=== block 1 ===
block_1/class_map.png
The bar under the picture is 50 um long.
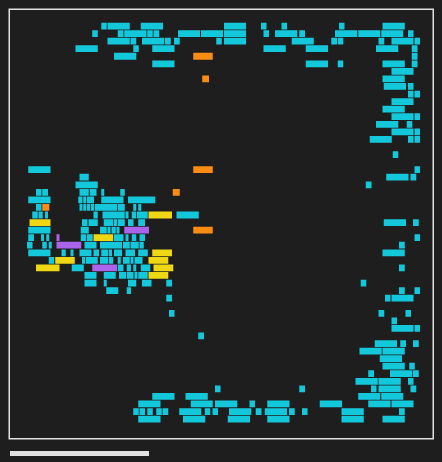

<file path="config.mk">
export PLATFORM = sky130hd
export DESIGN_NAME = udp_stream_arbiter
export DESIGN_NICKNAME = d
export VERILOG_FILES = /design/src/rtl/udp_stream_pkg.sv /design/src/rtl/rr_arbiter.sv /design/src/rtl/udp_stream_arbiter.sv
export SDC_FILE = /design/constraint.sdc
export NUM_CORES = 1
export LEC_CHECK = 0
export CAP_MARGIN = 5
export CORE_AREA = 4 4 148 150
export DETAILED_ROUTE_END_ITERATION = 10
export DIE_AREA = 0 0 152 154
export DONT_BUFFER_PORTS = 1
export SLEW_MARGIN = 20
export SYNTH_ARGS = -nofsm -noshare
export SYNTH_HDL_FRONTEND = slang
export SYNTH_SLANG_ARGS = --single-unit
</file>
<file path="constraint.sdc">
create_clock -name m00_axis_aclk -period 2.8 [get_ports m00_axis_aclk]
set_input_delay 0.28 -clock m00_axis_aclk [delete_from_list [all_inputs] [get_ports m00_axis_aclk]]
set_output_delay 0.28 -clock m00_axis_aclk [all_outputs]
set_load 0.03 [all_outputs]
</file>
<file path="src/rtl/udp_stream_pkg.sv">
// Shared types and constants for the UDP stream egress path.
// Holds the arbiter state encoding and the 64-bit AXI4-Stream beat geometry.
package udp_stream_pkg;

    localparam int unsigned UDP_AXIS_DATA_W = 64;
    localparam int unsigned UDP_AXIS_KEEP_W = 8;

    typedef enum logic [1:0] {
        StIdle,
        StXfer,
        StDrain
    } arb_state_t;

endpackage

</file>
<file path="src/rtl/rr_arbiter.sv">
// Combinational round-robin picker: the first requester at or after ptr_i wins.
// Returns the winner both one-hot and as a binary index.
module rr_arbiter #(
    parameter int unsigned NumSrc = 4,
    parameter int unsigned IdxW   = $clog2(NumSrc)
) (
    input  logic [NumSrc-1:0] req_i,
    input  logic [IdxW-1:0]   ptr_i,
    output logic [NumSrc-1:0] gnt_o,
    output logic [IdxW-1:0]   idx_o
);

    logic            found;
    logic [IdxW-1:0] cand;

    always_comb begin
        gnt_o = '0;
        idx_o = '0;
        found = 1'b0;
        cand  = '0;
        for (int unsigned i = 0; i < NumSrc; i++) begin
            cand = IdxW'((32'(ptr_i) + i) % NumSrc);
            if (!found && req_i[cand]) begin
                found       = 1'b1;
                gnt_o[cand] = 1'b1;
                idx_o       = cand;
            end
        end
    end

endmodule

</file>
<file path="src/rtl/udp_stream_arbiter.sv">
// Packet-level round-robin arbiter sharing one AXI4-Stream egress among NUM_SRC sources.
// Define UDP_ARB_WATCHDOG_EN to truncate packets longer than MAX_BEATS beats.
module udp_stream_arbiter
    import udp_stream_pkg::*;
#(
    parameter int unsigned NUM_SRC            = 4,
    parameter int unsigned C_AXIS_TDATA_WIDTH = UDP_AXIS_DATA_W,
    parameter int unsigned C_AXIS_TKEEP_WIDTH = UDP_AXIS_KEEP_W,
    parameter int unsigned MAX_BEATS          = 256
) (
    input  logic                                  m00_axis_aclk,
    input  logic                                  m00_axis_aresetn,
    input  logic [NUM_SRC*C_AXIS_TDATA_WIDTH-1:0] s_axis_tdata,
    input  logic [NUM_SRC*C_AXIS_TKEEP_WIDTH-1:0] s_axis_tkeep,
    input  logic [NUM_SRC-1:0]                    s_axis_tvalid,
    input  logic [NUM_SRC-1:0]                    s_axis_tlast,
    input  logic [NUM_SRC-1:0]                    s_axis_tuser,
    output logic [NUM_SRC-1:0]                    s_axis_tready,
    output logic [C_AXIS_TDATA_WIDTH-1:0]         m00_axis_tdata,
    output logic [C_AXIS_TKEEP_WIDTH-1:0]         m00_axis_tkeep,
    output logic                                  m00_axis_tvalid,
    output logic                                  m00_axis_tlast,
    output logic                                  m00_axis_tuser,
    input  logic                                  m00_axis_tready,
    output logic [$clog2(NUM_SRC)-1:0]            grant_id,
    output logic                                  busy
);

    localparam int unsigned IdxW = $clog2(NUM_SRC);

    if (NUM_SRC < 2 || NUM_SRC > 8 || MAX_BEATS < 1 ||
        C_AXIS_TKEEP_WIDTH * 8 != C_AXIS_TDATA_WIDTH) begin : g_bad_params
        $error("udp_stream_arbiter: unsupported parameter combination");
    end

    arb_state_t          state_q, state_d;
    logic [IdxW-1:0]     grant_id_q, grant_id_d;
    logic [IdxW-1:0]     last_grant_q, last_grant_d;
    logic [NUM_SRC-1:0]  gnt_oh_q, gnt_oh_d;

    logic [NUM_SRC-1:0]  rr_gnt;
    logic [IdxW-1:0]     rr_idx;
    logic [IdxW-1:0]     rr_ptr;

    logic [C_AXIS_TDATA_WIDTH-1:0] sel_tdata;
    logic [C_AXIS_TKEEP_WIDTH-1:0] sel_tkeep;
    logic                          sel_tvalid;
    logic                          sel_tlast;
    logic                          sel_tuser;
    logic                          xfer_hs;

    assign rr_ptr = (last_grant_q == IdxW'(NUM_SRC - 1)) ? '0 : last_grant_q + IdxW'(1);

    rr_arbiter #(
        .NumSrc (NUM_SRC),
        .IdxW   (IdxW)
    ) u_rr_arbiter (
        .req_i (s_axis_tvalid),
        .ptr_i (rr_ptr),
        .gnt_o (rr_gnt),
        .idx_o (rr_idx)
    );

    assign sel_tdata  = s_axis_tdata[int'(grant_id_q) * C_AXIS_TDATA_WIDTH +: C_AXIS_TDATA_WIDTH];
    assign sel_tkeep  = s_axis_tkeep[int'(grant_id_q) * C_AXIS_TKEEP_WIDTH +: C_AXIS_TKEEP_WIDTH];
    assign sel_tvalid = s_axis_tvalid[grant_id_q];
    assign sel_tlast  = s_axis_tlast[grant_id_q];
    assign sel_tuser  = s_axis_tuser[grant_id_q];
    assign xfer_hs    = sel_tvalid && m00_axis_tready;

`ifdef UDP_ARB_WATCHDOG_EN
    localparam int unsigned CntW = (MAX_BEATS > 1) ? $clog2(MAX_BEATS) : 1;

    logic [CntW-1:0] beat_cnt_q, beat_cnt_d;
    logic            wd_trip;

    // Forced tlast depends only on the count, never on downstream ready.
    assign wd_trip = (beat_cnt_q == CntW'(MAX_BEATS - 1)) && !sel_tlast;
`endif

    always_comb begin
        state_d         = state_q;
        grant_id_d      = grant_id_q;
        last_grant_d    = last_grant_q;
        gnt_oh_d        = gnt_oh_q;
`ifdef UDP_ARB_WATCHDOG_EN
        beat_cnt_d      = beat_cnt_q;
`endif
        s_axis_tready   = '0;
        m00_axis_tdata  = '0;
        m00_axis_tkeep  = '0;
        m00_axis_tvalid = 1'b0;
        m00_axis_tlast  = 1'b0;
        m00_axis_tuser  = 1'b0;

        unique case (state_q)
            StIdle: begin
                if (|s_axis_tvalid) begin
                    state_d      = StXfer;
                    grant_id_d   = rr_idx;
                    last_grant_d = rr_idx;
                    gnt_oh_d     = rr_gnt;
`ifdef UDP_ARB_WATCHDOG_EN
                    beat_cnt_d   = '0;
`endif
                end
            end

            StXfer: begin
                m00_axis_tdata  = sel_tdata;
                m00_axis_tkeep  = sel_tkeep;
                m00_axis_tvalid = sel_tvalid;
                m00_axis_tlast  = sel_tlast;
                m00_axis_tuser  = sel_tuser;
                s_axis_tready   = gnt_oh_q & {NUM_SRC{m00_axis_tready}};
`ifdef UDP_ARB_WATCHDOG_EN
                if (wd_trip) begin
                    m00_axis_tlast = 1'b1;
                    m00_axis_tuser = 1'b1;
                end
`endif
                if (xfer_hs) begin
                    if (sel_tlast) begin
                        state_d = StIdle;
`ifdef UDP_ARB_WATCHDOG_EN
                    end else if (wd_trip) begin
                        state_d = StDrain;
                    end else begin
                        beat_cnt_d = beat_cnt_q + CntW'(1);
`endif
                    end
                end
            end

`ifdef UDP_ARB_WATCHDOG_EN
            // Swallow the rest of the oversized packet so the source can move on.
            StDrain: begin
                s_axis_tready = gnt_oh_q;
                if (sel_tvalid && sel_tlast) begin
                    state_d = StIdle;
                end
            end
`endif

            default: state_d = StIdle;
        endcase
    end

    always_ff @(posedge m00_axis_aclk) begin
        if (!m00_axis_aresetn) begin
            state_q      <= StIdle;
            grant_id_q   <= '0;
            last_grant_q <= IdxW'(NUM_SRC - 1);
            gnt_oh_q     <= '0;
        end else begin
            state_q      <= state_d;
            grant_id_q   <= grant_id_d;
            last_grant_q <= last_grant_d;
            gnt_oh_q     <= gnt_oh_d;
        end
    end

`ifdef UDP_ARB_WATCHDOG_EN
    always_ff @(posedge m00_axis_aclk) begin
        if (!m00_axis_aresetn) begin
            beat_cnt_q <= '0;
        end else begin
            beat_cnt_q <= beat_cnt_d;
        end
    end
`endif

    assign grant_id = grant_id_q;
    assign busy     = (state_q != StIdle);

endmodule

</file>
=== block 2 ===
===== src/rtl/mem_bus_arbiter.sv =====
// mem_bus_arbiter
//
// Shares the single core-side port of memory_controller between two bus
// masters (m0 = core, m1 = debug/DMA). Arbitration is round-robin. The winning
// request is registered at the grant edge, and every downstream s_* output is
// driven from those registers. The arbiter follows the downstream busy
// handshake and returns a one-cycle ack with registered read data. A timeout
// in ISSUE forces an error completion if the downstream never raises busy.
//
// Ports
//   clock, reset_n          : rising-edge clock, asynchronous active-low reset
//   mX_rd_en, mX_wr_en      : master X request enables (rd+wr together = write)
//   mX_byte_en              : master X byte lanes
//   mX_addr, mX_wr_data     : master X address and write data
//   mX_rd_data              : read data, held until master X's next ack
//   mX_ack                  : one-cycle completion pulse for master X
//   mX_err                  : timeout flag, valid with mX_ack
//   s_rd_en, s_wr_en        : downstream enables
//   s_byte_en               : downstream byte lanes
//   s_addr, s_wr_data       : downstream address and write data
//   s_rd_data, s_busy       : downstream response
//   grant                   : one-hot current owner, 0 when the bus is free
module mem_bus_arbiter #(
  parameter int BYTE_AMNT = 4,
  parameter int DATA_SIZE = 8 * BYTE_AMNT,
  parameter int TIMEOUT   = 15
) (
  input  logic                 clock,
  input  logic                 reset_n,
  input  logic                 m0_rd_en,
  input  logic                 m0_wr_en,
  input  logic [BYTE_AMNT-1:0] m0_byte_en,
  input  logic [DATA_SIZE-1:0] m0_addr,
  input  logic [DATA_SIZE-1:0] m0_wr_data,
  output logic [DATA_SIZE-1:0] m0_rd_data,
  output logic                 m0_ack,
  output logic                 m0_err,
  input  logic                 m1_rd_en,
  input  logic                 m1_wr_en,
  input  logic [BYTE_AMNT-1:0] m1_byte_en,
  input  logic [DATA_SIZE-1:0] m1_addr,
  input  logic [DATA_SIZE-1:0] m1_wr_data,
  output logic [DATA_SIZE-1:0] m1_rd_data,
  output logic                 m1_ack,
  output logic                 m1_err,
  output logic                 s_rd_en,
  output logic                 s_wr_en,
  output logic [BYTE_AMNT-1:0] s_byte_en,
  output logic [DATA_SIZE-1:0] s_addr,
  output logic [DATA_SIZE-1:0] s_wr_data,
  input  logic [DATA_SIZE-1:0] s_rd_data,
  input  logic                 s_busy,
  output logic [1:0]           grant
);

  localparam logic [2:0] ST_IDLE  = 3'd0;
  localparam logic [2:0] ST_ISSUE = 3'd1;
  localparam logic [2:0] ST_WAIT  = 3'd2;
  localparam logic [2:0] ST_ACK   = 3'd3;
  localparam logic [2:0] ST_HOLD  = 3'd4;

  localparam logic [7:0] TMO_LIMIT = 8'(TIMEOUT);

  logic [2:0] state;
  // Index of the most recently granted master. During HOLD it is also the
  // master that was just served, so it doubles as the HOLD mask.
  logic       last_grant;
  logic [7:0] tmo_cnt;

  logic                 cand0;
  logic                 cand1;
  logic                 arb_valid;
  logic                 arb_sel;
  logic                 sel_rd;
  logic                 sel_wr;
  logic [BYTE_AMNT-1:0] sel_be;
  logic [DATA_SIZE-1:0] sel_addr;
  logic [DATA_SIZE-1:0] sel_wdata;

  logic                 done_ok;
  logic                 done_tmo;
  logic                 done;
  logic [DATA_SIZE-1:0] resp_data;

  // Arbitration runs in IDLE and HOLD only. In HOLD the master just served
  // is masked, because it may still be holding its enables for one cycle.
  always_comb begin
    cand0     = (m0_rd_en | m0_wr_en) && !(state == ST_HOLD && !last_grant);
    cand1     = (m1_rd_en | m1_wr_en) && !(state == ST_HOLD && last_grant);
    arb_valid = (state == ST_IDLE || state == ST_HOLD) && (cand0 || cand1);
    // On a tie the master that did not win last time is chosen.
    arb_sel   = (cand0 && cand1) ? ~last_grant : cand1;

    sel_rd    = arb_sel ? m1_rd_en   : m0_rd_en;
    sel_wr    = arb_sel ? m1_wr_en   : m0_wr_en;
    sel_be    = arb_sel ? m1_byte_en : m0_byte_en;
    sel_addr  = arb_sel ? m1_addr    : m0_addr;
    sel_wdata = arb_sel ? m1_wr_data : m0_wr_data;
  end

  // Completion: normal when busy has come and gone, error when ISSUE has
  // waited TIMEOUT cycles with no busy. Busy seen on the limit cycle wins.
  always_comb begin
    done_ok   = (state == ST_WAIT) && !s_busy;
    done_tmo  = (state == ST_ISSUE) && !s_busy && (tmo_cnt == TMO_LIMIT);
    done      = done_ok | done_tmo;
    resp_data = (done_ok && s_rd_en) ? s_rd_data : '0;
  end

  always_ff @(posedge clock or negedge reset_n) begin
    if (!reset_n) begin
      state      <= ST_IDLE;
      grant      <= 2'b00;
      last_grant <= 1'b1;
      tmo_cnt    <= 8'd0;
      m0_ack     <= 1'b0;
      m1_ack     <= 1'b0;
      m0_err     <= 1'b0;
      m1_err     <= 1'b0;
      s_rd_en    <= 1'b0;
      s_wr_en    <= 1'b0;
      s_byte_en  <= '0;
      s_addr     <= '0;
      s_wr_data  <= '0;
    end else begin
      m0_ack <= 1'b0;
      m1_ack <= 1'b0;
      m0_err <= 1'b0;
      m1_err <= 1'b0;

      if (arb_valid) begin
        state      <= ST_ISSUE;
        grant      <= arb_sel ? 2'b10 : 2'b01;
        last_grant <= arb_sel;
        tmo_cnt    <= 8'd0;
        s_rd_en    <= sel_rd & ~sel_wr;
        s_wr_en    <= sel_wr;
        s_byte_en  <= sel_be;
        s_addr     <= sel_addr;
        s_wr_data  <= sel_wdata;
      end else if (done) begin
        state     <= ST_ACK;
        s_rd_en   <= 1'b0;
        s_wr_en   <= 1'b0;
        s_byte_en <= '0;
        m0_ack    <= grant[0];
        m1_ack    <= grant[1];
        m0_err    <= grant[0] & done_tmo;
        m1_err    <= grant[1] & done_tmo;
      end else begin
        case (state)
          ST_ISSUE: begin
            if (s_busy) begin
              state <= ST_WAIT;
            end else if (tmo_cnt != 8'hFF) begin
              tmo_cnt <= tmo_cnt + 8'd1;
            end
          end
          ST_WAIT: begin
          end
          ST_ACK: begin
            state <= ST_HOLD;
            grant <= 2'b00;
          end
          default: state <= ST_IDLE;
        endcase
      end
    end
  end

  // Read data returns only to the master that owns the completing
  // transaction. The other master's value is left untouched.
  always_ff @(posedge clock or negedge reset_n) begin
    if (!reset_n) begin
      m0_rd_data <= '0;
      m1_rd_data <= '0;
    end else if (done) begin
      if (grant[0]) m0_rd_data <= resp_data;
      if (grant[1]) m1_rd_data <= resp_data;
    end
  end

endmodule


===== config.mk =====
export PLATFORM = sky130hd
export DESIGN_NAME = mem_bus_arbiter
export DESIGN_NICKNAME = d
export VERILOG_FILES = /design/src/rtl/mem_bus_arbiter.sv
export SDC_FILE = /design/constraint.sdc
export NUM_CORES = 1
export LEC_CHECK = 0
export CORE_MARGIN = 10
export CORE_UTILIZATION = 43
export DETAILED_ROUTE_END_ITERATION = 7
export PLACE_DENSITY = 0.95
export SKIP_LAST_GASP = 1
export SLEW_MARGIN = 20
export SYNTH_ARGS = -nofsm -noshare
export SYNTH_HDL_FRONTEND = slang
export SYNTH_SLANG_ARGS = --single-unit

===== constraint.sdc =====
create_clock -name clock -period 2.5 [get_ports clock]
set_input_delay 0.5 -clock clock [delete_from_list [all_inputs] [get_ports clock]]
set_output_delay 0.5 -clock clock [all_outputs]
set_load 0.02 [all_outputs]


==> gallery <==
Gate-type map.
(a)
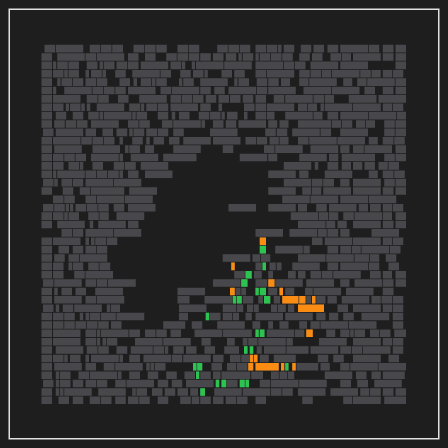
(b)
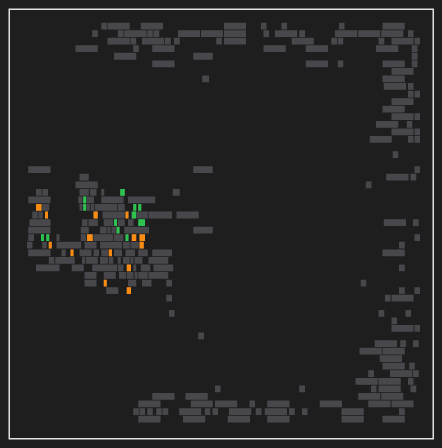
Of these, most cells: (a)
(a) is block 2.
(b) is block 1.

Key to (a):
Green shows nand cells, cells 23, where south. Orange shows nor cells, cells 16.

block_1/ff_map.png
The bar under the picture is 50 um long. Other sequential cells in the stronger grey, the rest of the logic in the fainter grey.
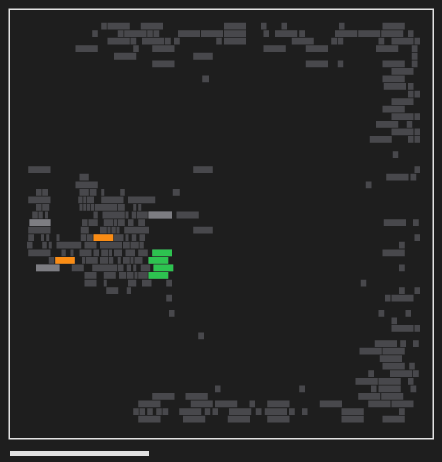
Green shows `gnt_oh_q`, placed flops 4. Orange shows `last_grant_q`, placed flops 2.

block_1/congestion_map.png
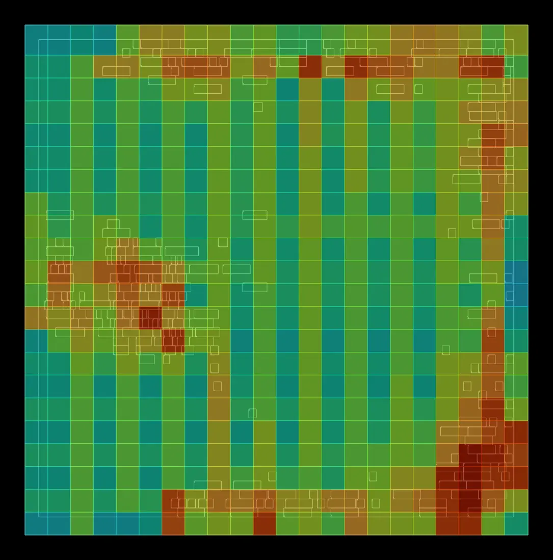
average wire per cell in the routed design: 32.0 um
overall track demand over capacity in global routing: 13.4%
global routing usage on met3: 5.71%
M2 GR Usage: 21.9%

About block_1/class_map.png:
Cyan shows remaining logic cells, cells 243, share of their area 89%. Purple shows clock drivers and dummy loads, cells 4, share of their area 2.4%. Yellow shows registers, cells 9, share of their area 5.8%. Orange shows remaining buffers and delay cells, cells 6, share of their area 2.6%.

==> PnR_summary.wiki, block 1 <==
== Run summary ==
{| class="wikitable"
! Metric !! Value
|-
| Number of max-cap violations || 0
|-
| Buf/Inv on CP || 0
|-
| Share of the clock period used by the worst path || ~93%
|-
| Setup slack after layout || ~200 ps
|-
| Via count of the first global-routing pass || between 2000 and 3000
|-
| Clock slew seen by the registers of the worst setup and hold paths || about 40 ps
|-
| Final Util || 17.4%
|-
| Cell type with the highest aggregate area in the netlist || mux4_2
|-
| Global-route congestion overflow total || 0
|-
| Area of all placed cells without fillers || approximately 3600 um2
|-
| # Cells Yosys || roughly 280
|-
| Net count of the mapped netlist || ~600
|-
| Clk buf depth || 2
|-
| Total via count in the routed design || 2895
|-
| Initial core utilization || ~16%
|-
| Final ANT Viol Nets || 0
|-
| Hold Path Class || in2reg
|-
| Critical path's slowest cell || mux4_2
|-
| Highest metal layer with signal wires || met5
|-
| Fraction of the mapped netlist area in compound gates || 8.93%
|-
| Number of placed cells counting well taps || ~530
|-
| Final critical delay including setup and external delays || ~2600 ps
|-
| Fraction of registers with async set or reset after synthesis || 0%
|-
| Clk ins delay skew pair || 240 ps
|-
| Max frequency || 0.384 GHz
|-
| GP Congestion || approximately 1
|-
| Cell depth of the worst flop-to-flop path || 5
|-
| Worst relative slew slack || between 40% and 50%
|-
| Adder share || a little over 3%
|-
| Result of the run || finished clean
|-
| Worst setup path startpoint || last_grant_q[0]
|-
| Post-synthesis cell count || ~280
|-
| Final wirelength || 17.4 mm
|-
| Flip-flops with a built-in enable || 0
|-
| Clk_skew || 4.19 ps
|-
| Portion of the layout cell area used by non-clock buffers || approximately 2.3%
|-
| Top logic cells by instance count in the layout || mux4_2, and2_1, inv_1
|-
| CTS Root Cell || clkbuf_16
|-
| Count of buffers not belonging to the clock network in the layout || 6
|-
| Largest incremental delay on the critical path || 720 ps
|-
| Antenna diodes || 7
|-
| Crit path capture type || flip-flop
|}
==> block 1: worst register-to-register path, stage by stage, from the launching register on <==
cell and delay (ps):
dfxtp_1 410, ha_1 350, nor2_2 260, mux4_2 720, a2111oi_0 610, a221o_1 190
==> block 1: flip-flops by register name, summed over array words and instances, names as in the netlist <==
register / count
state_q: 1
last_grant_q: 2
gnt_oh_q: 4
grant_id: 2
==> block 1: power breakdown <==
part	switching [W]	total [W]	internal, W
logic	0.00109	0.00190	0.000813
registers	0.000132	0.000300	0.000168
clock network	0.0000625	0.000253	0.000190
total	0.00128	0.00246	0.00117
block_2/class_map.png
The bar under the picture is 50 um long.
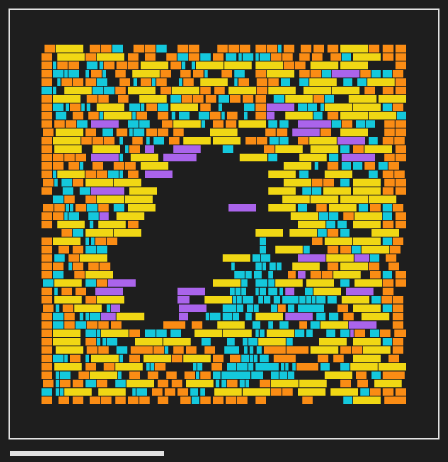
Purple shows clock drivers and dummy loads, cells 32, share of their area 6.6%. Cyan shows remaining logic cells, cells 284, share of their area 21%. Orange shows remaining buffers and delay cells, cells 325, share of their area 34%. Yellow shows registers, cells 152, share of their area 39%.

block_2/ff_map.png
The bar under the picture is 50 um long. Other sequential cells in the stronger grey, the rest of the logic in the fainter grey.
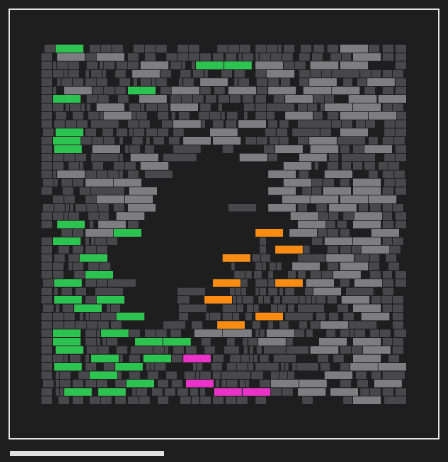
Magenta shows `s_byte_en`, placed flops 4, where south. Orange shows `tmo_cnt`, placed flops 8. Green shows `s_addr`, placed flops 32, where a vertical strip on the left.
Another 108 sequential cells are not coloured.

==> PnR_summary.wiki, block 2 <==
== Run summary ==
{| class="wikitable"
! Metric !! Value
|-
| Hold Path Class || in2async
|-
| Vertical die size || between 100 and 150 um
|-
| Worst setup path endpoint || s_wr_data[28]
|-
| Area of the placeable core || 13900 um2
|-
| M2 GR Usage || between 30% and 40%
|-
| Via-to-Cell Ratio || between 5 and 6
|-
| Portion of the layout cell area used by non-clock buffers || approximately 33%
|-
| Signal arrival time at the worst endpoint || about 2400 ps
|-
| Half-perimeter wire length of the detailed placement result || ~17 mm
|-
| Flip-flops with a built-in enable || 0
|-
| Number of warnings the tools reported || 26
|-
| Count of buffers not belonging to the clock network in the layout || around 330
|-
| Number of non-filler instances in the completed layout || between 900 and 1000
|-
| Seq pwr || about 0.004 W
|-
| Max frequency || around 0.48 GHz
|-
| Crit. path cell count || 6
|-
| Number of DRC violations after detailed routing || 3
|-
| Fraction of layout cells with a size suffix above 1 || under 10%
|-
| Floorplan row count || 43
|-
| Flop share of the area || a little under two fifths
|-
| Register-to-register setup slack || ~500 ps
|-
| Biggest consumer || combinational cells
|-
| Pwr Density || about 1300 nW/um2
|-
| Dpl cell area || around 9400 um2
|-
| Netlist Area Pre-Place || just over 6000 um2
|-
| Num CTS Buffers || 17
|-
| Result of the run || finished with violations
|-
| Share of power burned in registers || between 30% and 40%
|-
| Failing checks || design-rule violations
|-
| Number of placed cells counting well taps || between 900 and 1000
|-
| Sequential cell area fraction in the yosys report || around 62%
|-
| Critical path launch point type || input pin
|-
| Area fraction of the dominant cell type after synthesis || between 60 and 70%
|-
| Leak pwr || between 4 and 5 nW
|-
| Setup repair after global routing missed its margin || false
|-
| Clk_skew || about 8.7 ps
|-
| Relative contribution of the clock network to total power || about 22%
|-
| Clock buffer cells || 20
|-
| Final critical delay including setup and external delays || 2090 ps
|-
| Post-synth cell types || between 40 and 50
|-
| Post-Route Setup TNS || 0 ps
|-
| Antenna diodes || 0
|-
| Combinational logic power || just under 0.006 W
|}
[block 2: per-stage QoR]
step / util [%] / hold slack (ps)
CTS: 72.6 / 67.7
global placement: 68.0 / 473
detailed placement: 68.0 / 478
floorplan: - / 204
finish: 72.6 / 57.4
global route: 72.6 / 77.4
[block 2: routing by layer]
metal / up-vias / wire (um)
met5: - / 0
met4: 0 / 592
met3: 37 / 2700
met2: 347 / 11800
met1: 2829 / 8620
li1: 2443 / -
[block 2: worst reg2reg max path, cell delays in order (launching register included)]
cell and delay [ps]:
dfrtp_1 530, a2bb2oi_1 370, o311ai_4 230, buf_12 260
a222oi_1 400, inv_1 100

=== block 3 ===
block_3/layers.png
The bar under the picture is 50 um long. Two of the layers only.
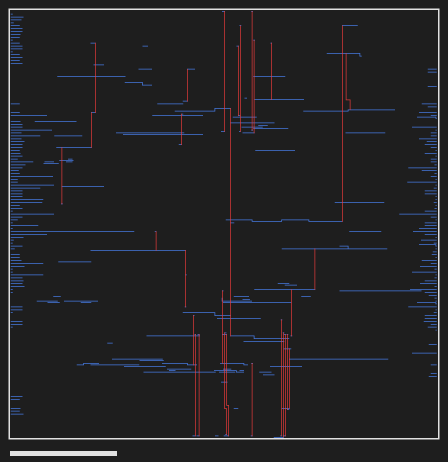

<file path="src/rtl/fetch_pkg.sv">
// fetch_pkg: shared types and instruction field positions for the LEGv8 fetch front-end.
package fetch_pkg;
  typedef enum logic [1:0] {
    PCSRC_SEQ = 2'b00,
    PCSRC_BR  = 2'b01,
    PCSRC_REG = 2'b10
  } pcsrc_e;
  typedef enum logic [1:0] {
    FETCH,
    WAIT,
    DISCARD
  } fetch_state_e;
  localparam int OPC_HI  = 31;
  localparam int OPC_LO  = 21;
  localparam int COND_HI = 3;
  localparam int COND_LO = 0;
endpackage

</file>
<file path="src/rtl/fetch_queue.sv">
// fetch_queue: DEPTH-entry prefetch FIFO holding {instr, pc} pairs.
//   clk, rst            : clock, asynchronous active-high reset
//   push/push_instr/pc  : enqueue one fetched word and its address
//   pop                 : dequeue head (caller guarantees non-empty)
//   flush               : empty the queue; wins over push and pop
//   count               : current occupancy
//   head_instr/head_pc  : head entry (undefined while empty)
module fetch_queue #(
  parameter int DEPTH   = 2,
  parameter int INSTR_W = 32,
  parameter int PC_W    = 64
) (
  input  logic                        clk,
  input  logic                        rst,
  input  logic                        push,
  input  logic                        pop,
  input  logic                        flush,
  input  logic [INSTR_W-1:0]          push_instr,
  input  logic [PC_W-1:0]             push_pc,
  output logic [$clog2(DEPTH+1)-1:0]  count,
  output logic [INSTR_W-1:0]          head_instr,
  output logic [PC_W-1:0]             head_pc
);
  localparam int AW = $clog2(DEPTH);
  localparam int CW = $clog2(DEPTH + 1);
  logic [INSTR_W+PC_W-1:0] mem [DEPTH];
  logic [AW-1:0] rd, wr;
  always_ff @(posedge clk)
    if (push && !flush) mem[wr] <= {push_instr, push_pc};
  // Pointers wrap naturally because DEPTH is a power of two.
  always_ff @(posedge clk or posedge rst)
    if (rst) begin
      rd    <= '0;
      wr    <= '0;
      count <= '0;
    end else if (flush) begin
      rd    <= '0;
      wr    <= '0;
      count <= '0;
    end else begin
      rd    <= rd + AW'(pop);
      wr    <= wr + AW'(push);
      count <= count + CW'(push) - CW'(pop);
    end
  assign {head_instr, head_pc} = mem[rd];
endmodule

</file>
<file path="src/rtl/fetch_unit.sv">
// fetch_unit: LEGv8 instruction fetch front-end with prefetch queue and redirect flush.
//   clk, rst                      : clock, asynchronous active-high reset
//   imem_req/addr/gnt             : word read request handshake to instruction memory
//   imem_rvalid/rdata             : in-order read responses, latency >= 1
//   instr_valid/ready/instr/pc    : head of the prefetch queue toward decode
//   OpCode, Cond                  : instr[31:21], instr[3:0] of the head
//   PCSrc, redirect_valid         : redirect decision from control (01 branch, 10 register)
//   branch_target, reg_target     : redirect targets (low 2 bits ignored)
//   perf_fetched, perf_flushed    : counters, present only when FETCH_PERF_EN is defined
module fetch_unit
  import fetch_pkg::*;
#(
  parameter int              PC_W     = 64,
  parameter int              INSTR_W  = 32,
  parameter int              DEPTH    = 2,
  parameter logic [PC_W-1:0] RESET_PC = '0
) (
  input  logic               clk,
  input  logic               rst,
  output logic               imem_req,
  output logic [PC_W-1:0]    imem_addr,
  input  logic               imem_gnt,
  input  logic               imem_rvalid,
  input  logic [INSTR_W-1:0] imem_rdata,
  output logic               instr_valid,
  input  logic               instr_ready,
  output logic [INSTR_W-1:0] instr,
  output logic [PC_W-1:0]    instr_pc,
  output logic [10:0]        OpCode,
  output logic [3:0]         Cond,
  input  logic [1:0]         PCSrc,
  input  logic               redirect_valid,
  input  logic [PC_W-1:0]    branch_target,
  input  logic [PC_W-1:0]    reg_target,
  output logic [31:0]        perf_fetched,
  output logic [31:0]        perf_flushed
);
  localparam int CW = $clog2(DEPTH + 1);
  fetch_state_e state;
  logic [PC_W-1:0] fetch_pc, req_pc, target, head_pc;
  logic [INSTR_W-1:0] head_instr;
  logic [CW-1:0] count;
  logic take, fire, push, pop;
  assign take   = redirect_valid && (PCSrc == PCSRC_BR || PCSrc == PCSRC_REG);
  assign target = PCSrc == PCSRC_BR ? branch_target : reg_target;
  // Only FETCH has no outstanding request, so credit reduces to a free queue slot.
  assign imem_req    = !rst && state == FETCH && count < CW'(DEPTH);
  assign imem_addr   = fetch_pc;
  assign fire        = imem_req && imem_gnt;
  assign push        = state == WAIT && imem_rvalid && !take;
  assign instr_valid = count != '0;
  assign pop         = instr_valid && instr_ready;
  assign instr       = instr_valid ? head_instr : '0;
  assign instr_pc    = instr_valid ? head_pc : RESET_PC;
  assign OpCode      = instr[OPC_HI:OPC_LO];
  assign Cond        = instr[COND_HI:COND_LO];
  fetch_queue #(
    .DEPTH  (DEPTH),
    .INSTR_W(INSTR_W),
    .PC_W   (PC_W)
  ) u_queue (
    .clk       (clk),
    .rst       (rst),
    .push      (push),
    .pop       (pop),
    .flush     (take),
    .push_instr(imem_rdata),
    .push_pc   (req_pc),
    .count     (count),
    .head_instr(head_instr),
    .head_pc   (head_pc)
  );
  // A redirect with a request in flight (or granted now) must swallow its response.
  always_ff @(posedge clk or posedge rst)
    if (rst) begin
      state    <= FETCH;
      fetch_pc <= RESET_PC;
      req_pc   <= RESET_PC;
    end else begin
      if (take) fetch_pc <= target & ~PC_W'(3);
      else if (fire) fetch_pc <= fetch_pc + PC_W'(4);
      if (fire) req_pc <= fetch_pc;
      state <= state == FETCH ? (fire ? (take ? DISCARD : WAIT) : FETCH)
             : imem_rvalid ? FETCH
             : (state == WAIT && !take) ? WAIT : DISCARD;
    end
`ifdef FETCH_PERF_EN
  logic [31:0] fetched, flushed;
  logic flushing;
  // In DISCARD the pending response is already doomed, so it is not counted again.
  assign flushing = take && (count != '0 || state == WAIT || fire);
  always_ff @(posedge clk or posedge rst)
    if (rst) begin
      fetched <= '0;
      flushed <= '0;
    end else begin
      fetched <= fetched + 32'(push);
      flushed <= flushed + 32'(flushing);
    end
  assign perf_fetched = fetched;
  assign perf_flushed = flushed;
`else
  assign perf_fetched = '0;
  assign perf_flushed = '0;
`endif
endmodule

</file>
<file path="config.mk">
export PLATFORM = sky130hd
export DESIGN_NAME = fetch_unit
export DESIGN_NICKNAME = d
export VERILOG_FILES = /design/src/rtl/fetch_pkg.sv /design/src/rtl/fetch_queue.sv /design/src/rtl/fetch_unit.sv
export SDC_FILE = /design/constraint.sdc
export NUM_CORES = 1
export LEC_CHECK = 0
export CAP_MARGIN = 20
export CORE_MARGIN = 3
export CORE_UTILIZATION = 40
export CTS_BUF_LIST = sky130_fd_sc_hd__clkbuf_8
export DETAILED_ROUTE_END_ITERATION = 16
export PLACE_DENSITY = 0.72
export REMOVE_ABC_BUFFERS = 1
export SKIP_LAST_GASP = 1
export SLEW_MARGIN = 10
export SYNTH_ARGS = -nofsm -noshare
export SYNTH_HDL_FRONTEND = slang
export SYNTH_HIERARCHICAL = 1
export SYNTH_SLANG_ARGS = --single-unit
</file>
<file path="constraint.sdc">
create_clock -name clk -period 9.6 [get_ports clk]
set_input_delay 2.4 -clock clk [delete_from_list [all_inputs] [get_ports clk]]
set_output_delay 2.4 -clock clk [all_outputs]
set_load 0.05 [all_outputs]
</file>
=== block 4 ===
$ cat src/rtl/mem_arbiter_if.sv
// mem_arbiter_if
// Purpose: bundles the fetch-stage, memory-stage and shared-memory signals
//          that connect to mem_arbiter.
// Signals:
//   fetch requester : if_req, if_addr -> if_rdata, if_valid, if_error, f_stall
//   data requester  : dm_read, dm_write, dm_addr, dm_wdata
//                     -> dm_rdata, dm_valid, dm_error, m_stall
//   shared memory   : mem_ack, mem_rdata -> mem_req, mem_we, mem_addr, mem_wdata
// Modports:
//   slave  - the arbiter side (drives the outputs listed above)
//   master - the environment side (requesters plus memory)
interface mem_arbiter_if;
  logic        if_req;
  logic [63:0] if_addr;
  logic        dm_read;
  logic        dm_write;
  logic [63:0] dm_addr;
  logic [63:0] dm_wdata;
  logic        mem_ack;
  logic [79:0] mem_rdata;

  logic        mem_req;
  logic        mem_we;
  logic [63:0] mem_addr;
  logic [63:0] mem_wdata;
  logic [79:0] if_rdata;
  logic        if_valid;
  logic        if_error;
  logic [63:0] dm_rdata;
  logic        dm_valid;
  logic        dm_error;
  logic        f_stall;
  logic        m_stall;

  modport slave (
    input  if_req, if_addr, dm_read, dm_write, dm_addr, dm_wdata, mem_ack, mem_rdata,
    output mem_req, mem_we, mem_addr, mem_wdata, if_rdata, if_valid, if_error,
           dm_rdata, dm_valid, dm_error, f_stall, m_stall
  );

  modport master (
    output if_req, if_addr, dm_read, dm_write, dm_addr, dm_wdata, mem_ack, mem_rdata,
    input  mem_req, mem_we, mem_addr, mem_wdata, if_rdata, if_valid, if_error,
           dm_rdata, dm_valid, dm_error, f_stall, m_stall
  );
endinterface

$ cat src/rtl/mem_arbiter.sv
// mem_arbiter
// Purpose: arbitrates one shared single-port memory between the instruction
//          fetch stage and the data memory stage. Data requests have priority.
//          Each access waits for mem_ack and is aborted after TIMEOUT cycles.
// Parameters:
//   TIMEOUT - cycles mem_req may stay high without mem_ack (1..255)
// Ports:
//   clk - rising-edge clock
//   rst - synchronous active-high reset
//   bus - mem_arbiter_if.slave carrying all request, response and memory signals
module mem_arbiter #(
  parameter int TIMEOUT = 15
) (
  input logic          clk,
  input logic          rst,
  mem_arbiter_if.slave bus
);

  localparam logic [7:0] TIMEOUT_C = 8'(TIMEOUT);

  typedef enum logic [1:0] {
    IDLE   = 2'd0,
    IFETCH = 2'd1,
    DACC   = 2'd2
  } state_t;

  state_t      state;
  state_t      state_next;
  logic [7:0]  wait_cnt;
  logic [7:0]  wait_cnt_next;

  logic        we_q;
  logic [63:0] addr_q;
  logic [63:0] wdata_q;
  logic [79:0] if_rdata_q;
  logic [63:0] dm_rdata_q;
  logic        if_valid_q;
  logic        if_error_q;
  logic        dm_valid_q;
  logic        dm_error_q;

  logic        latch_en;
  logic        latch_we;
  logic [63:0] latch_addr;
  logic [63:0] latch_wdata;
  logic        if_cap;
  logic        dm_cap;
  logic        if_valid_next;
  logic        if_error_next;
  logic        dm_valid_next;
  logic        dm_error_next;

  // A requester whose completion pulse is high this cycle has not yet dropped
  // its request; treat it as idle so the same access is not issued twice.
  logic        dm_pending;
  logic        if_pending;
  logic        timeout_hit;

  assign dm_pending  = (bus.dm_read | bus.dm_write) & ~dm_valid_q & ~dm_error_q;
  assign if_pending  = bus.if_req & ~if_valid_q & ~if_error_q;
  // Abort once this cycle would be the TIMEOUT-th one without an ack.
  assign timeout_hit = ((wait_cnt + 8'd1) == TIMEOUT_C);

  // State register and wait counter.
  always_ff @(posedge clk) begin
    if (rst) begin
      state    <= IDLE;
      wait_cnt <= 8'd0;
    end else begin
      state    <= state_next;
      wait_cnt <= wait_cnt_next;
    end
  end

  // Next-state, latch enables and completion pulses.
  always_comb begin
    state_next    = state;
    wait_cnt_next = wait_cnt;
    latch_en      = 1'b0;
    latch_we      = we_q;
    latch_addr    = addr_q;
    latch_wdata   = wdata_q;
    if_cap        = 1'b0;
    dm_cap        = 1'b0;
    if_valid_next = 1'b0;
    if_error_next = 1'b0;
    dm_valid_next = 1'b0;
    dm_error_next = 1'b0;
    case (state)
      IDLE: begin
        if (dm_pending && bus.dm_read && bus.dm_write) begin
          // Conflicting read+write: reject without touching memory.
          dm_error_next = 1'b1;
        end else if (dm_pending) begin
          state_next    = DACC;
          wait_cnt_next = 8'd0;
          latch_en      = 1'b1;
          latch_we      = bus.dm_write;
          latch_addr    = bus.dm_addr;
          latch_wdata   = bus.dm_wdata;
        end else if (if_pending) begin
          state_next    = IFETCH;
          wait_cnt_next = 8'd0;
          latch_en      = 1'b1;
          latch_we      = 1'b0;
          latch_addr    = bus.if_addr;
          latch_wdata   = wdata_q;
        end else begin
          state_next = IDLE;
        end
      end
      IFETCH: begin
        if (bus.mem_ack) begin
          if_valid_next = 1'b1;
          if_cap        = 1'b1;
          state_next    = IDLE;
        end else if (timeout_hit) begin
          if_error_next = 1'b1;
          state_next    = IDLE;
        end else begin
          wait_cnt_next = wait_cnt + 8'd1;
        end
      end
      DACC: begin
        if (bus.mem_ack) begin
          dm_valid_next = 1'b1;
          dm_cap        = ~we_q;
          state_next    = IDLE;
        end else if (timeout_hit) begin
          dm_error_next = 1'b1;
          state_next    = IDLE;
        end else begin
          wait_cnt_next = wait_cnt + 8'd1;
        end
      end
      default: begin
        state_next    = IDLE;
        wait_cnt_next = 8'd0;
      end
    endcase
  end

  // Access latches, read-data capture and one-cycle completion pulses.
  always_ff @(posedge clk) begin
    if (rst) begin
      we_q       <= 1'b0;
      addr_q     <= 64'd0;
      wdata_q    <= 64'd0;
      if_rdata_q <= 80'd0;
      dm_rdata_q <= 64'd0;
      if_valid_q <= 1'b0;
      if_error_q <= 1'b0;
      dm_valid_q <= 1'b0;
      dm_error_q <= 1'b0;
    end else begin
      if_valid_q <= if_valid_next;
      if_error_q <= if_error_next;
      dm_valid_q <= dm_valid_next;
      dm_error_q <= dm_error_next;
      if (latch_en) begin
        we_q    <= latch_we;
        addr_q  <= latch_addr;
        wdata_q <= latch_wdata;
      end
      if (if_cap) begin
        if_rdata_q <= bus.mem_rdata;
      end
      if (dm_cap) begin
        dm_rdata_q <= bus.mem_rdata[63:0];
      end
    end
  end

  assign bus.mem_req   = (state == IFETCH) || (state == DACC);
  assign bus.mem_we    = we_q;
  assign bus.mem_addr  = addr_q;
  assign bus.mem_wdata = wdata_q;
  assign bus.if_rdata  = if_rdata_q;
  assign bus.if_valid  = if_valid_q;
  assign bus.if_error  = if_error_q;
  assign bus.dm_rdata  = dm_rdata_q;
  assign bus.dm_valid  = dm_valid_q;
  assign bus.dm_error  = dm_error_q;
  assign bus.f_stall   = bus.if_req & ~if_valid_q & ~if_error_q;
  assign bus.m_stall   = (bus.dm_read | bus.dm_write) & ~dm_valid_q & ~dm_error_q;

endmodule
$ cat src/flat_wrapper.sv
// flat-port wrapper written by rule: the top's interface ports become plain ports
module mem_arbiter_flat 
#(
  parameter int TIMEOUT = 15
)
  (clk, rst, bus_if_req, bus_if_addr, bus_dm_read, bus_dm_write, bus_dm_addr, bus_dm_wdata, bus_mem_ack, bus_mem_rdata, bus_mem_req, bus_mem_we, bus_mem_addr, bus_mem_wdata, bus_if_rdata, bus_if_valid, bus_if_error, bus_dm_rdata, bus_dm_valid, bus_dm_error, bus_f_stall, bus_m_stall);
  mem_arbiter_if bus_i ();
  input logic clk;
  input logic rst;
  input wire logic [$bits(bus_i.if_req)-1:0] bus_if_req;
  input wire logic [$bits(bus_i.if_addr)-1:0] bus_if_addr;
  input wire logic [$bits(bus_i.dm_read)-1:0] bus_dm_read;
  input wire logic [$bits(bus_i.dm_write)-1:0] bus_dm_write;
  input wire logic [$bits(bus_i.dm_addr)-1:0] bus_dm_addr;
  input wire logic [$bits(bus_i.dm_wdata)-1:0] bus_dm_wdata;
  input wire logic [$bits(bus_i.mem_ack)-1:0] bus_mem_ack;
  input wire logic [$bits(bus_i.mem_rdata)-1:0] bus_mem_rdata;
  output wire logic [$bits(bus_i.mem_req)-1:0] bus_mem_req;
  output wire logic [$bits(bus_i.mem_we)-1:0] bus_mem_we;
  output wire logic [$bits(bus_i.mem_addr)-1:0] bus_mem_addr;
  output wire logic [$bits(bus_i.mem_wdata)-1:0] bus_mem_wdata;
  output wire logic [$bits(bus_i.if_rdata)-1:0] bus_if_rdata;
  output wire logic [$bits(bus_i.if_valid)-1:0] bus_if_valid;
  output wire logic [$bits(bus_i.if_error)-1:0] bus_if_error;
  output wire logic [$bits(bus_i.dm_rdata)-1:0] bus_dm_rdata;
  output wire logic [$bits(bus_i.dm_valid)-1:0] bus_dm_valid;
  output wire logic [$bits(bus_i.dm_error)-1:0] bus_dm_error;
  output wire logic [$bits(bus_i.f_stall)-1:0] bus_f_stall;
  output wire logic [$bits(bus_i.m_stall)-1:0] bus_m_stall;
  assign bus_i.if_req = bus_if_req;
  assign bus_i.if_addr = bus_if_addr;
  assign bus_i.dm_read = bus_dm_read;
  assign bus_i.dm_write = bus_dm_write;
  assign bus_i.dm_addr = bus_dm_addr;
  assign bus_i.dm_wdata = bus_dm_wdata;
  assign bus_i.mem_ack = bus_mem_ack;
  assign bus_i.mem_rdata = bus_mem_rdata;
  assign bus_mem_req = bus_i.mem_req;
  assign bus_mem_we = bus_i.mem_we;
  assign bus_mem_addr = bus_i.mem_addr;
  assign bus_mem_wdata = bus_i.mem_wdata;
  assign bus_if_rdata = bus_i.if_rdata;
  assign bus_if_valid = bus_i.if_valid;
  assign bus_if_error = bus_i.if_error;
  assign bus_dm_rdata = bus_i.dm_rdata;
  assign bus_dm_valid = bus_i.dm_valid;
  assign bus_dm_error = bus_i.dm_error;
  assign bus_f_stall = bus_i.f_stall;
  assign bus_m_stall = bus_i.m_stall;
  mem_arbiter #(.TIMEOUT(TIMEOUT)) u_core (.clk(clk), .rst(rst), .bus(bus_i));
endmodule
$ cat config.mk
export PLATFORM = sky130hd
export DESIGN_NAME = mem_arbiter_flat
export DESIGN_NICKNAME = d
export VERILOG_FILES = /design/src/rtl/mem_arbiter_if.sv /design/src/rtl/mem_arbiter.sv /design/src/flat_wrapper.sv
export SDC_FILE = /design/constraint.sdc
export NUM_CORES = 1
export LEC_CHECK = 0
export ABC_CLOCK_PERIOD_IN_PS = 6600
export CAP_MARGIN = 20
export CELL_PAD_IN_SITES_DETAIL_PLACEMENT = 2
export CELL_PAD_IN_SITES_GLOBAL_PLACEMENT = 2
export CORE_MARGIN = 5
export CORE_UTILIZATION = 23
export CTS_BUF_LIST = sky130_fd_sc_hd__clkbuf_16
export CTS_CLUSTER_SIZE = 14
export DETAILED_ROUTE_END_ITERATION = 8
export PLACE_DENSITY = 0.83
export SETUP_SLACK_MARGIN = 0.5
export SYNTH_ARGS = -nofsm -noshare
export SYNTH_HDL_FRONTEND = slang
export SYNTH_SLANG_ARGS = --single-unit
$ cat constraint.sdc
create_clock -name clk -period 6.6 [get_ports clk]
set_clock_uncertainty 0.2 [all_clocks]
set_input_delay 0.66 -clock clk [delete_from_list [all_inputs] [get_ports clk]]
set_output_delay 0.66 -clock clk [all_outputs]
set_load 0.05 [all_outputs]
=== block 5 ===
$ cat src/rtl/mvu_pkg.sv
// Shared helpers for MVU/VVU output paths: signed narrowing with
// saturation or wrap, reported together with an overflow flag.
package mvu_pkg;

  localparam int MAX_W = 64;

  typedef struct packed {
    logic             ovf;
    logic [MAX_W-1:0] val;
  } narrow_t;

  // value is sign-extended to MAX_W by the caller; out_w must be 1..MAX_W-1.
  // Callers keep val[out_w-1:0]; with sat=0 that is the wrapped low bits.
  function automatic narrow_t narrow_sat(input logic signed [MAX_W-1:0] value,
                                         input int unsigned             out_w,
                                         input logic                    sat);
    narrow_t                 r;
    logic signed [MAX_W-1:0] hi;
    logic signed [MAX_W-1:0] lo;
    hi    = (64'sd1 <<< (out_w - 1)) - 64'sd1;
    lo    = -hi - 64'sd1;
    r.ovf = 1'b0;
    r.val = value;
    if (value > hi) begin
      r.ovf = 1'b1;
      if (sat) r.val = hi;
    end else if (value < lo) begin
      r.ovf = 1'b1;
      if (sat) r.val = lo;
    end
    return r;
  endfunction

endpackage

$ cat src/rtl/mvu_out_fifo.sv
// Generic register FIFO with occupancy count; head entry visible on data_o.
module mvu_out_fifo #(
  parameter int DEPTH = 4,
  parameter int WIDTH = 8
) (
  input  logic                       clk,
  input  logic                       rst,
  input  logic                       push_i,
  input  logic                       pop_i,
  input  logic [WIDTH-1:0]           data_i,
  output logic [WIDTH-1:0]           data_o,
  output logic [$clog2(DEPTH+1)-1:0] count_o
);
  localparam int AW = $clog2(DEPTH);
  localparam int CW = $clog2(DEPTH+1);

  logic [WIDTH-1:0] mem_q [DEPTH];
  logic [AW-1:0]    wr_q, rd_q;
  logic [CW-1:0]    cnt_q, cnt_d;
  logic             do_push, do_pop;

  assign do_pop  = pop_i & (cnt_q != '0);
  // A pop frees the head in the same cycle, so a full FIFO may still accept.
  assign do_push = push_i & ((cnt_q != CW'(DEPTH)) | do_pop);

  always_comb begin
    cnt_d = cnt_q;
    if (do_push && !do_pop)      cnt_d = cnt_q + CW'(1);
    else if (do_pop && !do_push) cnt_d = cnt_q - CW'(1);
  end

  always_ff @(posedge clk or posedge rst) begin
    if (rst) begin
      wr_q  <= '0;
      rd_q  <= '0;
      cnt_q <= '0;
    end else begin
      if (do_push) wr_q <= wr_q + AW'(1);
      if (do_pop)  rd_q <= rd_q + AW'(1);
      cnt_q <= cnt_d;
    end
  end

  always_ff @(posedge clk) begin
    if (do_push) mem_q[wr_q] <= data_i;
  end

  assign data_o  = mem_q[rd_q];
  assign count_o = cnt_q;

endmodule

$ cat src/rtl/mvu_out_stage.sv
// MVU output stage: captures core results, narrows each lane, buffers them
// and streams them out, stalling the core through en when the FIFO is full.
module mvu_out_stage
  import mvu_pkg::*;
#(
  parameter int PE         = 1,
  parameter int ACCU_WIDTH = 24,
  parameter int OUT_WIDTH  = 16,
  parameter int SATURATE   = 1,
  parameter int DEPTH      = 4
) (
  input  logic                                clk,
  input  logic                                rst,
  input  logic                                en_in,
  output logic                                en,
  input  logic                                vld,
  input  logic [PE-1:0][ACCU_WIDTH-1:0]       p,
  output logic [PE*OUT_WIDTH-1:0]             m_axis_tdata,
  output logic                                m_axis_tvalid,
  input  logic                                m_axis_tready,
  output logic [$clog2(DEPTH+1)-1:0]          count,
  output logic                                ovf
);
  localparam int CW = $clog2(DEPTH+1);

  logic [PE*OUT_WIDTH-1:0] narrowed;
  logic [PE-1:0]           lane_ovf;
  logic                    capture;
  logic                    ovf_q, ovf_d;

  for (genvar g = 0; g < PE; g++) begin : g_lane
    narrow_t                 n;
    logic signed [MAX_W-1:0] ext;
    logic                    unused_hi;
    assign ext = {{(MAX_W-ACCU_WIDTH){p[g][ACCU_WIDTH-1]}}, p[g]};
    always_comb n = narrow_sat(ext, OUT_WIDTH, SATURATE != 0);
    assign narrowed[g*OUT_WIDTH +: OUT_WIDTH] = n.val[OUT_WIDTH-1:0];
    assign lane_ovf[g] = n.ovf;
    assign unused_hi   = ^n.val[MAX_W-1:OUT_WIDTH];
  end

  // en only looks at registered count, never at tready.
  assign en      = en_in & ~rst & (count < CW'(DEPTH));
  assign capture = vld & en;

  mvu_out_fifo #(.DEPTH(DEPTH), .WIDTH(PE*OUT_WIDTH)) u_fifo (
    .clk     (clk),
    .rst     (rst),
    .push_i  (capture),
    .pop_i   (m_axis_tvalid & m_axis_tready),
    .data_i  (narrowed),
    .data_o  (m_axis_tdata),
    .count_o (count)
  );

  assign m_axis_tvalid = (count != '0);

  assign ovf_d = ovf_q | (capture & (|lane_ovf));

  always_ff @(posedge clk or posedge rst) begin
    if (rst) ovf_q <= 1'b0;
    else     ovf_q <= ovf_d;
  end

  assign ovf = ovf_q;

endmodule

$ cat config.mk
export PLATFORM = sky130hd
export DESIGN_NAME = mvu_out_stage
export DESIGN_NICKNAME = d
export VERILOG_FILES = /design/src/rtl/mvu_pkg.sv /design/src/rtl/mvu_out_fifo.sv /design/src/rtl/mvu_out_stage.sv
export SDC_FILE = /design/constraint.sdc
export NUM_CORES = 1
export LEC_CHECK = 0
export CAP_MARGIN = 10
export CORE_MARGIN = 2
export CORE_UTILIZATION = 56
export DETAILED_ROUTE_END_ITERATION = 16
export PLACE_DENSITY = 0.82
export SLEW_MARGIN = 20
export SYNTH_ARGS = -nofsm -noshare
export SYNTH_HDL_FRONTEND = slang
export SYNTH_SLANG_ARGS = --single-unit
$ cat constraint.sdc
create_clock -name clk -period 4.6 [get_ports clk]
set_input_delay 0.92 -clock clk [delete_from_list [all_inputs] [get_ports clk]]
set_output_delay 0.92 -clock clk [all_outputs]
set_load 0.05 [all_outputs]
=== block 6 ===
--- src/rtl/mux_seq_pkg.sv ---
// rtl/mux_seq_pkg.sv - shared op encodings, FSM states and helpers for mux_gate_sequencer
package mux_seq_pkg;

  localparam logic [2:0] OP_AND     = 3'd0;
  localparam logic [2:0] OP_OR      = 3'd1;
  localparam logic [2:0] OP_NOT_A   = 3'd2;
  localparam logic [2:0] OP_XOR     = 3'd3;
  localparam logic [2:0] OP_NAND    = 3'd4;
  localparam logic [2:0] OP_NOR     = 3'd5;
  localparam logic [2:0] OP_XNOR    = 3'd6;
  localparam logic [2:0] OP_INVALID = 3'd7;

  typedef enum logic [1:0] {
    ST_IDLE  = 2'd0,
    ST_PASS1 = 2'd1,
    ST_PASS2 = 2'd2,
    ST_FIN   = 2'd3
  } state_t;

  // Ops that need a temp pass before the result bit can be formed
  function automatic logic is_two_pass(input logic [2:0] op);
    return (op == OP_XOR) || (op == OP_NAND) || (op == OP_NOR) || (op == OP_XNOR);
  endfunction

endpackage

--- src/rtl/mux2x1_cell.sv ---
// rtl/mux2x1_cell.sv - single combinational 2:1 mux cell used as a universal gate
// Ports:
//   sel - select; i1 chosen when high, i0 when low
//   i1  - data input for sel=1
//   i0  - data input for sel=0
//   y   - mux output
module mux2x1_cell (
  input  logic sel,
  input  logic i1,
  input  logic i0,
  output logic y
);

  assign y = sel ? i1 : i0;

endmodule

--- src/rtl/mux_gate_sequencer.sv ---
// rtl/mux_gate_sequencer.sv - bit-serial logic unit sequencing one shared 2:1 mux cell
// Evaluates a bitwise op on two WIDTH-bit operands, LSB first, one or two mux
// passes per bit, with a start/busy/done handshake.
// Optional build macro: MUX_SEQ_PASS_CNT_EN adds the pass_cnt output.
// Ports:
//   clk      - clock, rising edge
//   rst_n    - synchronous active-low reset
//   start    - request, sampled only in IDLE
//   op       - 0 AND, 1 OR, 2 NOT_A, 3 XOR, 4 NAND, 5 NOR, 6 XNOR, 7 invalid
//   a, b     - operands, captured on accepted start
//   busy     - high while evaluating
//   done     - one-cycle pulse, y/err valid
//   err      - invalid-op flag, held until next accepted start
//   y        - result, held until next accepted start
//   pass_cnt - (MUX_SEQ_PASS_CNT_EN only) mux passes of current/last op
module mux_gate_sequencer
  import mux_seq_pkg::*;
#(
  parameter int WIDTH = 8
) (
  input  logic             clk,
  input  logic             rst_n,
  input  logic             start,
  input  logic [2:0]       op,
  input  logic [WIDTH-1:0] a,
  input  logic [WIDTH-1:0] b,
  output logic             busy,
  output logic             done,
  output logic             err,
  output logic [WIDTH-1:0] y
`ifdef MUX_SEQ_PASS_CNT_EN
  ,
  output logic [$clog2(2*WIDTH+1)-1:0] pass_cnt
`endif
);

  localparam int KW = (WIDTH > 1) ? $clog2(WIDTH) : 1;
  localparam logic [KW-1:0] K_LAST = KW'(WIDTH - 1);

  state_t           state_q, state_d;
  logic [KW-1:0]    k_q, k_d;
  logic             t_q, t_d;
  logic [WIDTH-1:0] a_q, a_d;
  logic [WIDTH-1:0] b_q, b_d;
  logic [2:0]       op_q, op_d;
  logic [WIDTH-1:0] y_q, y_d;
  logic             err_q, err_d;

  logic mux_sel, mux_i1, mux_i0, mux_y;

  mux2x1_cell u_cell (
    .sel (mux_sel),
    .i1  (mux_i1),
    .i0  (mux_i0),
    .y   (mux_y)
  );

`ifdef MUX_SEQ_PASS_CNT_EN
  localparam int CW = $clog2(2*WIDTH+1);
  logic [CW-1:0] cnt_q, cnt_d;
  assign pass_cnt = cnt_q;
`endif

  always_ff @(posedge clk) begin
    if (!rst_n) begin
      state_q <= ST_IDLE;
      k_q     <= '0;
      t_q     <= 1'b0;
      a_q     <= '0;
      b_q     <= '0;
      op_q    <= '0;
      y_q     <= '0;
      err_q   <= 1'b0;
`ifdef MUX_SEQ_PASS_CNT_EN
      cnt_q   <= '0;
`endif
    end else begin
      state_q <= state_d;
      k_q     <= k_d;
      t_q     <= t_d;
      a_q     <= a_d;
      b_q     <= b_d;
      op_q    <= op_d;
      y_q     <= y_d;
      err_q   <= err_d;
`ifdef MUX_SEQ_PASS_CNT_EN
      cnt_q   <= cnt_d;
`endif
    end
  end

  always_comb begin
    state_d = state_q;
    k_d     = k_q;
    t_d     = t_q;
    a_d     = a_q;
    b_d     = b_q;
    op_d    = op_q;
    y_d     = y_q;
    err_d   = err_q;
    mux_sel = 1'b0;
    mux_i1  = 1'b0;
    mux_i0  = 1'b0;
    busy    = 1'b0;
    done    = 1'b0;
`ifdef MUX_SEQ_PASS_CNT_EN
    cnt_d   = cnt_q;
`endif

    case (state_q)
      ST_IDLE: begin
        if (start) begin
`ifdef MUX_SEQ_PASS_CNT_EN
          cnt_d = '0;
`endif
          if (op == OP_INVALID) begin
            // y deliberately untouched so the previous result survives
            err_d   = 1'b1;
            state_d = ST_FIN;
          end else begin
            a_d     = a;
            b_d     = b;
            op_d    = op;
            y_d     = '0;
            err_d   = 1'b0;
            k_d     = '0;
            t_d     = 1'b0;
            state_d = ST_PASS1;
          end
        end
      end

      ST_PASS1: begin
        busy = 1'b1;
`ifdef MUX_SEQ_PASS_CNT_EN
        cnt_d = cnt_q + 1'b1;
`endif
        case (op_q)
          OP_AND, OP_NAND: begin
            mux_sel = a_q[k_q];
            mux_i1  = b_q[k_q];
            mux_i0  = 1'b0;
          end
          OP_OR, OP_NOR: begin
            mux_sel = a_q[k_q];
            mux_i1  = 1'b1;
            mux_i0  = b_q[k_q];
          end
          OP_NOT_A: begin
            mux_sel = a_q[k_q];
            mux_i1  = 1'b0;
            mux_i0  = 1'b1;
          end
          default: begin
            // XOR/XNOR first form t = ~b[k]
            mux_sel = b_q[k_q];
            mux_i1  = 1'b0;
            mux_i0  = 1'b1;
          end
        endcase

        if (is_two_pass(op_q)) begin
          t_d     = mux_y;
          state_d = ST_PASS2;
        end else begin
          y_d[k_q] = mux_y;
          if (k_q == K_LAST) begin
            state_d = ST_FIN;
          end else begin
            k_d     = k_q + 1'b1;
            state_d = ST_PASS1;
          end
        end
      end

      ST_PASS2: begin
        busy = 1'b1;
`ifdef MUX_SEQ_PASS_CNT_EN
        cnt_d = cnt_q + 1'b1;
`endif
        case (op_q)
          OP_NAND, OP_NOR: begin
            mux_sel = t_q;
            mux_i1  = 1'b0;
            mux_i0  = 1'b1;
          end
          OP_XOR: begin
            mux_sel = a_q[k_q];
            mux_i1  = t_q;
            mux_i0  = b_q[k_q];
          end
          default: begin
            mux_sel = a_q[k_q];
            mux_i1  = b_q[k_q];
            mux_i0  = t_q;
          end
        endcase

        y_d[k_q] = mux_y;
        if (k_q == K_LAST) begin
          state_d = ST_FIN;
        end else begin
          k_d     = k_q + 1'b1;
          state_d = ST_PASS1;
        end
      end

      ST_FIN: begin
        done    = 1'b1;
        state_d = ST_IDLE;
      end

      default: state_d = ST_IDLE;
    endcase
  end

  assign y   = y_q;
  assign err = err_q;

endmodule

--- config.mk ---
export PLATFORM = sky130hd
export DESIGN_NAME = mux_gate_sequencer
export DESIGN_NICKNAME = d
export VERILOG_FILES = /design/src/rtl/mux_seq_pkg.sv /design/src/rtl/mux2x1_cell.sv /design/src/rtl/mux_gate_sequencer.sv
export SDC_FILE = /design/constraint.sdc
export NUM_CORES = 1
export LEC_CHECK = 0
export CORE_MARGIN = 3
export CORE_UTILIZATION = 47
export DETAILED_ROUTE_END_ITERATION = 16
export GPL_ROUTABILITY_DRIVEN = 0
export GPL_TIMING_DRIVEN = 0
export PLACE_DENSITY = 0.75
export RECOVER_POWER = 25
export SYNTH_ARGS = -nofsm -noshare
export SYNTH_HDL_FRONTEND = slang
export SYNTH_SLANG_ARGS = --single-unit
--- constraint.sdc ---
create_clock -name clk -period 2.2 [get_ports clk]
set_clock_uncertainty 0.15 [all_clocks]
set_input_delay 0.33 -clock clk [delete_from_list [all_inputs] [get_ports clk]]
set_output_delay 0.33 -clock clk [all_outputs]
set_load 0.02 [all_outputs]
block_3/gates.png
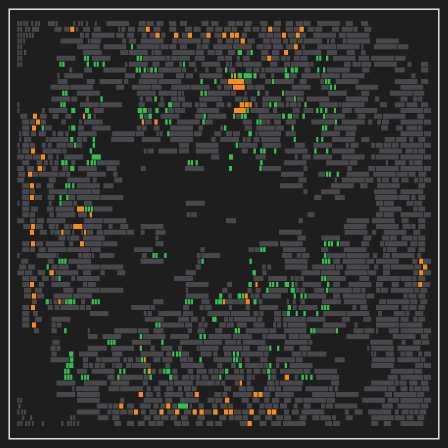
Green shows nand cells, cells 251. Orange shows nor cells, cells 82.

block_3/class_map.png
The bar under the picture is 50 um long.
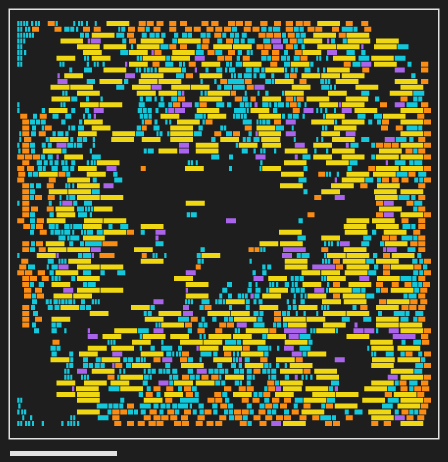
Cyan shows remaining logic cells, cells 867, share of their area 29%. Purple shows clock drivers and dummy loads, cells 102, share of their area 6.0%. Yellow shows registers, cells 322, share of their area 47%. Orange shows remaining buffers and delay cells, cells 348, share of their area 18%.

## Picture notes: block_3/layers.png
Red shows M4, wire length 1170 um. Blue shows M3, wire length 2250 um.

==> PnR_summary.wiki, block 3 <==
== Run summary ==
{| class="wikitable"
! Metric !! Value
|-
| M2 GR Usage || 31.9%
|-
| Seq Cell Count || ~320
|-
| Critical path launch point type || input pin
|-
| Result of the run || finished clean
|-
| Num CTS Buffers || about 54
|-
| Power spent charging and discharging nets || 0.00240 W
|-
| Most used flip-flop cell || edfxtp_1
|-
| Tapcells || ~500
|-
| Netlist Area Pre-Place || approximately 15000 um2
|-
| Final wirelength || a little under 40 mm
|-
| Fraction of registers with async set or reset after synthesis || between 40% and 50%
|-
| Global routing usage on met3 || under 10%
|-
| Most frequent logic cell in the layout || clkdlybuf4s50_1
|-
| Relative contribution of the clock network to total power || ~22%
|-
| Count of pins on the block boundary || 409
|-
| Required time reported for the critical path endpoint || just over 7000 ps
|}
block 3: through the flow:
| step | util (%) | cells | setup slack (ps) | power [W] | area, um2 |
|---|---|---|---|---|---|
| after floorplan | - | 1189 | -3660 | 0.00367 | 14500 |
| after CTS | 53.5 | 2143 | 2410 | 0.00582 | 19800 |
| final | 53.5 | 2143 | 2420 | 0.00576 | 19800 |
| after global placement | 50.4 | 2041 | 2420 | 0.00449 | 18700 |
| after detailed placement | 50.4 | 2041 | 2420 | 0.00453 | 18700 |
| after global routing | 53.5 | 2143 | 2360 | 0.00602 | 19800 |
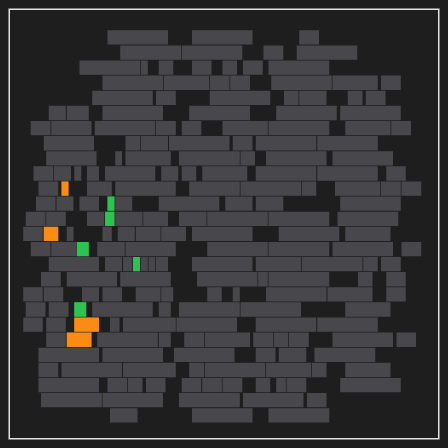
block_5/gates.png
Green shows nand cells, cells 5, where west. Orange shows nor cells, cells 4.

block_5/class_map.png
The bar under the picture is 20 um long.
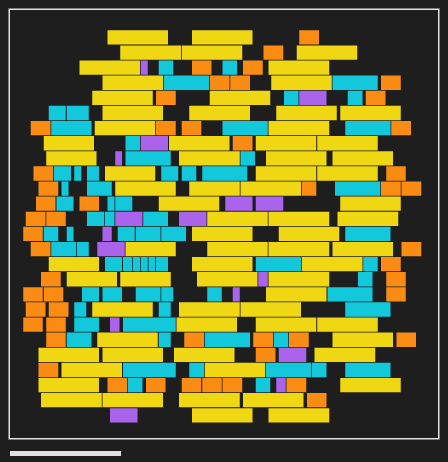
Yellow shows registers, cells 72, share of their area 59%. Cyan shows remaining logic cells, cells 68, share of their area 22%. Orange shows remaining buffers and delay cells, cells 51, share of their area 14%. Purple shows clock drivers and dummy loads, cells 16, share of their area 4.3%.

==> PnR_summary.wiki, block 5 <==
== Run summary ==
{| class="wikitable"
! Metric !! Value
|-
| Worst setup path endpoint || m_axis_tdata[6]
|-
| Most numerous cell in the Yosys netlist || edfxtp_1
|-
| Fraction of area in clock buffers and inverters || roughly 4.2%
|-
| Num CTS Buffers || 9
|-
| Final-report setup violation count || 0
|-
| Area of the placeable core || between 5000 and 6000 um2
|-
| Number of nets in the final layout || 237
|-
| Share of the clock period used by the worst path || between 70 and 80%
|-
| Cell depth of the worst flop-to-flop path || 8
|-
| Crit. path cell count || 3
|-
| Portion of the layout cell area used by non-clock buffers || 13.9%
|-
| Clk buf depth || 2
|-
| Final hold viol count || 0
|-
| Post-cts sizing count || 0
|-
| Grt met1 use || between 20% and 30%
|-
| Cell type with the highest aggregate area in the netlist || edfxtp_1
|-
| Number of warnings the tools reported || 29
|-
| Tapcells || 70
|-
| Die width || 77.0 um
|-
| Flop share of the area || 58.0%
|-
| Result of the run || finished clean
|-
| Overall power after layout || between 0.002 and 0.0025 W
|-
| Post-CTS Setup Inserts || 0
|-
| Highest metal layer with signal wires || met4
|-
| Area of the synthesized netlist per yosys stat || 2990 um2
|-
| H-tree levels || 3
|-
| Net count of the mapped netlist || 183
|}
[block 5: cell families after synthesis]
kind of cell,Yosys count
AOI/OAI and AO/OA,20
xor gates and xnor gates,6
adders and majority gates,6
buffers and inverters,12
DFF,72
muxes,17
and+or+nand+nor,15
[block 5: cells in the final DEF (no fill, tap or decap), types with 2 or more instances in the layout]
master	count
nor4_2	2
clkinv_2	4
dfrtp_1	8
inv_1	4
mux4_2	14
o21a_1	15
nand4_1	2
nand2_1	2
clkdlybuf4s50_1	50
edfxtp_1	64
and2_1	4
xnor2_1	4
mux4_1	2
xor2_1	2
clkbuf_1	2
clkbuf_8	9
ha_1	5
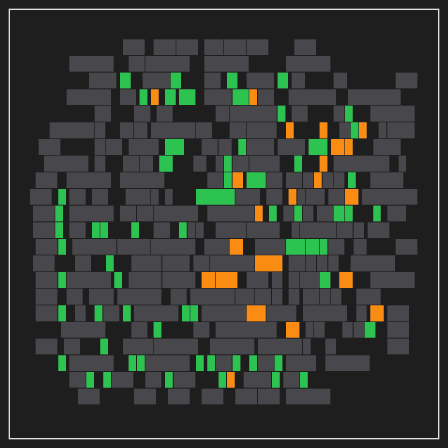
block_6/gates.png
Orange shows nor cells, cells 22. Green shows nand cells, cells 63, where widely spread.

==> PnR_summary.wiki, block 6 <==
== Run summary ==
{| class="wikitable"
! Metric !! Value
|-
| Number of non-filler instances in the completed layout || 329
|-
| Share of cell area taken by multi-input logic gates || 49.4%
|-
| Combinational logic power || 0.00142 W
|-
| Post-synth mux share || under 10%
|-
| Worst Hold Slack || 313 ps
|-
| Register-to-register setup slack || -110 ps
|-
| Prevailing logic family in the synthesized netlist || AND-OR/OR-AND gates
|-
| Required time reported for the critical path endpoint || between 2000 and 2500 ps
|-
| Seq Cell Count || 34
|-
| Count of buffers not belonging to the clock network in the layout || about 50
|-
| Area of the placeable core || between 3000 and 4000 um2
|-
| Portion of the layout cell area used by non-clock buffers || between 10% and 20%
|-
| Relative contribution of the clock network to total power || just under 20%
|-
| CTS tree || built
|-
| Switching fraction of total power || approximately 40%
|-
| Area fraction of the dominant cell type after synthesis || between 30 and 40%
|-
| Setup slack after layout || -114 ps
|-
| CTS Root Cell || clkbuf_8
|-
| Busiest metal layer after global routing || met2
|-
| Post-synthesis cell count || approximately 240
|-
| Final wirelength || 4.75 mm
|-
| Result of the run || finished with violations
|-
| XOR/XNOR Fraction of Synth Area || less than 1%
|-
| Failing checks || negative setup slack
|-
| Final-report setup violation count || 8
|-
| Fraction of area in clock buffers and inverters || 4.24%
|-
| Clk ins delay skew pair || 290 ps
|-
| Comb gate area || between 1000 and 1500 um2
|-
| Number of warnings the tools reported || 32
|-
| Tapcells || 48
|-
| Highest metal layer with signal wires || met4
|-
| Worst setup path startpoint || k_q[0]
|-
| Wl on met1 || ~2.1 mm
|-
| Sinks on Clock Net || 34
|-
| Area grow syn2layout || 35.0%
|-
| Biggest consumer || combinational cells
|-
| Area of all placed cells without fillers || around 2600 um2
|-
| Worst hold endpoint || b_q[3]
|-
| DR WL met2 || between 2 and 2.5 mm
|-
| Sequential standard cell area || 688 um2
|-
| Half-perimeter wire length of the detailed placement result || 3.12 mm
|-
| Number of antenna violations at the first check in global routing || 0
|-
| Clock net power || about 0.00054 W
|-
| Top Family by Delay on Critical Path || AND-OR/OR-AND gates
|-
| Tightest Pin Transition || around 500 ps
|-
| Fraction of layout cells with a size suffix above 1 || between 15 and 20%
|-
| Share of the clock period used by the worst path || 105%
|}
block 6: through the flow:
stage          total power (W)  setup slack, ps  utilization, %  TNS, ps
5_1_grt                0.00297             -214            68.4    -1600
3_3_place_gp           0.00197             -381            61.0    -3730
6_report               0.00277             -114            68.4     -731
3_5_place_dp           0.00199             -363            61.0    -3840
4_1_cts                0.00261            -70.5            65.7     -514
2_1_floorplan          0.00168             5.19               -        0
block 6: what timing repair did:
action | in CTS | in global routing
pin swaps | 9 | 2
resized | 17 | 20
setup buffers | 3 | 4
endpoints found under the setup margin | 20 | 21
hold buffers | 0 | 0
block_4/gates.png
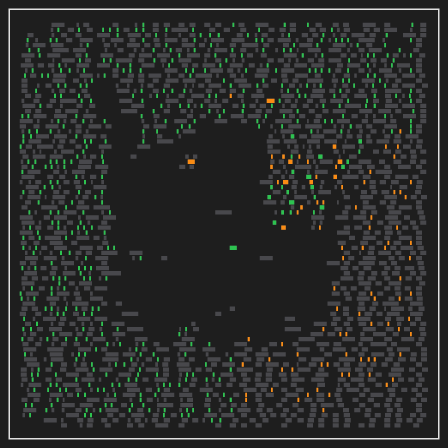
Orange shows nor cells, cells 88. Green shows nand cells, cells 438, where widely spread.

==> PnR_summary.wiki, block 4 <==
== Run summary ==
{| class="wikitable"
! Metric !! Value
|-
| Result of the run || finished clean
|-
| Average wire per cell in the routed design || approximately 21 um
|-
| Average cell area after synthesis || roughly 8.5 um2
|-
| Via-to-Cell Ratio || between 4 and 5
|-
| Highest metal layer with signal wires || met5
|-
| Number of pins with negative max-slew slack in the final report || 0
|-
| Adder share || less than 1%
|-
| Seq pwr || between 0.0015 and 0.002 W
|-
| Power spent charging and discharging nets || roughly 0.0018 W
|-
| Quantity of I/O buffers inserted on ports || roughly 560
|-
| Top Family by Delay on Critical Path || buffers and inverters
|-
| Critical path launch point type || input pin
|-
| Post-synth mux share || approximately 5.8%
|-
| Die width || approximately 230 um
|-
| Kind of critical path || in2out
|-
| Number of placed cells counting well taps || between 2000 and 2500
|-
| Largest incremental delay on the critical path || just over 900 ps
|-
| Number of design-rule violations left by the first detailed-router iteration || a little over 300
|-
| Number of stages on the worst hold path || 2
|-
| Largest net degree at the start of global routing || approximately 120
|-
| Hold Path Class || reg2reg
|-
| Biggest area cells || dfxtp_1, nand2_1, a21oi_1, a211oi_2, mux2i_1
|-
| Net count of the mapped netlist || 1587
|-
| Global-route congestion overflow total || 0
|-
| Area of the synthesized netlist per yosys stat || approximately 11000 um2
|-
| Share of power burned in registers || 36.7%
|-
| Iteration tally of the first detailed-router pass || 4
|-
| Global routing usage on met3 || under 10%
|-
| Busiest metal layer after global routing || met2
|-
| Worst-path cell chain || clkdlybuf4s50_1, or2_1, and2_4, clkdlybuf4s50_1
|-
| Final-report setup violation count || 0
|-
| Signal arrival time at the worst endpoint || just under 3000 ps
|-
| Clk ins delay skew pair || approximately 530 ps
|-
| DR WL met2 || about 27 mm
|-
| Floorplan row count || 80
|-
| Crit. path cell count || 4
|-
| Post-cts sizing count || 0
|-
| Fraction of registers with async set or reset after synthesis || 0%
|-
| Met3 routed WL || 5.06 mm
|-
| Crit path capture type || primary output
|-
| Number of DRC violations after detailed routing || 0
|-
| Final Util || between 30% and 40%
|-
| Netlist Area Pre-Place || 11100 um2
|-
| Wl on met1 || 19.3 mm
|}
## block 4: layout make-up
class	instances	share of cell area (%)
Antenna cell	3	0.0412
Multi-Input combinational cell	910	26.8
Clock inverter	28	0.872
Sequential cell	287	31.5
Clock buffer	38	5.22
Tap cell	615	4.22
Inverter	7	0.144
Timing Repair Buffer	567	31.1
## block 4: stage by stage
stage | worst slack, ps | hold WS (ps) | power [W]
final | 2840 | 254 | 0.00531
after global routing | 2790 | 279 | 0.00555
after CTS | 2820 | 259 | 0.00540
after detailed placement | 2570 | 250 | 0.00349
after global placement | 2740 | 241 | 0.00344
after floorplan | 3970 | 258 | 0.00289

## Gallery

Routing congestion.
shot_01.png
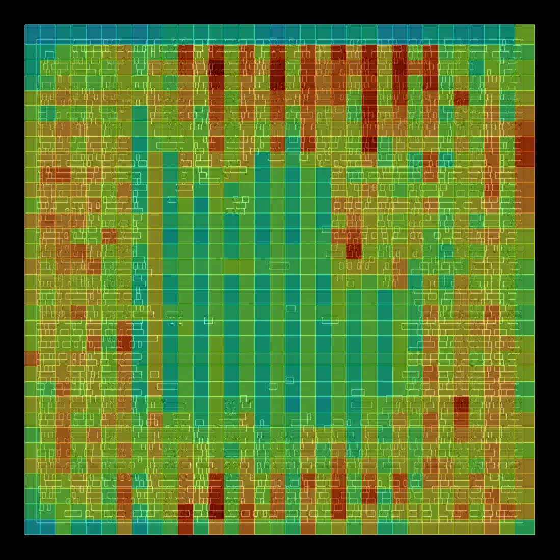
shot_02.png
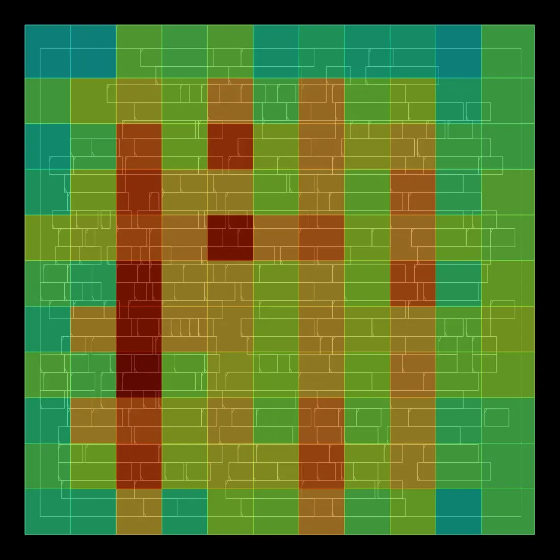
shot_03.png
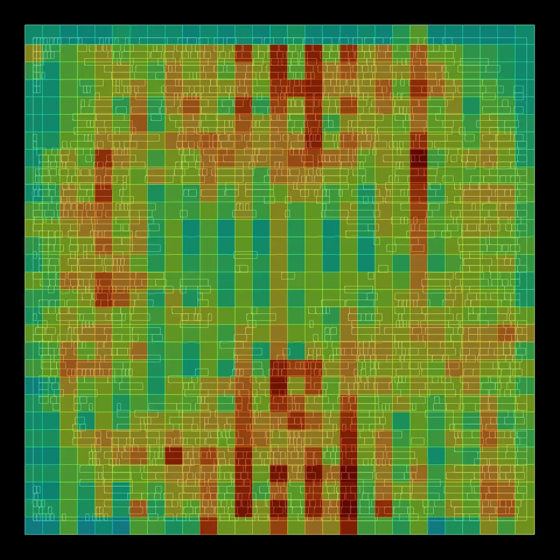
shot_04.png
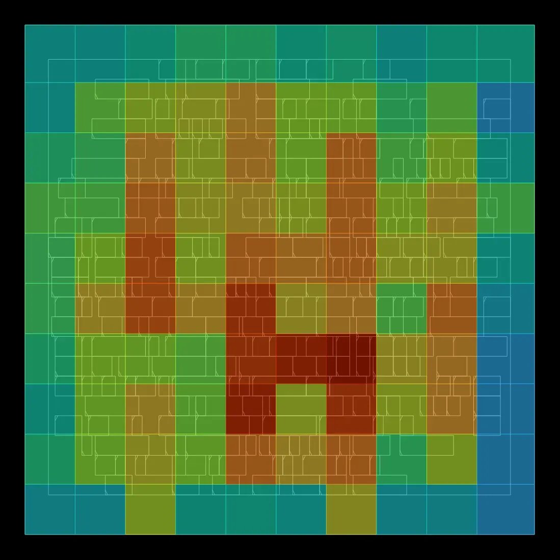
- shot_02.png = block 5
- shot_03.png = block 3
- shot_04.png = block 6
- shot_01.png = block 4
The one with the least wire per cell is shot_04.png.
The one with the lowest utilization is shot_01.png.


=== block 7 ===
block_7/gates.png
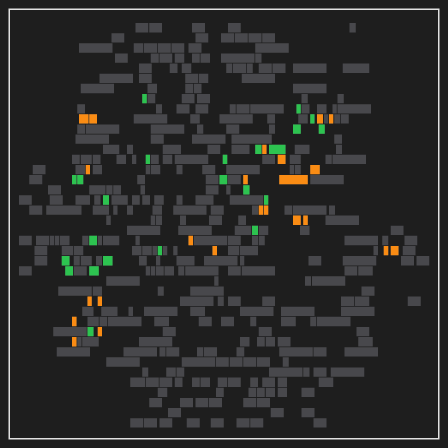

## src/rtl/fb_port_arbiter.sv

```systemverilog
// Framebuffer port A arbiter: two round-robin write requesters with a
// bounded burst length, plus a whole-buffer fill engine.
module fb_port_arbiter #(
  parameter int ADDR_WIDTH = 12,
  parameter int DATA_WIDTH = 8,
  parameter int FB_DEPTH   = 4096,
  parameter int MAX_BURST  = 16
) (
  input  logic                  clk_in,
  input  logic                  reset,
  input  logic                  r0_req,
  input  logic [ADDR_WIDTH-1:0] r0_addr,
  input  logic [DATA_WIDTH-1:0] r0_data,
  input  logic                  r1_req,
  input  logic [ADDR_WIDTH-1:0] r1_addr,
  input  logic [DATA_WIDTH-1:0] r1_data,
  output logic                  r0_gnt,
  output logic                  r1_gnt,
  input  logic                  fill_start,
  input  logic [DATA_WIDTH-1:0] fill_value,
  output logic                  fill_busy,
  output logic                  fill_done,
  output logic [ADDR_WIDTH-1:0] ram_address,
  output logic [DATA_WIDTH-1:0] ram_data_out,
  output logic                  ram_write_enable,
  output logic                  ram_clk_enable
);

  typedef enum logic [1:0] {IDLE, GRANT0, GRANT1, FILL} state_t;

  typedef struct packed {
    logic [ADDR_WIDTH-1:0] addr;
    logic [DATA_WIDTH-1:0] data;
  } beat_t;

  localparam int BC_W = $clog2(MAX_BURST + 1);
  localparam int FA_W = (FB_DEPTH > 1) ? $clog2(FB_DEPTH) : 1;

  state_t                state, state_nxt;
  logic [BC_W-1:0]       burst_cnt;
  logic [FA_W-1:0]       fill_addr;
  logic                  last_r1;     // 1 = r1 was served last
  logic                  fill_pend;   // accepted fill not yet started
  logic [DATA_WIDTH-1:0] fill_val;

  logic  beat, beat_r1, burst_wrap, ptr_set, ptr_val;
  logic  fill_wr, fill_last, fill_acc;
  beat_t src;

  assign fill_acc = fill_start && !fill_busy;
  assign src      = beat_r1 ? beat_t'({r1_addr, r1_data}) : beat_t'({r0_addr, r0_data});

  // Next-state, beat qualification and burst/fill terminal decisions
  always_comb begin
    state_nxt  = state;
    beat       = 1'b0;
    beat_r1    = 1'b0;
    burst_wrap = 1'b0;
    ptr_set    = 1'b0;
    ptr_val    = last_r1;
    fill_wr    = 1'b0;
    fill_last  = 1'b0;
    case (state)
      IDLE: begin
        if (fill_pend)                       state_nxt = FILL;
        else if (r0_req && (!r1_req || last_r1)) state_nxt = GRANT0;
        else if (r1_req)                     state_nxt = GRANT1;
      end
      GRANT0: begin
        if (!r0_req) begin
          state_nxt = IDLE;
          ptr_set   = 1'b1;
          ptr_val   = 1'b0;
        end else begin
          beat = 1'b1;
          if (burst_cnt == BC_W'(MAX_BURST - 1)) begin
            // yield only if someone else is waiting
            if (r1_req || fill_pend) begin
              state_nxt = IDLE;
              ptr_set   = 1'b1;
              ptr_val   = 1'b0;
            end else begin
              burst_wrap = 1'b1;
            end
          end
        end
      end
      GRANT1: begin
        if (!r1_req) begin
          state_nxt = IDLE;
          ptr_set   = 1'b1;
          ptr_val   = 1'b1;
        end else begin
          beat    = 1'b1;
          beat_r1 = 1'b1;
          if (burst_cnt == BC_W'(MAX_BURST - 1)) begin
            if (r0_req || fill_pend) begin
              state_nxt = IDLE;
              ptr_set   = 1'b1;
              ptr_val   = 1'b1;
            end else begin
              burst_wrap = 1'b1;
            end
          end
        end
      end
      FILL: begin
        fill_wr = 1'b1;
        if (fill_addr == FA_W'(FB_DEPTH - 1)) begin
          fill_last = 1'b1;
          state_nxt = IDLE;
        end
      end
      default: state_nxt = IDLE;
    endcase
  end

  // State register and registered grants
  always_ff @(posedge clk_in or negedge reset) begin
    if (!reset) begin
      state  <= IDLE;
      r0_gnt <= 1'b0;
      r1_gnt <= 1'b0;
    end else begin
      state  <= state_nxt;
      r0_gnt <= (state_nxt == GRANT0);
      r1_gnt <= (state_nxt == GRANT1);
    end
  end

  // Burst/fill counters, round-robin pointer and fill bookkeeping
  always_ff @(posedge clk_in or negedge reset) begin
    if (!reset) begin
      burst_cnt <= '0;
      fill_addr <= '0;
      last_r1   <= 1'b1;
      fill_pend <= 1'b0;
      fill_busy <= 1'b0;
      fill_done <= 1'b0;
      fill_val  <= '0;
    end else begin
      burst_cnt <= (beat && !burst_wrap) ? burst_cnt + 1'b1 : '0;
      if (state == FILL) begin
        if (!fill_last) fill_addr <= fill_addr + 1'b1;
      end else begin
        fill_addr <= '0;
      end
      if (ptr_set) last_r1 <= ptr_val;
      if (fill_acc) begin
        fill_pend <= 1'b1;
        fill_val  <= fill_value;
      end else if (state == IDLE && fill_pend) begin
        fill_pend <= 1'b0;
      end
      if (fill_acc)       fill_busy <= 1'b1;
      else if (fill_done) fill_busy <= 1'b0;
      fill_done <= fill_last;
    end
  end

  // Registered RAM port drive; address/data hold when idle
  always_ff @(posedge clk_in or negedge reset) begin
    if (!reset) begin
      ram_address      <= '0;
      ram_data_out     <= '0;
      ram_write_enable <= 1'b0;
      ram_clk_enable   <= 1'b0;
    end else begin
      ram_write_enable <= beat | fill_wr;
      ram_clk_enable   <= beat | fill_wr;
      if (beat) begin
        ram_address  <= src.addr;
        ram_data_out <= src.data;
      end else if (fill_wr) begin
        ram_address  <= ADDR_WIDTH'(fill_addr);
        ram_data_out <= fill_val;
      end
    end
  end

endmodule

```

## config.mk

```make
export PLATFORM = sky130hd
export DESIGN_NAME = fb_port_arbiter
export DESIGN_NICKNAME = d
export VERILOG_FILES = /design/src/rtl/fb_port_arbiter.sv
export SDC_FILE = /design/constraint.sdc
export NUM_CORES = 1
export LEC_CHECK = 0
export CAP_MARGIN = 10
export CORE_MARGIN = 2
export CORE_UTILIZATION = 23
export CTS_BUF_LIST = sky130_fd_sc_hd__clkbuf_8
export CTS_CLUSTER_DIAMETER = 50
export CTS_CLUSTER_SIZE = 25
export DETAILED_ROUTE_END_ITERATION = 8
export GPL_TIMING_DRIVEN = 0
export HOLD_SLACK_MARGIN = 0.05
export PLACE_DENSITY = 0.45
export SLEW_MARGIN = 0
export SYNTH_ARGS = -nofsm -noshare
export SYNTH_HDL_FRONTEND = slang
export SYNTH_SLANG_ARGS = --single-unit
```

## constraint.sdc

```tcl
create_clock -name clk_in -period 3.7 [get_ports clk_in]
set_clock_uncertainty 0.2 [all_clocks]
set_input_delay 0.555 -clock clk_in [delete_from_list [all_inputs] [get_ports clk_in]]
set_output_delay 0.555 -clock clk_in [all_outputs]
set_load 0.02 [all_outputs]
```

=== block 8 ===
$ cat config.mk
export PLATFORM = sky130hd
export DESIGN_NAME = limber_gnrl_stretch
export DESIGN_NICKNAME = d
export VERILOG_FILES = /design/src/rtl/limber_gnrl_pkg.sv /design/src/rtl/limber_gnrl_stretch.sv
export SDC_FILE = /design/constraint.sdc
export NUM_CORES = 1
export LEC_CHECK = 0
export ABC_AREA = 1
export CELL_PAD_IN_SITES_DETAIL_PLACEMENT = 1
export CELL_PAD_IN_SITES_GLOBAL_PLACEMENT = 2
export CORE_ASPECT_RATIO = 0.7
export CORE_MARGIN = 2
export CORE_UTILIZATION = 29
export CTS_BUF_LIST = sky130_fd_sc_hd__clkbuf_2 sky130_fd_sc_hd__clkbuf_4 sky130_fd_sc_hd__clkbuf_8
export DETAILED_ROUTE_END_ITERATION = 12
export PLACE_DENSITY = 0.85
export SKIP_CTS_REPAIR_TIMING = 1
export SLEW_MARGIN = 20
export SYNTH_ARGS = -nofsm -noshare
export SYNTH_HDL_FRONTEND = slang
export SYNTH_SLANG_ARGS = --single-unit
$ cat constraint.sdc
create_clock -name i_clk -period 1.37 [get_ports i_clk]
set_input_delay 0.411 -clock i_clk [delete_from_list [all_inputs] [get_ports i_clk]]
set_output_delay 0.411 -clock i_clk [all_outputs]
set_load 0.005 [all_outputs]
$ cat src/rtl/limber_gnrl_pkg.sv
// Shared definitions for the Limber general-logic blocks: state encoding
// for the pulse stretcher and its default counter width.
package limber_gnrl_pkg;

  localparam int DEFAULT_CNT_W = 8;

  typedef enum logic [1:0] {
    IDLE = 2'd0,
    HIGH = 2'd1,
    GAP  = 2'd2
  } stretch_state_e;

  function automatic logic isBusy(input stretch_state_e state);
    return state != IDLE;
  endfunction

endpackage

$ cat src/rtl/limber_gnrl_stretch.sv
// Pulse-to-level stretcher: a one-cycle trigger produces a clean level of
// programmable width, followed by an optional low hold-off gap.
module limber_gnrl_stretch
  import limber_gnrl_pkg::*;
#(
  parameter int CNT_W  = DEFAULT_CNT_W,
  parameter bit RETRIG = 1'b0
) (
  input  logic             i_clk,
  input  logic             i_rst_n,
  input  logic             i_pulse,
  input  logic [CNT_W-1:0] i_width,
  input  logic [CNT_W-1:0] i_gap,
  output logic             o_level,
  output logic             o_busy,
  output logic             o_done,
  output logic             o_drop
);

  localparam logic [CNT_W-1:0] CNT_ZERO = '0;
  localparam logic [CNT_W-1:0] CNT_ONE  = CNT_W'(1);

  stretch_state_e   state_q, state_d;
  logic [CNT_W-1:0] cnt_q, cnt_d;
  logic [CNT_W-1:0] width_q, width_d;
  logic [CNT_W-1:0] gap_q, gap_d;
  logic             level_q, level_d;
  logic             busy_q, busy_d;
  logic             done_q, done_d;
  logic             drop_q, drop_d;

  // One down-counter serves both phases; its meaning depends on the state.
  // Width and gap are captured only on an accepted trigger so that later
  // input changes cannot disturb the operation in progress.
  always_comb begin
    state_d = state_q;
    cnt_d   = cnt_q;
    width_d = width_q;
    gap_d   = gap_q;
    done_d  = 1'b0;
    drop_d  = 1'b0;

    unique case (state_q)
      IDLE: begin
        if (i_pulse) begin
          if (i_width != CNT_ZERO) begin
            width_d = i_width;
            gap_d   = i_gap;
            cnt_d   = i_width - CNT_ONE;
            state_d = HIGH;
          end else begin
            drop_d = 1'b1;
          end
        end
      end

      HIGH: begin
        if (i_pulse && RETRIG) begin
          cnt_d = width_q - CNT_ONE;
        end else begin
          drop_d = i_pulse;
          if (cnt_q == CNT_ZERO) begin
            done_d = 1'b1;
            if (gap_q == CNT_ZERO) begin
              state_d = IDLE;
            end else begin
              cnt_d   = gap_q - CNT_ONE;
              state_d = GAP;
            end
          end else begin
            cnt_d = cnt_q - CNT_ONE;
          end
        end
      end

      GAP: begin
        drop_d = i_pulse;
        if (cnt_q == CNT_ZERO) begin
          state_d = IDLE;
        end else begin
          cnt_d = cnt_q - CNT_ONE;
        end
      end

      default: begin
        state_d = IDLE;
        cnt_d   = CNT_ZERO;
      end
    endcase

    level_d = (state_d == HIGH);
    busy_d  = isBusy(state_d);
  end

  always_ff @(posedge i_clk or negedge i_rst_n) begin
    if (!i_rst_n) begin
      state_q <= IDLE;
      cnt_q   <= CNT_ZERO;
      width_q <= CNT_ZERO;
      gap_q   <= CNT_ZERO;
      level_q <= 1'b0;
      busy_q  <= 1'b0;
      done_q  <= 1'b0;
      drop_q  <= 1'b0;
    end else begin
      state_q <= state_d;
      cnt_q   <= cnt_d;
      width_q <= width_d;
      gap_q   <= gap_d;
      level_q <= level_d;
      busy_q  <= busy_d;
      done_q  <= done_d;
      drop_q  <= drop_d;
    end
  end

  assign o_level = level_q;
  assign o_busy  = busy_q;
  assign o_done  = done_q;
  assign o_drop  = drop_q;

endmodule

=== block 9 ===
File: src/rtl/calc1_req_sequencer.sv
// Sequences one request at a time into a calc1 port: command+operand 1, then operand 2, then waits for the response.
// Optional timeout completion (rsp_code 3) is compiled in by defining CALC1_SEQ_TIMEOUT_EN.
module calc1_req_sequencer #(
    parameter int TIMEOUT = 15
) (
    input  logic        c_clk,
    input  logic        reset,
    // Both handshakes: a transfer happens at a rising edge where valid && ready;
    // the sender holds its payload stable while valid is high and ready is low.
    input  logic        req_valid,
    output logic        req_ready,
    input  logic [0:3]  req_cmd,
    input  logic [0:31] req_op1,
    input  logic [0:31] req_op2,
    output logic [0:3]  cmd_out,
    output logic [0:31] data_out,
    input  logic [0:1]  resp_in,
    input  logic [0:31] data_in,
    output logic        rsp_valid,
    input  logic        rsp_ready,
    output logic [0:1]  rsp_code,
    output logic [0:31] rsp_data,
    output logic [2:0]  state_dbg
);

    typedef enum logic [2:0] {
        S_IDLE     = 3'd0,
        S_SEND_OP1 = 3'd1,
        S_SEND_OP2 = 3'd2,
        S_WAIT     = 3'd3,
        S_HOLD     = 3'd4
    } state_t;

    state_t      state;
    logic [0:31] op2_q;

`ifdef CALC1_SEQ_TIMEOUT_EN
    localparam int CNT_W = $clog2(TIMEOUT + 1);
    logic [CNT_W-1:0] tmo_cnt;
`endif

    assign req_ready = (state == S_IDLE);
    assign state_dbg = state;

    always_ff @(posedge c_clk or negedge reset) begin
        if (!reset) begin
            state     <= S_IDLE;
            cmd_out   <= '0;
            data_out  <= '0;
            op2_q     <= '0;
            rsp_valid <= 1'b0;
            rsp_code  <= '0;
            rsp_data  <= '0;
`ifdef CALC1_SEQ_TIMEOUT_EN
            tmo_cnt   <= '0;
`endif
        end else begin
            case (state)
                S_IDLE: begin
                    // Command and operand 1 go straight into the output registers,
                    // so calc1 sees them the cycle after acceptance.
                    if (req_valid) begin
                        cmd_out  <= req_cmd;
                        data_out <= req_op1;
                        op2_q    <= req_op2;
                        state    <= S_SEND_OP1;
                    end
                end
                S_SEND_OP1: begin
                    cmd_out  <= '0;
                    data_out <= op2_q;
                    state    <= S_SEND_OP2;
                end
                S_SEND_OP2: begin
                    data_out <= '0;
                    state    <= S_WAIT;
`ifdef CALC1_SEQ_TIMEOUT_EN
                    tmo_cnt  <= '0;
`endif
                end
                S_WAIT: begin
                    // A response is checked first so it wins over a same-cycle expiry.
                    if (resp_in != 2'b00) begin
                        rsp_valid <= 1'b1;
                        rsp_code  <= resp_in;
                        rsp_data  <= data_in;
                        state     <= S_HOLD;
                    end
`ifdef CALC1_SEQ_TIMEOUT_EN
                    else begin
                        tmo_cnt <= tmo_cnt + 1'b1;
                        if (tmo_cnt == CNT_W'(TIMEOUT - 1)) begin
                            rsp_valid <= 1'b1;
                            rsp_code  <= 2'd3;
                            rsp_data  <= '0;
                            state     <= S_HOLD;
                        end
                    end
`endif
                end
                S_HOLD: begin
                    if (rsp_ready) begin
                        rsp_valid <= 1'b0;
                        state     <= S_IDLE;
                    end
                end
                default: state <= S_IDLE;
            endcase
        end
    end

endmodule

File: config.mk
export PLATFORM = sky130hd
export DESIGN_NAME = calc1_req_sequencer
export DESIGN_NICKNAME = d
export VERILOG_FILES = /design/src/rtl/calc1_req_sequencer.sv
export SDC_FILE = /design/constraint.sdc
export NUM_CORES = 1
export LEC_CHECK = 0
export CAP_MARGIN = 20
export CORE_UTILIZATION = 44
export DETAILED_ROUTE_END_ITERATION = 16
export PLACE_DENSITY = 0.81
export RECOVER_POWER = 100
export SETUP_SLACK_MARGIN = 0.02
export SLEW_MARGIN = 20
export SYNTH_ARGS = -nofsm -noshare
export SYNTH_HDL_FRONTEND = slang
export SYNTH_SLANG_ARGS = --single-unit
File: constraint.sdc
create_clock -name c_clk -period 1.6 [get_ports c_clk]
set_input_delay 0.32 -clock c_clk [delete_from_list [all_inputs] [get_ports c_clk]]
set_output_delay 0.32 -clock c_clk [all_outputs]
set_load 0.03 [all_outputs]
block_9/congestion_map.png
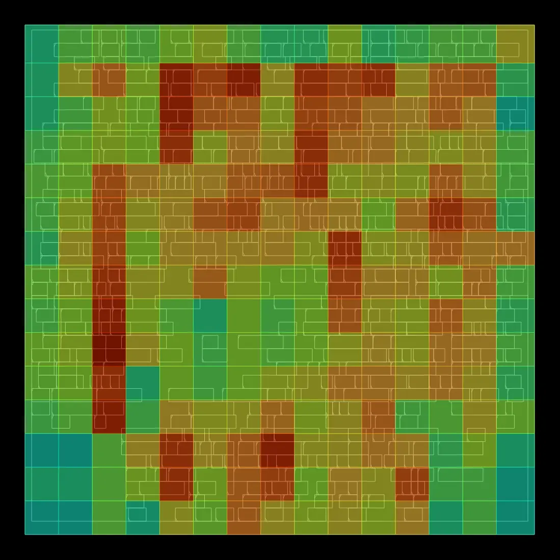
grt met1 use: 28.0%
average wire per cell in the routed design: 17.9 um
busiest metal layer after global routing: met2

==> PnR_summary.wiki, block 9 <==
== Run summary ==
{| class="wikitable"
! Metric !! Value
|-
| Quantity of I/O buffers inserted on ports || approximately 180
|-
| Post-Route Setup TNS || 0 ps
|-
| Final Util || between 60% and 70%
|-
| Antenna diodes || 0
|-
| Largest incremental delay on the critical path || 570 ps
|-
| Fraction of the mapped netlist area in compound gates || approximately 13%
|-
| Wl on met1 || 5.16 mm
|-
| Reg-to-reg endpoint || rsp_data[10]
|-
| Number of DRC violations after detailed routing || 0
|-
| Final ANT Viol Nets || 0
|-
| Total via count in the routed design || 3727
|-
| Hold Path Class || reg2reg
|-
| Crit. path cell count || 6
|-
| Vertical die size || between 100 and 150 um
|-
| Dpl cell area || approximately 6800 um2
|-
| Post-CTS Setup Inserts || 3
|-
| Count of warnings emitted by yosys || 0
|-
| Initial core utilization || between 40% and 50%
|-
| Critical path's slowest cell || clkdlybuf4s50_1
|-
| Buf/Inv on CP || 3
|-
| Global routing usage on met3 || ~4.5%
|-
| Result of the run || finished clean
|-
| Post-cts sizing count || about 72
|-
| Share of the clock period used by the worst path || a little over nine tenths
|-
| Crit path capture type || flip-flop
|-
| Setup repair after global routing missed its margin || true
|-
| Top Family by Delay on Critical Path || buffers and inverters
|-
| Worst-path cell chain || clkdlybuf4s50_1, o21ai_4, nor3_4, buf_12, buf_12, mux2_2
|-
| Number of non-filler instances in the completed layout || between 700 and 800
|-
| Overall track demand over capacity in global routing || 22.6%
|-
| Area of the synthesized netlist per yosys stat || around 4600 um2
|-
| Number of max-cap violations || 0
|-
| Iteration tally of the first detailed-router pass || 7
|-
| Post-synthesis cell count || 369
|-
| Hold buffer count at cts || 1
|-
| Final critical delay including setup and external delays || 1560 ps
|-
| Overall die area || 10900 um2
|-
| Overall power after layout || roughly 0.015 W
|-
| Fraction of layout cells with a size suffix above 1 || 28.5%
|}
==> block 9: report_power, final <==
group / leakage [nW] / switching, W / total, W / internal, W
combinational: 1.83 / 0.00466 / 0.00900 / 0.00435
sequential: 1.25 / 0.000796 / 0.00490 / 0.00410
clock: 0.0929 / 0.00100 / 0.00160 / 0.000598
==> block 9: cell type report <==
class	instances	area [um2]	area share (%)
Clock buffer	9	124	1.75
Multi-Input combinational cell	199	1790	25.3
Inverter	34	128	1.81
Timing Repair Buffer	214	2140	30.3
Tap cell	136	170	2.41
Sequential cell	106	2660	37.6
Clock inverter	7	58.8	0.833
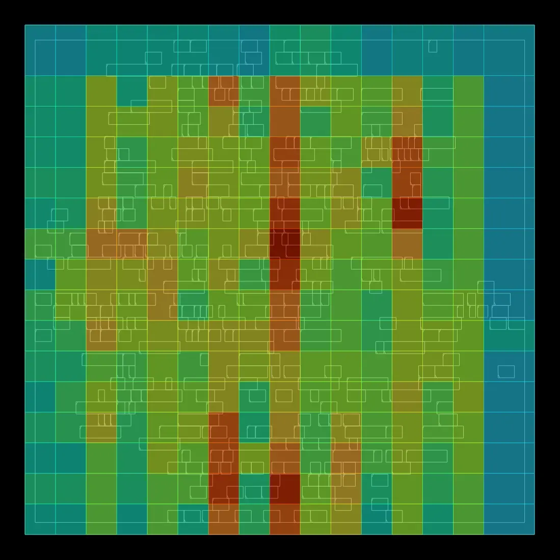
block_7/congestion_map.png
global routing usage on met3: 1.90%
busiest metal layer after global routing: met2
average wire per cell in the routed design: 15.5 um

Notes on block_7/gates.png above:
Orange shows nor cells, cells 23. Green shows nand cells, cells 23.

==> PnR_summary.wiki, block 7 <==
== Run summary ==
{| class="wikitable"
! Metric !! Value
|-
| Max frequency || ~0.41 GHz
|-
| Area fraction of the dominant cell type after synthesis || between 40% and 50%
|-
| Critical path launch point type || flip-flop
|-
| Antenna diodes || 0
|-
| Clock net power || slightly below 0.0004 W
|-
| Count of pins on the block boundary || 79
|-
| Cell type with the highest aggregate area in the netlist || dfrtp_1
|-
| Overall track demand over capacity in global routing || about an eighth
|-
| Number of nets in the final layout || 423
|-
| Most used flip-flop cell || dfrtp_1
|-
| Adder share || between 3 and 4%
|-
| Count of warnings emitted by yosys || 0
|-
| Dpl ws || 1080 ps
|-
| GP Congestion || 0.751
|-
| Seq Cell Count || approximately 54
|-
| Fraction of registers with async set or reset after synthesis || 100%
|-
| Initial core utilization || around a quarter
|-
| Result of the run || finished clean
|-
| Number of antenna violations at the first check in global routing || 0
|-
| Fraction of area in clock buffers and inverters || roughly 2.8%
|-
| Logic inverters || 9
|-
| Portion of the layout cell area used by non-clock buffers || ~23%
|-
| M2 GR Usage || a little over a fifth
|-
| Floorplan row count || 40
|-
| Highest metal layer with signal wires || met4
|-
| CTS tree || built
|-
| Clk ins delay skew pair || around 310 ps
|-
| CTS Root Cell || clkbuf_8
|-
| Die width || between 100 and 150 um
|-
| Kind of critical path || reg2reg
|-
| Hold Path Class || in2async
|}
[block 7: critical path, cell delays in order, from the launching register on]
cell      delay, ps
dfrtp_1         430
inv_1           110
ha_1            200
buf_2           170
a22oi_1         210
nand2b_1        130
clkbuf_1        230
clkbuf_1        470
a21oi_1         130
[block 7: final timing paths]
kind	depth (start not counted)	slack [ps]	endpoint	start
max	8	1280	ram_address[11]	state[0]
min	1	40	fill_addr[9]	reset
max reg2reg	8	1280	ram_address[11]	state[0]
min reg2reg	1	260	fill_busy	fill_done
max in group asynchronous	2	2610	last_r1	reset
min in group clk_in	1	260	fill_busy	fill_done
block_8/congestion_map.png
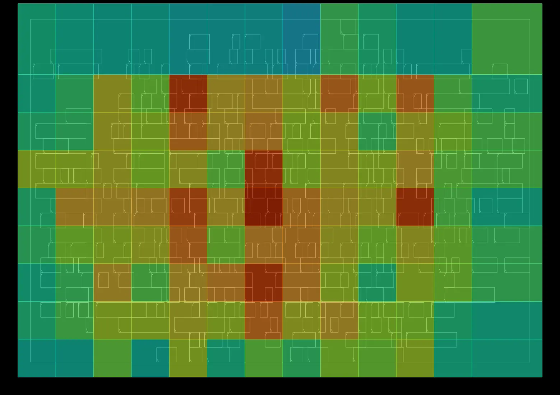
Final Util: 49.1%
average wire per cell in the routed design: 14.2 um
overall track demand over capacity in global routing: 18.1%
global routing usage on met3: 3.19%

==> PnR_summary.wiki, block 8 <==
== Run summary ==
{| class="wikitable"
! Metric !! Value
|-
| Failing checks || negative setup slack
|-
| Final-report setup violation count || 12
|-
| Setup slack after layout || -163 ps
|-
| Clock buffer cells || 3
|-
| Result of the run || finished with violations
|-
| Area of all placed cells without fillers || roughly 2800 um2
|-
| Most used flip-flop cell || dfrtp_1
|-
| Largest incremental delay on the critical path || ~400 ps
|-
| Signal arrival time at the worst endpoint || around 1800 ps
|-
| Number of non-filler instances in the completed layout || about 400
|-
| Share of cell area taken by multi-input logic gates || a little over two fifths
|-
| Count of pins on the block boundary || 23
|-
| Number of design-rule violations left by the first detailed-router iteration || between 40 and 50
|-
| Fraction of area in clock buffers and inverters || around 2.5%
|-
| Post-synth cell types || 27
|-
| Flip-flops with a built-in enable || 0
|}
## block 8: worst paths after layout
kind | startpoint | endpoint | slack (ps) | cells after the start
setup / recovery | state_q[0] | cnt_q[6] | -160 | 9
hold / removal | i_rst_n | cnt_q[7] | 470 | 2
setup reg to reg | state_q[0] | cnt_q[6] | -160 | 9
hold reg to reg | cnt_q[4] | cnt_q[4] | 570 | 2
max in group asynchronous | i_rst_n | cnt_q[4] | 750 | 2
min in group i_clk | cnt_q[4] | cnt_q[4] | 570 | 2

## Gallery

Routed metal, one colour a layer.
The bar under the picture is 20 um long. Two of the layers only.
picture 1
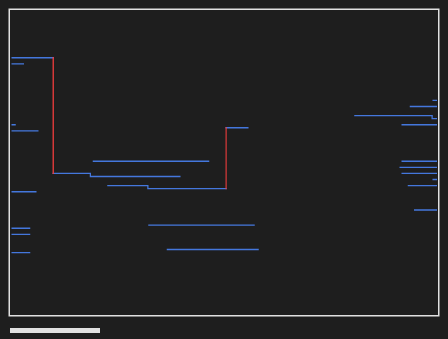
picture 2
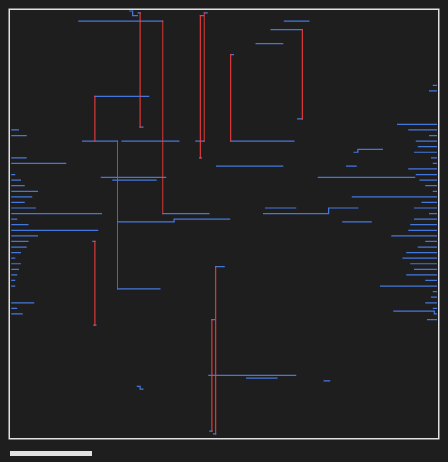
picture 3
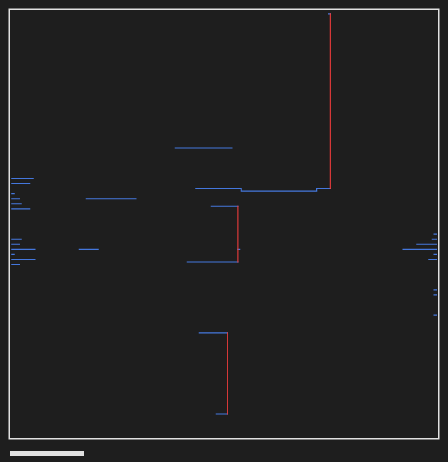
block 8 -> picture 1
block 9 -> picture 2
block 7 -> picture 3
Of these, largest die: picture 3
Of these, most wire: picture 2

Key to picture 2:
Blue shows M3, wire length 618 um. Red shows M4, wire length 319 um.


=== block 10 ===
block_10/gates.png
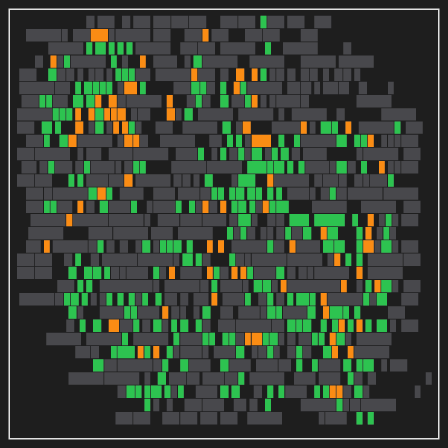

**src/rtl/pacman_pkg.sv**
```systemverilog
// Shared pacman map types: tile codes, default map size and the map writer's state codes.
package pacman_pkg;

    typedef enum logic [3:0] {
        EMPTY  = 4'd0,
        WALL   = 4'd1,
        PILL   = 4'd2,
        PACMAN = 4'd3,
        GHOST  = 4'd4
    } tile_t;

    localparam int unsigned MAP_W_DEF = 40;
    localparam int unsigned MAP_H_DEF = 30;

    localparam logic [2:0] StIdle   = 3'd0;
    localparam logic [2:0] StCheck  = 3'd1;
    localparam logic [2:0] StEval   = 3'd2;
    localparam logic [2:0] StErase  = 3'd3;
    localparam logic [2:0] StPlace  = 3'd4;
    localparam logic [2:0] StReject = 3'd5;
    localparam logic [2:0] StDone   = 3'd6;

endpackage

```
**src/rtl/tile_addr.sv**
```systemverilog
// Tile coordinate to linear RAM address: addr = y*MAP_W + x.
module tile_addr #(
    parameter int unsigned MAP_W  = 40,
    parameter int unsigned ADDR_W = 11
) (
    input  logic [5:0]        x,
    input  logic [4:0]        y,
    output logic [ADDR_W-1:0] addr
);

    assign addr = ADDR_W'(y) * ADDR_W'(MAP_W) + ADDR_W'(x);

endmodule

```
**src/rtl/pacman_map_writer.sv**
```systemverilog
// Commits a pacman move into the tile map RAM: read target, reject walls/out-of-range,
// erase the old cell, write pacman at the new cell, then pulse done.
module pacman_map_writer
    import pacman_pkg::*;
#(
    parameter int unsigned MAP_W  = MAP_W_DEF,
    parameter int unsigned MAP_H  = MAP_H_DEF,
    parameter int unsigned ADDR_W = 11,
    parameter int unsigned RD_LAT = 1,
    parameter int unsigned CNT_W  = 16
) (
    input  logic              CLOCK_50,
    input  logic              reset,
    input  logic [5:0]        curr_x,
    input  logic [4:0]        curr_y,
    input  logic [5:0]        next_x,
    input  logic [4:0]        next_y,
    output logic [ADDR_W-1:0] ram_addr,
    output logic              ram_we,
    output logic [3:0]        ram_wdata,
    input  logic [3:0]        ram_rdata,
    output logic              done,
    output logic              blocked,
    output logic              pill_eaten,
    output logic [CNT_W-1:0]  pills_eaten,
    output logic              busy
);

    localparam logic [1:0] LAT_LAST = 2'(RD_LAT - 1);

    logic [2:0]        state;
    logic [5:0]        curr_x_q, next_x_q;
    logic [4:0]        curr_y_q, next_y_q;
    logic [1:0]        lat_cnt;
    logic              pill_q;
    logic              out_of_range;
    logic [ADDR_W-1:0] in_next_addr, curr_addr, next_addr;

    // The live next coords address lets CHECK present its read on the very first cycle.
    tile_addr #(.MAP_W(MAP_W), .ADDR_W(ADDR_W)) u_addr_in_next (
        .x    (next_x),
        .y    (next_y),
        .addr (in_next_addr)
    );

    tile_addr #(.MAP_W(MAP_W), .ADDR_W(ADDR_W)) u_addr_curr (
        .x    (curr_x_q),
        .y    (curr_y_q),
        .addr (curr_addr)
    );

    tile_addr #(.MAP_W(MAP_W), .ADDR_W(ADDR_W)) u_addr_next (
        .x    (next_x_q),
        .y    (next_y_q),
        .addr (next_addr)
    );

    // Also catches the 0-1 wrap to 6'h3F / 5'h1F coming from loc_ctrl.
    assign out_of_range = (32'(next_x) >= MAP_W) || (32'(next_y) >= MAP_H);

    always_ff @(posedge CLOCK_50) begin
        if (reset) begin
            state       <= StIdle;
            ram_addr    <= '0;
            ram_we      <= 1'b0;
            ram_wdata   <= EMPTY;
            done        <= 1'b0;
            blocked     <= 1'b0;
            pill_eaten  <= 1'b0;
            pills_eaten <= '0;
            busy        <= 1'b0;
            curr_x_q    <= '0;
            curr_y_q    <= '0;
            next_x_q    <= '0;
            next_y_q    <= '0;
            lat_cnt     <= '0;
            pill_q      <= 1'b0;
        end else begin
            ram_we     <= 1'b0;
            done       <= 1'b0;
            blocked    <= 1'b0;
            pill_eaten <= 1'b0;
            case (state)
                StIdle: begin
                    if ({next_x, next_y} != {curr_x, curr_y}) begin
                        curr_x_q <= curr_x;
                        curr_y_q <= curr_y;
                        next_x_q <= next_x;
                        next_y_q <= next_y;
                        pill_q   <= 1'b0;
                        busy     <= 1'b1;
                        if (out_of_range) begin
                            state <= StReject;
                        end else begin
                            state    <= StCheck;
                            ram_addr <= in_next_addr;
                            lat_cnt  <= '0;
                        end
                    end
                end
                StCheck: begin
                    if (lat_cnt == LAT_LAST) state <= StEval;
                    else                     lat_cnt <= lat_cnt + 2'd1;
                end
                StEval: begin
                    if (ram_rdata == WALL) begin
                        state <= StReject;
                    end else begin
                        pill_q    <= (ram_rdata == PILL);
                        state     <= StErase;
                        ram_addr  <= curr_addr;
                        ram_wdata <= EMPTY;
                        ram_we    <= 1'b1;
                    end
                end
                StErase: begin
                    state     <= StPlace;
                    ram_addr  <= next_addr;
                    ram_wdata <= PACMAN;
                    ram_we    <= 1'b1;
                end
                StPlace: begin
                    state      <= StDone;
                    done       <= 1'b1;
                    pill_eaten <= pill_q;
                    if (pill_q && (pills_eaten != '1)) begin
                        pills_eaten <= pills_eaten + CNT_W'(1);
                    end
                end
                StReject: begin
                    state   <= StDone;
                    done    <= 1'b1;
                    blocked <= 1'b1;
                end
                default: begin
                    state <= StIdle;
                    busy  <= 1'b0;
                end
            endcase
        end
    end

endmodule
```
**config.mk**
```make
export PLATFORM = sky130hd
export DESIGN_NAME = pacman_map_writer
export DESIGN_NICKNAME = d
export VERILOG_FILES = /design/src/rtl/pacman_pkg.sv /design/src/rtl/tile_addr.sv /design/src/rtl/pacman_map_writer.sv
export SDC_FILE = /design/constraint.sdc
export NUM_CORES = 1
export LEC_CHECK = 0
export ABC_AREA = 1
export CORE_UTILIZATION = 55
export DETAILED_ROUTE_END_ITERATION = 7
export PLACE_DENSITY = 0.84
export SYNTH_ARGS = -nofsm -noshare
export SYNTH_HDL_FRONTEND = slang
export SYNTH_SLANG_ARGS = --single-unit
```
**constraint.sdc**
```tcl
create_clock -name CLOCK_50 -period 2.9 [get_ports CLOCK_50]
set_clock_uncertainty 0.05 [all_clocks]
set_input_delay 0.725 -clock CLOCK_50 [delete_from_list [all_inputs] [get_ports CLOCK_50]]
set_output_delay 0.725 -clock CLOCK_50 [all_outputs]
set_load 0.02 [all_outputs]
```
=== block 11 ===
$ cat config.mk
export PLATFORM = sky130hd
export DESIGN_NAME = imem_responder
export DESIGN_NICKNAME = d
export VERILOG_FILES = /design/src/rtl/imem_responder.sv
export SDC_FILE = /design/constraint.sdc
export NUM_CORES = 1
export LEC_CHECK = 0
export CORE_MARGIN = 3
export CORE_UTILIZATION = 55
export CTS_CLUSTER_DIAMETER = 50
export DETAILED_ROUTE_END_ITERATION = 7
export PLACE_DENSITY = 0.75
export REMOVE_ABC_BUFFERS = 1
export SKIP_LAST_GASP = 1
export SYNTH_ARGS = -nofsm -noshare
export SYNTH_HDL_FRONTEND = slang
export SYNTH_SLANG_ARGS = --single-unit
$ cat constraint.sdc
create_clock -name clock -period 5.1 [get_ports clock]
set_clock_uncertainty 0.1 [all_clocks]
set_input_delay 1.02 -clock clock [delete_from_list [all_inputs] [get_ports clock]]
set_output_delay 1.02 -clock clock [all_outputs]
set_load 0.1 [all_outputs]
$ cat src/rtl/imem_responder.sv
// -----------------------------------------------------------------------------
// imem_responder
//   Instruction-memory responder that feeds a core front end from a small
//   program buffer. The buffer is written while the block is in LOAD. Fetches
//   are served from it in RUN. Every request gets exactly one response
//   LATENCY cycles later, with no backpressure.
//
//   Handshake: a request is accepted in every cycle where io_imem_req_valid is
//   high; there is no ready. The matching io_imem_resp_valid pulses exactly
//   LATENCY cycles later. io_imem_resp_bits_data carries NOP_WORD whenever
//   io_imem_resp_valid is low.
//
// Parameters
//   DEPTH      program buffer size in 32-bit words (power of two, 4..64)
//   LATENCY    request-to-response delay in cycles (1..3)
//   BASE_ADDR  byte address of buffer word 0
//   NOP_WORD   filler instruction for misses and non-RUN fetches
//
// Optional feature
//   IMEM_OOB_COUNT_EN  when defined, oob_count counts misaligned or
//                      out-of-range RUN fetches. When undefined, oob_count
//                      is tied to 0.
//
// Ports
//   clock                  sole clock, rising edge
//   reset                  asynchronous, active-low
//   io_imem_req_valid      fetch request
//   io_imem_req_bits_addr  fetch byte address
//   io_imem_resp_valid     response valid
//   io_imem_resp_bits_data fetched instruction word
//   prog_wr_en/idx/data    buffer write port (honoured in LOAD only)
//   run_start / run_stop   control pulses
//   state                  FSM state (LOAD=0, RUN=1, DRAIN=2)
//   fetch_count            in-range RUN fetches, saturating
//   oob_count              misaligned/out-of-range RUN fetches, saturating
// -----------------------------------------------------------------------------
module imem_responder #(
  parameter int          DEPTH     = 16,
  parameter int          LATENCY   = 1,
  parameter logic [31:0] BASE_ADDR = 32'h80000000,
  parameter logic [31:0] NOP_WORD  = 32'h00000013,
  localparam int         IDX_W     = $clog2(DEPTH)
) (
  input  logic             clock,
  input  logic             reset,
  input  logic             io_imem_req_valid,
  input  logic [31:0]      io_imem_req_bits_addr,
  output logic             io_imem_resp_valid,
  output logic [31:0]      io_imem_resp_bits_data,
  input  logic             prog_wr_en,
  input  logic [IDX_W-1:0] prog_wr_idx,
  input  logic [31:0]      prog_wr_data,
  input  logic             run_start,
  input  logic             run_stop,
  output logic [1:0]       state,
  output logic [15:0]      fetch_count,
  output logic [7:0]       oob_count
);

  typedef enum logic [1:0] {
    S_LOAD  = 2'd0,
    S_RUN   = 2'd1,
    S_DRAIN = 2'd2,
    S_BAD   = 2'd3
  } state_t;

  localparam logic [31:0] SPAN = 32'(4 * DEPTH);

  state_t state_q, state_d;

  logic [31:0]        mem [DEPTH];
  logic [LATENCY-1:0] vpipe;
  logic [31:0]        dpipe [LATENCY];

  logic [31:0]      offset;
  logic             in_range;
  logic [IDX_W-1:0] rd_idx;
  logic [31:0]      req_data;
  logic             run_fetch;
  logic             enter_run;
  logic [15:0]      fetch_q;

  // Unsigned subtraction: addresses below BASE_ADDR wrap to huge offsets
  // and fail the range check.
  assign offset    = io_imem_req_bits_addr - BASE_ADDR;
  assign in_range  = (io_imem_req_bits_addr[1:0] == 2'b00) && (offset < SPAN);
  assign rd_idx    = offset[IDX_W+1:2];
  assign run_fetch = io_imem_req_valid && (state_q == S_RUN);
  assign req_data  = (run_fetch && in_range) ? mem[rd_idx] : NOP_WORD;
  assign enter_run = (state_q == S_LOAD) && (state_d == S_RUN);

  // ---------------------------------------------------------------------------
  // FSM
  // ---------------------------------------------------------------------------
  always_ff @(posedge clock or negedge reset) begin
    if (!reset) state_q <= S_LOAD;
    else        state_q <= state_d;
  end

  always_comb begin
    state_d = state_q;
    case (state_q)
      // run_stop wins over a simultaneous run_start.
      S_LOAD:  if (run_start && !run_stop) state_d = S_RUN;
      S_RUN:   if (run_stop) state_d = S_DRAIN;
      // Leave DRAIN only once every earlier response has left the pipeline.
      // The state register guarantees at least one cycle in DRAIN.
      S_DRAIN: if (vpipe == '0) state_d = S_LOAD;
      default: state_d = S_LOAD;
    endcase
  end

  assign state = state_q;

  // ---------------------------------------------------------------------------
  // Program buffer. It has no reset, so its contents survive reset.
  // ---------------------------------------------------------------------------
  always_ff @(posedge clock) begin
    if (prog_wr_en && (state_q == S_LOAD)) mem[prog_wr_idx] <= prog_wr_data;
  end

  // ---------------------------------------------------------------------------
  // Response pipeline. Data is resolved in the request cycle. Empty slots
  // carry NOP_WORD, so the output data is NOP whenever valid is low.
  // ---------------------------------------------------------------------------
  always_ff @(posedge clock or negedge reset) begin
    if (!reset) begin
      vpipe <= '0;
      for (int i = 0; i < LATENCY; i++) dpipe[i] <= NOP_WORD;
    end else begin
      vpipe[0] <= io_imem_req_valid;
      dpipe[0] <= io_imem_req_valid ? req_data : NOP_WORD;
      for (int i = 1; i < LATENCY; i++) begin
        vpipe[i] <= vpipe[i-1];
        dpipe[i] <= dpipe[i-1];
      end
    end
  end

  assign io_imem_resp_valid     = vpipe[LATENCY-1];
  assign io_imem_resp_bits_data = dpipe[LATENCY-1];

  // ---------------------------------------------------------------------------
  // Counters. Both are cleared on entry to RUN.
  // ---------------------------------------------------------------------------
  always_ff @(posedge clock or negedge reset) begin
    if (!reset) begin
      fetch_q <= '0;
    end else if (enter_run) begin
      fetch_q <= '0;
    end else if (run_fetch && in_range && (fetch_q != 16'hFFFF)) begin
      fetch_q <= fetch_q + 16'd1;
    end
  end

  assign fetch_count = fetch_q;

`ifdef IMEM_OOB_COUNT_EN
  logic [7:0] oob_q;

  always_ff @(posedge clock or negedge reset) begin
    if (!reset) begin
      oob_q <= '0;
    end else if (enter_run) begin
      oob_q <= '0;
    end else if (run_fetch && !in_range && (oob_q != 8'hFF)) begin
      oob_q <= oob_q + 8'd1;
    end
  end

  assign oob_count = oob_q;
`else
  assign oob_count = 8'd0;
`endif

endmodule

block_10/congestion_map.png
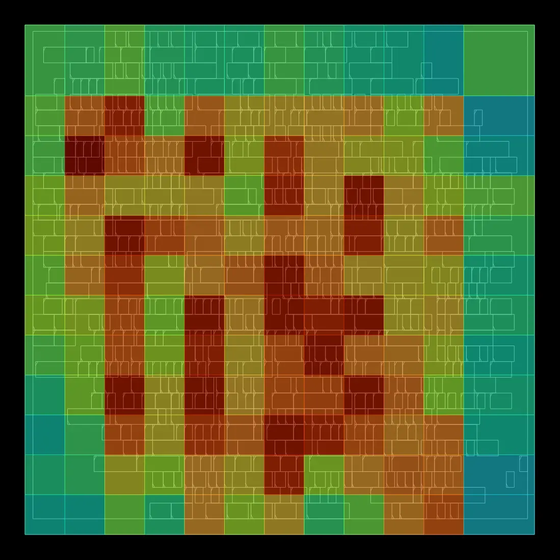
Final Util: 70.2%
grt met1 use: 34.3%
overall track demand over capacity in global routing: 28.7%
M2 GR Usage: 48.8%

block_10/ff_map.png
The bar under the picture is 20 um long. Other sequential cells in the stronger grey, the rest of the logic in the fainter grey.
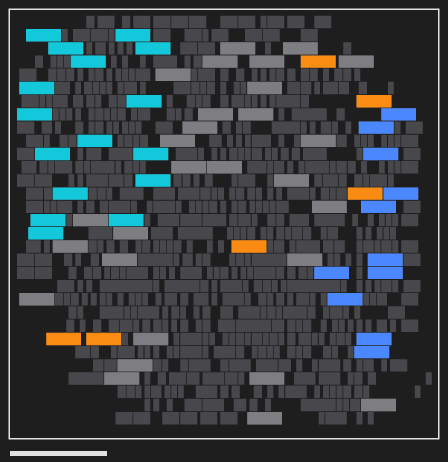
Orange shows `next_x_q`, placed flops 6, where widely spread. Cyan shows `pills_eaten`, placed flops 16. Blue shows `ram_addr`, placed flops 11.
Another 28 sequential cells are not coloured.

Notes on block_10/gates.png above:
Green shows nand cells, cells 231, where widely spread. Orange shows nor cells, cells 72.

==> PnR_summary.wiki, block 10 <==
== Run summary ==
{| class="wikitable"
! Metric !! Value
|-
| Result of the run || finished clean
|-
| Number of non-filler instances in the completed layout || between 700 and 800
|-
| Critical path launch point type || input pin
|-
| Share of power burned in registers || 28.4%
|-
| Number of pins with negative max-slew slack in the final report || 0
|-
| Biggest area cells || dfxtp_1, nand2_1, ha_1, inv_1, nand3_1
|-
| Initial core utilization || 56.6%
|-
| Number of DRC violations after detailed routing || 0
|-
| Combinational logic power || approximately 0.0022 W
|-
| Biggest consumer || combinational cells
|-
| Share of cell area taken by multi-input logic gates || a little under half
|-
| Power spent charging and discharging nets || 0.00186 W
|-
| Vertical die size || 88.1 um
|-
| Worst setup path startpoint || next_y[1]
|-
| Startpoint of the most critical register-to-register path || next_y_q[1]
|-
| Hold Path Class || reg2reg
|-
| Post-Route Setup TNS || 0 ps
|-
| Final ANT Viol Nets || 0
|-
| Number of placed cells counting well taps || between 700 and 800
|-
| Share of the clock period used by the worst path || between 90% and 100%
|-
| Num CTS Buffers || 9
|-
| Number of warnings the tools reported || 26
|-
| Post-synth cell types || 36
|-
| Cell repeated most along the worst path || nand2_1
|}
## block 10: cell usage after synthesis, types with 2 or more instances
master / number
a211oi_1: 2
a21oi_1: 48
buf_2: 5
buf_4: 7
clkbuf_1: 5
dfxtp_1: 61
fa_1: 6
ha_1: 29
inv_1: 92
nand2_1: 154
nand2_2: 8
nand2_4: 2
nand3_1: 49
nand3_2: 2
nand3b_1: 4
nand4_1: 11
nor2_1: 57
nor2_2: 2
nor3_1: 10
o21ai_0: 27
o22ai_1: 4
or2_2: 2
xnor2_1: 7
xor2_1: 5
block_11/gates.png
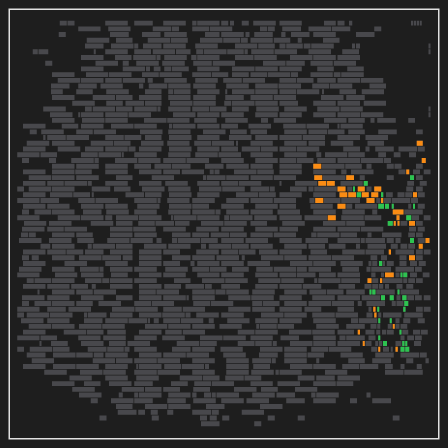
Green shows nand cells, cells 33. Orange shows nor cells, cells 40, where east.

block_11/congestion_map.png
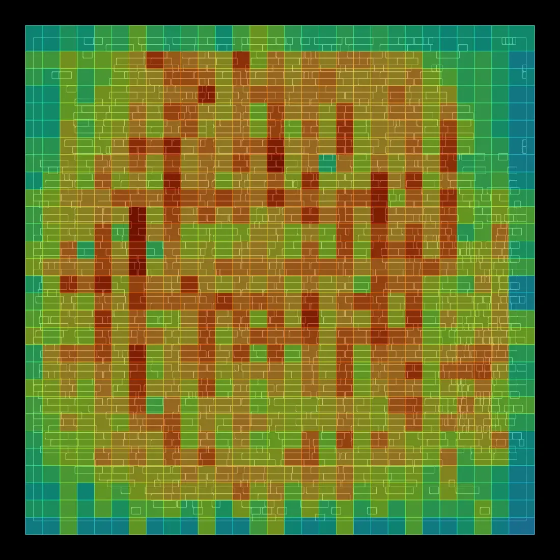
overall track demand over capacity in global routing: 23.2%
grt met1 use: 34.0%
M2 GR Usage: 37.0%

==> PnR_summary.wiki, block 11 <==
== Run summary ==
{| class="wikitable"
! Metric !! Value
|-
| Post-cts sizing count || 0
|-
| Crit path capture type || primary output
|-
| Critical path's slowest cell || clkdlybuf4s50_1
|-
| Final Util || 66.6%
|-
| Num CTS Buffers || between 50 and 60
|-
| Post-synth mux share || 17.1%
|-
| Overall power after layout || around 0.0097 W
|-
| Adder share || 0.0584%
|-
| Post-synthesis cell count || ~900
|-
| Via count of the first global-routing pass || 10712
|-
| Most frequent logic cell in the layout || edfxtp_1
|-
| Simple-gate area share of the yosys netlist || 3.17%
|-
| Combinational logic power || 0.000483 W
|-
| Power spent charging and discharging nets || 0.00201 W
|-
| Kind of critical path || reg2out
|-
| Signal arrival time at the worst endpoint || about 2200 ps
|-
| Area of the synthesized netlist per yosys stat || 21400 um2
|-
| GP Congestion || approximately 0.75
|-
| Result of the run || finished clean
|-
| Biggest consumer || registers
|-
| Peak VDD IR || about 0.31 mV
|}
==> block 11: final cells by class <==
cell class	instances	area, um2	area share [%]
clock inverter	31	328	1.29
tap	511	639	2.52
timing repair buffer	153	1480	5.85
clock buffer	74	1550	6.12
sequential	563	16700	65.7
antenna	1	2.50	0.00988
inverter	2	7.51	0.0296
multi-input combinational	317	4670	18.4
==> block 11: registers in the layout (all words and copies together), names as in the netlist <==
register,cells
mem,512
io_imem_resp_bits_data,32
fetch_count,16
state,2
io_imem_resp_valid,1

==> gallery <==
Routed metal, one colour a layer.
image #1
The bar under the picture is 50 um long. Two of the layers only.
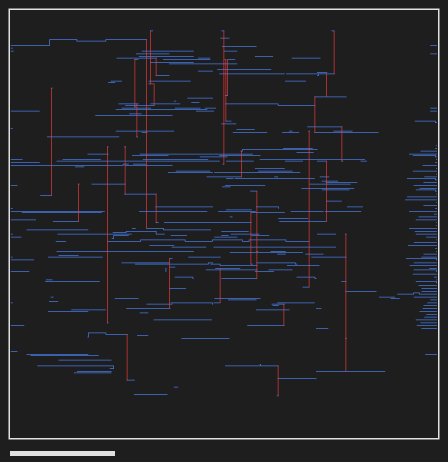
image #2
The bar under the picture is 20 um long. Two of the layers only.
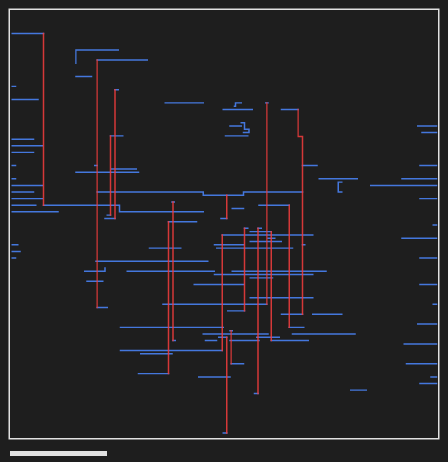
Image #1 comes from block 11.
Image #2 comes from block 10.
The one with the largest die is image #1.

Key to image #2:
Red shows M4, wire length 427 um. Blue shows M3, wire length 657 um.


=== block 12 ===
block_12/congestion_map.png
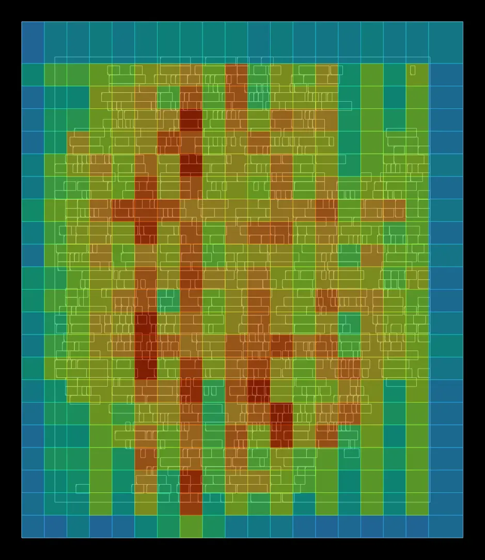
block_12/layers.png
The bar under the picture is 50 um long. Two of the layers only.
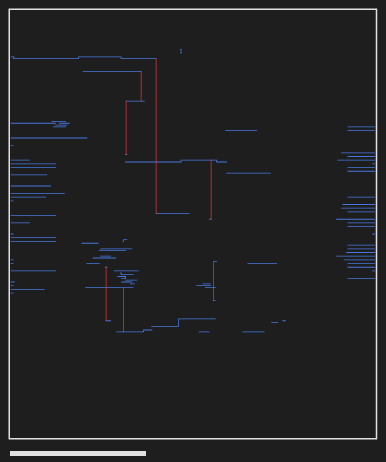
block_12/class_map.png
The bar under the picture is 50 um long.
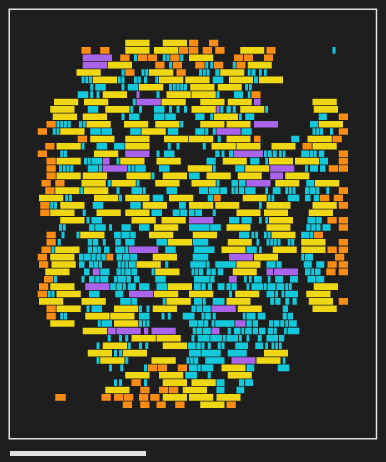
<file path="config.mk">
export PLATFORM = sky130hd
export DESIGN_NAME = seg7_scan_capture_flat
export DESIGN_NICKNAME = d
export VERILOG_FILES = /design/src/rtl/seg7_scan_capture_if.sv /design/src/rtl/seg7_scan_capture.sv /design/src/flat_wrapper.sv
export SDC_FILE = /design/constraint.sdc
export NUM_CORES = 1
export LEC_CHECK = 0
export CAP_MARGIN = 20
export CORE_ASPECT_RATIO = 1.2
export CORE_MARGIN = 10
export CORE_UTILIZATION = 46
export DETAILED_ROUTE_END_ITERATION = 8
export PLACE_DENSITY = 0.67
export SLEW_MARGIN = 20
export SYNTH_ARGS = -nofsm -noshare
export SYNTH_HDL_FRONTEND = slang
export SYNTH_SLANG_ARGS = --single-unit
</file>
<file path="constraint.sdc">
create_clock -name clk -period 6.22 [get_ports clk]
set_input_delay 1.244 -clock clk [delete_from_list [all_inputs] [get_ports clk]]
set_output_delay 1.244 -clock clk [all_outputs]
set_load 0.02 [all_outputs]
</file>
<file path="src/rtl/seg7_scan_capture_if.sv">
// Scanned 7-segment bus (AN/HEX) plus the decoded frame outputs of the capture block.
// Combinational bundle only; master drives the display pins, slave is the capture block.
interface seg7_scan_capture_if #(
  parameter int FRAME_CNT_W = 16
);
  logic [7:0]             AN;
  logic [7:0]             HEX;
  logic [31:0]            value;
  logic [7:0]             dp;
  logic [7:0]             blank;
  logic [7:0]             err;
  logic                   frame_valid;
  logic [FRAME_CNT_W-1:0] frame_count;
  logic                   value_chg;

  modport master (
    output AN, HEX,
    input  value, dp, blank, err, frame_valid, frame_count, value_chg
  );

  modport slave (
    input  AN, HEX,
    output value, dp, blank, err, frame_valid, frame_count, value_chg
  );
endinterface

</file>
<file path="src/rtl/seg7_scan_capture.sv">
// Decodes a scanned 8-digit 7-segment bus back into hex frames; SEG7_CHANGE_DETECT_EN adds value_chg.
// Latency: last digit AN edge -> frame_valid = 1 + SETTLE_CYCLES + 1 cycles.
// No backpressure: passive monitor, outputs hold until the next complete frame.
module seg7_scan_capture #(
  parameter int SETTLE_CYCLES = 4,
  parameter int FRAME_CNT_W   = 16
) (
  input  logic               clk,
  input  logic               rst_n,
  seg7_scan_capture_if.slave bus
);
  localparam logic [7:0] SETTLE = 8'(SETTLE_CYCLES);

  logic [7:0]             an_q, an_d1_q, hex_q;
  logic [7:0]             cnt_q, cnt_d, cnt_eff;
  logic                   an_valid, sample, complete;
  logic [2:0]             sel;
  logic [3:0]             nib;
  logic                   dec_blank, dec_err;
  logic [7:0][3:0]        sh_nib_q, sh_nib_d;
  logic [7:0]             sh_dp_q, sh_dp_d, sh_blank_q, sh_blank_d, sh_err_q, sh_err_d;
  logic [7:0]             seen_q, seen_d;
  logic [31:0]            value_q;
  logic [7:0]             dp_q, blank_q, err_q;
  logic                   fv_q;
  logic [FRAME_CNT_W-1:0] fc_q;

  always_comb begin
    an_valid = $onehot(~an_q);
    sel      = 3'd0;
    for (int i = 0; i < 8; i++) begin
      if (!an_q[i]) sel = 3'(i);
    end
  end

  // A change of the registered select restarts the dwell; the sample is taken on
  // the cycle the count would first reach SETTLE.
  always_comb begin
    cnt_eff = (an_q != an_d1_q) ? 8'd0 : cnt_q;
    if (!an_valid)              cnt_d = 8'd0;
    else if (cnt_eff == SETTLE) cnt_d = SETTLE;
    else                        cnt_d = cnt_eff + 8'd1;
    sample = an_valid && (cnt_d == SETTLE) && (cnt_eff != SETTLE);
  end

  always_comb begin
    nib       = 4'h0;
    dec_blank = 1'b0;
    dec_err   = 1'b0;
    case (~hex_q[6:0])
      7'h3F: nib = 4'h0;
      7'h06: nib = 4'h1;
      7'h5B: nib = 4'h2;
      7'h4F: nib = 4'h3;
      7'h66: nib = 4'h4;
      7'h6D: nib = 4'h5;
      7'h7D: nib = 4'h6;
      7'h07: nib = 4'h7;
      7'h7F: nib = 4'h8;
      7'h6F: nib = 4'h9;
      7'h77: nib = 4'hA;
      7'h7C: nib = 4'hB;
      7'h39: nib = 4'hC;
      7'h5E: nib = 4'hD;
      7'h79: nib = 4'hE;
      7'h71: nib = 4'hF;
      7'h00: dec_blank = 1'b1;
      default: dec_err = 1'b1;
    endcase
  end

  // A sample coinciding with frame completion starts the next frame.
  always_comb begin
    complete   = (seen_q == 8'hFF);
    seen_d     = complete ? 8'h00 : seen_q;
    sh_nib_d   = sh_nib_q;
    sh_dp_d    = sh_dp_q;
    sh_blank_d = sh_blank_q;
    sh_err_d   = sh_err_q;
    if (sample) begin
      seen_d[sel]     = 1'b1;
      sh_nib_d[sel]   = nib;
      sh_dp_d[sel]    = ~hex_q[7];
      sh_blank_d[sel] = dec_blank;
      sh_err_d[sel]   = dec_err;
    end
  end

  always_ff @(posedge clk or negedge rst_n) begin
    if (!rst_n) begin
      an_q       <= 8'h00;
      an_d1_q    <= 8'h00;
      hex_q      <= 8'h00;
      cnt_q      <= 8'h00;
      seen_q     <= 8'h00;
      sh_nib_q   <= '0;
      sh_dp_q    <= 8'h00;
      sh_blank_q <= 8'h00;
      sh_err_q   <= 8'h00;
      value_q    <= 32'h0;
      dp_q       <= 8'h00;
      blank_q    <= 8'h00;
      err_q      <= 8'h00;
      fv_q       <= 1'b0;
      fc_q       <= '0;
    end else begin
      an_q       <= bus.AN;
      an_d1_q    <= an_q;
      hex_q      <= bus.HEX;
      cnt_q      <= cnt_d;
      seen_q     <= seen_d;
      sh_nib_q   <= sh_nib_d;
      sh_dp_q    <= sh_dp_d;
      sh_blank_q <= sh_blank_d;
      sh_err_q   <= sh_err_d;
      fv_q       <= complete;
      if (complete) begin
        value_q <= sh_nib_q;
        dp_q    <= sh_dp_q;
        blank_q <= sh_blank_q;
        err_q   <= sh_err_q;
        fc_q    <= fc_q + 1'b1;
      end
    end
  end

`ifdef SEG7_CHANGE_DETECT_EN
  // The output registers already hold the previous frame, so only a first-frame flag is added.
  logic first_q, chg_q;

  always_ff @(posedge clk or negedge rst_n) begin
    if (!rst_n) begin
      first_q <= 1'b1;
      chg_q   <= 1'b0;
    end else begin
      chg_q <= complete && (first_q || ({sh_nib_q, sh_dp_q} != {value_q, dp_q}));
      if (complete) first_q <= 1'b0;
    end
  end

  assign bus.value_chg = chg_q;
`else
  assign bus.value_chg = 1'b0;
`endif

  assign bus.value       = value_q;
  assign bus.dp          = dp_q;
  assign bus.blank       = blank_q;
  assign bus.err         = err_q;
  assign bus.frame_valid = fv_q;
  assign bus.frame_count = fc_q;
endmodule
</file>
<file path="src/flat_wrapper.sv">
// flat-port wrapper written by rule: the top's interface ports become plain ports
module seg7_scan_capture_flat 
#(
  parameter int SETTLE_CYCLES = 4,
  parameter int FRAME_CNT_W   = 16
)
  (clk, rst_n, bus_AN, bus_HEX, bus_value, bus_dp, bus_blank, bus_err, bus_frame_valid, bus_frame_count, bus_value_chg);
  seg7_scan_capture_if #(.FRAME_CNT_W(FRAME_CNT_W)) bus_i ();
  input  logic clk;
  input  logic rst_n;
  input wire logic [$bits(bus_i.AN)-1:0] bus_AN;
  input wire logic [$bits(bus_i.HEX)-1:0] bus_HEX;
  output wire logic [$bits(bus_i.value)-1:0] bus_value;
  output wire logic [$bits(bus_i.dp)-1:0] bus_dp;
  output wire logic [$bits(bus_i.blank)-1:0] bus_blank;
  output wire logic [$bits(bus_i.err)-1:0] bus_err;
  output wire logic [$bits(bus_i.frame_valid)-1:0] bus_frame_valid;
  output wire logic [$bits(bus_i.frame_count)-1:0] bus_frame_count;
  output wire logic [$bits(bus_i.value_chg)-1:0] bus_value_chg;
  assign bus_i.AN = bus_AN;
  assign bus_i.HEX = bus_HEX;
  assign bus_value = bus_i.value;
  assign bus_dp = bus_i.dp;
  assign bus_blank = bus_i.blank;
  assign bus_err = bus_i.err;
  assign bus_frame_valid = bus_i.frame_valid;
  assign bus_frame_count = bus_i.frame_count;
  assign bus_value_chg = bus_i.value_chg;
  seg7_scan_capture #(.SETTLE_CYCLES(SETTLE_CYCLES), .FRAME_CNT_W(FRAME_CNT_W)) u_core (.clk(clk), .rst_n(rst_n), .bus(bus_i));
endmodule
</file>
==> PnR_summary.wiki <==
== Run summary ==
{| class="wikitable"
! Metric !! Value
|-
| Fraction of layout cells with a size suffix above 1 || 13.9%
|-
| Cell depth of the worst flop-to-flop path || 14
|-
| Setup slack after layout || 1160 ps
|-
| Busiest metal layer after global routing || met2
|-
| Clk ins delay skew pair || ~430 ps
|-
| Leak pwr || about 4.4 nW
|-
| Tightest Pin Transition || roughly 950 ps
|-
| Fraction of registers with async set or reset after synthesis || 100%
|-
| Number of DRC violations after detailed routing || 0
|-
| Area grow syn2layout || 23.0%
|-
| Result of the run || finished clean
|-
| Required time reported for the critical path endpoint || 6530 ps
|-
| Worst Hold Launch || u_core.an_q[0]
|-
| H-tree levels || 4
|-
| Post-synth mux share || under 10%
|-
| Count of warnings emitted by yosys || 0
|-
| Highest metal layer with signal wires || met4
|-
| Floorplan row count || roughly 50
|-
| Final ANT Viol Nets || 0
|-
| Largest net degree at the start of global routing || 110
|-
| Top Family by Delay on Critical Path || adder cells
|-
| Combinational logic power || between 0.0001 and 0.00015 W
|-
| Critical path launch point type || flip-flop
|-
| Max frequency || 0.198 GHz
|-
| Kind of critical path || reg2reg
|-
| Wire length of the first global-routing pass || ~27 mm
|-
| Post-synth cell types || a little under 60
|-
| Number of synthesized register bits || roughly 170
|-
| GP Congestion || 0.831
|-
| Cell type with the highest aggregate area in the netlist || dfrtp_1
|-
| Simple-gate area share of the yosys netlist || a little under a fifth
|-
| Biggest area cells || dfrtp_1, nand2_1, mux2_2, xnor2_1, ha_1
|-
| XOR/XNOR Fraction of Synth Area || roughly 3.6%
|-
| Half-perimeter wire length of the detailed placement result || about 11 mm
|-
| Reg-to-reg endpoint || u_core.sh_nib_q[6]
|-
| Post-CTS Setup Inserts || 0
|-
| Switching fraction of total power || between 20 and 25%
|-
| Area of the placeable core || 15600 um2
|-
| Worst Hold Slack || around 420 ps
|-
| Worst-path cell chain || inv_1, ha_1, fa_1, inv_1, fa_1, inv_1, ha_1, fa_1, or4b_4, a31oi_1, nand3_2, or2_1, nor4_4, mux2_2
|-
| Vertical die size || approximately 160 um
|-
| Crit path capture type || flip-flop
|-
| Number of non-filler instances in the completed layout || around 960
|-
| Biggest consumer || registers
|-
| Worst hold endpoint || u_core.an_d1_q[0]
|-
| Overall power after layout || ~0.0023 W
|-
| Largest incremental delay on the critical path || roughly 630 ps
|-
| Final critical delay including setup and external delays || 5060 ps
|-
| Initial core utilization || between 40% and 50%
|-
| Share of power burned in registers || 48.4%
|-
| Buf/Inv on CP || 3
|}
Notes on block_12/congestion_map.png above:
grt met1 use: 18.4%
average wire per cell in the routed design: 16.4 um
Final Util: 57.4%
global routing usage on met3: 4.72%
overall track demand over capacity in global routing: 15.7%

Notes on block_12/layers.png above:
Red shows M4, wire length 160 um. Blue shows M3, wire length 826 um.

Notes on block_12/class_map.png above:
Purple shows clock drivers and dummy loads, cells 32, share of their area 7.0%. Cyan shows remaining logic cells, cells 462, share of their area 34%. Orange shows remaining buffers and delay cells, cells 93, share of their area 11%. Yellow shows registers, cells 169, share of their area 49%.

[area by class of cell]
cell class | count | area, um2
Sequential cell | 169 | 4230
Clock inverter | 12 | 163
Timing Repair Buffer | 93 | 925
Tap cell | 208 | 260
Inverter | 34 | 128
Multi-Input combinational cell | 428 | 2790
Fill cell | 1300 | 6640
Clock buffer | 20 | 447
[kinds of logic (layout without fill, tap and decap cells)]
family	Yosys count	after routing
simple gates	278	278
flops	169	169
buf+inv	62	159
mux	57	57
compound gates	47	47
xor+xnor	30	30
fa+ha+maj	15	15
other cells	1	1


==> layout pictures side by side <==
Sequential cells grouped by signal name.
panel A
The bar under the picture is 20 um long. Other sequential cells in the stronger grey, the rest of the logic in the fainter grey.
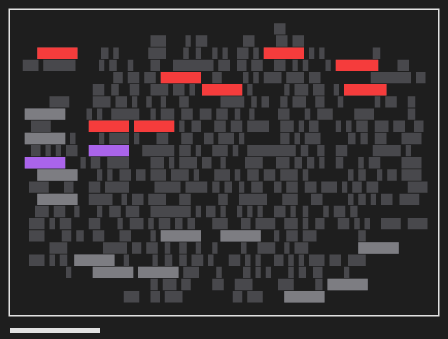
panel B
The bar under the picture is 50 um long. Other sequential cells in the stronger grey, the rest of the logic in the fainter grey.
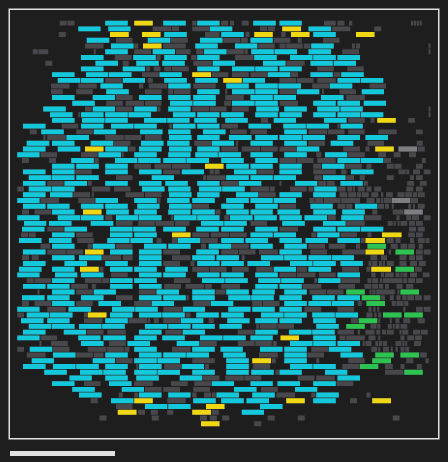
panel C
The bar under the picture is 50 um long. Other sequential cells in the stronger grey, the rest of the logic in the fainter grey.
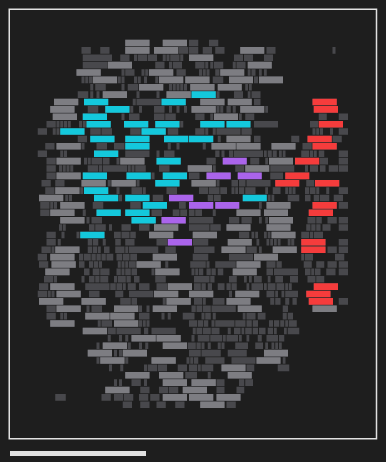
panel D
The bar under the picture is 20 um long. Other sequential cells in the stronger grey, the rest of the logic in the fainter grey.
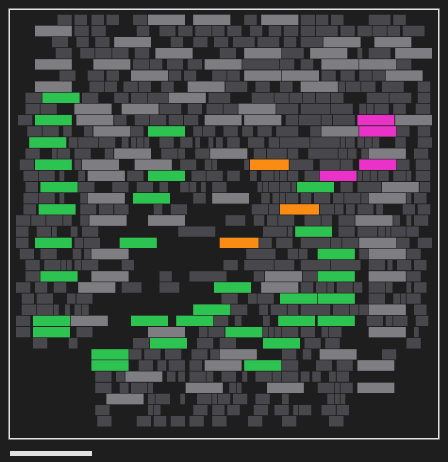
panel E
The bar under the picture is 20 um long. Other sequential cells in the stronger grey, the rest of the logic in the fainter grey.
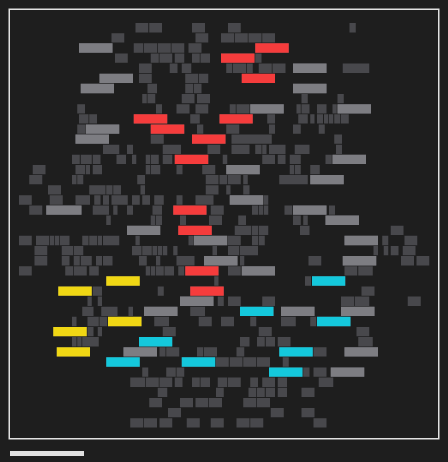
panel F
The bar under the picture is 50 um long. Other sequential cells in the stronger grey, the rest of the logic in the fainter grey.
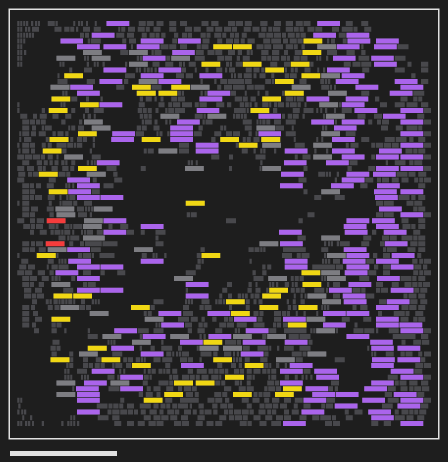
- panel C = block 12
- panel F = block 3
- panel B = block 11
- panel E = block 7
- panel D = block 9
- panel A = block 8
Of these, most cells: panel F
Of these, fewest sequential cells: panel A

Key to panel B:
Cyan shows `mem`, placed flops 512, where widely spread. Green shows `fetch_count`, placed flops 16. Yellow shows `io_imem_resp_bits_data`, placed flops 32, where widely spread.
Another 3 sequential cells are not coloured.


==> notes/layouts.md <==
Pictures saved along the way, in no particular order.

Gate-type map.
Plate I
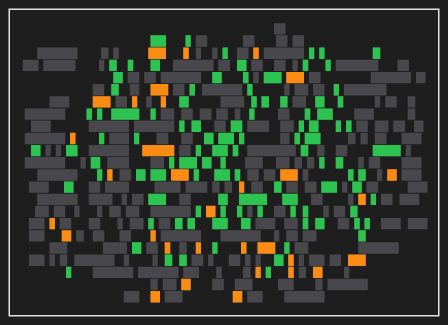
Plate II
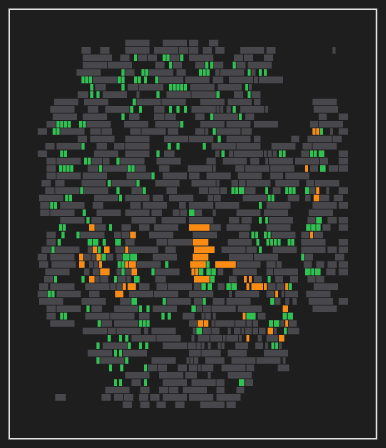
Plate III
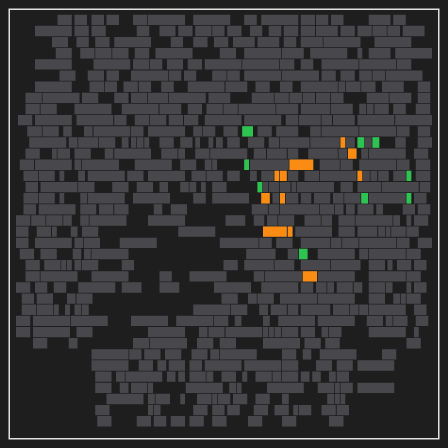
Block 8 is Plate I.
Block 12 is Plate II.
Block 9 is Plate III.

Power figures rest on the tool's default switching activity, not on a simulated workload.
